######## design 1 ########
design_1/placed.png
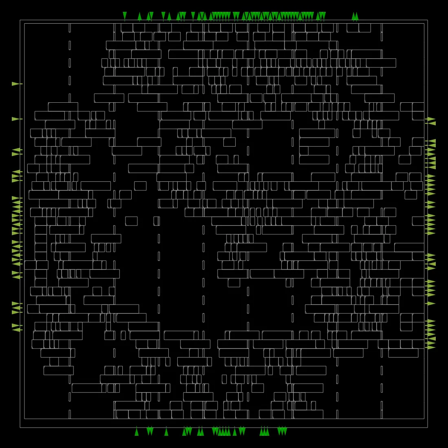

--- config.mk ---
export PLATFORM = sky130hd
export DESIGN_NAME = writeback_lsu
export DESIGN_NICKNAME = d
export VERILOG_FILES = /design/src/rtl/writeback_lsu.sv
export SDC_FILE = /design/constraint.sdc
export NUM_CORES = 1
export LEC_CHECK = 0
export ABC_AREA = 1
export CAP_MARGIN = 10
export CORE_UTILIZATION = 30
export CTS_CLUSTER_DIAMETER = 30
export CTS_CLUSTER_SIZE = 28
export DETAILED_ROUTE_END_ITERATION = 10
export PLACE_DENSITY = 0.64
export SYNTH_ARGS = -nofsm -noshare
export SYNTH_HDL_FRONTEND = slang
export SYNTH_SLANG_ARGS = --single-unit
--- constraint.sdc ---
create_clock -name clock -period 2.2 [get_ports clock]
set_input_delay 0.55 -clock clock [delete_from_list [all_inputs] [get_ports clock]]
set_output_delay 0.55 -clock clock [all_outputs]
set_load 0.005 [all_outputs]
--- src/rtl/writeback_lsu.sv ---
// writeback_lsu: one-entry writeback stage with load-wait FSM, extension, retire pulse and counter
module writeback_lsu #(
  parameter int IALU_WORD_WIDTH    = 16,
  parameter int REG_IDX_WIDTH      = 4,
  parameter int PMEM_WORD_WIDTH    = 16,
  parameter int PC_WIDTH           = 12,
  parameter int RET_CNT_WIDTH      = 16,
  parameter int ZERO_REG_HARDWIRED = 1
) (
  input  logic                       clock,
  input  logic                       reset,
  input  logic                       in_valid,
  input  logic                       in_flush,
  input  logic                       in_act_write_res_to_reg,
  input  logic                       in_is_load,
  input  logic                       in_load_byte,
  input  logic                       in_load_signed,
  input  logic [PMEM_WORD_WIDTH-1:0] in_instr,
  input  logic [PC_WIDTH-1:0]        in_pc,
  input  logic [IALU_WORD_WIDTH-1:0] in_res,
  input  logic [REG_IDX_WIDTH-1:0]   in_res_reg_idx,
  input  logic [IALU_WORD_WIDTH-1:0] dmem_rdata,
  input  logic                       dmem_rvalid,
  output logic                       out_stall,
  output logic                       out_act_write_res_to_reg,
  output logic [IALU_WORD_WIDTH-1:0] out_res,
  output logic [REG_IDX_WIDTH-1:0]   out_res_reg_idx,
  output logic                       out_retire_valid,
  output logic [PC_WIDTH-1:0]        out_retire_pc,
  output logic [PMEM_WORD_WIDTH-1:0] out_retire_instr,
  output logic [RET_CNT_WIDTH-1:0]   out_retired_count,
  output logic                       out_err_spurious_rvalid
);
  localparam int W = IALU_WORD_WIDTH;
  typedef enum logic {IDLE, LOAD_WAIT} state_t;
  state_t state_q, state_d;
  logic                       act_q, lane_q, byte_q, signed_q;
  logic [REG_IDX_WIDTH-1:0]   idx_q;
  logic [PC_WIDTH-1:0]        pc_q;
  logic [PMEM_WORD_WIDTH-1:0] instr_q;
  logic                       wb_act_q, ret_valid_q, err_q;
  logic [W-1:0]               wb_res_q;
  logic [REG_IDX_WIDTH-1:0]   wb_idx_q;
  logic [PC_WIDTH-1:0]        ret_pc_q;
  logic [PMEM_WORD_WIDTH-1:0] ret_instr_q;
  logic [RET_CNT_WIDTH-1:0]   cnt_q;
  logic                       accept, alu_done, load_done, done, wr_act, we;
  logic [REG_IDX_WIDTH-1:0]   wr_idx;
  logic [7:0]                 ld_byte;
  logic [W-1:0]               ld_data;
  assign accept    = in_valid && !out_stall && !in_flush;
  assign alu_done  = accept && !in_is_load;
  assign load_done = state_q == LOAD_WAIT && dmem_rvalid && !in_flush;
  assign done      = alu_done || load_done;
  assign wr_act    = alu_done ? in_act_write_res_to_reg : act_q;
  assign wr_idx    = alu_done ? in_res_reg_idx : idx_q;
  assign we        = done && wr_act && !(ZERO_REG_HARDWIRED != 0 && wr_idx == '0);
  assign ld_byte   = dmem_rdata[8*lane_q +: 8];
  assign ld_data   = !byte_q ? dmem_rdata :
                     signed_q ? {{(W-8){ld_byte[7]}}, ld_byte} : {{(W-8){1'b0}}, ld_byte};
  // state register; a load pending at reset is discarded by returning to IDLE
  always_ff @(posedge clock or negedge reset)
    if (!reset) state_q <= IDLE;
    else        state_q <= state_d;
  // next state: flush always returns to IDLE, accepted loads wait, load data ends the wait
  always_comb
    state_d = in_flush ? IDLE : (accept && in_is_load) ? LOAD_WAIT : load_done ? IDLE : state_q;
  // stall upstream only while waiting and not being flushed
  always_comb
    out_stall = state_q == LOAD_WAIT && !in_flush;
  // capture the op fields so a load can complete with its own act/idx/pc/instr
  always_ff @(posedge clock or negedge reset)
    if (!reset) begin
      {act_q, lane_q, byte_q, signed_q} <= '0;
      idx_q   <= '0;
      pc_q    <= '0;
      instr_q <= '0;
    end else if (accept) begin
      {act_q, lane_q, byte_q, signed_q} <= {in_act_write_res_to_reg, in_res[0], in_load_byte, in_load_signed};
      idx_q   <= in_res_reg_idx;
      pc_q    <= in_pc;
      instr_q <= in_instr;
    end
  // registered writeback/retire outputs; data fields hold between completions
  always_ff @(posedge clock or negedge reset)
    if (!reset) begin
      wb_act_q    <= 1'b0;
      ret_valid_q <= 1'b0;
      wb_res_q    <= '0;
      wb_idx_q    <= '0;
      ret_pc_q    <= '0;
      ret_instr_q <= '0;
      cnt_q       <= '0;
      err_q       <= 1'b0;
    end else begin
      wb_act_q    <= we;
      ret_valid_q <= done;
      cnt_q       <= cnt_q + RET_CNT_WIDTH'(done);
      err_q       <= err_q || (dmem_rvalid && state_q == IDLE);
      if (done) begin
        wb_res_q    <= alu_done ? in_res : ld_data;
        wb_idx_q    <= wr_idx;
        ret_pc_q    <= alu_done ? in_pc : pc_q;
        ret_instr_q <= alu_done ? in_instr : instr_q;
      end
    end
  assign out_act_write_res_to_reg = wb_act_q;
  assign out_res                  = wb_res_q;
  assign out_res_reg_idx          = wb_idx_q;
  assign out_retire_valid         = ret_valid_q;
  assign out_retire_pc            = ret_pc_q;
  assign out_retire_instr         = ret_instr_q;
  assign out_retired_count        = cnt_q;
  assign out_err_spurious_rvalid  = err_q;
endmodule
######## design 2 ########
`src/rtl/jpeg_sched_pkg.sv`:
```
// Shared types and lookups for the JPEG MCU scheduler: FSM states, chroma modes,
// blocks-per-MCU and block-to-component mapping, and the tag width rule.
package jpeg_sched_pkg;

    typedef enum logic [2:0] {
        ST_IDLE,
        ST_ISSUE,
        ST_HAND,
        ST_NEXT,
        ST_RSTW,
        ST_DRAIN
    } state_t;

    localparam logic [1:0] MODE_GRAY = 2'd0;
    localparam logic [1:0] MODE_444  = 2'd1;
    localparam logic [1:0] MODE_422  = 2'd2;
    localparam logic [1:0] MODE_420  = 2'd3;

    localparam logic [1:0] COMP_Y  = 2'd0;
    localparam logic [1:0] COMP_CB = 2'd1;
    localparam logic [1:0] COMP_CR = 2'd2;

    // Tag = {last_in_mcu, blk_idx[3:0], comp[1:0], x, y}
    function automatic int tag_width(input int xy_w);
        return 7 + 2 * xy_w;
    endfunction

    function automatic logic [3:0] blocks_per_mcu(input logic [1:0] mode);
        case (mode)
            MODE_GRAY: return 4'd1;
            MODE_444:  return 4'd3;
            MODE_422:  return 4'd4;
            default:   return 4'd6;
        endcase
    endfunction

    // Luma blocks come first, then one Cb and one Cr block.
    function automatic logic [1:0] block_comp(input logic [1:0] mode, input logic [3:0] blk);
        logic [3:0] n_y;
        case (mode)
            MODE_422: n_y = 4'd2;
            MODE_420: n_y = 4'd4;
            default:  n_y = 4'd1;
        endcase
        if (blk < n_y)
            return COMP_Y;
        else if (blk == n_y)
            return COMP_CB;
        else
            return COMP_CR;
    endfunction

endpackage

```
`src/rtl/jpeg_tag_slot.sv`:
```
// One back-end slot: holds {valid, done, tag} and raises start in the first
// cycle the slot is valid.
module jpeg_tag_slot #(
    parameter int TAG_W = 33
) (
    input  logic             clk,
    input  logic             clr,
    input  logic             load,
    input  logic [TAG_W-1:0] load_tag,
    input  logic             done_in,
    input  logic             pop,
    output logic             valid,
    output logic             done,
    output logic             start,
    output logic [TAG_W-1:0] tag
);

    logic fresh;

    // load only happens into an invalid slot and pop only out of a valid one,
    // so the two never coincide.
    always_ff @(posedge clk) begin
        if (clr) begin
            valid <= 1'b0;
            done  <= 1'b0;
            fresh <= 1'b0;
            tag   <= '0;
        end else begin
            fresh <= load;
            if (load) begin
                valid <= 1'b1;
                done  <= 1'b0;
                tag   <= load_tag;
            end else if (pop) begin
                valid <= 1'b0;
                done  <= 1'b0;
            end else if (valid && done_in) begin
                done <= 1'b1;
            end
        end
    end

    assign start = valid & fresh;

endmodule

```
`src/rtl/jpeg_mcu_sched.sv`:
```
// MCU scheduler: issues block decodes in MCU order, handles restart markers and
// carries each block's position tag through NUM_STAGES back-end slots.
module jpeg_mcu_sched #(
    parameter int NUM_STAGES = 4,
    parameter int XY_W       = 13,
    parameter int RI_W       = 16,
    localparam int TAG_W     = jpeg_sched_pkg::tag_width(XY_W)
) (
    input  logic                        clk,
    input  logic                        rst,
    input  logic                        start,
    input  logic                        abort,
    input  logic [1:0]                  mode,
    input  logic [XY_W-1:0]             mcu_w,
    input  logic [XY_W-1:0]             mcu_h,
    input  logic [RI_W-1:0]             restart_interval,
    output logic                        dec_req,
    output logic [1:0]                  dec_comp,
    input  logic                        dec_done,
    output logic                        dc_pred_clr,
    output logic                        rst_expect,
    input  logic                        rst_seen,
    input  logic [2:0]                  rst_idx,
    output logic                        err_rst,
    output logic [NUM_STAGES-1:0]       stg_start,
    input  logic [NUM_STAGES-1:0]       stg_done,
    output logic [NUM_STAGES*TAG_W-1:0] stg_tag,
    output logic                        out_valid,
    output logic [TAG_W-1:0]            out_tag,
    input  logic                        out_ready,
    input  logic                        out_empty,
    output logic                        busy,
    output logic                        frame_done
);

    import jpeg_sched_pkg::*;

    localparam int LAST = NUM_STAGES - 1;
    localparam logic [XY_W-1:0] XY_ONE = 1;
    localparam logic [RI_W-1:0] RI_ONE = 1;

    state_t state, state_n;

    logic [1:0]      mode_q;
    logic [XY_W-1:0] w_q, h_q, x_q, y_q;
    logic [RI_W-1:0] ri_q, rst_cnt, rst_cnt_inc;
    logic [3:0]      blk, bpm_m1;
    logic [2:0]      exp_idx;
    logic            err_q, clr_q, fd_q;
    logic            flush, blk_last, x_last, y_last, ri_hit;
    logic [TAG_W-1:0] hand_tag;

    logic [NUM_STAGES-1:0] s_valid, s_done, s_load, s_pop;
    logic [TAG_W-1:0]      s_tag [NUM_STAGES];

    assign flush       = rst | abort;
    assign bpm_m1      = blocks_per_mcu(mode_q) - 4'd1;
    assign blk_last    = (blk == bpm_m1);
    assign x_last      = (x_q == w_q - XY_ONE);
    assign y_last      = (y_q == h_q - XY_ONE);
    assign rst_cnt_inc = rst_cnt + RI_ONE;
    assign ri_hit      = (ri_q != '0) && (rst_cnt_inc == ri_q);
    assign hand_tag    = {blk_last, blk, block_comp(mode_q, blk), x_q, y_q};

    always_ff @(posedge clk) begin
        if (flush)
            state <= ST_IDLE;
        else
            state <= state_n;
    end

    always_comb begin
        state_n = state;
        case (state)
            ST_IDLE:  if (start) state_n = ST_ISSUE;
            ST_ISSUE: if (dec_done) state_n = ST_HAND;
            ST_HAND:  if (!s_valid[0]) state_n = ST_NEXT;
            ST_NEXT: begin
                if (!blk_last)
                    state_n = ST_ISSUE;
                else if (x_last && y_last)
                    state_n = ST_DRAIN;
                else if (ri_hit)
                    state_n = ST_RSTW;
                else
                    state_n = ST_ISSUE;
            end
            ST_RSTW:  if (rst_seen) state_n = ST_ISSUE;
            ST_DRAIN: if ((s_valid == '0) && out_empty) state_n = ST_IDLE;
            default:  state_n = ST_IDLE;
        endcase
    end

    // err_rst survives abort; only rst or a new frame clears it.
    always_ff @(posedge clk) begin
        if (flush) begin
            mode_q  <= '0;
            w_q     <= '0;
            h_q     <= '0;
            ri_q    <= '0;
            x_q     <= '0;
            y_q     <= '0;
            blk     <= '0;
            rst_cnt <= '0;
            exp_idx <= '0;
            clr_q   <= 1'b0;
            fd_q    <= 1'b0;
            if (rst)
                err_q <= 1'b0;
        end else begin
            clr_q <= 1'b0;
            fd_q  <= 1'b0;
            case (state)
                ST_IDLE: begin
                    if (start) begin
                        mode_q  <= mode;
                        w_q     <= mcu_w;
                        h_q     <= mcu_h;
                        ri_q    <= restart_interval;
                        x_q     <= '0;
                        y_q     <= '0;
                        blk     <= '0;
                        rst_cnt <= '0;
                        exp_idx <= '0;
                        err_q   <= 1'b0;
                        clr_q   <= 1'b1;
                    end
                end
                ST_NEXT: begin
                    if (!blk_last) begin
                        blk <= blk + 4'd1;
                    end else begin
                        blk     <= '0;
                        rst_cnt <= ri_hit ? '0 : rst_cnt_inc;
                        if (!(x_last && y_last)) begin
                            if (x_last) begin
                                x_q <= '0;
                                y_q <= y_q + XY_ONE;
                            end else begin
                                x_q <= x_q + XY_ONE;
                            end
                        end
                    end
                end
                ST_RSTW: begin
                    if (rst_seen) begin
                        if (rst_idx != exp_idx)
                            err_q <= 1'b1;
                        exp_idx <= exp_idx + 3'd1;
                        clr_q   <= 1'b1;
                    end
                end
                ST_DRAIN: begin
                    if (state_n == ST_IDLE)
                        fd_q <= 1'b1;
                end
                default: ;
            endcase
        end
    end

    // Slot k fills only from an invalid state, so a slot freed at one edge
    // refills no earlier than the next edge.
    for (genvar k = 0; k < NUM_STAGES; k++) begin : g_slot
        logic [TAG_W-1:0] src_tag;
        logic             slot_start;

        if (k == 0) begin : g_head
            assign s_load[k] = (state == ST_HAND) && !s_valid[0];
            assign src_tag   = hand_tag;
        end else begin : g_body
            assign s_load[k] = s_valid[k-1] && s_done[k-1] && !s_valid[k];
            assign src_tag   = s_tag[k-1];
        end

        if (k == LAST) begin : g_tail
            assign s_pop[k] = out_valid && out_ready;
        end else begin : g_mid
            assign s_pop[k] = s_load[k+1];
        end

        jpeg_tag_slot #(.TAG_W(TAG_W)) u_slot (
            .clk      (clk),
            .clr      (flush),
            .load     (s_load[k]),
            .load_tag (src_tag),
            .done_in  (stg_done[k]),
            .pop      (s_pop[k]),
            .valid    (s_valid[k]),
            .done     (s_done[k]),
            .start    (slot_start),
            .tag      (s_tag[k])
        );

        assign stg_start[k]              = slot_start;
        assign stg_tag[k*TAG_W +: TAG_W] = s_tag[k];
    end

    assign out_valid   = s_valid[LAST] & s_done[LAST];
    assign out_tag     = s_tag[LAST];
    assign dec_req     = (state == ST_ISSUE);
    assign dec_comp    = dec_req ? block_comp(mode_q, blk) : 2'd0;
    assign rst_expect  = (state == ST_RSTW);
    assign busy        = (state != ST_IDLE);
    assign dc_pred_clr = clr_q;
    assign frame_done  = fd_q;
    assign err_rst     = err_q;

endmodule

```
`config.mk`:
```
export PLATFORM = sky130hd
export DESIGN_NAME = jpeg_mcu_sched
export DESIGN_NICKNAME = d
export VERILOG_FILES = /design/src/rtl/jpeg_sched_pkg.sv /design/src/rtl/jpeg_tag_slot.sv /design/src/rtl/jpeg_mcu_sched.sv
export SDC_FILE = /design/constraint.sdc
export NUM_CORES = 1
export LEC_CHECK = 0
export CAP_MARGIN = 0
export CORE_MARGIN = 4
export CORE_UTILIZATION = 55
export DETAILED_ROUTE_END_ITERATION = 10
export PLACE_DENSITY = 0.85
export SLEW_MARGIN = 10
export SYNTH_ARGS = -nofsm -noshare
export SYNTH_HDL_FRONTEND = slang
export SYNTH_SLANG_ARGS = --single-unit
```
`constraint.sdc`:
```
create_clock -name clk -period 4.95 [get_ports clk]
set_clock_uncertainty 0.05 [all_clocks]
set_input_delay 0.495 -clock clk [delete_from_list [all_inputs] [get_ports clk]]
set_output_delay 0.495 -clock clk [all_outputs]
set_load 0.03 [all_outputs]
```
######## design 3 ########
## src/rtl/mem_access_arbiter_pkg.sv

```systemverilog
// Shared configuration for the IFU/LSU memory access sequencer: default widths,
// FSM state and owner encodings, and the fixed instruction fetch length.
package mem_access_arbiter_pkg;

    localparam int ADDR_W_DEF    = 64;
    localparam int DATA_W_DEF    = 64;
    localparam int INST_W_DEF    = 32;
    localparam int LEN_W_DEF     = 8;
    localparam int IFU_LEN_BYTES = 4;

    typedef enum logic [1:0] {
        ST_IDLE = 2'd0,
        ST_REQ  = 2'd1,
        ST_WAIT = 2'd2,
        ST_RESP = 2'd3
    } arb_state_e;

    typedef enum logic {
        OWN_LSU = 1'b0,
        OWN_IFU = 1'b1
    } owner_e;

endpackage

```

## src/rtl/mem_access_arbiter_rr.sv

```systemverilog
// Two-way round-robin arbiter between LSU and IFU; the last-grant pointer only
// moves when a grant is actually issued (gnt_en high).
module mem_rr_arb2
    import mem_access_arbiter_pkg::*;
(
    input  logic clk,
    input  logic rst_n,
    input  logic gnt_en,
    input  logic req_lsu,
    input  logic req_ifu,
    output logic gnt_lsu,
    output logic gnt_ifu
);

    owner_e last_q;
    owner_e last_d;

    // Grant selection: on contention favour whoever was not served last
    always_comb begin
        gnt_lsu = 1'b0;
        gnt_ifu = 1'b0;
        last_d  = last_q;
        if (gnt_en) begin
            if (req_lsu && req_ifu) begin
                if (last_q == OWN_IFU) begin
                    gnt_lsu = 1'b1;
                end else begin
                    gnt_ifu = 1'b1;
                end
            end else if (req_lsu) begin
                gnt_lsu = 1'b1;
            end else if (req_ifu) begin
                gnt_ifu = 1'b1;
            end else begin
                gnt_lsu = 1'b0;
            end
        end else begin
            gnt_lsu = 1'b0;
        end
        if (gnt_lsu) begin
            last_d = OWN_LSU;
        end else if (gnt_ifu) begin
            last_d = OWN_IFU;
        end else begin
            last_d = last_q;
        end
    end

    // Last-grant pointer; after reset the LSU wins the first tie
    always_ff @(posedge clk) begin
        if (!rst_n) begin
            last_q <= OWN_IFU;
        end else begin
            last_q <= last_d;
        end
    end

endmodule

```

## src/rtl/mem_access_arbiter.sv

```systemverilog
// Sequencer sharing one single-port memory between IFU and LSU: one transaction
// at a time, round-robin grant, response timeout, registered response routing.
module mem_access_arbiter
    import mem_access_arbiter_pkg::*;
#(
    parameter int ADDR_W  = ADDR_W_DEF,
    parameter int DATA_W  = DATA_W_DEF,
    parameter int INST_W  = INST_W_DEF,
    parameter int LEN_W   = LEN_W_DEF,
    parameter int TIMEOUT = 256
) (
    input  logic              iClock,
    input  logic              iReset,
    input  logic              iIfuReqValid,
    output logic              oIfuReqReady,
    input  logic [ADDR_W-1:0] iIfuAddr,
    output logic              oIfuRespValid,
    input  logic              iIfuRespReady,
    output logic [INST_W-1:0] oIfuRespData,
    output logic              oIfuRespErr,
    input  logic              iLsuReqValid,
    output logic              oLsuReqReady,
    input  logic [ADDR_W-1:0] iLsuAddr,
    input  logic              iLsuWen,
    input  logic [DATA_W-1:0] iLsuWrData,
    input  logic [LEN_W-1:0]  iLsuLen,
    output logic              oLsuRespValid,
    input  logic              iLsuRespReady,
    output logic [DATA_W-1:0] oLsuRespData,
    output logic              oLsuRespErr,
    output logic              oMemReqValid,
    input  logic              iMemReqReady,
    output logic [ADDR_W-1:0] oMemAddr,
    output logic              oMemWen,
    output logic [DATA_W-1:0] oMemWrData,
    output logic [LEN_W-1:0]  oMemLen,
    input  logic              iMemRespValid,
    input  logic [DATA_W-1:0] iMemRespData
);

    localparam int               CNT_W   = $clog2(TIMEOUT);
    localparam logic [CNT_W-1:0] CNT_MAX = CNT_W'(TIMEOUT - 1);

    arb_state_e        state_q, state_d;
    owner_e            owner_q, owner_d;
    logic              mem_req_valid_q, mem_req_valid_d;
    logic [ADDR_W-1:0] mem_addr_q, mem_addr_d;
    logic              mem_wen_q, mem_wen_d;
    logic [DATA_W-1:0] mem_wdata_q, mem_wdata_d;
    logic [LEN_W-1:0]  mem_len_q, mem_len_d;
    logic [CNT_W-1:0]  cnt_q, cnt_d;
    logic [DATA_W-1:0] resp_data_q, resp_data_d;
    logic              ifu_resp_valid_q, ifu_resp_valid_d;
    logic              lsu_resp_valid_q, lsu_resp_valid_d;
    logic              ifu_err_q, ifu_err_d;
    logic              lsu_err_q, lsu_err_d;

    logic gnt_en_s;
    logic gnt_lsu_s;
    logic gnt_ifu_s;

    assign gnt_en_s = iReset && (state_q == ST_IDLE);

    mem_rr_arb2 u_arb (
        .clk     (iClock),
        .rst_n   (iReset),
        .gnt_en  (gnt_en_s),
        .req_lsu (iLsuReqValid),
        .req_ifu (iIfuReqValid),
        .gnt_lsu (gnt_lsu_s),
        .gnt_ifu (gnt_ifu_s)
    );

    // Next-state and datapath capture for the IDLE/REQ/WAIT/RESP sequence
    always_comb begin
        state_d          = state_q;
        owner_d          = owner_q;
        mem_req_valid_d  = mem_req_valid_q;
        mem_addr_d       = mem_addr_q;
        mem_wen_d        = mem_wen_q;
        mem_wdata_d      = mem_wdata_q;
        mem_len_d        = mem_len_q;
        cnt_d            = cnt_q;
        resp_data_d      = resp_data_q;
        ifu_resp_valid_d = ifu_resp_valid_q;
        lsu_resp_valid_d = lsu_resp_valid_q;
        ifu_err_d        = ifu_err_q;
        lsu_err_d        = lsu_err_q;
        case (state_q)
            ST_IDLE: begin
                if (gnt_lsu_s) begin
                    owner_d         = OWN_LSU;
                    mem_addr_d      = iLsuAddr;
                    mem_wen_d       = iLsuWen;
                    mem_wdata_d     = iLsuWrData;
                    mem_len_d       = iLsuLen;
                    mem_req_valid_d = 1'b1;
                    state_d         = ST_REQ;
                end else if (gnt_ifu_s) begin
                    owner_d         = OWN_IFU;
                    mem_addr_d      = iIfuAddr;
                    mem_wen_d       = 1'b0;
                    mem_wdata_d     = {DATA_W{1'b0}};
                    mem_len_d       = LEN_W'(IFU_LEN_BYTES);
                    mem_req_valid_d = 1'b1;
                    state_d         = ST_REQ;
                end else begin
                    state_d = ST_IDLE;
                end
            end
            ST_REQ: begin
                if (iMemReqReady) begin
                    mem_req_valid_d = 1'b0;
                    cnt_d           = {CNT_W{1'b0}};
                    state_d         = ST_WAIT;
                end else begin
                    state_d = ST_REQ;
                end
            end
            ST_WAIT: begin
                // A response arriving on the last counted cycle still wins
                if (iMemRespValid) begin
                    resp_data_d      = mem_wen_q ? {DATA_W{1'b0}} : iMemRespData;
                    ifu_err_d        = 1'b0;
                    lsu_err_d        = 1'b0;
                    ifu_resp_valid_d = (owner_q == OWN_IFU);
                    lsu_resp_valid_d = (owner_q == OWN_LSU);
                    state_d          = ST_RESP;
                end else if (cnt_q == CNT_MAX) begin
                    resp_data_d      = {DATA_W{1'b0}};
                    ifu_err_d        = (owner_q == OWN_IFU);
                    lsu_err_d        = (owner_q == OWN_LSU);
                    ifu_resp_valid_d = (owner_q == OWN_IFU);
                    lsu_resp_valid_d = (owner_q == OWN_LSU);
                    state_d          = ST_RESP;
                end else begin
                    cnt_d = cnt_q + {{(CNT_W-1){1'b0}}, 1'b1};
                end
            end
            ST_RESP: begin
                if ((owner_q == OWN_IFU) ? iIfuRespReady : iLsuRespReady) begin
                    ifu_resp_valid_d = 1'b0;
                    lsu_resp_valid_d = 1'b0;
                    ifu_err_d        = 1'b0;
                    lsu_err_d        = 1'b0;
                    state_d          = ST_IDLE;
                end else begin
                    state_d = ST_RESP;
                end
            end
            default: begin
                state_d = ST_IDLE;
            end
        endcase
    end

    // State and datapath registers; reset abandons any transaction in flight
    always_ff @(posedge iClock) begin
        if (!iReset) begin
            state_q          <= ST_IDLE;
            owner_q          <= OWN_IFU;
            mem_req_valid_q  <= 1'b0;
            mem_addr_q       <= {ADDR_W{1'b0}};
            mem_wen_q        <= 1'b0;
            mem_wdata_q      <= {DATA_W{1'b0}};
            mem_len_q        <= {LEN_W{1'b0}};
            cnt_q            <= {CNT_W{1'b0}};
            resp_data_q      <= {DATA_W{1'b0}};
            ifu_resp_valid_q <= 1'b0;
            lsu_resp_valid_q <= 1'b0;
            ifu_err_q        <= 1'b0;
            lsu_err_q        <= 1'b0;
        end else begin
            state_q          <= state_d;
            owner_q          <= owner_d;
            mem_req_valid_q  <= mem_req_valid_d;
            mem_addr_q       <= mem_addr_d;
            mem_wen_q        <= mem_wen_d;
            mem_wdata_q      <= mem_wdata_d;
            mem_len_q        <= mem_len_d;
            cnt_q            <= cnt_d;
            resp_data_q      <= resp_data_d;
            ifu_resp_valid_q <= ifu_resp_valid_d;
            lsu_resp_valid_q <= lsu_resp_valid_d;
            ifu_err_q        <= ifu_err_d;
            lsu_err_q        <= lsu_err_d;
        end
    end

    assign oIfuReqReady  = gnt_ifu_s;
    assign oLsuReqReady  = gnt_lsu_s;
    assign oMemReqValid  = mem_req_valid_q;
    assign oMemAddr      = mem_addr_q;
    assign oMemWen       = mem_wen_q;
    assign oMemWrData    = mem_wdata_q;
    assign oMemLen       = mem_len_q;
    assign oIfuRespValid = ifu_resp_valid_q;
    assign oIfuRespData  = resp_data_q[INST_W-1:0];
    assign oIfuRespErr   = ifu_err_q;
    assign oLsuRespValid = lsu_resp_valid_q;
    assign oLsuRespData  = resp_data_q;
    assign oLsuRespErr   = lsu_err_q;

endmodule
```

## config.mk

```make
export PLATFORM = sky130hd
export DESIGN_NAME = mem_access_arbiter
export DESIGN_NICKNAME = d
export VERILOG_FILES = /design/src/rtl/mem_access_arbiter_pkg.sv /design/src/rtl/mem_access_arbiter_rr.sv /design/src/rtl/mem_access_arbiter.sv
export SDC_FILE = /design/constraint.sdc
export NUM_CORES = 1
export LEC_CHECK = 0
export CELL_PAD_IN_SITES_DETAIL_PLACEMENT = 0
export CELL_PAD_IN_SITES_GLOBAL_PLACEMENT = 1
export CORE_AREA = 2 2 201 203
export DETAILED_ROUTE_END_ITERATION = 16
export DIE_AREA = 0 0 203 205
export PLACE_DENSITY_LB_ADDON = 0.25
export SLEW_MARGIN = 10
export SYNTH_ARGS = -nofsm -noshare
export SYNTH_HDL_FRONTEND = slang
export SYNTH_SLANG_ARGS = --single-unit
```

## constraint.sdc

```tcl
create_clock -name iClock -period 1.7 [get_ports iClock]
set_input_delay 0.34 -clock iClock [delete_from_list [all_inputs] [get_ports iClock]]
set_output_delay 0.34 -clock iClock [all_outputs]
set_load 0.02 [all_outputs]
```


==> gallery <==
Signal wires on met2.
Cells faint in the background.
(a)
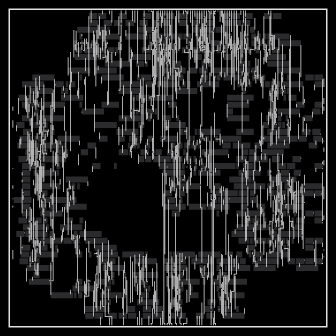
(b)
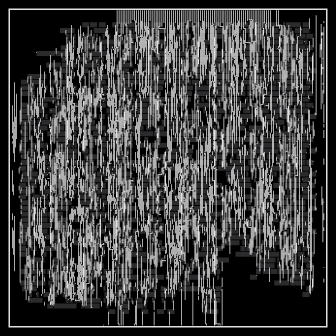
(c)
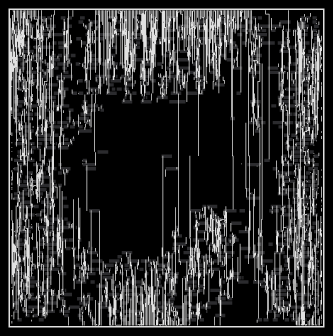
design 3 -> (c)
design 1 -> (a)
design 2 -> (b)

Key to (a):
share of all routed wire: 49%
wire length on this layer: 5940 um
nets with wire on the layer: 641
longest straight run: 53.7 um

design_3/m3.png
Bar = 50 um. Cells faint in the background.
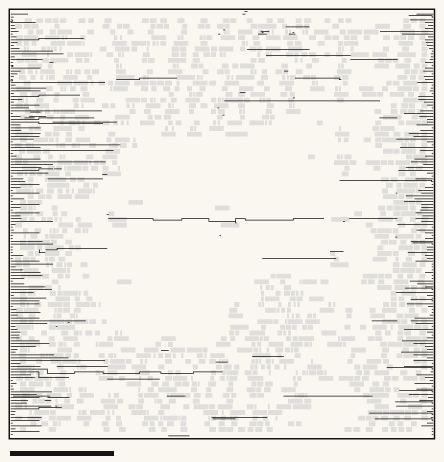
nets with wire on the layer: 322
share of all routed wire: 9.9%
longest straight run: 74.3 um
wire length on this layer: 3440 um
main direction: horizontal
M3 GR Usage: 6.33%
Routed Wire Length: 34700 um

==> impl.org, design 3 <==
#+TITLE: Physical design notes

** Place
- According to the dpl log, the detail-placed design has an HPWL of 25700 um.
- Placed instance count :: 1791
- Quantity of I/O buffers inserted on ports :: around 510

** Detailed routing
- In the log, the iteration count for the first detailed-route pass is 4.
- The detailed router placed 8030 vias in this run.
- After detailed routing, the number of remaining DRC violations is 0.

** Power and ir drop
- Net switching component of the power :: approximately 0.0037 W
- Pwr per Cell Area :: 962 nW/um^2
- Share of total power in combinational logic :: 18.0%
- Per report_power, the Combinational row totals ~0.0025 W.

** Die
- The initialized floorplan defines between 70 and 80 standard-cell rows.
- Die Size :: 41600 um^2

** Critical path
- Crit. Startpoint :: state_q[1]
- Critical-path top delay cell :: sky130_fd_sc_hd__dfxtp_2
- CP bufs+invs :: 2

** Final timing
- Worst path setup slack after routing :: -245 ps
- In the final report, the number of endpoints failing setup comes to 3.
- Setup repair after global routing could not meet its margin everywhere.
- The pin closest to its max-slew limit shows a slew of 597 ps.

** Synthesis
- Comb area leader :: AND-OR/OR-AND gates
- Net count after synthesis :: ~1.1k
- The cell count after synthesis came out at 804.

** Worst hold path
- Cell depth of the worst min-delay path :: 2

** Global routing
- The global route stage reports its total congestion overflow as 0.
- The number of global-route vias before repair is just over 8k.

** Run status
- The final reports fail on setup timing.
- The flow ran to the end, but the final reports show violations.

** Final layout
- Tally of filler cells in the layout :: 4079
- Tally of non-filler cells in the final layout :: 1846

** CTS
- The clock drives 218 sinks.
-- design 3: how the worst max path moves through the flow --
stage | cells after the start | endpoint
3_3_place_gp | 5 | oLsuReqReady
2_1_floorplan | 6 | oLsuReqReady
5_1_grt | 4 | oIfuReqReady
4_1_cts | 5 | oIfuReqReady
3_5_place_dp | 8 | oMemAddr[5]
6_report | 4 | oIfuReqReady
-- design 3: repair_timing --
item,4_1_cts,5_1_grt
pin swaps,2,4
setup buffers,2,2
hold buffers,0,0
gates resized,260,17
cloned,0,2
setup endpoints to repair,257,134
-- design 3: stage by stage --
step	power (W)	setup slack (ps)
floorplan	0.00673	172
global placement	0.00830	-515
detailed placement	0.00831	-529
CTS	0.0141	-339
global route	0.0145	-350
finish	0.0139	-245
-- design 3: routing by layer --
metal	global-route usage (%)	share of wire (%)	up-vias
met5	0	0	-
met4	3.88	2.3	0
met3	6.33	9.9	47
met2	27.6	49	379
met1	17.9	39	3720
li1	-	-	3884
-- design 3: final cells by class --
type	count	area, um^2	area share (%)
clock buffer	35	766	5.31
clock inverter	15	143	0.988
inverter	5	23.8	0.165
multi-input combinational	481	2970	20.5
sequential	218	4370	30.3
tap	525	657	4.55
timing repair buffer	567	5510	38.2
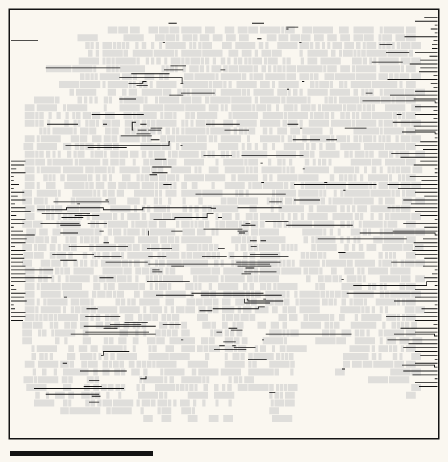
design_2/m3.png
Bar = 50 um. Cells faint in the background.
nets with wire on the layer: 239
main direction: horizontal
M3 GR Usage: 4.09%
DR vias: 10.4k
Routed Wire Length: 31000 um

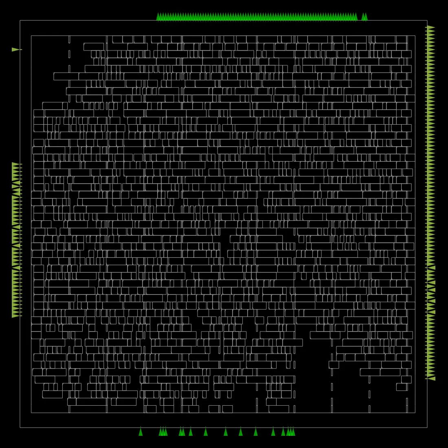
design_2/placed.png
count of sequential standard cells: 243
tally of non-filler cells in the final layout: 1860
number of tapcells: 265

==> impl.org, design 2 <==
#+TITLE: Physical design notes

** Synthesis
- Sequential area share after synthesis :: 44.1%
- Average cell area after synthesis :: 7.73 um^2
- Summing the areas of all fa, ha and maj instances in the mapped netlist gives 1.79% of the synthesized area.
- The synthesized netlist handed to floorplanning was reported with a cell count of 1431.
- Synth flops :: 243
- Mux share :: less than 1%

** Critical path
- Reg2reg setup slack :: 1340 ps

** Final timing
- Actual transition at the worst max-transition pin :: 1040 ps

** Run status
- The run finished with clean final reports.

** Global routing
- Vias in the first global route :: slightly below 10k

** CTS
- TritonCTS Buffers :: 25
- The tree built by TritonCTS fans out to 243 sinks.
- Worst-Skew Late Latency :: 520 ps

** Detailed routing
- In the log, the iteration count for the first detailed-route pass is 5.

** Final layout
- Utilization of the core after routing :: a little under three quarters
- Fraction of area in non-clock buffers :: 17.5%
- 0 antenna diodes ended up in the layout.
- In the final layout, the fill cell count is 1537.
- Top flop regs :: g_slot.u_slot.tag (132), ri_q (16), rst_cnt (16)
- Clock buf/inv share :: 5.40%

** Die
- Die Height :: 150 um

** Worst hold path
- The endpoint of the worst hold path is reported as g_slot[2].u_slot.tag[2].
## design 2: routing by layer
| layer | track usage (%) | up-vias | routed length [um] |
|---|---|---|---|
| met5 | 0 | - | 0 |
| met4 | 7.64 | 0 | 835 |
| met3 | 4.09 | 61 | 2320 |
| met2 | 45.7 | 422 | 15200 |
| met1 | 33.1 | 4834 | 12600 |
| li1 | - | 5124 | - |
## design 2: worst max-delay path by stage
stage	slack, ps	end
6_report	1340	x_q[11]
5_1_grt	1070	x_q[11]
4_1_cts	1400	x_q[11]
3_5_place_dp	1470	x_q[11]
3_3_place_gp	1610	x_q[10]
2_1_floorplan	2060	y_q[8]
## design 2: critical path: cells and delay by family, from the launching register on
family	cells	cell delay, ps
buf+inv	1	80
mux	1	290
xor+xnor	1	140
simple gates	3	1000
compound gates	4	1200
fa+ha+maj	1	320
flops	1	410
## design 2: power by group
part           total (W)  internal [W]  switching (W)
clock            0.00178       0.00104       0.000735
sequential       0.00199       0.00197      0.0000187
combinational   0.000256      0.000111       0.000145
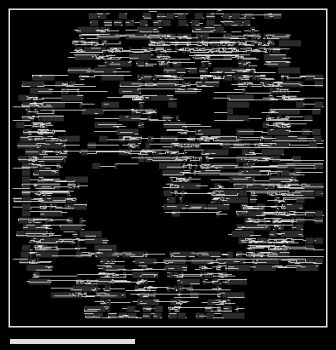
design_1/m1.png
Bar = 50 um. Cells faint in the background.
wire length on this layer: 5420 um
main direction: horizontal
longest straight run: 37.3 um
DR vias: 4044
global routing met1 resource utilization: 20.4%
Routed Wire Length: 12200 um

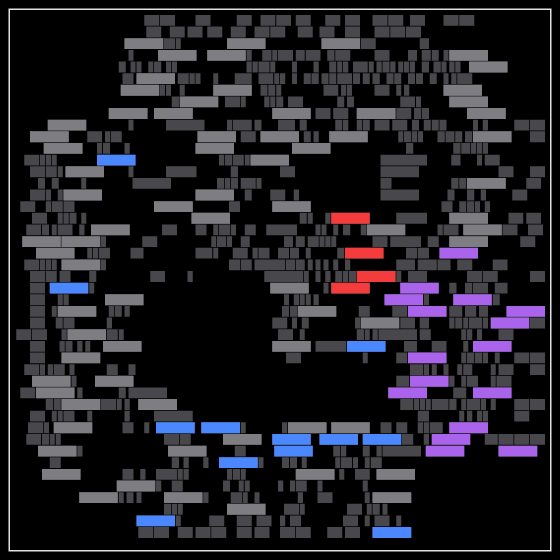
design_1/ff_map.png
legend:
  pc_q:
    colour: blue
    sequential_cells: 12
  out_res_reg_idx:
    colour: red
    sequential_cells: 4
  out_retired_count:
    colour: purple
    sequential_cells: 16

Notes on design_1/placed.png above:
utilization of the core after routing: 44.0%
number of rows created at floorplan: 45
flop share of the area: 39.0%

==> impl.org, design 1 <==
#+TITLE: Physical design notes

** Final timing
- For this run, the final setup violation count is recorded as 0.
- Aggregate negative setup slack :: 0 ps

** Power and ir drop
- Pwr per Cell Area :: approximately 830 nW/um^2
- The script extracted a total leakage power of about 3.1 nW.
- Power in sequential cells :: 0.00253 W

** Detailed routing
- TritonRoute output was used to compute an average wire per cell of 14.1 um.

** Critical path
- Maximum cell stage delay along the critical path :: 510 ps
- Most frequent cell on the critical path :: sky130_fd_sc_hd__nand2_1

** Final layout
- Most common cell after layout, fill and taps aside :: sky130_fd_sc_hd__clkdlybuf4s50_1

** CTS
- In this run the clock root is driven by a sky130_fd_sc_hd__clkbuf_16.
- CTS sink count :: roughly 100
- Post-CTS timing repair inserted 0 buffers for setup.

** Place
- Quantity of I/O buffers inserted on ports :: approximately 140

** Run status
- Result of the run :: complete, no violations

** Synthesis
- The netlist uses 28 different library cells.

** Die
- Die Size :: around 16000 um^2
design 1: layout make-up:
cell class              count  area (um^2)
fillers                  1459         8480
multi-input cells         341         1690
clock inverters             3         42.5
inverters                  52          195
well taps                 188          235
flip-flops and latches    104         2600
clock buffers              12          246
repair buffers            164         1660
diodes                      1         2.50
design 1: kinds of logic after synthesis:
family / after synthesis / synth area share (%)
fa+ha+maj: 3 / 0.811
compound gates: 86 / 11.0
simple gates: 238 / 21.5
buf+inv: 77 / 7.68
mux: 2 / 0.487
flops: 104 / 56.2
xor+xnor: 12 / 2.27
design 1: worst paths after layout:
kind	startpoint	endpoint	slack, ps	depth (start not counted)
worst max-delay path	in_valid	out_retired_count[12]	230	12
worst min register to register	out_res[8]	out_res[8]	490	2
worst min-delay path	reset	out_retire_pc[2]	130	1
min in group clock	out_res[8]	out_res[8]	490	2
worst max register to register	state_q	out_retired_count[12]	410	12
max in group asynchronous	reset	pc_q[0]	1500	2
design 1: routing by layer:
| metal | vias up | track usage (%) |
|---|---|---|
| met4 | 0 | 6.24 |
| li1 | 1986 | - |
| met1 | 1945 | 20.4 |
| met2 | 97 | 27.3 |
| met3 | 16 | 3.48 |
| met5 | - | 0 |

######## design 4 ########
design_4/m2.png
Cells faint in the background.
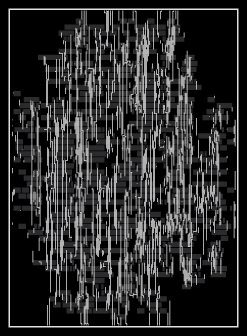

`config.mk`:
```
export PLATFORM = sky130hd
export DESIGN_NAME = nd_1to2
export DESIGN_NICKNAME = d
export VERILOG_FILES = /design/src/rtl/nd_1to2.sv
export SDC_FILE = /design/constraint.sdc
export NUM_CORES = 1
export LEC_CHECK = 0
export ABC_AREA = 1
export CORE_ASPECT_RATIO = 1.4
export CORE_UTILIZATION = 40
export CTS_CLUSTER_DIAMETER = 40
export CTS_CLUSTER_SIZE = 25
export DETAILED_ROUTE_END_ITERATION = 8
export SLEW_MARGIN = 5
export SYNTH_ARGS = -nofsm -noshare
export SYNTH_HDL_FRONTEND = slang
export SYNTH_SLANG_ARGS = --single-unit
```
`constraint.sdc`:
```
create_clock -name gch_clk -period 3.45 [get_ports gch_clk]
set_input_delay 0.5175 -clock gch_clk [delete_from_list [all_inputs] [get_ports gch_clk]]
set_output_delay 0.5175 -clock gch_clk [all_outputs]
set_load 0.05 [all_outputs]
```
`src/rtl/nd_1to2.sv`:
```
// nd_1to2: 1-to-2 splitter node. One 4-phase input channel is routed by a
// single destination-address bit into one of two output FIFOs. Each FIFO
// feeds its own 4-phase output channel. All raw req/ack inputs are debounced.

// Level debouncer: the filtered level follows the raw level only after the
// raw level has differed from it for CKS consecutive samples.
module nd_1to2_db #(
    parameter int CKS = 2
) (
    input  logic gch_clk,
    input  logic gch_reset,
    input  logic raw,
    output logic ckd,
    output logic rdy
);
    localparam int CW = $clog2(CKS + 1);

    logic [CW-1:0] cnt;
    logic [CW-1:0] rcnt;

    // ready once CKS samples have been observed since reset
    always_ff @(posedge gch_clk) begin
        if (gch_reset) begin
            rcnt <= '0;
            rdy  <= 1'b0;
        end else if (!rdy) begin
            if (rcnt == CW'(CKS - 1)) rdy <= 1'b1;
            rcnt <= rcnt + CW'(1);
        end
    end

    // a glitch back to the filtered level restarts the stability count
    always_ff @(posedge gch_clk) begin
        if (gch_reset) begin
            ckd <= 1'b0;
            cnt <= '0;
        end else if (raw == ckd) begin
            cnt <= '0;
        end else if (cnt == CW'(CKS - 1)) begin
            ckd <= raw;
            cnt <= '0;
        end else begin
            cnt <= cnt + CW'(1);
        end
    end
endmodule

// One output lane: circular FIFO plus 4-phase transmit FSM. The head is
// popped straight into the output message registers when a handshake starts.
module nd_1to2_tx #(
    parameter int FSZ = 2,
    parameter int MW  = 20
) (
    input  logic          gch_clk,
    input  logic          gch_reset,
    input  logic          en,
    input  logic          push,
    input  logic [MW-1:0] push_msg,
    input  logic          ckd_ack,
    output logic          full,
    output logic [MW-1:0] snd_msg,
    output logic          snd_req
);
    localparam int IW = (FSZ > 1) ? $clog2(FSZ) : 1;
    localparam int CW = $clog2(FSZ + 1);

    typedef enum logic [1:0] {IDLE, WAIT_ACK, WAIT_REL} tx_st_t;

    tx_st_t        st, st_nx;
    logic [MW-1:0] mem [FSZ];
    logic [IW-1:0] hd, tl;
    logic [CW-1:0] cnt;
    logic          pop;

    assign full    = (cnt == CW'(FSZ));
    assign snd_req = (st == WAIT_ACK);

    function automatic logic [IW-1:0] nxt(input logic [IW-1:0] i);
        return (i == IW'(FSZ - 1)) ? '0 : i + IW'(1);
    endfunction

    // next-state: start a handshake only once the previous ack has released
    always_comb begin
        st_nx = st;
        pop   = 1'b0;
        unique case (st)
            IDLE:     if (en && cnt != '0 && !ckd_ack) begin
                          pop   = 1'b1;
                          st_nx = WAIT_ACK;
                      end
            WAIT_ACK: if (ckd_ack)  st_nx = WAIT_REL;
            WAIT_REL: if (!ckd_ack) st_nx = IDLE;
            default:  st_nx = IDLE;
        endcase
    end

    // state register
    always_ff @(posedge gch_clk) begin
        if (gch_reset) st <= IDLE;
        else           st <= st_nx;
    end

    // storage: contents are only meaningful where the count says so
    always_ff @(posedge gch_clk) begin
        if (push) mem[tl] <= push_msg;
    end

    // indices and occupancy; simultaneous push and pop leave count unchanged
    always_ff @(posedge gch_clk) begin
        if (gch_reset) begin
            hd  <= '0;
            tl  <= '0;
            cnt <= '0;
        end else begin
            if (push) tl <= nxt(tl);
            if (pop)  hd <= nxt(hd);
            if (push && !pop)      cnt <= cnt + CW'(1);
            else if (pop && !push) cnt <= cnt - CW'(1);
        end
    end

    // output message holds from one load to the next
    always_ff @(posedge gch_clk) begin
        if (gch_reset) snd_msg <= '0;
        else if (pop)  snd_msg <= mem[hd];
    end
endmodule

module nd_1to2 #(
    parameter int FSZ         = 2,
    parameter int ASZ         = 6,
    parameter int DSZ         = 4,
    parameter int RSZ         = 4,
    parameter int ROUTE_BIT   = 0,
    parameter int RCV_REQ_CKS = 2,
    parameter int SND_ACK_CKS = 2
) (
    input  logic           gch_clk,
    input  logic           gch_reset,
    output logic           gch_ready,
    input  logic [ASZ-1:0] rcv0_src,
    input  logic [ASZ-1:0] rcv0_dst,
    input  logic [DSZ-1:0] rcv0_dat,
    input  logic [RSZ-1:0] rcv0_red,
    input  logic           rcv0_req,
    output logic           rcv0_ack_out,
    output logic [ASZ-1:0] snd0_src,
    output logic [ASZ-1:0] snd0_dst,
    output logic [DSZ-1:0] snd0_dat,
    output logic [RSZ-1:0] snd0_red,
    output logic           snd0_req_out,
    input  logic           snd0_ack,
    output logic [ASZ-1:0] snd1_src,
    output logic [ASZ-1:0] snd1_dst,
    output logic [DSZ-1:0] snd1_dat,
    output logic [RSZ-1:0] snd1_red,
    output logic           snd1_req_out,
    input  logic           snd1_ack
);
    localparam int MW = 2 * ASZ + DSZ + RSZ;

    logic                 rg_rdy;
    logic                 ckd_req, rdy_req;
    logic [1:0]           ack_raw, ckd_ack, rdy_ack;
    logic [1:0]           full, push, snd_req;
    logic [1:0][MW-1:0]   snd_msg;
    logic [MW-1:0]        rcv_msg;
    logic                 tgt, accept;

    assign rcv_msg = {rcv0_src, rcv0_dst, rcv0_dat, rcv0_red};
    assign tgt     = rcv0_dst[ROUTE_BIT];
    // head-of-line: a full target stalls the input even if the other side has room
    assign accept  = gch_ready && ckd_req && !rcv0_ack_out && !full[tgt];
    assign push    = {accept && tgt, accept && !tgt};
    assign ack_raw = {snd1_ack, snd0_ack};

    assign {snd0_src, snd0_dst, snd0_dat, snd0_red} = snd_msg[0];
    assign {snd1_src, snd1_dst, snd1_dat, snd1_red} = snd_msg[1];
    assign snd0_req_out = snd_req[0];
    assign snd1_req_out = snd_req[1];

    nd_1to2_db #(.CKS(RCV_REQ_CKS)) u_db_req (
        .gch_clk  (gch_clk),
        .gch_reset(gch_reset),
        .raw      (rcv0_req),
        .ckd      (ckd_req),
        .rdy      (rdy_req)
    );

    for (genvar k = 0; k < 2; k++) begin : g_out
        nd_1to2_db #(.CKS(SND_ACK_CKS)) u_db_ack (
            .gch_clk  (gch_clk),
            .gch_reset(gch_reset),
            .raw      (ack_raw[k]),
            .ckd      (ckd_ack[k]),
            .rdy      (rdy_ack[k])
        );

        nd_1to2_tx #(.FSZ(FSZ), .MW(MW)) u_tx (
            .gch_clk  (gch_clk),
            .gch_reset(gch_reset),
            .en       (gch_ready),
            .push     (push[k]),
            .push_msg (rcv_msg),
            .ckd_ack  (ckd_ack[k]),
            .full     (full[k]),
            .snd_msg  (snd_msg[k]),
            .snd_req  (snd_req[k])
        );
    end

    // node ready: initialised and every debouncer has a valid history
    always_ff @(posedge gch_clk) begin
        if (gch_reset) begin
            rg_rdy    <= 1'b0;
            gch_ready <= 1'b0;
        end else begin
            rg_rdy    <= 1'b1;
            gch_ready <= rg_rdy && rdy_req && (&rdy_ack);
        end
    end

    // receive ack: one accept per req/ack cycle, released when req drops
    always_ff @(posedge gch_clk) begin
        if (gch_reset)                    rcv0_ack_out <= 1'b0;
        else if (accept)                  rcv0_ack_out <= 1'b1;
        else if (!ckd_req && rcv0_ack_out) rcv0_ack_out <= 1'b0;
    end
endmodule

```
######## design 5 ########
[src/rtl/colparity_pkg.sv]
// Shared definitions for the column-parity slice: frame geometry defaults,
// counter widths and the sequencer state encoding.
package colparity_pkg;

    localparam int COLP_LINES  = 64;
    localparam int COLP_ROUNDS = 24;
    localparam int COLP_LW     = 7;
    localparam int COLP_TW     = 5;

    localparam int COLP_STALL_W = 16;

    typedef enum logic [2:0] {
        ST_IDLE    = 3'd0,
        ST_LD_CURR = 3'd1,
        ST_LD_PREV = 3'd2,
        ST_CALC    = 3'd3,
        ST_WRITE   = 3'd4,
        ST_DONE    = 3'd5
    } colp_state_t;

    typedef struct packed {
        logic ld_curr_fr;
        logic ld_prev_fr;
        logic cap_curr;
        logic cp_en;
        logic wr_en;
        logic busy;
        logic done;
    } colp_strobes_t;

endpackage

[src/rtl/colparity_line_cnt.sv]
// Line/turn counter pair for the column-parity sequencer: line runs 1..LINES,
// turn runs 0..ROUNDS-1, both wrap explicitly and expose last-flags.
module colparity_line_cnt
    import colparity_pkg::*;
#(
    parameter int LINES  = COLP_LINES,
    parameter int ROUNDS = COLP_ROUNDS,
    parameter int LW     = COLP_LW,
    parameter int TW     = COLP_TW
) (
    input  logic          clk,
    input  logic          rst,
    input  logic          clear,
    input  logic          advance,
    output logic [LW-1:0] line_number,
    output logic [TW-1:0] turn,
    output logic          last_line,
    output logic          last_round
);

    assign last_line  = (line_number == LW'(LINES));
    assign last_round = (turn == TW'(ROUNDS - 1));

    // NOTE: sequential state uses non-blocking assignments so every register
    // samples the pre-edge values of its neighbours.
    always_ff @(posedge clk or negedge rst) begin
        if (!rst) begin
            line_number <= LW'(1);
            turn        <= '0;
        end else if (clear) begin
            line_number <= LW'(1);
            turn        <= '0;
        end else if (advance) begin
            if (last_line) begin
                // The final line of the final round wraps both, so nothing
                // ever exceeds LINES / ROUNDS-1.
                line_number <= LW'(1);
                turn        <= last_round ? '0 : turn + TW'(1);
            end else begin
                line_number <= line_number + LW'(1);
            end
        end
    end

endmodule

[src/rtl/colparity_seq_ctrl.sv]
// Column-parity sequencer: per line issues current load, previous load,
// parity compute and a handshaked write. Optional stall counter: COLP_STALL_CNT_EN.
module colparity_seq_ctrl
    import colparity_pkg::*;
#(
    parameter int LINES  = COLP_LINES,
    parameter int ROUNDS = COLP_ROUNDS,
    parameter int LW     = COLP_LW,
    parameter int TW     = COLP_TW
) (
    input  logic          clk,
    input  logic          rst,
    input  logic          start,
    input  logic          wr_ack,
    output logic          ld_curr_fr,
    output logic          ld_prev_fr,
    output logic [LW-1:0] line_number,
    output logic [TW-1:0] turn,
    output logic          cap_curr,
    output logic          cp_en,
    output logic          wr_en,
    output logic          busy,
    output logic          done
`ifdef COLP_STALL_CNT_EN
    ,
    output logic [COLP_STALL_W-1:0] stall_cnt
`endif
);

    colp_state_t   state, state_nxt;
    colp_strobes_t strb;
    logic          last_line, last_round;
    logic          line_adv;

    assign line_adv = (state == ST_WRITE) && wr_ack;

    colparity_line_cnt #(
        .LINES  (LINES),
        .ROUNDS (ROUNDS),
        .LW     (LW),
        .TW     (TW)
    ) u_line_cnt (
        .clk         (clk),
        .rst         (rst),
        .clear       (state == ST_IDLE),
        .advance     (line_adv),
        .line_number (line_number),
        .turn        (turn),
        .last_line   (last_line),
        .last_round  (last_round)
    );

    always_ff @(posedge clk or negedge rst) begin
        if (!rst) state <= ST_IDLE;
        else      state <= state_nxt;
    end

    // NOTE: default assignment first, so no path through the case leaves the
    // output unassigned and no latch is inferred.
    always_comb begin
        state_nxt = state;
        unique case (state)
            ST_IDLE:    if (start) state_nxt = ST_LD_CURR;
            ST_LD_CURR: state_nxt = ST_LD_PREV;
            ST_LD_PREV: state_nxt = ST_CALC;
            ST_CALC:    state_nxt = ST_WRITE;
            ST_WRITE: begin
                if (wr_ack)
                    state_nxt = (last_line && last_round) ? ST_DONE : ST_LD_CURR;
            end
            ST_DONE:    state_nxt = ST_IDLE;
            default:    state_nxt = ST_IDLE;
        endcase
    end

    // Moore strobes: decoded from state alone, so at most one load/compute/write is active.
    always_comb begin
        strb = '0;
        unique case (state)
            ST_IDLE:    ;
            ST_LD_CURR: strb.ld_curr_fr = 1'b1;
            ST_LD_PREV: begin
                strb.ld_prev_fr = 1'b1;
                strb.cap_curr   = 1'b1;
            end
            ST_CALC:    strb.cp_en = 1'b1;
            ST_WRITE:   strb.wr_en = 1'b1;
            ST_DONE:    strb.done  = 1'b1;
            default:    ;
        endcase
        strb.busy = (state != ST_IDLE);
    end

    assign ld_curr_fr = strb.ld_curr_fr;
    assign ld_prev_fr = strb.ld_prev_fr;
    assign cap_curr   = strb.cap_curr;
    assign cp_en      = strb.cp_en;
    assign wr_en      = strb.wr_en;
    assign busy       = strb.busy;
    assign done       = strb.done;

`ifdef COLP_STALL_CNT_EN
    // Counts writer back-pressure for the current job; kept after DONE for readout.
    always_ff @(posedge clk or negedge rst) begin
        if (!rst) begin
            stall_cnt <= '0;
        end else if (state == ST_IDLE && start) begin
            stall_cnt <= '0;
        end else if (state == ST_WRITE && !wr_ack && stall_cnt != {COLP_STALL_W{1'b1}}) begin
            stall_cnt <= stall_cnt + COLP_STALL_W'(1);
        end
    end
`endif

endmodule

[config.mk]
export PLATFORM = sky130hd
export DESIGN_NAME = colparity_seq_ctrl
export DESIGN_NICKNAME = d
export VERILOG_FILES = /design/src/rtl/colparity_pkg.sv /design/src/rtl/colparity_line_cnt.sv /design/src/rtl/colparity_seq_ctrl.sv
export SDC_FILE = /design/constraint.sdc
export NUM_CORES = 1
export LEC_CHECK = 0
export CAP_MARGIN = 5
export CORE_UTILIZATION = 42
export CTS_CLUSTER_SIZE = 28
export DETAILED_ROUTE_END_ITERATION = 7
export PLACE_DENSITY = 0.72
export SYNTH_ARGS = -nofsm -noshare
export SYNTH_HDL_FRONTEND = slang
export SYNTH_SLANG_ARGS = --single-unit
[constraint.sdc]
create_clock -name clk -period 2.1 [get_ports clk]
set_input_delay 0.63 -clock clk [delete_from_list [all_inputs] [get_ports clk]]
set_output_delay 0.63 -clock clk [all_outputs]
set_load 0.005 [all_outputs]
design_5/m2.png
Cells faint in the background.
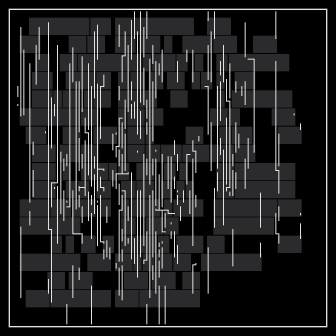
nets with wire on the layer: 128
longest straight run: 30.9 um
met2 Usage GRT: 35.1%
DR vias: 882
Routed Wire Length: 2140 um

==> impl.org, design 5 <==
#+TITLE: Physical design notes

** Final timing
- Headroom to the max-slew limit came out at 71.7%.
- Setup repair after global routing could not meet its margin everywhere.

** Worst hold path
- Worst Hold Class :: flip-flop to flip-flop

** Flow run
- Warning total across the stage logs :: 28
- Max-capacitance violation count :: 0

** Power and ir drop
- Cell internal power was estimated by the tool at 0.000779 W.
- Pwr per Cell Area :: 968 nW/um^2
- Flop pwr share :: 31.2%

** Die
- The design received a total of 27 well taps at floorplan.
- The chip occupies 2240 um^2.
- Core Region :: 1940 um^2

** Global routing
- Global routing met1 resource utilization :: 28.2%
- Congestion Overflow GR :: 0

** Synthesis
- For this run, the number of Yosys warnings is 0.
- The synthesized netlist devotes 4.35% of its cell area to adder and majority cells.
- The main area contributors are sky130_fd_sc_hd__dfrtp_1, sky130_fd_sc_hd__o21ai_0, sky130_fd_sc_hd__ha_1.

** CTS
- For the worst-skew pair, the clock arrives at the later sink with an insertion delay of 290 ps.

** Place
- GP Congestion :: 0.808

** Final layout
- Count of sequential standard cells :: 15
- Flop share of the area :: 29.4%

** Run status
- Result of the run :: complete, no violations

** Critical path
- Cell-by-cell trace of the critical path :: buf_4 -> buf_4 -> nand2_1 -> inv_1 -> dlygate4sd2_1
design 5: cells in the mapped netlist, drive strengths merged (2+ instances only):
cell / n
dfrtp: 14
nand2: 9
nor2: 8
o21ai: 8
a21oi: 7
inv: 6
clkbuf: 4
nor3b: 4
or3: 4
and3: 3
ha: 3
buf: 2
nand3: 2
nand4: 2
o31ai: 2
or2: 2
or4: 2
design 5: worst max-delay path: cells and delay by family (launching register included):
kind          cells  cell delay [ps]
buf+inv           4              640
simple gates      1               80
flops             1              410
design 5: power groups by stage:
| stage | Combinational [W] | Clock, W | Sequential, W |
|---|---|---|---|
| 5_1_grt | 0.000754 | 0.000189 | 0.000393 |
| 6_report | 0.000683 | 0.000173 | 0.000387 |
| 3_3_place_gp | 0.000568 | 0 | 0.000402 |
| 4_1_cts | 0.000652 | 0.000178 | 0.000390 |
| 3_5_place_dp | 0.000578 | 0 | 0.000405 |
| 2_1_floorplan | 0.000299 | 0 | 0.000387 |
design 5: sequential cells by signal, summed over array words and instances (netlist names):
register,flops
state,3
u_line_cnt.line_number,7
u_line_cnt.turn,5
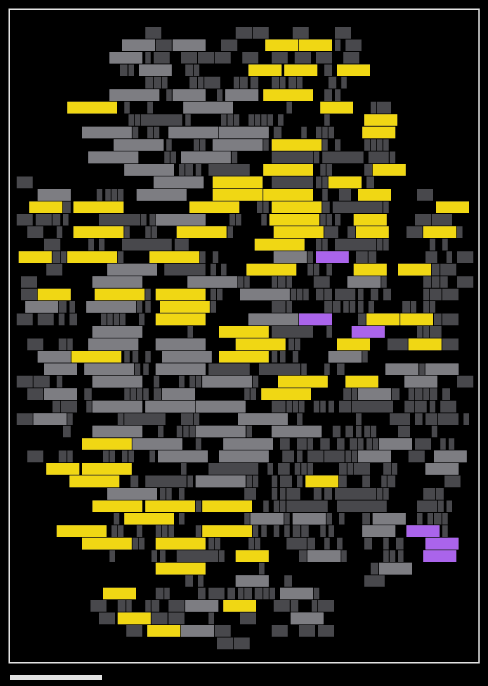
design_4/blocks.png
Bar = 20 um.
legend:
  g_out[1]:
    colour: yellow
    sequential_cells: 72
    where: spread over the die
  u_db_req:
    colour: purple
    sequential_cells: 6
not coloured: 75

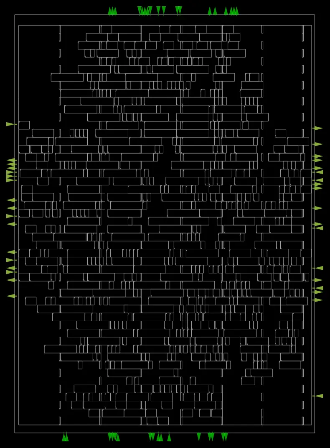
design_4/placed.png
tally of non-filler cells in the final layout: 822
Core Region: 13600 um^2
count of sequential standard cells: 153
flop share of the area: 54.4%

About design_4/m2.png:
share of all routed wire: 52%
main direction: vertical
longest straight run: 59.2 um

==> impl.org, design 4 <==
#+TITLE: Physical design notes

** Power and ir drop
- The combinational power reported by the tool is 0.000135 W.
- Net switching component of the power :: about 0.00084 W
- Internal power consumption :: between 0.003 and 0.004 W

** Synthesis
- The cell count after synthesis came out at 555.
- Top cells by count :: sky130_fd_sc_hd__nand2_1, sky130_fd_sc_hd__edfxtp_1, sky130_fd_sc_hd__dfxtp_1
- Dominant cells by area after synthesis :: sky130_fd_sc_hd__edfxtp_1, sky130_fd_sc_hd__dfxtp_1, sky130_fd_sc_hd__nand2_1
- Yosys reported that registers with async set or reset make up 0%.

** Global routing
- M3 GR Usage :: 3.73%
- Antenna violations before repair :: 0
- Global routing met1 resource utilization :: 20.1%

** Critical path
- The worst setup path is captured at an output pin.
- The cell family contributing the most delay on the critical path is buffers and inverters.
- Critical R2R Capture :: g_out[0].u_tx.snd_msg[19]

** Run status
- Result of the run :: complete, no violations

** Detailed routing
- Uppermost layer routed :: met4

** CTS
- CTS clock-pin slew for the worst setup and hold paths :: 60 ps

** Final layout
- Cells fill 52.3% of the core in the end.

** Place
- After its last routability iteration, the placer logged a weighted congestion of 0.720.
-- design 4: kinds of logic after synthesis --
logic type	share of synthesized area [%]
xor+xnor	0.156
compound gates	6.80
buf+inv	4.18
simple gates	18.4
fa+ha+maj	1.78
flops	68.7
-- design 4: through the flow --
stage | std cells | setup WS (ps)
6_report | 822 | 1140
5_1_grt | 822 | 1030
4_1_cts | 822 | 1110
3_5_place_dp | 790 | 918
3_3_place_gp | 790 | 1030
2_1_floorplan | 555 | 555
-- design 4: state kept, by name (all words and copies together), names as in the netlist, 2 cells and up --
register,cells
g_out.u_tx.cnt,4
g_out.u_db_ack.rdy,2
g_out.u_tx.snd_msg,40
g_out.u_db_ack.rcnt,4
u_db_req.cnt,2
g_out.u_tx.st,4
g_out.u_tx.mem,80
g_out.u_tx.hd,2
g_out.u_tx.tl,2
u_db_req.rcnt,2
g_out.u_db_ack.ckd,2
g_out.u_db_ack.cnt,4
-- design 4: cell type report --
type                    instances  area (um^2)
inverters                      30          113
well taps                     182          228
fillers                      1200         6480
multi-input cells             349         1540
clock inverters                14          194
clock buffers                  18          429
flip-flops and latches        153         3860
repair buffers                 76          736

######## design 6 ########
design_6/m2.png
Cells faint in the background.
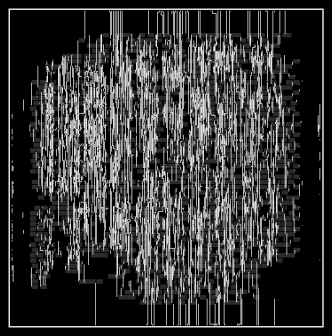

$ cat src/rtl/deskew_ctrl_fsm.sv
// Multi-lane RX deskew controller: measures per-lane AM arrival skew,
// programs per-lane FIFO delays, and monitors post-deskew alignment.
//
// Ports:
//   i_clock, i_reset (async, active-low)
//   i_enable, i_valid   - state advances only when both are high
//   i_resync, i_am_lock - synchronous restart / loss of lock -> IDLE
//   i_start_of_lane     - per-lane AM pulse before deskew
//   i_post_am           - per-lane AM pulse at the FIFO output
//   o_lane_delay        - lane k delay at [k*NB +: NB]
//   o_skew              - measured skew (last arrival time)
//   o_set_fifo_delay    - 1-cycle load strobe for the FIFOs
//   o_write_fifo_enb    - FIFO write enable
//   o_read_fifo_enb     - FIFO read enable
//   o_lanes_arrived     - arrival mask of the current measurement
//   o_deskew_done       - level: alignment established
//   o_invalid_skew      - 1-cycle pulse: skew out of range
//   o_realign           - 1-cycle pulse: persistent misalignment
module deskew_ctrl_fsm #(
  parameter int N_LANES        = 20,
  parameter int MAX_SKEW       = 16,
  parameter int NB_DELAY_COUNT = $clog2(MAX_SKEW),
  parameter bit VERIFY_EN      = 1'b1,
  parameter int MAX_ERR        = 3
) (
  input  logic                              i_clock,
  input  logic                              i_reset,
  input  logic                              i_enable,
  input  logic                              i_valid,
  input  logic                              i_resync,
  input  logic                              i_am_lock,
  input  logic [N_LANES-1:0]                i_start_of_lane,
  input  logic [N_LANES-1:0]                i_post_am,
  output logic [N_LANES*NB_DELAY_COUNT-1:0] o_lane_delay,
  output logic [NB_DELAY_COUNT-1:0]         o_skew,
  output logic                              o_set_fifo_delay,
  output logic                              o_write_fifo_enb,
  output logic                              o_read_fifo_enb,
  output logic [N_LANES-1:0]                o_lanes_arrived,
  output logic                              o_deskew_done,
  output logic                              o_invalid_skew,
  output logic                              o_realign
);

  localparam int NB    = NB_DELAY_COUNT;
  localparam int ERR_W = $clog2(MAX_ERR + 1);

  typedef enum logic [1:0] {
    S_IDLE,
    S_COUNT,
    S_LOAD,
    S_LOCKED
  } state_t;

  state_t             state;
  logic [N_LANES-1:0] mask;
  logic [NB-1:0]      cnt;
  logic [ERR_W-1:0]   err;
  logic [NB-1:0]      arrival [N_LANES];

  logic [N_LANES-1:0] new_lanes;
  logic [ERR_W-1:0]   err_inc;
  logic               post_full;
  logic               post_part;

  // Only first arrivals count; repeat pulses from lanes
  // already in the mask are ignored.
  always_comb begin
    new_lanes = i_start_of_lane & ~mask;
    err_inc   = err + 1'b1;
    post_full = &i_post_am;
    post_part = (|i_post_am) & ~post_full;
  end

  assign o_lanes_arrived = mask;

  always_ff @(posedge i_clock or negedge i_reset) begin
    if (!i_reset) begin
      state            <= S_IDLE;
      mask             <= '0;
      cnt              <= '0;
      err              <= '0;
      o_lane_delay     <= '0;
      o_skew           <= '0;
      o_set_fifo_delay <= 1'b0;
      o_write_fifo_enb <= 1'b0;
      o_read_fifo_enb  <= 1'b0;
      o_deskew_done    <= 1'b0;
      o_invalid_skew   <= 1'b0;
      o_realign        <= 1'b0;
      for (int k = 0; k < N_LANES; k++)
        arrival[k] <= '0;
    end else begin
      o_set_fifo_delay <= 1'b0;
      o_invalid_skew   <= 1'b0;
      o_realign        <= 1'b0;
      if (i_resync || !i_am_lock) begin
        state            <= S_IDLE;
        mask             <= '0;
        cnt              <= '0;
        err              <= '0;
        o_write_fifo_enb <= 1'b0;
        o_read_fifo_enb  <= 1'b0;
        o_deskew_done    <= 1'b0;
      end else if (i_enable && i_valid) begin
        unique case (state)
          S_IDLE: begin
            if (|i_start_of_lane) begin
              mask             <= i_start_of_lane;
              cnt              <= NB'(1);
              o_write_fifo_enb <= 1'b1;
              for (int k = 0; k < N_LANES; k++)
                if (i_start_of_lane[k])
                  arrival[k] <= '0;
              if (&i_start_of_lane) begin
                state  <= S_LOAD;
                o_skew <= '0;
              end else begin
                state <= S_COUNT;
              end
            end
          end
          S_COUNT: begin
            for (int k = 0; k < N_LANES; k++)
              if (new_lanes[k])
                arrival[k] <= cnt;
            if (&(mask | new_lanes)) begin
              mask   <= mask | new_lanes;
              state  <= S_LOAD;
              o_skew <= cnt;
            end else if (cnt == NB'(MAX_SKEW - 1)) begin
              mask             <= '0;
              cnt              <= '0;
              state            <= S_IDLE;
              o_invalid_skew   <= 1'b1;
              o_write_fifo_enb <= 1'b0;
            end else begin
              mask <= mask | new_lanes;
              cnt  <= cnt + 1'b1;
            end
          end
          S_LOAD: begin
            // Last arrival is o_skew, so no lane delay underflows.
            for (int k = 0; k < N_LANES; k++)
              o_lane_delay[k*NB +: NB] <= o_skew - arrival[k];
            o_set_fifo_delay <= 1'b1;
            o_write_fifo_enb <= 1'b1;
            o_read_fifo_enb  <= 1'b1;
            o_deskew_done    <= 1'b1;
            cnt              <= '0;
            err              <= '0;
            state            <= S_LOCKED;
          end
          S_LOCKED: begin
            if (VERIFY_EN) begin
              if (post_full) begin
                err <= '0;
              end else if (post_part) begin
                if (err_inc == ERR_W'(MAX_ERR)) begin
                  err              <= '0;
                  mask             <= '0;
                  state            <= S_IDLE;
                  o_realign        <= 1'b1;
                  o_deskew_done    <= 1'b0;
                  o_write_fifo_enb <= 1'b0;
                  o_read_fifo_enb  <= 1'b0;
                end else begin
                  err <= err_inc;
                end
              end
            end
          end
          default: state <= S_IDLE;
        endcase
      end
    end
  end

endmodule

$ cat config.mk
export PLATFORM = sky130hd
export DESIGN_NAME = deskew_ctrl_fsm
export DESIGN_NICKNAME = d
export VERILOG_FILES = /design/src/rtl/deskew_ctrl_fsm.sv
export SDC_FILE = /design/constraint.sdc
export NUM_CORES = 1
export LEC_CHECK = 0
export ABC_AREA = 1
export CORE_AREA = 10 10 152 154
export CTS_CLUSTER_DIAMETER = 60
export DETAILED_ROUTE_END_ITERATION = 6
export DIE_AREA = 0 0 162 164
export PLACE_DENSITY = 0.77
export SLEW_MARGIN = 10
export SYNTH_ARGS = -nofsm -noshare
export SYNTH_HDL_FRONTEND = slang
export SYNTH_SLANG_ARGS = --single-unit
$ cat constraint.sdc
create_clock -name i_clock -period 4.41 [get_ports i_clock]
set_clock_uncertainty 0.15 [all_clocks]
set_input_delay 0.882 -clock i_clock [delete_from_list [all_inputs] [get_ports i_clock]]
set_output_delay 0.882 -clock i_clock [all_outputs]
set_load 0.05 [all_outputs]
######## design 7 ########
File: src/rtl/mp_add_if.sv
// Request/response handshake bundle for mp_add_sequencer.
// MP_ADD_SUB_EN adds the req_sub request field.
interface mp_add_if #(
    parameter int WIDTH = 8,
    parameter int WORDS = 4
);
    localparam int N = WIDTH * WORDS;

    logic         req_valid;
    logic         req_ready;
    logic [N-1:0] req_a;
    logic [N-1:0] req_b;
`ifdef MP_ADD_SUB_EN
    logic         req_sub;
`endif
    logic         rsp_valid;
    logic         rsp_ready;
    logic [N-1:0] rsp_sum;
    logic         rsp_cout;
    logic         rsp_zero;

    modport master (
        output req_valid, req_a, req_b,
`ifdef MP_ADD_SUB_EN
        output req_sub,
`endif
        output rsp_ready,
        input  req_ready, rsp_valid, rsp_sum, rsp_cout, rsp_zero
    );

    modport slave (
        input  req_valid, req_a, req_b,
`ifdef MP_ADD_SUB_EN
        input  req_sub,
`endif
        input  rsp_ready,
        output req_ready, rsp_valid, rsp_sum, rsp_cout, rsp_zero
    );
endinterface

File: src/rtl/mp_add_sequencer.sv
// Word-serial multi-precision adder: one WIDTH-bit slice, LS word first, carry chained in a register.
// Define MP_ADD_SUB_EN to add subtract support (req_sub).
module mp_add_sequencer #(
    parameter int WIDTH = 8,
    parameter int WORDS = 4
) (
    input  logic    clk,
    input  logic    rst_n,
    mp_add_if.slave bus,
    output logic    busy
);
    localparam int N  = WIDTH * WORDS;
    localparam int IW = (WORDS > 1) ? $clog2(WORDS) : 1;
    localparam logic [IW-1:0] LAST = IW'(WORDS - 1);

    typedef enum logic [1:0] {IDLE = 2'd0, RUN = 2'd1, DONE = 2'd2} state_t;

    state_t         state_q, state_d;
    logic [N-1:0]   op_a, op_b, sum_q, sum_upd;
    logic [IW-1:0]  idx;
    logic           carry, cout_q, zero_q;
    logic           accept;
    logic [WIDTH-1:0] a_w, b_w, s_w;
    logic           c_w;
`ifdef MP_ADD_SUB_EN
    logic           sub_q;
`endif

    assign accept = (state_q == IDLE) && bus.req_valid;

    always_ff @(posedge clk or negedge rst_n) begin
        if (!rst_n) state_q <= IDLE;
        else        state_q <= state_d;
    end

    always_comb begin
        state_d = IDLE;
        case (state_q)
            IDLE:    state_d = accept ? RUN : IDLE;
            RUN:     state_d = (idx == LAST) ? DONE : RUN;
            DONE:    state_d = bus.rsp_ready ? IDLE : DONE;
            default: state_d = IDLE;
        endcase
    end

    // Word slice; subtraction is A + ~B + 1 with the +1 seeded into carry at accept.
    always_comb begin
        a_w = op_a[idx*WIDTH +: WIDTH];
        b_w = op_b[idx*WIDTH +: WIDTH];
`ifdef MP_ADD_SUB_EN
        b_w = b_w ^ {WIDTH{sub_q}};
`endif
        {c_w, s_w} = {1'b0, a_w} + {1'b0, b_w} + {{WIDTH{1'b0}}, carry};
        sum_upd = sum_q;
        sum_upd[idx*WIDTH +: WIDTH] = s_w;
    end

    always_ff @(posedge clk or negedge rst_n) begin
        if (!rst_n) begin
            op_a   <= '0;
            op_b   <= '0;
            sum_q  <= '0;
            idx    <= '0;
            carry  <= 1'b0;
            cout_q <= 1'b0;
            zero_q <= 1'b0;
`ifdef MP_ADD_SUB_EN
            sub_q  <= 1'b0;
`endif
        end else if (accept) begin
            op_a   <= bus.req_a;
            op_b   <= bus.req_b;
            sum_q  <= '0;
            idx    <= '0;
            zero_q <= 1'b0;
`ifdef MP_ADD_SUB_EN
            sub_q  <= bus.req_sub;
            carry  <= bus.req_sub;
`else
            carry  <= 1'b0;
`endif
        end else if (state_q == RUN) begin
            sum_q <= sum_upd;
            carry <= c_w;
            if (idx == LAST) begin
                cout_q <= c_w;
                zero_q <= (sum_upd == '0);
            end else begin
                idx <= idx + 1'b1;
            end
        end
    end

    assign bus.req_ready = (state_q == IDLE);
    assign bus.rsp_valid = (state_q == DONE);
    assign bus.rsp_sum   = sum_q;
    assign bus.rsp_cout  = cout_q;
    assign bus.rsp_zero  = zero_q;
    assign busy          = (state_q == RUN) || (state_q == DONE);
endmodule

File: src/flat_wrapper.sv
// flat-port wrapper written by rule: the top's interface ports become plain ports
module mp_add_sequencer_flat 
#(
    parameter int WIDTH = 8,
    parameter int WORDS = 4
)
  (clk, rst_n, busy, bus_req_valid, bus_req_a, bus_req_b, bus_rsp_ready, bus_req_ready, bus_rsp_valid, bus_rsp_sum, bus_rsp_cout, bus_rsp_zero);
  mp_add_if #(.WIDTH(WIDTH), .WORDS(WORDS)) bus_i ();
  input  logic clk;
  input  logic rst_n;
  output logic busy;
  input wire logic [$bits(bus_i.req_valid)-1:0] bus_req_valid;
  input wire logic [$bits(bus_i.req_a)-1:0] bus_req_a;
  input wire logic [$bits(bus_i.req_b)-1:0] bus_req_b;
  input wire logic [$bits(bus_i.rsp_ready)-1:0] bus_rsp_ready;
  output wire logic [$bits(bus_i.req_ready)-1:0] bus_req_ready;
  output wire logic [$bits(bus_i.rsp_valid)-1:0] bus_rsp_valid;
  output wire logic [$bits(bus_i.rsp_sum)-1:0] bus_rsp_sum;
  output wire logic [$bits(bus_i.rsp_cout)-1:0] bus_rsp_cout;
  output wire logic [$bits(bus_i.rsp_zero)-1:0] bus_rsp_zero;
  assign bus_i.req_valid = bus_req_valid;
  assign bus_i.req_a = bus_req_a;
  assign bus_i.req_b = bus_req_b;
  assign bus_i.rsp_ready = bus_rsp_ready;
  assign bus_req_ready = bus_i.req_ready;
  assign bus_rsp_valid = bus_i.rsp_valid;
  assign bus_rsp_sum = bus_i.rsp_sum;
  assign bus_rsp_cout = bus_i.rsp_cout;
  assign bus_rsp_zero = bus_i.rsp_zero;
  mp_add_sequencer #(.WIDTH(WIDTH), .WORDS(WORDS)) u_core (.clk(clk), .rst_n(rst_n), .bus(bus_i), .busy(busy));
endmodule
File: config.mk
export PLATFORM = sky130hd
export DESIGN_NAME = mp_add_sequencer_flat
export DESIGN_NICKNAME = d
export VERILOG_FILES = /design/src/rtl/mp_add_if.sv /design/src/rtl/mp_add_sequencer.sv /design/src/flat_wrapper.sv
export SDC_FILE = /design/constraint.sdc
export NUM_CORES = 1
export LEC_CHECK = 0
export ABC_CLOCK_PERIOD_IN_PS = 4700
export CORE_MARGIN = 2
export CORE_UTILIZATION = 40
export DETAILED_ROUTE_END_ITERATION = 8
export PLACE_DENSITY = 0.69
export SYNTH_ARGS = -nofsm -noshare
export SYNTH_HDL_FRONTEND = slang
export SYNTH_SLANG_ARGS = --single-unit
File: constraint.sdc
create_clock -name clk -period 4.7 [get_ports clk]
set_clock_uncertainty 0.15 [all_clocks]
set_input_delay 0.94 -clock clk [delete_from_list [all_inputs] [get_ports clk]]
set_output_delay 0.94 -clock clk [all_outputs]
set_load 0.02 [all_outputs]
######## design 8 ########
[src/rtl/alu_issue_queue.sv]
// alu_issue_queue: request FIFO in front of an external combinational ALU,
// with a registered, handshaked result stage. Issues one op per clock.
module alu_issue_queue #(
  parameter int WIDTH = 4,
  parameter int DEPTH = 4
) (
  input  logic                       clk,
  input  logic                       rst,
  input  logic                       in_valid,
  output logic                       in_ready,
  input  logic [WIDTH-1:0]           in_a,
  input  logic [WIDTH-1:0]           in_b,
  input  logic [2:0]                 in_sel,
  output logic [WIDTH-1:0]           alu_a,
  output logic [WIDTH-1:0]           alu_b,
  output logic [2:0]                 alu_sel,
  input  logic [WIDTH-1:0]           alu_out,
  output logic                       out_valid,
  input  logic                       out_ready,
  output logic [WIDTH-1:0]           out_result,
  output logic [2:0]                 out_sel,
  output logic                       out_zero,
  output logic                       out_illegal,
  output logic [$clog2(DEPTH):0]     level
);

  localparam int PW = $clog2(DEPTH);
  localparam int LW = PW + 1;
  localparam logic [LW-1:0] FULL_LVL = LW'(DEPTH);

  // FIFO storage and bookkeeping
  logic [WIDTH-1:0] mem_a_q   [DEPTH];
  logic [WIDTH-1:0] mem_b_q   [DEPTH];
  logic [2:0]       mem_sel_q [DEPTH];
  logic [PW-1:0]    rd_ptr_q, rd_ptr_d;
  logic [PW-1:0]    wr_ptr_q, wr_ptr_d;
  logic [LW-1:0]    level_q,  level_d;

  // Result register
  logic             out_valid_q,   out_valid_d;
  logic [WIDTH-1:0] out_result_q,  out_result_d;
  logic [2:0]       out_sel_q,     out_sel_d;
  logic             out_zero_q,    out_zero_d;
  logic             out_illegal_q, out_illegal_d;

  logic fifo_empty;
  logic push, pop;

  assign fifo_empty = (level_q == '0);
  // Ready comes only from the registered level, so a full FIFO refuses a push
  // even if the head pops in the same cycle (no out_ready -> in_ready path).
  assign in_ready   = (level_q != FULL_LVL);
  assign push       = in_valid && in_ready;
  assign pop        = !fifo_empty && (!out_valid_q || out_ready);

  // Head of FIFO feeds the ALU; zeros when empty so the ALU sees a quiet input.
  always_comb begin
    alu_a   = '0;
    alu_b   = '0;
    alu_sel = '0;
    if (!fifo_empty) begin
      alu_a   = mem_a_q[rd_ptr_q];
      alu_b   = mem_b_q[rd_ptr_q];
      alu_sel = mem_sel_q[rd_ptr_q];
    end
  end

  // Next-state for pointers, occupancy and the result register
  always_comb begin
    rd_ptr_d      = rd_ptr_q;
    wr_ptr_d      = wr_ptr_q;
    level_d       = level_q;
    out_valid_d   = out_valid_q;
    out_result_d  = out_result_q;
    out_sel_d     = out_sel_q;
    out_zero_d    = out_zero_q;
    out_illegal_d = out_illegal_q;

    if (push) wr_ptr_d = wr_ptr_q + PW'(1);
    if (pop)  rd_ptr_d = rd_ptr_q + PW'(1);
    if (push && !pop)      level_d = level_q + LW'(1);
    else if (!push && pop) level_d = level_q - LW'(1);

    if (pop) begin
      out_valid_d   = 1'b1;
      out_result_d  = alu_out;
      out_sel_d     = alu_sel;
      out_zero_d    = (alu_out == '0);
      out_illegal_d = (alu_sel >= 3'b101);
    end else if (out_valid_q && out_ready) begin
      // Consumer took the last result and nothing is queued: drop valid, keep data.
      out_valid_d = 1'b0;
    end
  end

  // Control and result state; reset wins over any handshake in the same cycle
  always_ff @(posedge clk) begin
    if (rst) begin
      rd_ptr_q      <= '0;
      wr_ptr_q      <= '0;
      level_q       <= '0;
      out_valid_q   <= 1'b0;
      out_result_q  <= '0;
      out_sel_q     <= '0;
      out_zero_q    <= 1'b0;
      out_illegal_q <= 1'b0;
    end else begin
      rd_ptr_q      <= rd_ptr_d;
      wr_ptr_q      <= wr_ptr_d;
      level_q       <= level_d;
      out_valid_q   <= out_valid_d;
      out_result_q  <= out_result_d;
      out_sel_q     <= out_sel_d;
      out_zero_q    <= out_zero_d;
      out_illegal_q <= out_illegal_d;
    end
  end

  // Payload storage needs no reset: entries are only read while level != 0
  always_ff @(posedge clk) begin
    if (push && !rst) begin
      mem_a_q[wr_ptr_q]   <= in_a;
      mem_b_q[wr_ptr_q]   <= in_b;
      mem_sel_q[wr_ptr_q] <= in_sel;
    end
  end

  assign out_valid   = out_valid_q;
  assign out_result  = out_result_q;
  assign out_sel     = out_sel_q;
  assign out_zero    = out_zero_q;
  assign out_illegal = out_illegal_q;
  assign level       = level_q;

endmodule
[config.mk]
export PLATFORM = sky130hd
export DESIGN_NAME = alu_issue_queue
export DESIGN_NICKNAME = d
export VERILOG_FILES = /design/src/rtl/alu_issue_queue.sv
export SDC_FILE = /design/constraint.sdc
export NUM_CORES = 1
export LEC_CHECK = 0
export CORE_MARGIN = 2
export CORE_UTILIZATION = 30
export CTS_CLUSTER_DIAMETER = 150
export DETAILED_ROUTE_END_ITERATION = 8
export PLACE_DENSITY = 0.56
export SLEW_MARGIN = 20
export SYNTH_ARGS = -nofsm -noshare
export SYNTH_HDL_FRONTEND = slang
export SYNTH_SLANG_ARGS = --single-unit
export TNS_END_PERCENT = 100
[constraint.sdc]
create_clock -name clk -period 3.4 [get_ports clk]
set_input_delay 1.02 -clock clk [delete_from_list [all_inputs] [get_ports clk]]
set_output_delay 1.02 -clock clk [all_outputs]
set_load 0.01 [all_outputs]
design_7/m2.png
Cells faint in the background.
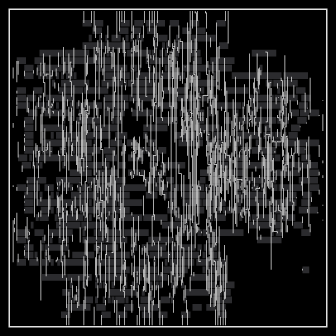
longest straight run: 50.3 um
main direction: vertical
DR vias: 3993
Routed Wire Length: 12200 um
met2 Usage GRT: 33.0%

==> impl.org, design 7 <==
#+TITLE: Physical design notes

** Run status
- Result of the run :: complete, no violations

** Final timing
- The transition time recorded at the tightest slew-check pin is 966 ps.
- In the final report, the number of pins over their slew limit comes to 0.
- Setup repair after global routing missed its margin :: no

** Die
- The floorplan has 40 rows.

** Final layout
- The final report gives the core utilization as between 50 and 60%.
- Count of nets after finishing :: 696
- After the flow finishes, the layout carries non-filler instances totaling 761.
- With fillers left out, the area of the finished cells amounts to 6410 um^2.
- For this run, combinational gates with multiple inputs come to around 380.

** Worst hold path
- Worst Hold Class :: flip-flop to flip-flop

** CTS
- The root buffer cell chosen for the clock tree is sky130_fd_sc_hd__clkbuf_16.
- Resized cells post-CTS :: 0
- CTS clock-pin slew for the worst setup and hold paths :: 70 ps
- According to the CTS report, the clock sink count is 103.

** Detailed routing
- Per the post-route antenna check, the number of violating nets is 0.

** Critical path
- Critical path data arrival time :: 3770 ps
- The critical path contains buffers and inverters numbering 0 combined.
- Per STA, the worst path is made up of mux4_2 -> fa_1 -> fa_1 -> a211oi_2 -> o21bai_1 -> a21oi_2 -> xnor2_1 -> o41ai_1 -> a32o_1.
- Cell family with the largest share of critical-path delay :: AND-OR/OR-AND gates

** Synthesis
- YS warnings :: 0
- Sequential area share after synthesis :: about 52%
## design 7: metal layers
metal | up-vias | global-route usage (%) | routed length [um]
met3 | 11 | 3.64 | 591
li1 | 1916 | - | -
met5 | - | 0 | 0
met4 | 0 | 6.18 | 165
met2 | 124 | 33.0 | 6200
met1 | 1942 | 25.4 | 5200
## design 7: path summary, 6_finish.rpt
kind / slack, ps / end
max: 1060 / u_core.bus.rsp_zero
min: 330 / u_core.op_a[10]
max reg2reg: 1060 / u_core.bus.rsp_zero
min reg2reg: 330 / u_core.op_a[10]
max in group asynchronous: 2890 / u_core.op_a[26]
min in group asynchronous: 610 / u_core.state_q[0]
## design 7: logic make-up (layout without fill, tap and decap cells)
kind of cell	Yosys count	after routing	share of synthesized area [%]
flip-flops	103	103	52.3
buffers and inverters	33	130	2.62
adder cells (fa/ha/maj)	19	19	5.13
XOR/XNOR	6	6	1.07
multiplexers	16	16	7.31
AND-OR/OR-AND	63	63	8.81
AND/OR/NAND/NOR	277	277	22.8
## design 7: power breakdown
part	leakage [nW]	total [W]	switching [W]	internal [W]
combinational	1.53	0.00273	0.00160	0.00113
sequential	1.33	0.00153	0.000271	0.00125
clock	0.157	0.000812	0.000338	0.000473
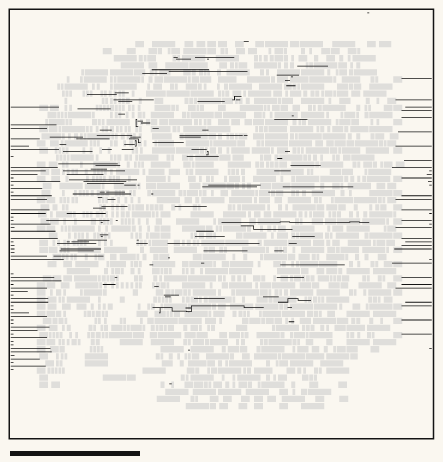
design_6/m3.png
Bar = 50 um. Cells faint in the background.
main direction: horizontal
nets with wire on the layer: 168

About design_6/m2.png:
wire length on this layer: 13800 um
nets with wire on the layer: 1249
longest straight run: 48.3 um
met2 Usage GRT: 36.6%
DR vias: 9050
Routed Wire Length: 28400 um

==> impl.org, design 6 <==
#+TITLE: Physical design notes

** Final timing
- Post-route fraction of the period consumed by the critical path :: 72.0%
- The max-slew check reports its worst relative slack as 28.3%.
- The clock period could shrink to roughly 3200 ps.

** Global routing
- Vias in the first global route :: 8971
- Layer with the highest usage :: met2

** CTS
- The timing report gives the clock slew at the launch and capture registers of the worst setup and hold paths as 70 ps.
- The clock reaches the later pin of the worst-skew pair after 440 ps.
- Max H-tree Level :: 4

** Final layout
- The flow measured a signed area growth from synthesis to layout of 22.0%.
- After the flow finishes, the layout carries non-filler instances totaling 1688.
- Layout cell share with drive strength beyond 1 :: 6.70%
- The top cell types in the final layout, fill and taps aside, are sky130_fd_sc_hd__nand2_1, sky130_fd_sc_hd__dfrtp_1, sky130_fd_sc_hd__nor2_1.

** Synthesis
- Share of flip-flops with an asynchronous set or reset after synthesis :: 100%
- Yosys printed 0 warnings.

** Critical path
- Nature of the critical path endpoint :: output pin
- Cell family with the largest share of critical-path delay :: buffers and inverters

** Die
- The horizontal die dimension reported for this design is approximately 160 um.
- Core utilization before placement :: 54.5%
- Die Size :: 26600 um^2

** Detailed routing
- Before antenna repair, the detailed router went through 5 iterations.

** Power and ir drop
- Power spread over the standard cell area amounts to 376 nW/um^2.

** Run status
- The run finished with clean final reports.
## design 6: area by class of cell
cell class	instances	area share, %
clock inverter	15	1.09
inverter	87	2.51
tap	270	2.53
timing repair buffer	178	13.1
clock buffer	17	3.19
sequential	197	37.0
multi-input combinational	924	40.6
## design 6: power by group
| part | leakage [nW] | switching [W] | internal, W |
|---|---|---|---|
| Clock | 0.277 | 0.000737 | 0.000794 |
| Sequential | 2.69 | 0.000107 | 0.00197 |
| Combinational | 3.23 | 0.000953 | 0.000452 |
## design 6: kinds of logic (layout without fill, tap and decap cells)
family                     count (synthesis)  after routing  share of synthesized area [%]
xor gates and xnor gates                  60             60                           4.81
buffers and inverters                    131            297                           5.41
AOI/OAI and AO/OA                        236            236                           12.2
and+or+nand+nor                          543            543                           21.3
DFF                                      197            197                           45.1
adders and majority gates                 85             85                           11.1
## design 6: final timing paths
check                                  from               end  slack [ps]  cells after the start
max in group asynchronous           i_reset         o_realign        2820                      2
worst max register to register    o_skew[1]  o_lane_delay[38]        1770                      5
worst min-delay path            arrival[54]       arrival[54]         340                      2
worst min register to register  arrival[54]       arrival[54]         340                      2
min in group asynchronous           i_reset  o_lane_delay[18]         370                      1
worst max-delay path              o_skew[1]         o_skew[1]        1230                      1
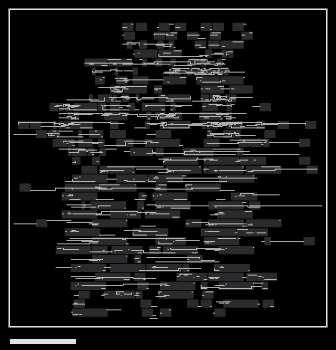
design_8/m1.png
Bar = 20 um. Cells faint in the background.
main direction: horizontal
wire length on this layer: 2020 um

==> impl.org, design 8 <==
#+TITLE: Physical design notes

** Run status
- The run finished with clean final reports.

** Global routing
- Global-route wire length before repair :: 7650 um

** Synthesis
- Mux share :: between 10% and 20%
- A synthesized cell averages 15.2 um^2.
- Sequential area share after synthesis :: between 60 and 70%
- By area the synthesized netlist is led by sky130_fd_sc_hd__edfxtp_1, sky130_fd_sc_hd__dfxtp_1, sky130_fd_sc_hd__mux4_1.
- Per the synth stats, the flop cell with the highest instance count is sky130_fd_sc_hd__edfxtp_1.

** Flow run
- Warning total across the stage logs :: 29

** Place
- The detailed placer reported the number of placed instances as 316.
- Input and output buffers added on the ports amount to 43.

** Critical path
- STA classifies the critical path endpoint as an output pin.
- According to the timing report, the critical path is captured at alu_sel[0].

** CTS
- The tree built by TritonCTS fans out to 63 sinks.
- Post-CTS timing repair inserted 0 buffers for setup.

** Detailed routing
- The routed wirelength on the met1 layer is recorded as 2020 um.

** Final layout
- Once layout is done, the placed cells without fillers occupy approximately 3300 um^2.

** Final timing
- Peak Freq :: 314 MHz
-- design 8: layout make-up --
type                            instances  area [um^2]  area share, %
Sequential cell                        63         1700           51.3
Multi-Input combinational cell         90          785           23.7
Timing Repair Buffer                   52          498           15.0
Tap cell                              105          131           3.96
Clock buffer                           10          128           3.85
Clock inverter                          5         50.0           1.51
Inverter                                6         22.5          0.679
-- design 8: layer usage --
layer	up-vias	GRT usage, %
li1	745	-
met1	741	13.5
met2	30	18.3
met3	8	3.21
met4	0	6.43
met5	-	0
-- design 8: report_power, final --
group          switching (W)  internal [W]  total [W]  leakage [nW]
logic               0.000388      0.000472   0.000860         0.493
registers          0.0000652      0.000916   0.000981         0.556
clock network       0.000256      0.000328   0.000584        0.0872
total               0.000709       0.00172    0.00243          1.14
-- design 8: sequential cells by signal, summed over array words and instances, names as in the netlist, named ones only --
register and cells:
mem_a_q 16, mem_b_q 16, mem_sel_q 12, out_result 4, level 3, out_sel 3
rd_ptr_q 2, wr_ptr_q 2, out_illegal 1, out_valid 1, out_zero 1

######## design 9 ########
design_9/m3.png
Bar = 50 um. Cells faint in the background.
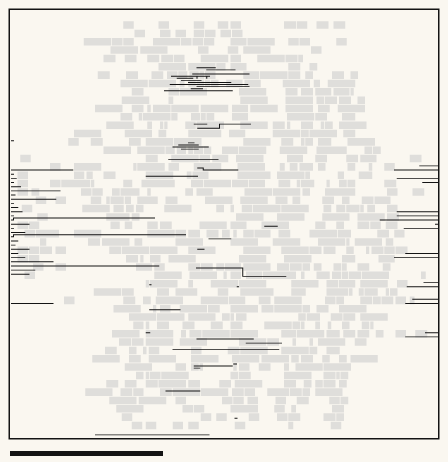

File: src/rtl/pwm_regs_pkg.sv
// Shared constants for the PWM register block: ctrl bit map, default
// register offsets, reset value and the decoded register select type.
package pwm_regs_pkg;

    localparam int CTRL_EN     = 0;
    localparam int CTRL_MODE   = 1;
    localparam int CTRL_CNTRST = 2;
    localparam int CTRL_IRQEN  = 3;
    localparam int CTRL_OUTEN  = 4;
    localparam int CTRL_IRQF   = 5;
    localparam int CTRL_UPD    = 6;

    localparam int unsigned CTRL_OFS = 0;
    localparam int unsigned DIV_OFS  = 2;
    localparam int unsigned PER_OFS  = 4;
    localparam int unsigned DC_OFS   = 6;

    localparam logic [15:0] REG_RST_VAL = 16'h0000;

    typedef enum logic [2:0] {
        SEL_NONE,
        SEL_CTRL,
        SEL_DIV,
        SEL_PER,
        SEL_DC
    } reg_sel_e;

endpackage

File: src/rtl/pwm_reg_file_if.sv
// Register-bus strobes between the Wishbone slave front end and the
// PWM register file.
interface pwm_reg_file_if;

    logic [15:0] reg_adr;
    logic [15:0] reg_data;
    logic        reg_we;
    logic        reg_re;
    logic [15:0] reg_rdata;

    modport master (
        output reg_adr,
        output reg_data,
        output reg_we,
        output reg_re,
        input  reg_rdata
    );

    modport slave (
        input  reg_adr,
        input  reg_data,
        input  reg_we,
        input  reg_re,
        output reg_rdata
    );

endinterface

File: src/rtl/pwm_shadow_reg.sv
// 16-bit pending/active register pair: bus writes land in pending, and
// commit copies the pre-write pending value into active.
module pwm_shadow_reg
    import pwm_regs_pkg::*;
(
    input  logic        i_wb_clk,
    input  logic        i_wb_rst,
    input  logic        i_load,
    input  logic [15:0] i_load_data,
    input  logic        i_commit,
    output logic [15:0] o_pending,
    output logic [15:0] o_active
);

    logic [15:0] pending_q, pending_d;
    logic [15:0] active_q, active_d;

    always_comb begin
        pending_d = i_load   ? i_load_data : pending_q;
        active_d  = i_commit ? pending_q   : active_q;
    end

    always_ff @(posedge i_wb_clk or posedge i_wb_rst) begin
        if (i_wb_rst) begin
            pending_q <= REG_RST_VAL;
            active_q  <= REG_RST_VAL;
        end else begin
            pending_q <= pending_d;
            active_q  <= active_d;
        end
    end

    assign o_pending = pending_q;
    assign o_active  = active_q;

endmodule

File: src/rtl/pwm_reg_file.sv
// PWM register file: decodes register-bus strobes, holds ctrl plus three
// shadowed settings, and commits them to the core only at period boundaries.
module pwm_reg_file
    import pwm_regs_pkg::*;
#(
    parameter logic [15:0] base_adr        = 16'h0000,
    parameter int unsigned ctrl_spacing    = CTRL_OFS,
    parameter int unsigned divisor_spacing = DIV_OFS,
    parameter int unsigned period_spacing  = PER_OFS,
    parameter int unsigned DC_spacing      = DC_OFS
)
(
    input  logic                 i_wb_clk,
    input  logic                 i_wb_rst,
    pwm_reg_file_if.slave        bus,
    input  logic                 i_period_end,
    output logic                 o_ctrl_en,
    output logic                 o_ctrl_mode,
    output logic                 o_out_en,
    output logic                 o_cnt_rst,
    output logic [15:0]          o_divisor,
    output logic [15:0]          o_period,
    output logic [15:0]          o_dc,
    output logic                 o_irq
);

    localparam logic [15:0] CTRL_ADR = base_adr + 16'(ctrl_spacing);
    localparam logic [15:0] DIV_ADR  = base_adr + 16'(divisor_spacing);
    localparam logic [15:0] PER_ADR  = base_adr + 16'(period_spacing);
    localparam logic [15:0] DC_ADR   = base_adr + 16'(DC_spacing);

    reg_sel_e    sel;
    logic        wr_ctrl, wr_div, wr_per, wr_dc, cnt_wr, commit;
    logic [15:0] ctrl_rd;
    logic [15:0] div_pend, per_pend, dc_pend;
    logic [15:0] div_act, per_act, dc_act;

    logic        en_q, en_d;
    logic        mode_q, mode_d;
    logic        irqen_q, irqen_d;
    logic        outen_q, outen_d;
    logic        irqf_q, irqf_d;
    logic        upd_q, upd_d;
    logic        cnt_rst_q, cnt_rst_d;
    logic        armed_q, armed_d;
    logic [15:0] rdata_q, rdata_d;

    always_comb begin
        sel = SEL_NONE;
        if (bus.reg_adr == CTRL_ADR)     sel = SEL_CTRL;
        else if (bus.reg_adr == DIV_ADR) sel = SEL_DIV;
        else if (bus.reg_adr == PER_ADR) sel = SEL_PER;
        else if (bus.reg_adr == DC_ADR)  sel = SEL_DC;
    end

    assign wr_ctrl = bus.reg_we && (sel == SEL_CTRL);
    assign wr_div  = bus.reg_we && (sel == SEL_DIV);
    assign wr_per  = bus.reg_we && (sel == SEL_PER);
    assign wr_dc   = bus.reg_we && (sel == SEL_DC);
    assign cnt_wr  = wr_ctrl && bus.reg_data[CTRL_CNTRST];
    assign commit  = upd_q && (i_period_end || !en_q);

    always_comb begin
        ctrl_rd             = REG_RST_VAL;
        ctrl_rd[CTRL_EN]    = en_q;
        ctrl_rd[CTRL_MODE]  = mode_q;
        ctrl_rd[CTRL_IRQEN] = irqen_q;
        ctrl_rd[CTRL_OUTEN] = outen_q;
        ctrl_rd[CTRL_IRQF]  = irqf_q;
        ctrl_rd[CTRL_UPD]   = upd_q;
    end

    // Flag set beats a coincident W1C, and a new pending write beats the
    // commit's clear of upd so the freshly written value is not lost.
    always_comb begin
        en_d    = en_q;
        mode_d  = mode_q;
        irqen_d = irqen_q;
        outen_d = outen_q;
        if (wr_ctrl) begin
            en_d    = bus.reg_data[CTRL_EN];
            mode_d  = bus.reg_data[CTRL_MODE];
            irqen_d = bus.reg_data[CTRL_IRQEN];
            outen_d = bus.reg_data[CTRL_OUTEN];
        end

        irqf_d = irqf_q;
        if (wr_ctrl && bus.reg_data[CTRL_IRQF]) irqf_d = 1'b0;
        if (i_period_end && irqen_q)           irqf_d = 1'b1;

        upd_d = upd_q;
        if (commit)                     upd_d = 1'b0;
        if (wr_div || wr_per || wr_dc) upd_d = 1'b1;

        cnt_rst_d = cnt_wr && armed_q;
        armed_d   = !cnt_wr;

        rdata_d = rdata_q;
        if (bus.reg_re) begin
            case (sel)
                SEL_CTRL: rdata_d = ctrl_rd;
                SEL_DIV:  rdata_d = div_pend;
                SEL_PER:  rdata_d = per_pend;
                SEL_DC:   rdata_d = dc_pend;
                default:  rdata_d = REG_RST_VAL;
            endcase
        end
    end

    always_ff @(posedge i_wb_clk or posedge i_wb_rst) begin
        if (i_wb_rst) begin
            en_q      <= 1'b0;
            mode_q    <= 1'b0;
            irqen_q   <= 1'b0;
            outen_q   <= 1'b0;
            irqf_q    <= 1'b0;
            upd_q     <= 1'b0;
            cnt_rst_q <= 1'b0;
            armed_q   <= 1'b1;
            rdata_q   <= REG_RST_VAL;
        end else begin
            en_q      <= en_d;
            mode_q    <= mode_d;
            irqen_q   <= irqen_d;
            outen_q   <= outen_d;
            irqf_q    <= irqf_d;
            upd_q     <= upd_d;
            cnt_rst_q <= cnt_rst_d;
            armed_q   <= armed_d;
            rdata_q   <= rdata_d;
        end
    end

    pwm_shadow_reg u_div_shadow (
        .i_wb_clk    (i_wb_clk),
        .i_wb_rst    (i_wb_rst),
        .i_load      (wr_div),
        .i_load_data (bus.reg_data),
        .i_commit    (commit),
        .o_pending   (div_pend),
        .o_active    (div_act)
    );

    pwm_shadow_reg u_per_shadow (
        .i_wb_clk    (i_wb_clk),
        .i_wb_rst    (i_wb_rst),
        .i_load      (wr_per),
        .i_load_data (bus.reg_data),
        .i_commit    (commit),
        .o_pending   (per_pend),
        .o_active    (per_act)
    );

    pwm_shadow_reg u_dc_shadow (
        .i_wb_clk    (i_wb_clk),
        .i_wb_rst    (i_wb_rst),
        .i_load      (wr_dc),
        .i_load_data (bus.reg_data),
        .i_commit    (commit),
        .o_pending   (dc_pend),
        .o_active    (dc_act)
    );

    // Period and DC always commit together, so clamping the active pair
    // gives the same result as clamping the pending pair at commit time.
    assign o_dc = (dc_act < per_act) ? dc_act : per_act;

    assign bus.reg_rdata = rdata_q;
    assign o_ctrl_en     = en_q;
    assign o_ctrl_mode   = mode_q;
    assign o_out_en      = outen_q;
    assign o_cnt_rst     = cnt_rst_q;
    assign o_divisor     = div_act;
    assign o_period      = per_act;
    assign o_irq         = irqen_q && irqf_q;

endmodule

File: src/flat_wrapper.sv
// flat-port wrapper written by rule: the top's interface ports become plain ports
module pwm_reg_file_flat import pwm_regs_pkg::*;
#(
    parameter logic [15:0] base_adr        = 16'h0000,
    parameter int unsigned ctrl_spacing    = CTRL_OFS,
    parameter int unsigned divisor_spacing = DIV_OFS,
    parameter int unsigned period_spacing  = PER_OFS,
    parameter int unsigned DC_spacing      = DC_OFS
)
  (i_wb_clk, i_wb_rst, i_period_end, o_ctrl_en, o_ctrl_mode, o_out_en, o_cnt_rst, o_divisor, o_period, o_dc, o_irq, bus_reg_adr, bus_reg_data, bus_reg_we, bus_reg_re, bus_reg_rdata);
  pwm_reg_file_if bus_i ();
  input  logic i_wb_clk;
  input  logic i_wb_rst;
  input  logic i_period_end;
  output logic o_ctrl_en;
  output logic o_ctrl_mode;
  output logic o_out_en;
  output logic o_cnt_rst;
  output logic [15:0] o_divisor;
  output logic [15:0] o_period;
  output logic [15:0] o_dc;
  output logic o_irq;
  input wire logic [$bits(bus_i.reg_adr)-1:0] bus_reg_adr;
  input wire logic [$bits(bus_i.reg_data)-1:0] bus_reg_data;
  input wire logic [$bits(bus_i.reg_we)-1:0] bus_reg_we;
  input wire logic [$bits(bus_i.reg_re)-1:0] bus_reg_re;
  output wire logic [$bits(bus_i.reg_rdata)-1:0] bus_reg_rdata;
  assign bus_i.reg_adr = bus_reg_adr;
  assign bus_i.reg_data = bus_reg_data;
  assign bus_i.reg_we = bus_reg_we;
  assign bus_i.reg_re = bus_reg_re;
  assign bus_reg_rdata = bus_i.reg_rdata;
  pwm_reg_file #(.base_adr(base_adr), .ctrl_spacing(ctrl_spacing), .divisor_spacing(divisor_spacing), .period_spacing(period_spacing), .DC_spacing(DC_spacing)) u_core (.i_wb_clk(i_wb_clk), .i_wb_rst(i_wb_rst), .bus(bus_i), .i_period_end(i_period_end), .o_ctrl_en(o_ctrl_en), .o_ctrl_mode(o_ctrl_mode), .o_out_en(o_out_en), .o_cnt_rst(o_cnt_rst), .o_divisor(o_divisor), .o_period(o_period), .o_dc(o_dc), .o_irq(o_irq));
endmodule
File: config.mk
export PLATFORM = sky130hd
export DESIGN_NAME = pwm_reg_file_flat
export DESIGN_NICKNAME = d
export VERILOG_FILES = /design/src/rtl/pwm_regs_pkg.sv /design/src/rtl/pwm_reg_file_if.sv /design/src/rtl/pwm_shadow_reg.sv /design/src/rtl/pwm_reg_file.sv /design/src/flat_wrapper.sv
export SDC_FILE = /design/constraint.sdc
export NUM_CORES = 1
export LEC_CHECK = 0
export CAP_MARGIN = 15
export CORE_MARGIN = 2
export CORE_UTILIZATION = 30
export CTS_CLUSTER_SIZE = 30
export DETAILED_ROUTE_END_ITERATION = 6
export PLACE_DENSITY = 0.54
export SETUP_SLACK_MARGIN = 0.3
export SLEW_MARGIN = 20
export SYNTH_ARGS = -nofsm -noshare
export SYNTH_HDL_FRONTEND = slang
export SYNTH_SLANG_ARGS = --single-unit
File: constraint.sdc
create_clock -name i_wb_clk -period 3.4 [get_ports i_wb_clk]
set_input_delay 0.34 -clock i_wb_clk [delete_from_list [all_inputs] [get_ports i_wb_clk]]
set_output_delay 0.34 -clock i_wb_clk [all_outputs]
set_load 0.01 [all_outputs]
######## design 10 ########
**src/rtl/mul_sequencer.sv**
```systemverilog
// mul_sequencer: drives simple_calculator through an unsigned shift-and-add
// multiply of OpA by OpB[N_BITS-1:0] using two calculator registers, then
// reads the 8-bit product back over BusY.
//
// Handshake: Start is a level request sampled only in IDLE; the edge that
// sees Start=1 in IDLE accepts the operands and raises Busy. Busy stays high
// until the result is read, after which Done pulses for exactly one cycle
// with Product/Ovf valid. Start seen while Busy or in DONE is ignored (no
// queuing). Product/Ovf hold their values after Done.
module mul_sequencer #(
    parameter int         N_BITS    = 4,
    parameter logic [2:0] REG_MCAND = 3'd1,
    parameter logic [2:0] REG_ACC   = 3'd3
) (
    input  logic       Clk,
    input  logic       Rst_n,
    input  logic       Start,
    input  logic [7:0] OpA,
    input  logic [7:0] OpB,
    input  logic [7:0] BusY,
    input  logic       Carry,
    output logic       WEN,
    output logic [2:0] RW,
    output logic [2:0] RX,
    output logic [2:0] RY,
    output logic [7:0] DataIn,
    output logic       Sel,
    output logic [3:0] Ctrl,
    output logic       Busy,
    output logic       Done,
    output logic [7:0] Product,
    output logic       Ovf,
    output logic [2:0] dbg_state
);

    typedef enum logic [2:0] {
        S_IDLE   = 3'd0,
        S_LOAD_A = 3'd1,
        S_CLR    = 3'd2,
        S_ADD    = 3'd3,
        S_SHIFT  = 3'd4,
        S_READ   = 3'd5,
        S_DONE   = 3'd6
    } state_t;

    localparam logic [3:0] K_LAST   = 4'(N_BITS - 1);
    localparam logic [7:0] B_MASK   = 8'((1 << N_BITS) - 1);
    localparam logic [3:0] CTRL_ADD = 4'b0000;
    localparam logic [3:0] CTRL_SLL = 4'b1010;

    state_t     state;
    logic [7:0] b_reg;      // multiplier, only the used bits kept
    logic [7:0] shadow;     // copy of REG_MCAND as it is shifted
    logic [3:0] k;          // current multiplier bit index
    logic [3:0] k_next;
    logic [7:0] rem_bits;   // multiplier bits still to be processed after a shift

    assign dbg_state = state;
    assign k_next    = k + 4'd1;
    assign rem_bits  = b_reg >> k_next;

    // Sequencer FSM; every calculator control output is registered here and
    // falls back to the idle set unless the next state drives it.
    always_ff @(posedge Clk or negedge Rst_n) begin
        if (!Rst_n) begin
            state   <= S_IDLE;
            b_reg   <= 8'd0;
            shadow  <= 8'd0;
            k       <= 4'd0;
            WEN     <= 1'b0;
            RW      <= 3'd0;
            RX      <= 3'd0;
            RY      <= 3'd0;
            DataIn  <= 8'd0;
            Sel     <= 1'b0;
            Ctrl    <= 4'd0;
            Busy    <= 1'b0;
            Done    <= 1'b0;
            Product <= 8'd0;
            Ovf     <= 1'b0;
        end else begin
            WEN    <= 1'b0;
            RW     <= 3'd0;
            RX     <= 3'd0;
            RY     <= 3'd0;
            DataIn <= 8'd0;
            Sel    <= 1'b0;
            Ctrl   <= 4'd0;
            Done   <= 1'b0;
            case (state)
                S_IDLE: begin
                    if (Start) begin
                        state  <= S_LOAD_A;
                        b_reg  <= OpB & B_MASK;
                        shadow <= OpA;
                        k      <= 4'd0;
                        Ovf    <= 1'b0;
                        Busy   <= 1'b1;
                        WEN    <= 1'b1;
                        RW     <= REG_MCAND;
                        DataIn <= OpA;
                    end
                end
                S_LOAD_A: begin
                    state <= S_CLR;
                    WEN   <= 1'b1;
                    RW    <= REG_ACC;
                end
                S_CLR: begin
                    // first ADD: accumulate only if multiplier bit 0 is set
                    state <= S_ADD;
                    WEN   <= b_reg[0];
                    RW    <= REG_ACC;
                    RX    <= REG_ACC;
                    RY    <= REG_MCAND;
                    Sel   <= 1'b1;
                    Ctrl  <= CTRL_ADD;
                end
                S_ADD: begin
                    if (WEN && Carry) begin
                        Ovf <= 1'b1;
                    end
                    if (k < K_LAST) begin
                        state <= S_SHIFT;
                        WEN   <= 1'b1;
                        RW    <= REG_MCAND;
                        RX    <= REG_MCAND;
                        Sel   <= 1'b1;
                        Ctrl  <= CTRL_SLL;
                    end else begin
                        state <= S_READ;
                        RY    <= REG_ACC;
                    end
                end
                S_SHIFT: begin
                    // a bit leaving the multiplicand only matters if a later
                    // multiplier bit would still have added it in
                    if (shadow[7] && (rem_bits != 8'd0)) begin
                        Ovf <= 1'b1;
                    end
                    k      <= k_next;
                    shadow <= shadow << 1;
                    state  <= S_ADD;
                    WEN    <= b_reg[k_next[2:0]];
                    RW     <= REG_ACC;
                    RX     <= REG_ACC;
                    RY     <= REG_MCAND;
                    Sel    <= 1'b1;
                    Ctrl   <= CTRL_ADD;
                end
                S_READ: begin
                    state   <= S_DONE;
                    Product <= BusY;
                    Busy    <= 1'b0;
                    Done    <= 1'b1;
                end
                S_DONE: begin
                    state <= S_IDLE;
                end
                default: begin
                    state <= S_IDLE;
                    Busy  <= 1'b0;
                end
            endcase
        end
    end

endmodule

```
**config.mk**
```make
export PLATFORM = sky130hd
export DESIGN_NAME = mul_sequencer
export DESIGN_NICKNAME = d
export VERILOG_FILES = /design/src/rtl/mul_sequencer.sv
export SDC_FILE = /design/constraint.sdc
export NUM_CORES = 1
export LEC_CHECK = 0
export CAP_MARGIN = 20
export CORE_MARGIN = 1.5
export CORE_UTILIZATION = 30
export DETAILED_ROUTE_END_ITERATION = 16
export PLACE_DENSITY = 0.59
export SLEW_MARGIN = 20
export SYNTH_ARGS = -nofsm -noshare
export SYNTH_HDL_FRONTEND = slang
export SYNTH_SLANG_ARGS = --single-unit
export TNS_END_PERCENT = 1
```
**constraint.sdc**
```tcl
create_clock -name Clk -period 1.91 [get_ports Clk]
set_clock_uncertainty 0.2 [all_clocks]
set_input_delay 0.2865 -clock Clk [delete_from_list [all_inputs] [get_ports Clk]]
set_output_delay 0.2865 -clock Clk [all_outputs]
set_load 0.01 [all_outputs]
```
######## design 11 ########
`config.mk`:
```
export PLATFORM = sky130hd
export DESIGN_NAME = output_port_arbiter
export DESIGN_NICKNAME = d
export VERILOG_FILES = /design/src/rtl/router_pkg.sv /design/src/rtl/rr_arbiter4.sv /design/src/rtl/output_port_arbiter.sv
export SDC_FILE = /design/constraint.sdc
export NUM_CORES = 1
export LEC_CHECK = 0
export CAP_MARGIN = 10
export CORE_MARGIN = 2
export CORE_UTILIZATION = 38
export DETAILED_ROUTE_END_ITERATION = 6
export PLACE_DENSITY = 0.8
export SLEW_MARGIN = 20
export SYNTH_ARGS = -nofsm -noshare
export SYNTH_HDL_FRONTEND = slang
export SYNTH_SLANG_ARGS = --single-unit
```
`constraint.sdc`:
```
create_clock -name clk -period 2.3 [get_ports clk]
set_clock_uncertainty 0.1 [all_clocks]
set_input_delay 0.23 -clock clk [delete_from_list [all_inputs] [get_ports clk]]
set_output_delay 0.23 -clock clk [all_outputs]
set_load 0.01 [all_outputs]
```
`src/rtl/router_pkg.sv`:
```
// router_pkg: shared flit layout, direction codes and output-arbiter FSM encoding
package router_pkg;
    localparam int FLIT_WIDTH = 16;
    localparam int HEAD_BIT = FLIT_WIDTH - 1;
    localparam int TAIL_BIT = FLIT_WIDTH - 2;
    localparam int DEST_LSB = 0;
    localparam int DEST_MSB = 1;
    localparam logic [1:0] DIR_N = 2'b00;
    localparam logic [1:0] DIR_S = 2'b01;
    localparam logic [1:0] DIR_E = 2'b10;
    localparam logic [1:0] DIR_W = 2'b11;
    typedef enum logic {IDLE = 1'b0, LOCKED = 1'b1} state_t;
endpackage

```
`src/rtl/rr_arbiter4.sv`:
```
// rr_arbiter4: combinational 4-way round-robin pick starting at ptr
module rr_arbiter4 (
    input  logic [3:0] req,
    input  logic [1:0] ptr,
    output logic [3:0] gnt,
    output logic [1:0] idx,
    output logic       any
);
    logic [3:0] rot;
    logic [1:0] off;
    // rotate requests so ptr sits at bit 0, take the first set bit, rotate back
    always_comb begin
        rot = 4'({req, req} >> ptr);
        off = rot[0] ? 2'd0 : rot[1] ? 2'd1 : rot[2] ? 2'd2 : 2'd3;
        idx = ptr + off;
        any = |req;
        gnt = any ? 4'b0001 << idx : 4'b0000;
    end
endmodule

```
`src/rtl/output_port_arbiter.sv`:
```
// output_port_arbiter: per-output-port wormhole round-robin arbiter with registered output stage
module output_port_arbiter #(
    parameter int         NUM_IN     = 4,
    parameter int         FLIT_WIDTH = 16,
    parameter logic [1:0] MY_DIR     = 2'b00
) (
    input  logic                         clk,
    input  logic                         reset,
    input  logic [NUM_IN*FLIT_WIDTH-1:0] in_flit,
    input  logic [NUM_IN-1:0]            in_valid,
    output logic [NUM_IN-1:0]            in_ready,
    output logic [FLIT_WIDTH-1:0]        out_flit,
    output logic                         out_valid,
    input  logic                         out_ready,
    output logic                         busy,
    output logic [1:0]                   grant_id
);
    import router_pkg::*;

    state_t                  state, state_n;
    logic [1:0]              rr_ptr;
    logic [NUM_IN-1:0]       grant_oh;
    logic [NUM_IN-1:0]       req;
    logic [NUM_IN-1:0]       gnt;
    logic [1:0]              idx;
    logic                    any;
    logic [FLIT_WIDTH-1:0]   gflit;
    logic                    xfer;
    logic                    rel;

    for (genvar i = 0; i < NUM_IN; i++) begin : g_req
        assign req[i] = in_valid[i] & in_flit[i*FLIT_WIDTH + FLIT_WIDTH - 1]
                        & (in_flit[i*FLIT_WIDTH + DEST_LSB +: DEST_MSB - DEST_LSB + 1] == MY_DIR);
    end

    rr_arbiter4 u_arb (
        .req (req),
        .ptr (rr_ptr),
        .gnt (gnt),
        .idx (idx),
        .any (any)
    );

    // grant_oh is zero outside LOCKED, so it alone gates the ready of the locked input
    always_comb begin
        gflit    = in_flit[grant_id*FLIT_WIDTH +: FLIT_WIDTH];
        in_ready = grant_oh & {NUM_IN{!out_valid | out_ready}};
        xfer     = |(in_valid & in_ready);
        rel      = xfer & gflit[FLIT_WIDTH-2];
        busy     = (state == LOCKED);
        state_n  = (state == IDLE) ? (any ? LOCKED : IDLE) : (rel ? IDLE : LOCKED);
    end

    // FSM state register
    always_ff @(posedge clk) begin
        if (reset) state <= IDLE;
        else       state <= state_n;
    end

    // lock the winner on arbitration, release and advance the pointer past it on the tail
    always_ff @(posedge clk) begin
        if (reset) begin
            grant_id <= '0;
            grant_oh <= '0;
            rr_ptr   <= '0;
        end else if (state == IDLE && any) begin
            grant_id <= idx;
            grant_oh <= gnt;
        end else if (rel) begin
            grant_id <= '0;
            grant_oh <= '0;
            rr_ptr   <= grant_id + 2'd1;
        end
    end

    // output flit stage: load on transfer, otherwise empty once drained
    always_ff @(posedge clk) begin
        if (reset) begin
            out_flit  <= '0;
            out_valid <= 1'b0;
        end else if (xfer) begin
            out_flit  <= gflit;
            out_valid <= 1'b1;
        end else if (out_ready) begin
            out_valid <= 1'b0;
        end
    end
endmodule

```
######## design 12 ########
==> src/rtl/turfio_cin_pkg.sv <==
// Shared definitions for the TURFIO CIN alignment-training logic.
//   cin_train_state_t     : training FSM state encoding
//   TrainSequenceDefault  : default 32-bit training word
//   nib_rotr(word, k)     : rotate word right by 4*k bits
package turfio_cin_pkg;

    typedef enum logic [3:0] {
        StIdle,
        StSlipRst,
        StSettle,
        StErrChk,
        StCapt,
        StCwait,
        StCompare,
        StSlip,
        StLocked,
        StFail
    } cin_train_state_t;

    localparam logic [31:0] TrainSequenceDefault = 32'hA55A6996;

    function automatic logic [31:0] nib_rotr(input logic [31:0] word, input logic [2:0] k);
        logic [63:0] dbl;
        // Doubling the word turns the rotate into a plain shift.
        dbl = {word, word} >> {k, 2'b00};
        return dbl[31:0];
    endfunction

endpackage

==> src/rtl/cin_pattern_match.sv <==
// Combinational rotation matcher: compares word_i against the pattern rotated right by
// 4k bits for k = 0..7 and reports the lowest matching k.
//   word_i : captured 32-bit word
//   hit_o  : some rotation matched
//   k_o    : lowest matching nibble rotation (0 when no hit)
module cin_pattern_match
    import turfio_cin_pkg::*;
#(
    parameter logic [31:0] PATTERN = TrainSequenceDefault
) (
    input  logic [31:0] word_i,
    output logic        hit_o,
    output logic [2:0]  k_o
);

    always_comb begin
        hit_o = 1'b0;
        k_o   = 3'd0;
        // Walk from k=7 down so the lowest matching k is the one left standing.
        for (int i = 7; i >= 0; i--) begin
            if (word_i == nib_rotr(PATTERN, 3'(i))) begin
                hit_o = 1'b1;
                k_o   = 3'(i);
            end
        end
    end

endmodule

==> src/rtl/turfio_cin_train_ctrl.sv <==
// Alignment-training controller for one TURFIO CIN parallel-sync lane. Searches the four
// bitslip positions for the training word and reports slip count and nibble rotation.
//   ifclk_i, rstn_i      : clock, asynchronous active-low reset
//   start_i              : start training (accepted in idle/locked/fail)
//   cin_parallel_i       : captured word from the sync stage
//   cin_biterr_i         : bit-error flag from the sync stage
//   rst_bitslip_o, bitslip_o, capture_o, captured_o : single-cycle control pulses
//   enable_o             : lane enable, high only while locked
//   busy_o, locked_o, fail_o, err_o : status (err_o: 1 = bit error, 0 = no match)
//   slip_o, rot_o        : bitslip count and nibble rotation result
module turfio_cin_train_ctrl
    import turfio_cin_pkg::*;
#(
    parameter logic [31:0] TRAIN_SEQUENCE = TrainSequenceDefault,
    parameter int unsigned SETTLE_CYCLES  = 32,
    parameter int unsigned ERR_WINDOW     = 256
) (
    input  logic        ifclk_i,
    input  logic        rstn_i,
    input  logic        start_i,
    input  logic [31:0] cin_parallel_i,
    input  logic        cin_biterr_i,
    output logic        rst_bitslip_o,
    output logic        bitslip_o,
    output logic        capture_o,
    output logic        captured_o,
    output logic        enable_o,
    output logic        busy_o,
    output logic        locked_o,
    output logic        fail_o,
    output logic        err_o,
    output logic [1:0]  slip_o,
    output logic [2:0]  rot_o
);

    localparam logic [15:0] SettleLoad = 16'(SETTLE_CYCLES - 1);
    localparam logic [15:0] WinLoad    = 16'(ERR_WINDOW - 1);

    cin_train_state_t state_q, state_d;
    logic [15:0]      cnt_q, cnt_d;
    logic [1:0]       slip_q, slip_d;
    logic [2:0]       rot_q, rot_d;
    logic             err_q, err_d;

    logic             hit;
    logic [2:0]       hit_k;

    cin_pattern_match #(
        .PATTERN (TRAIN_SEQUENCE)
    ) u_match (
        .word_i (cin_parallel_i),
        .hit_o  (hit),
        .k_o    (hit_k)
    );

    always_comb begin
        state_d = state_q;
        cnt_d   = cnt_q;
        slip_d  = slip_q;
        rot_d   = rot_q;
        err_d   = err_q;
        unique case (state_q)
            StIdle, StLocked, StFail: begin
                if (start_i) begin
                    state_d = StSlipRst;
                    slip_d  = 2'd0;
                    rot_d   = 3'd0;
                    err_d   = 1'b0;
                end
            end
            StSlipRst: begin
                state_d = StSettle;
                cnt_d   = SettleLoad;
            end
            StSettle: begin
                if (cnt_q == 16'd0) begin
                    state_d = StErrChk;
                    cnt_d   = WinLoad;
                end else begin
                    cnt_d = cnt_q - 16'd1;
                end
            end
            StErrChk: begin
                if (cin_biterr_i) begin
                    state_d = StFail;
                    err_d   = 1'b1;
                end else if (cnt_q == 16'd0) begin
                    state_d = StCapt;
                end else begin
                    cnt_d = cnt_q - 16'd1;
                end
            end
            StCapt: begin
                state_d = StCwait;
                cnt_d   = 16'd1;
            end
            StCwait: begin
                if (cnt_q == 16'd0) begin
                    state_d = StCompare;
                end else begin
                    cnt_d = cnt_q - 16'd1;
                end
            end
            StCompare: begin
                if (hit) begin
                    state_d = StLocked;
                    rot_d   = hit_k;
                end else if (slip_q == 2'd3) begin
                    state_d = StFail;
                    err_d   = 1'b0;
                end else begin
                    state_d = StSlip;
                end
            end
            StSlip: begin
                state_d = StSettle;
                cnt_d   = SettleLoad;
                slip_d  = slip_q + 2'd1;
            end
            default: state_d = StIdle;
        endcase
    end

    // Outputs are registered from the next state so each one lines up with its state.
    always_ff @(posedge ifclk_i or negedge rstn_i) begin
        if (!rstn_i) begin
            state_q       <= StIdle;
            cnt_q         <= 16'd0;
            slip_q        <= 2'd0;
            rot_q         <= 3'd0;
            err_q         <= 1'b0;
            rst_bitslip_o <= 1'b0;
            bitslip_o     <= 1'b0;
            capture_o     <= 1'b0;
            captured_o    <= 1'b0;
            enable_o      <= 1'b0;
            busy_o        <= 1'b0;
            locked_o      <= 1'b0;
            fail_o        <= 1'b0;
        end else begin
            state_q       <= state_d;
            cnt_q         <= cnt_d;
            slip_q        <= slip_d;
            rot_q         <= rot_d;
            err_q         <= err_d;
            rst_bitslip_o <= (state_d == StSlipRst);
            bitslip_o     <= (state_d == StSlip);
            capture_o     <= (state_d == StCapt);
            captured_o    <= (state_d == StCompare);
            enable_o      <= (state_d == StLocked);
            locked_o      <= (state_d == StLocked);
            fail_o        <= (state_d == StFail);
            busy_o        <= !((state_d == StIdle) || (state_d == StLocked)
                               || (state_d == StFail));
        end
    end

    assign err_o  = err_q;
    assign slip_o = slip_q;
    assign rot_o  = rot_q;

endmodule

==> config.mk <==
export PLATFORM = sky130hd
export DESIGN_NAME = turfio_cin_train_ctrl
export DESIGN_NICKNAME = d
export VERILOG_FILES = /design/src/rtl/turfio_cin_pkg.sv /design/src/rtl/cin_pattern_match.sv /design/src/rtl/turfio_cin_train_ctrl.sv
export SDC_FILE = /design/constraint.sdc
export NUM_CORES = 1
export LEC_CHECK = 0
export CORE_ASPECT_RATIO = 0.8
export CORE_MARGIN = 2
export CORE_UTILIZATION = 48
export CTS_BUF_LIST = sky130_fd_sc_hd__clkbuf_8
export DETAILED_ROUTE_END_ITERATION = 8
export GPL_TIMING_DRIVEN = 0
export PLACE_DENSITY = 0.79
export SLEW_MARGIN = 15
export SYNTH_ARGS = -nofsm -noshare
export SYNTH_HDL_FRONTEND = slang
export SYNTH_HIERARCHICAL = 1
export SYNTH_SLANG_ARGS = --single-unit
==> constraint.sdc <==
create_clock -name ifclk_i -period 2.1 [get_ports ifclk_i]
set_input_delay 0.63 -clock ifclk_i [delete_from_list [all_inputs] [get_ports ifclk_i]]
set_output_delay 0.63 -clock ifclk_i [all_outputs]
set_load 0.05 [all_outputs]
design_9/m1.png
Bar = 50 um. Cells faint in the background.
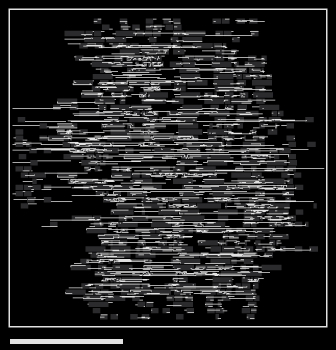
share of all routed wire: 44%
wire length on this layer: 6410 um
Routed Wire Length: 14400 um
DR vias: 3843
global routing met1 resource utilization: 20.2%

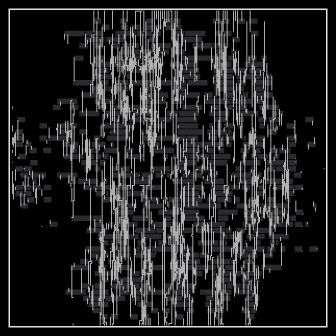
design_9/m2.png
Cells faint in the background.
nets with wire on the layer: 543
longest straight run: 51.0 um
share of all routed wire: 48%
wire length on this layer: 6960 um

## Picture notes: design_9/m3.png
longest straight run: 56.1 um
nets with wire on the layer: 70
share of all routed wire: 6.0%
M3 GR Usage: 4.78%

==> impl.org, design 9 <==
#+TITLE: Physical design notes

** Synthesis
- Per the synth stats, the proportion of register bits with asynchronous set or reset is 100%.
- Synth Instances :: 386
- Number of enable-type register cells in the synthesized netlist :: 0

** Detailed routing
- Iter 0 DRT Violations :: 199
- Antenna-violating nets left :: 0
- Routed wire per std cell :: roughly 18 um
- Iteration count of the initial detailed-routing pass :: 5

** Worst hold path
- Checking hold timing, the worst path is listed with class input port to async pin.

** Final timing
- For the final routed database, the setup TNS stands at 0 ps.
- The transition time recorded at the tightest slew-check pin is 781 ps.

** Power and ir drop
- Per the OpenROAD power report, leakage power amounts to 3.77 nW.
- Top power group :: the clock network
- Power in sequential cells :: 0.00143 W

** Global routing
- Largest net degree at the start of global routing :: around 63
- Congestion Overflow GR :: 0

** Final layout
- Tally of filler cells in the layout :: approximately 1.7k
- Between the synthesized netlist and the finished layout, the area growth was recorded as 45.2%.
- The post-route netlist has a little over two fifths of its cells at a drive strength greater than 1.

** Critical path
- Maximum cell stage delay along the critical path :: 390 ps
- Most frequent cell on the critical path :: sky130_fd_sc_hd__buf_6
- Nature of the critical path endpoint :: output pin

** CTS
- Root cell of the clock tree :: sky130_fd_sc_hd__clkbuf_16
- TritonCTS Buffers :: 17

** Run status
- Result of the run :: complete, no violations

** Die
- between 100 and 150 I/O pins were placed.
## design 9: repair_timing
item	in CTS	in global routing
hold endpoints to repair	0	0
gates resized	86	20
endpoints found under the setup margin	16	15
buffers inserted	9	4
pin swaps	5	7
gates cloned	1	0
## design 9: layout make-up
type | count | area (um^2) | area share [%]
clock buffer | 23 | 468 | 5.84
timing repair buffer | 166 | 1550 | 19.4
multi-input combinational | 228 | 2450 | 30.6
sequential | 120 | 3000 | 37.5
tap | 229 | 287 | 3.58
inverter | 19 | 75.1 | 0.938
clock inverter | 9 | 170 | 2.13
## design 9: worst paths after layout
path | startpoint | to | slack, ps
hold reg to reg | u_core.u_div_shadow.o_active[4] | u_core.u_div_shadow.o_active[4] | 510
setup reg to reg | u_core.o_ctrl_en | u_core.u_per_shadow.o_active[1] | 1620
hold / removal | i_wb_rst | u_core.u_per_shadow.o_active[12] | 340
max in group asynchronous | i_wb_rst | u_core.bus.reg_rdata[1] | 2220
min in group i_wb_clk | u_core.u_div_shadow.o_active[4] | u_core.u_div_shadow.o_active[4] | 510
setup / recovery | u_core.u_per_shadow.o_active[13] | o_dc[2] | 320
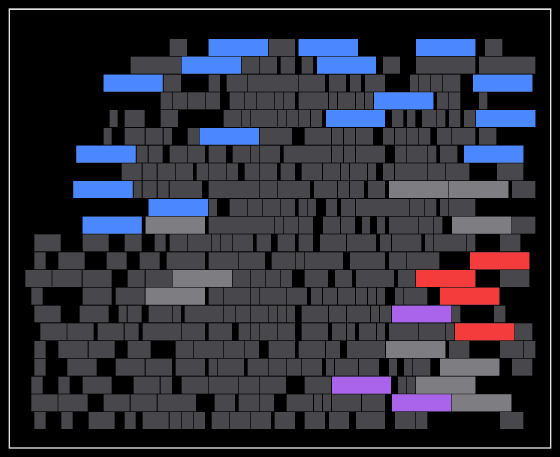
design_12/ff_map.png
legend:
  state_q:
    colour: red
    sequential_cells: 4
  rot_o:
    colour: purple
    sequential_cells: 3
  cnt_q:
    colour: blue
    sequential_cells: 16

==> impl.org, design 12 <==
#+TITLE: Physical design notes

** CTS
- Per the CTS log, the buffer count on the longest clock path is 2.
- Looking at the worst setup and hold paths, the clock pins of their registers show a slew of approximately 70 ps.

** Final timing
- After layout, the worst setup slack is -376 ps.
- The final timing report counts setup violations totalling 18.
- The final timing report lists a hold violation count of 0.

** Global routing
- Vias in the first global route :: 2510

** Run status
- Violated checks :: setup timing
- The flow ran to the end, but the final reports show violations.

** Die
- Die Size :: 5540 um^2
- Per the OpenROAD floorplan log, the width of the die is 82.7 um.

** Synthesis
- The synthesized design contains 0 enable-type register cells.
- Cell count in the Yosys report :: approximately 260

** Critical path
- In this run the worst setup path begins at cin_parallel_i[11].
- Worst setup path endpoint :: busy_o

** Power and ir drop
- Internal power comes to 0.00192 W.
design 12: power groups by stage:
stage	clock network [W]	logic, W	registers [W]
after global routing	0.000515	0.00229	0.000905
final	0.000481	0.00216	0.000891
after CTS	0.000480	0.00187	0.000877
after global placement	0	0.00160	0.000881
after floorplan	0	0.00110	0.000978
after detailed placement	0	0.00163	0.000891
design 12: cell type report:
type | instances | share of cell area [%]
multi-input cells | 203 | 46.5
flip-flops and latches | 33 | 23.4
repair buffers | 89 | 21.8
well taps | 60 | 2.13
plain buffers | 11 | 2.06
clock buffers | 5 | 1.95
inverters | 15 | 1.60
clock inverters | 3 | 0.497
design 12: sequential cells by signal (all words and copies together), names as in the netlist:
signal and cells:
err_o 1, fail_o 1, locked_o 1, state_q 4, captured_o 1, rot_o 3
bitslip_o 1, cnt_q 16, rst_bitslip_o 1, slip_o 2, busy_o 1, capture_o 1
design 12: logic make-up after synthesis:
| group | after synthesis | synth area share [%] |
|---|---|---|
| DFF | 33 | 34.7 |
| adders and majority gates | 2 | 1.05 |
| buffers and inverters | 26 | 5.16 |
| AOI/OAI and AO/OA | 64 | 18.1 |
| xor gates and xnor gates | 6 | 3.58 |
| and+or+nand+nor | 127 | 35.7 |
| muxes | 4 | 1.68 |
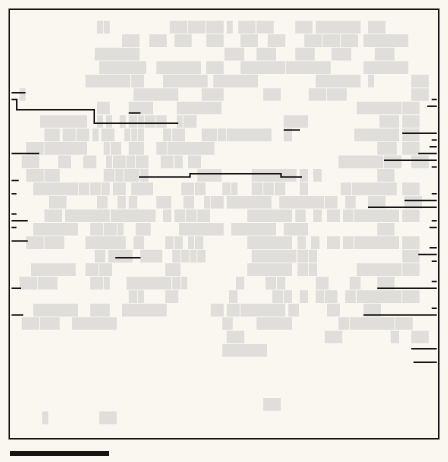
design_10/m3.png
Bar = 20 um. Cells faint in the background.
wire length on this layer: 192 um
nets with wire on the layer: 34
share of all routed wire: 4.6%
longest straight run: 18.4 um
main direction: horizontal
DR vias: 1530
Routed Wire Length: 4220 um
M3 GR Usage: 3.52%

==> impl.org, design 10 <==
#+TITLE: Physical design notes

** Critical path
- Req. time, crit path :: 1420 ps
- STA classifies the critical path endpoint as an output pin.
- Category of the critical setup timing path :: flip-flop to output pin
- Maximum cell stage delay along the critical path :: 570 ps

** Power and ir drop
- The power report lists the clock group at approximately 0.0006 W.
- In the power breakdown, the internal column shows around 0.0028 W.
- For this design the ratio of total power to cell area is 1520 nW/um^2.

** Synthesis
- In this run, the synthesized area fraction spent on and/or/nand/nor cells is recorded as 14.9%.
- Share of flip-flops with an asynchronous set or reset after synthesis :: 100%
- In the post-synthesis netlist, the biggest area contributors are sky130_fd_sc_hd__dfrtp_1, sky130_fd_sc_hd__mux2_2, sky130_fd_sc_hd__a21oi_1.
- By area, the combinational part of the netlist is dominated by simple AND/OR/NAND/NOR gates.

** Run status
- The flow ran to the end, and the final reports show no timing, DRC or antenna violations.

** CTS
- Clock tree synthesis selected as its root buffer the cell sky130_fd_sc_hd__clkbuf_8.
- After clock tree synthesis, the flow added hold-fix buffers numbering 1.

** Final timing
- Worst hold slack :: 229 ps
- Number of endpoints failing setup at the final stage :: 0
- Final min period :: 1770 ps

** Final layout
- Per the run report, area growth between synthesis and finish was 37.1%.

** Global routing
- Vias in the first global route :: 1467

** Detailed routing
- Iteration count of the initial detailed-routing pass :: 4
-- design 10: layer usage --
metal	vias up	GRT usage [%]	share of wire, %
met3	5	3.52	4.5
met5	-	0	0
li1	773	-	-
met2	38	18.3	46
met1	714	15.5	48
met4	0	4.11	0.90
-- design 10: layout make-up --
type	instances	area (um^2)	area share [%]
clock buffers	5	68.8	2.40
clock inverters	3	21.3	0.743
inverters	4	15.0	0.524
multi-input cells	123	815	28.4
flip-flops and latches	46	1150	40.3
well taps	80	100	3.49
repair buffers	72	689	24.1
-- design 10: final timing paths --
check,startpoint,endpoint,cells after the start
setup / recovery,Ovf,Ovf,1
hold / removal,Rst_n,DataIn[6],2
setup reg to reg,dbg_state[2],b_reg[0],4
hold reg to reg,Busy,Busy,1
max in group asynchronous,Rst_n,dbg_state[2],3
min in group Clk,Busy,Busy,1
-- design 10: stage by stage --
step	instance area (um^2)	utilization, %	setup WS [ps]
floorplan	2100	-	177
global placement	2730	40.4	56.3
detailed placement	2730	40.4	54.4
CTS	2830	41.9	14.0
global route	2860	42.4	84.4
finish	2860	42.4	137
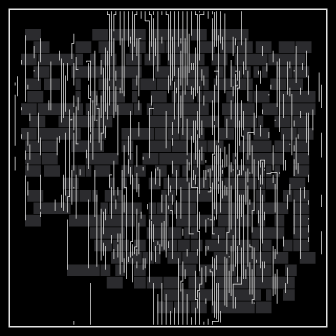
design_11/m2.png
Cells faint in the background.
longest straight run: 27.0 um
nets with wire on the layer: 292
share of all routed wire: 50%
main direction: vertical
wire length on this layer: 2450 um

==> impl.org, design 11 <==
#+TITLE: Physical design notes

** Final layout
- Register bank with the most flops :: out_flit
- The net count of the finished layout is ~340.
- The register with the most flip-flops in the layout has 16 of them.
- Per the cell usage report, the commonest logic cell in the layout is sky130_fd_sc_hd__clkdlybuf4s50_1.
- The count of cells in the finished layout, fillers not included, comes to 311.

** Run status
- The run finished with clean final reports.

** Power and ir drop
- Per the OpenROAD power report, switching power amounts to 0.000338 W.
- The flow reported a cell area power density of around 460 nW/um^2.
- Maximum vdd drop :: 0.000224 V
- Power in sequential cells :: about 0.00050 W
- Top power group :: registers

** Critical path
- Logic depth of the worst register-to-register path :: 6
- Per the timing report, the most critical flop-to-flop path finishes at grant_oh[3].
- The worst setup path is launched from an input port.
- OpenSTA lists the critical path startpoint as in_flit[49].
- Category of the critical setup timing path :: input port to flip-flop
- CP bufs+invs :: 2
- Cell-by-cell trace of the critical path :: clkdlybuf4s50_1 -> nand4bb_4 -> buf_4 -> a31oi_1 -> o221ai_1 -> ha_1 -> xor2_1 -> a32o_1

** CTS
- Resized cells post-CTS :: 0
- Worst-Skew Late Latency :: 260 ps

** Synthesis
- The synthesis report names the predominant flop master as sky130_fd_sc_hd__dfxtp_1.
- Average cell area after synthesis :: 10.1 um^2
- Cell count in the Yosys report :: 161

** Detailed routing
- The script logs the ratio of routed vias to standard cells as 5.42.
- Per the post-route antenna check, the number of violating nets is 0.

** Final timing
- The final timing report lists a max-slew violation count of 0.

** Die
- Per the OpenROAD floorplan log, the area of the die is 4810 um^2.
- The core region is 4060 um^2.

** Global routing
- Summed over all layers, the global routing overflow is 0.

** Flow run
- Max-cap violations in this run came to 0.
## design 11: metrics by stage
stage	utilization, %	cell area [um^2]	setup slack [ps]
final	67.4	2730	190
after global placement	66.0	2680	-30.0
after global routing	67.4	2730	97.6
after CTS	67.4	2730	213
after floorplan	-	1620	427
after detailed placement	66.0	2680	-40.7
## design 11: per-layer routing
| metal | global-route usage (%) | share of wire (%) | vias to the layer above |
|---|---|---|---|
| met1 | 24.2 | 40 | 783 |
| met2 | 37.7 | 50 | 78 |
| li1 | - | - | 812 |
| met5 | 0 | 0 | - |
| met4 | 9.37 | 3.0 | 0 |
| met3 | 4.51 | 7.4 | 12 |
## design 11: layout make-up
| cell class | count | area [um^2] |
|---|---|---|
| Fill cell | 343 | 1320 |
| Multi-Input combinational cell | 122 | 1050 |
| Timing Repair Buffer | 108 | 1050 |
| Sequential cell | 26 | 520 |
| Tap cell | 50 | 62.6 |
| Clock buffer | 4 | 55.1 |
| Inverter | 1 | 3.75 |
## design 11: logic make-up after synthesis
kind of cell	share of synthesized area, %
AOI/OAI and AO/OA	15.1
xor gates and xnor gates	1.62
adders and majority gates	1.54
buffers and inverters	3.47
DFF	32.1
muxes	22.4
and+or+nand+nor	23.7


==> screenshots <==
Signal wires on met1.
shot_01.png
Bar = 20 um. Cells faint in the background.
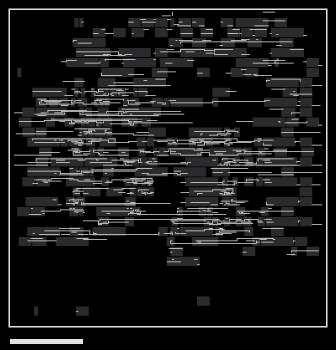
shot_02.png
Bar = 50 um. Cells faint in the background.
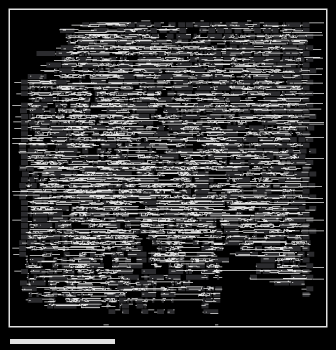
shot_03.png
Bar = 50 um. Cells faint in the background.
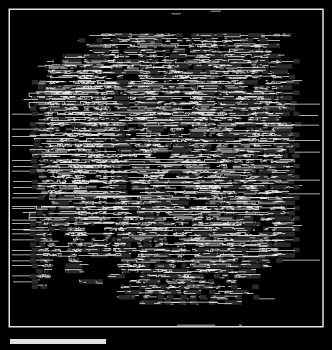
shot_04.png
Bar = 20 um. Cells faint in the background.
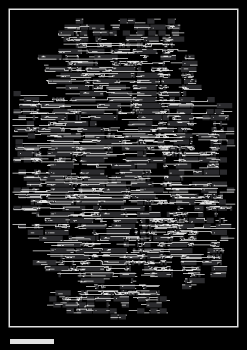
shot_05.png
Bar = 20 um. Cells faint in the background.
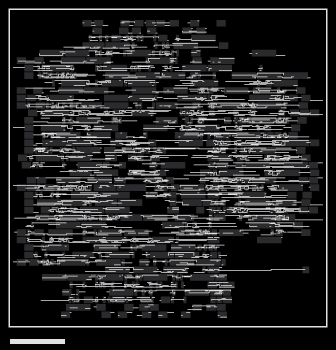
shot_06.png
Bar = 50 um. Cells faint in the background.
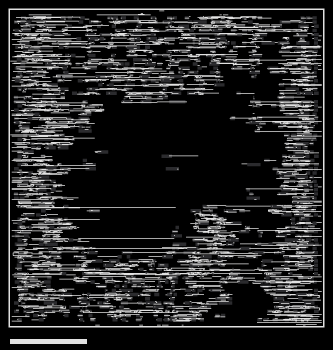
- design 2 = shot_02.png
- design 7 = shot_05.png
- design 6 = shot_03.png
- design 10 = shot_01.png
- design 3 = shot_06.png
- design 4 = shot_04.png
- smallest die: shot_01.png
- largest die: shot_06.png


## Gallery

Signal wires on met2.
Cells faint in the background.
Plate I
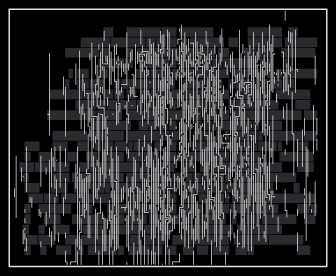
Plate II
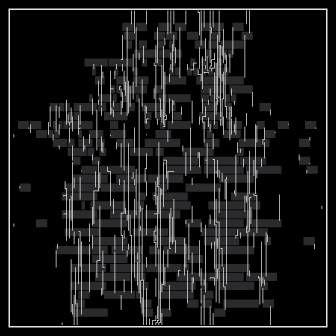
Plate III
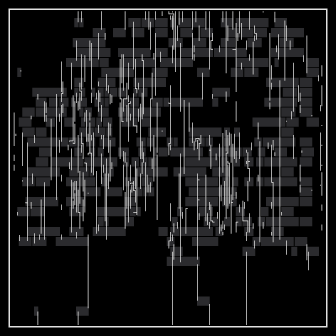
| picture | from |
|---|---|
| Plate I | design 12 |
| Plate III | design 10 |
| Plate II | design 8 |

Key to Plate I:
main direction: vertical
wire length on this layer: 3680 um
longest straight run: 27.9 um

Power is estimated from default activity; no workload was simulated.
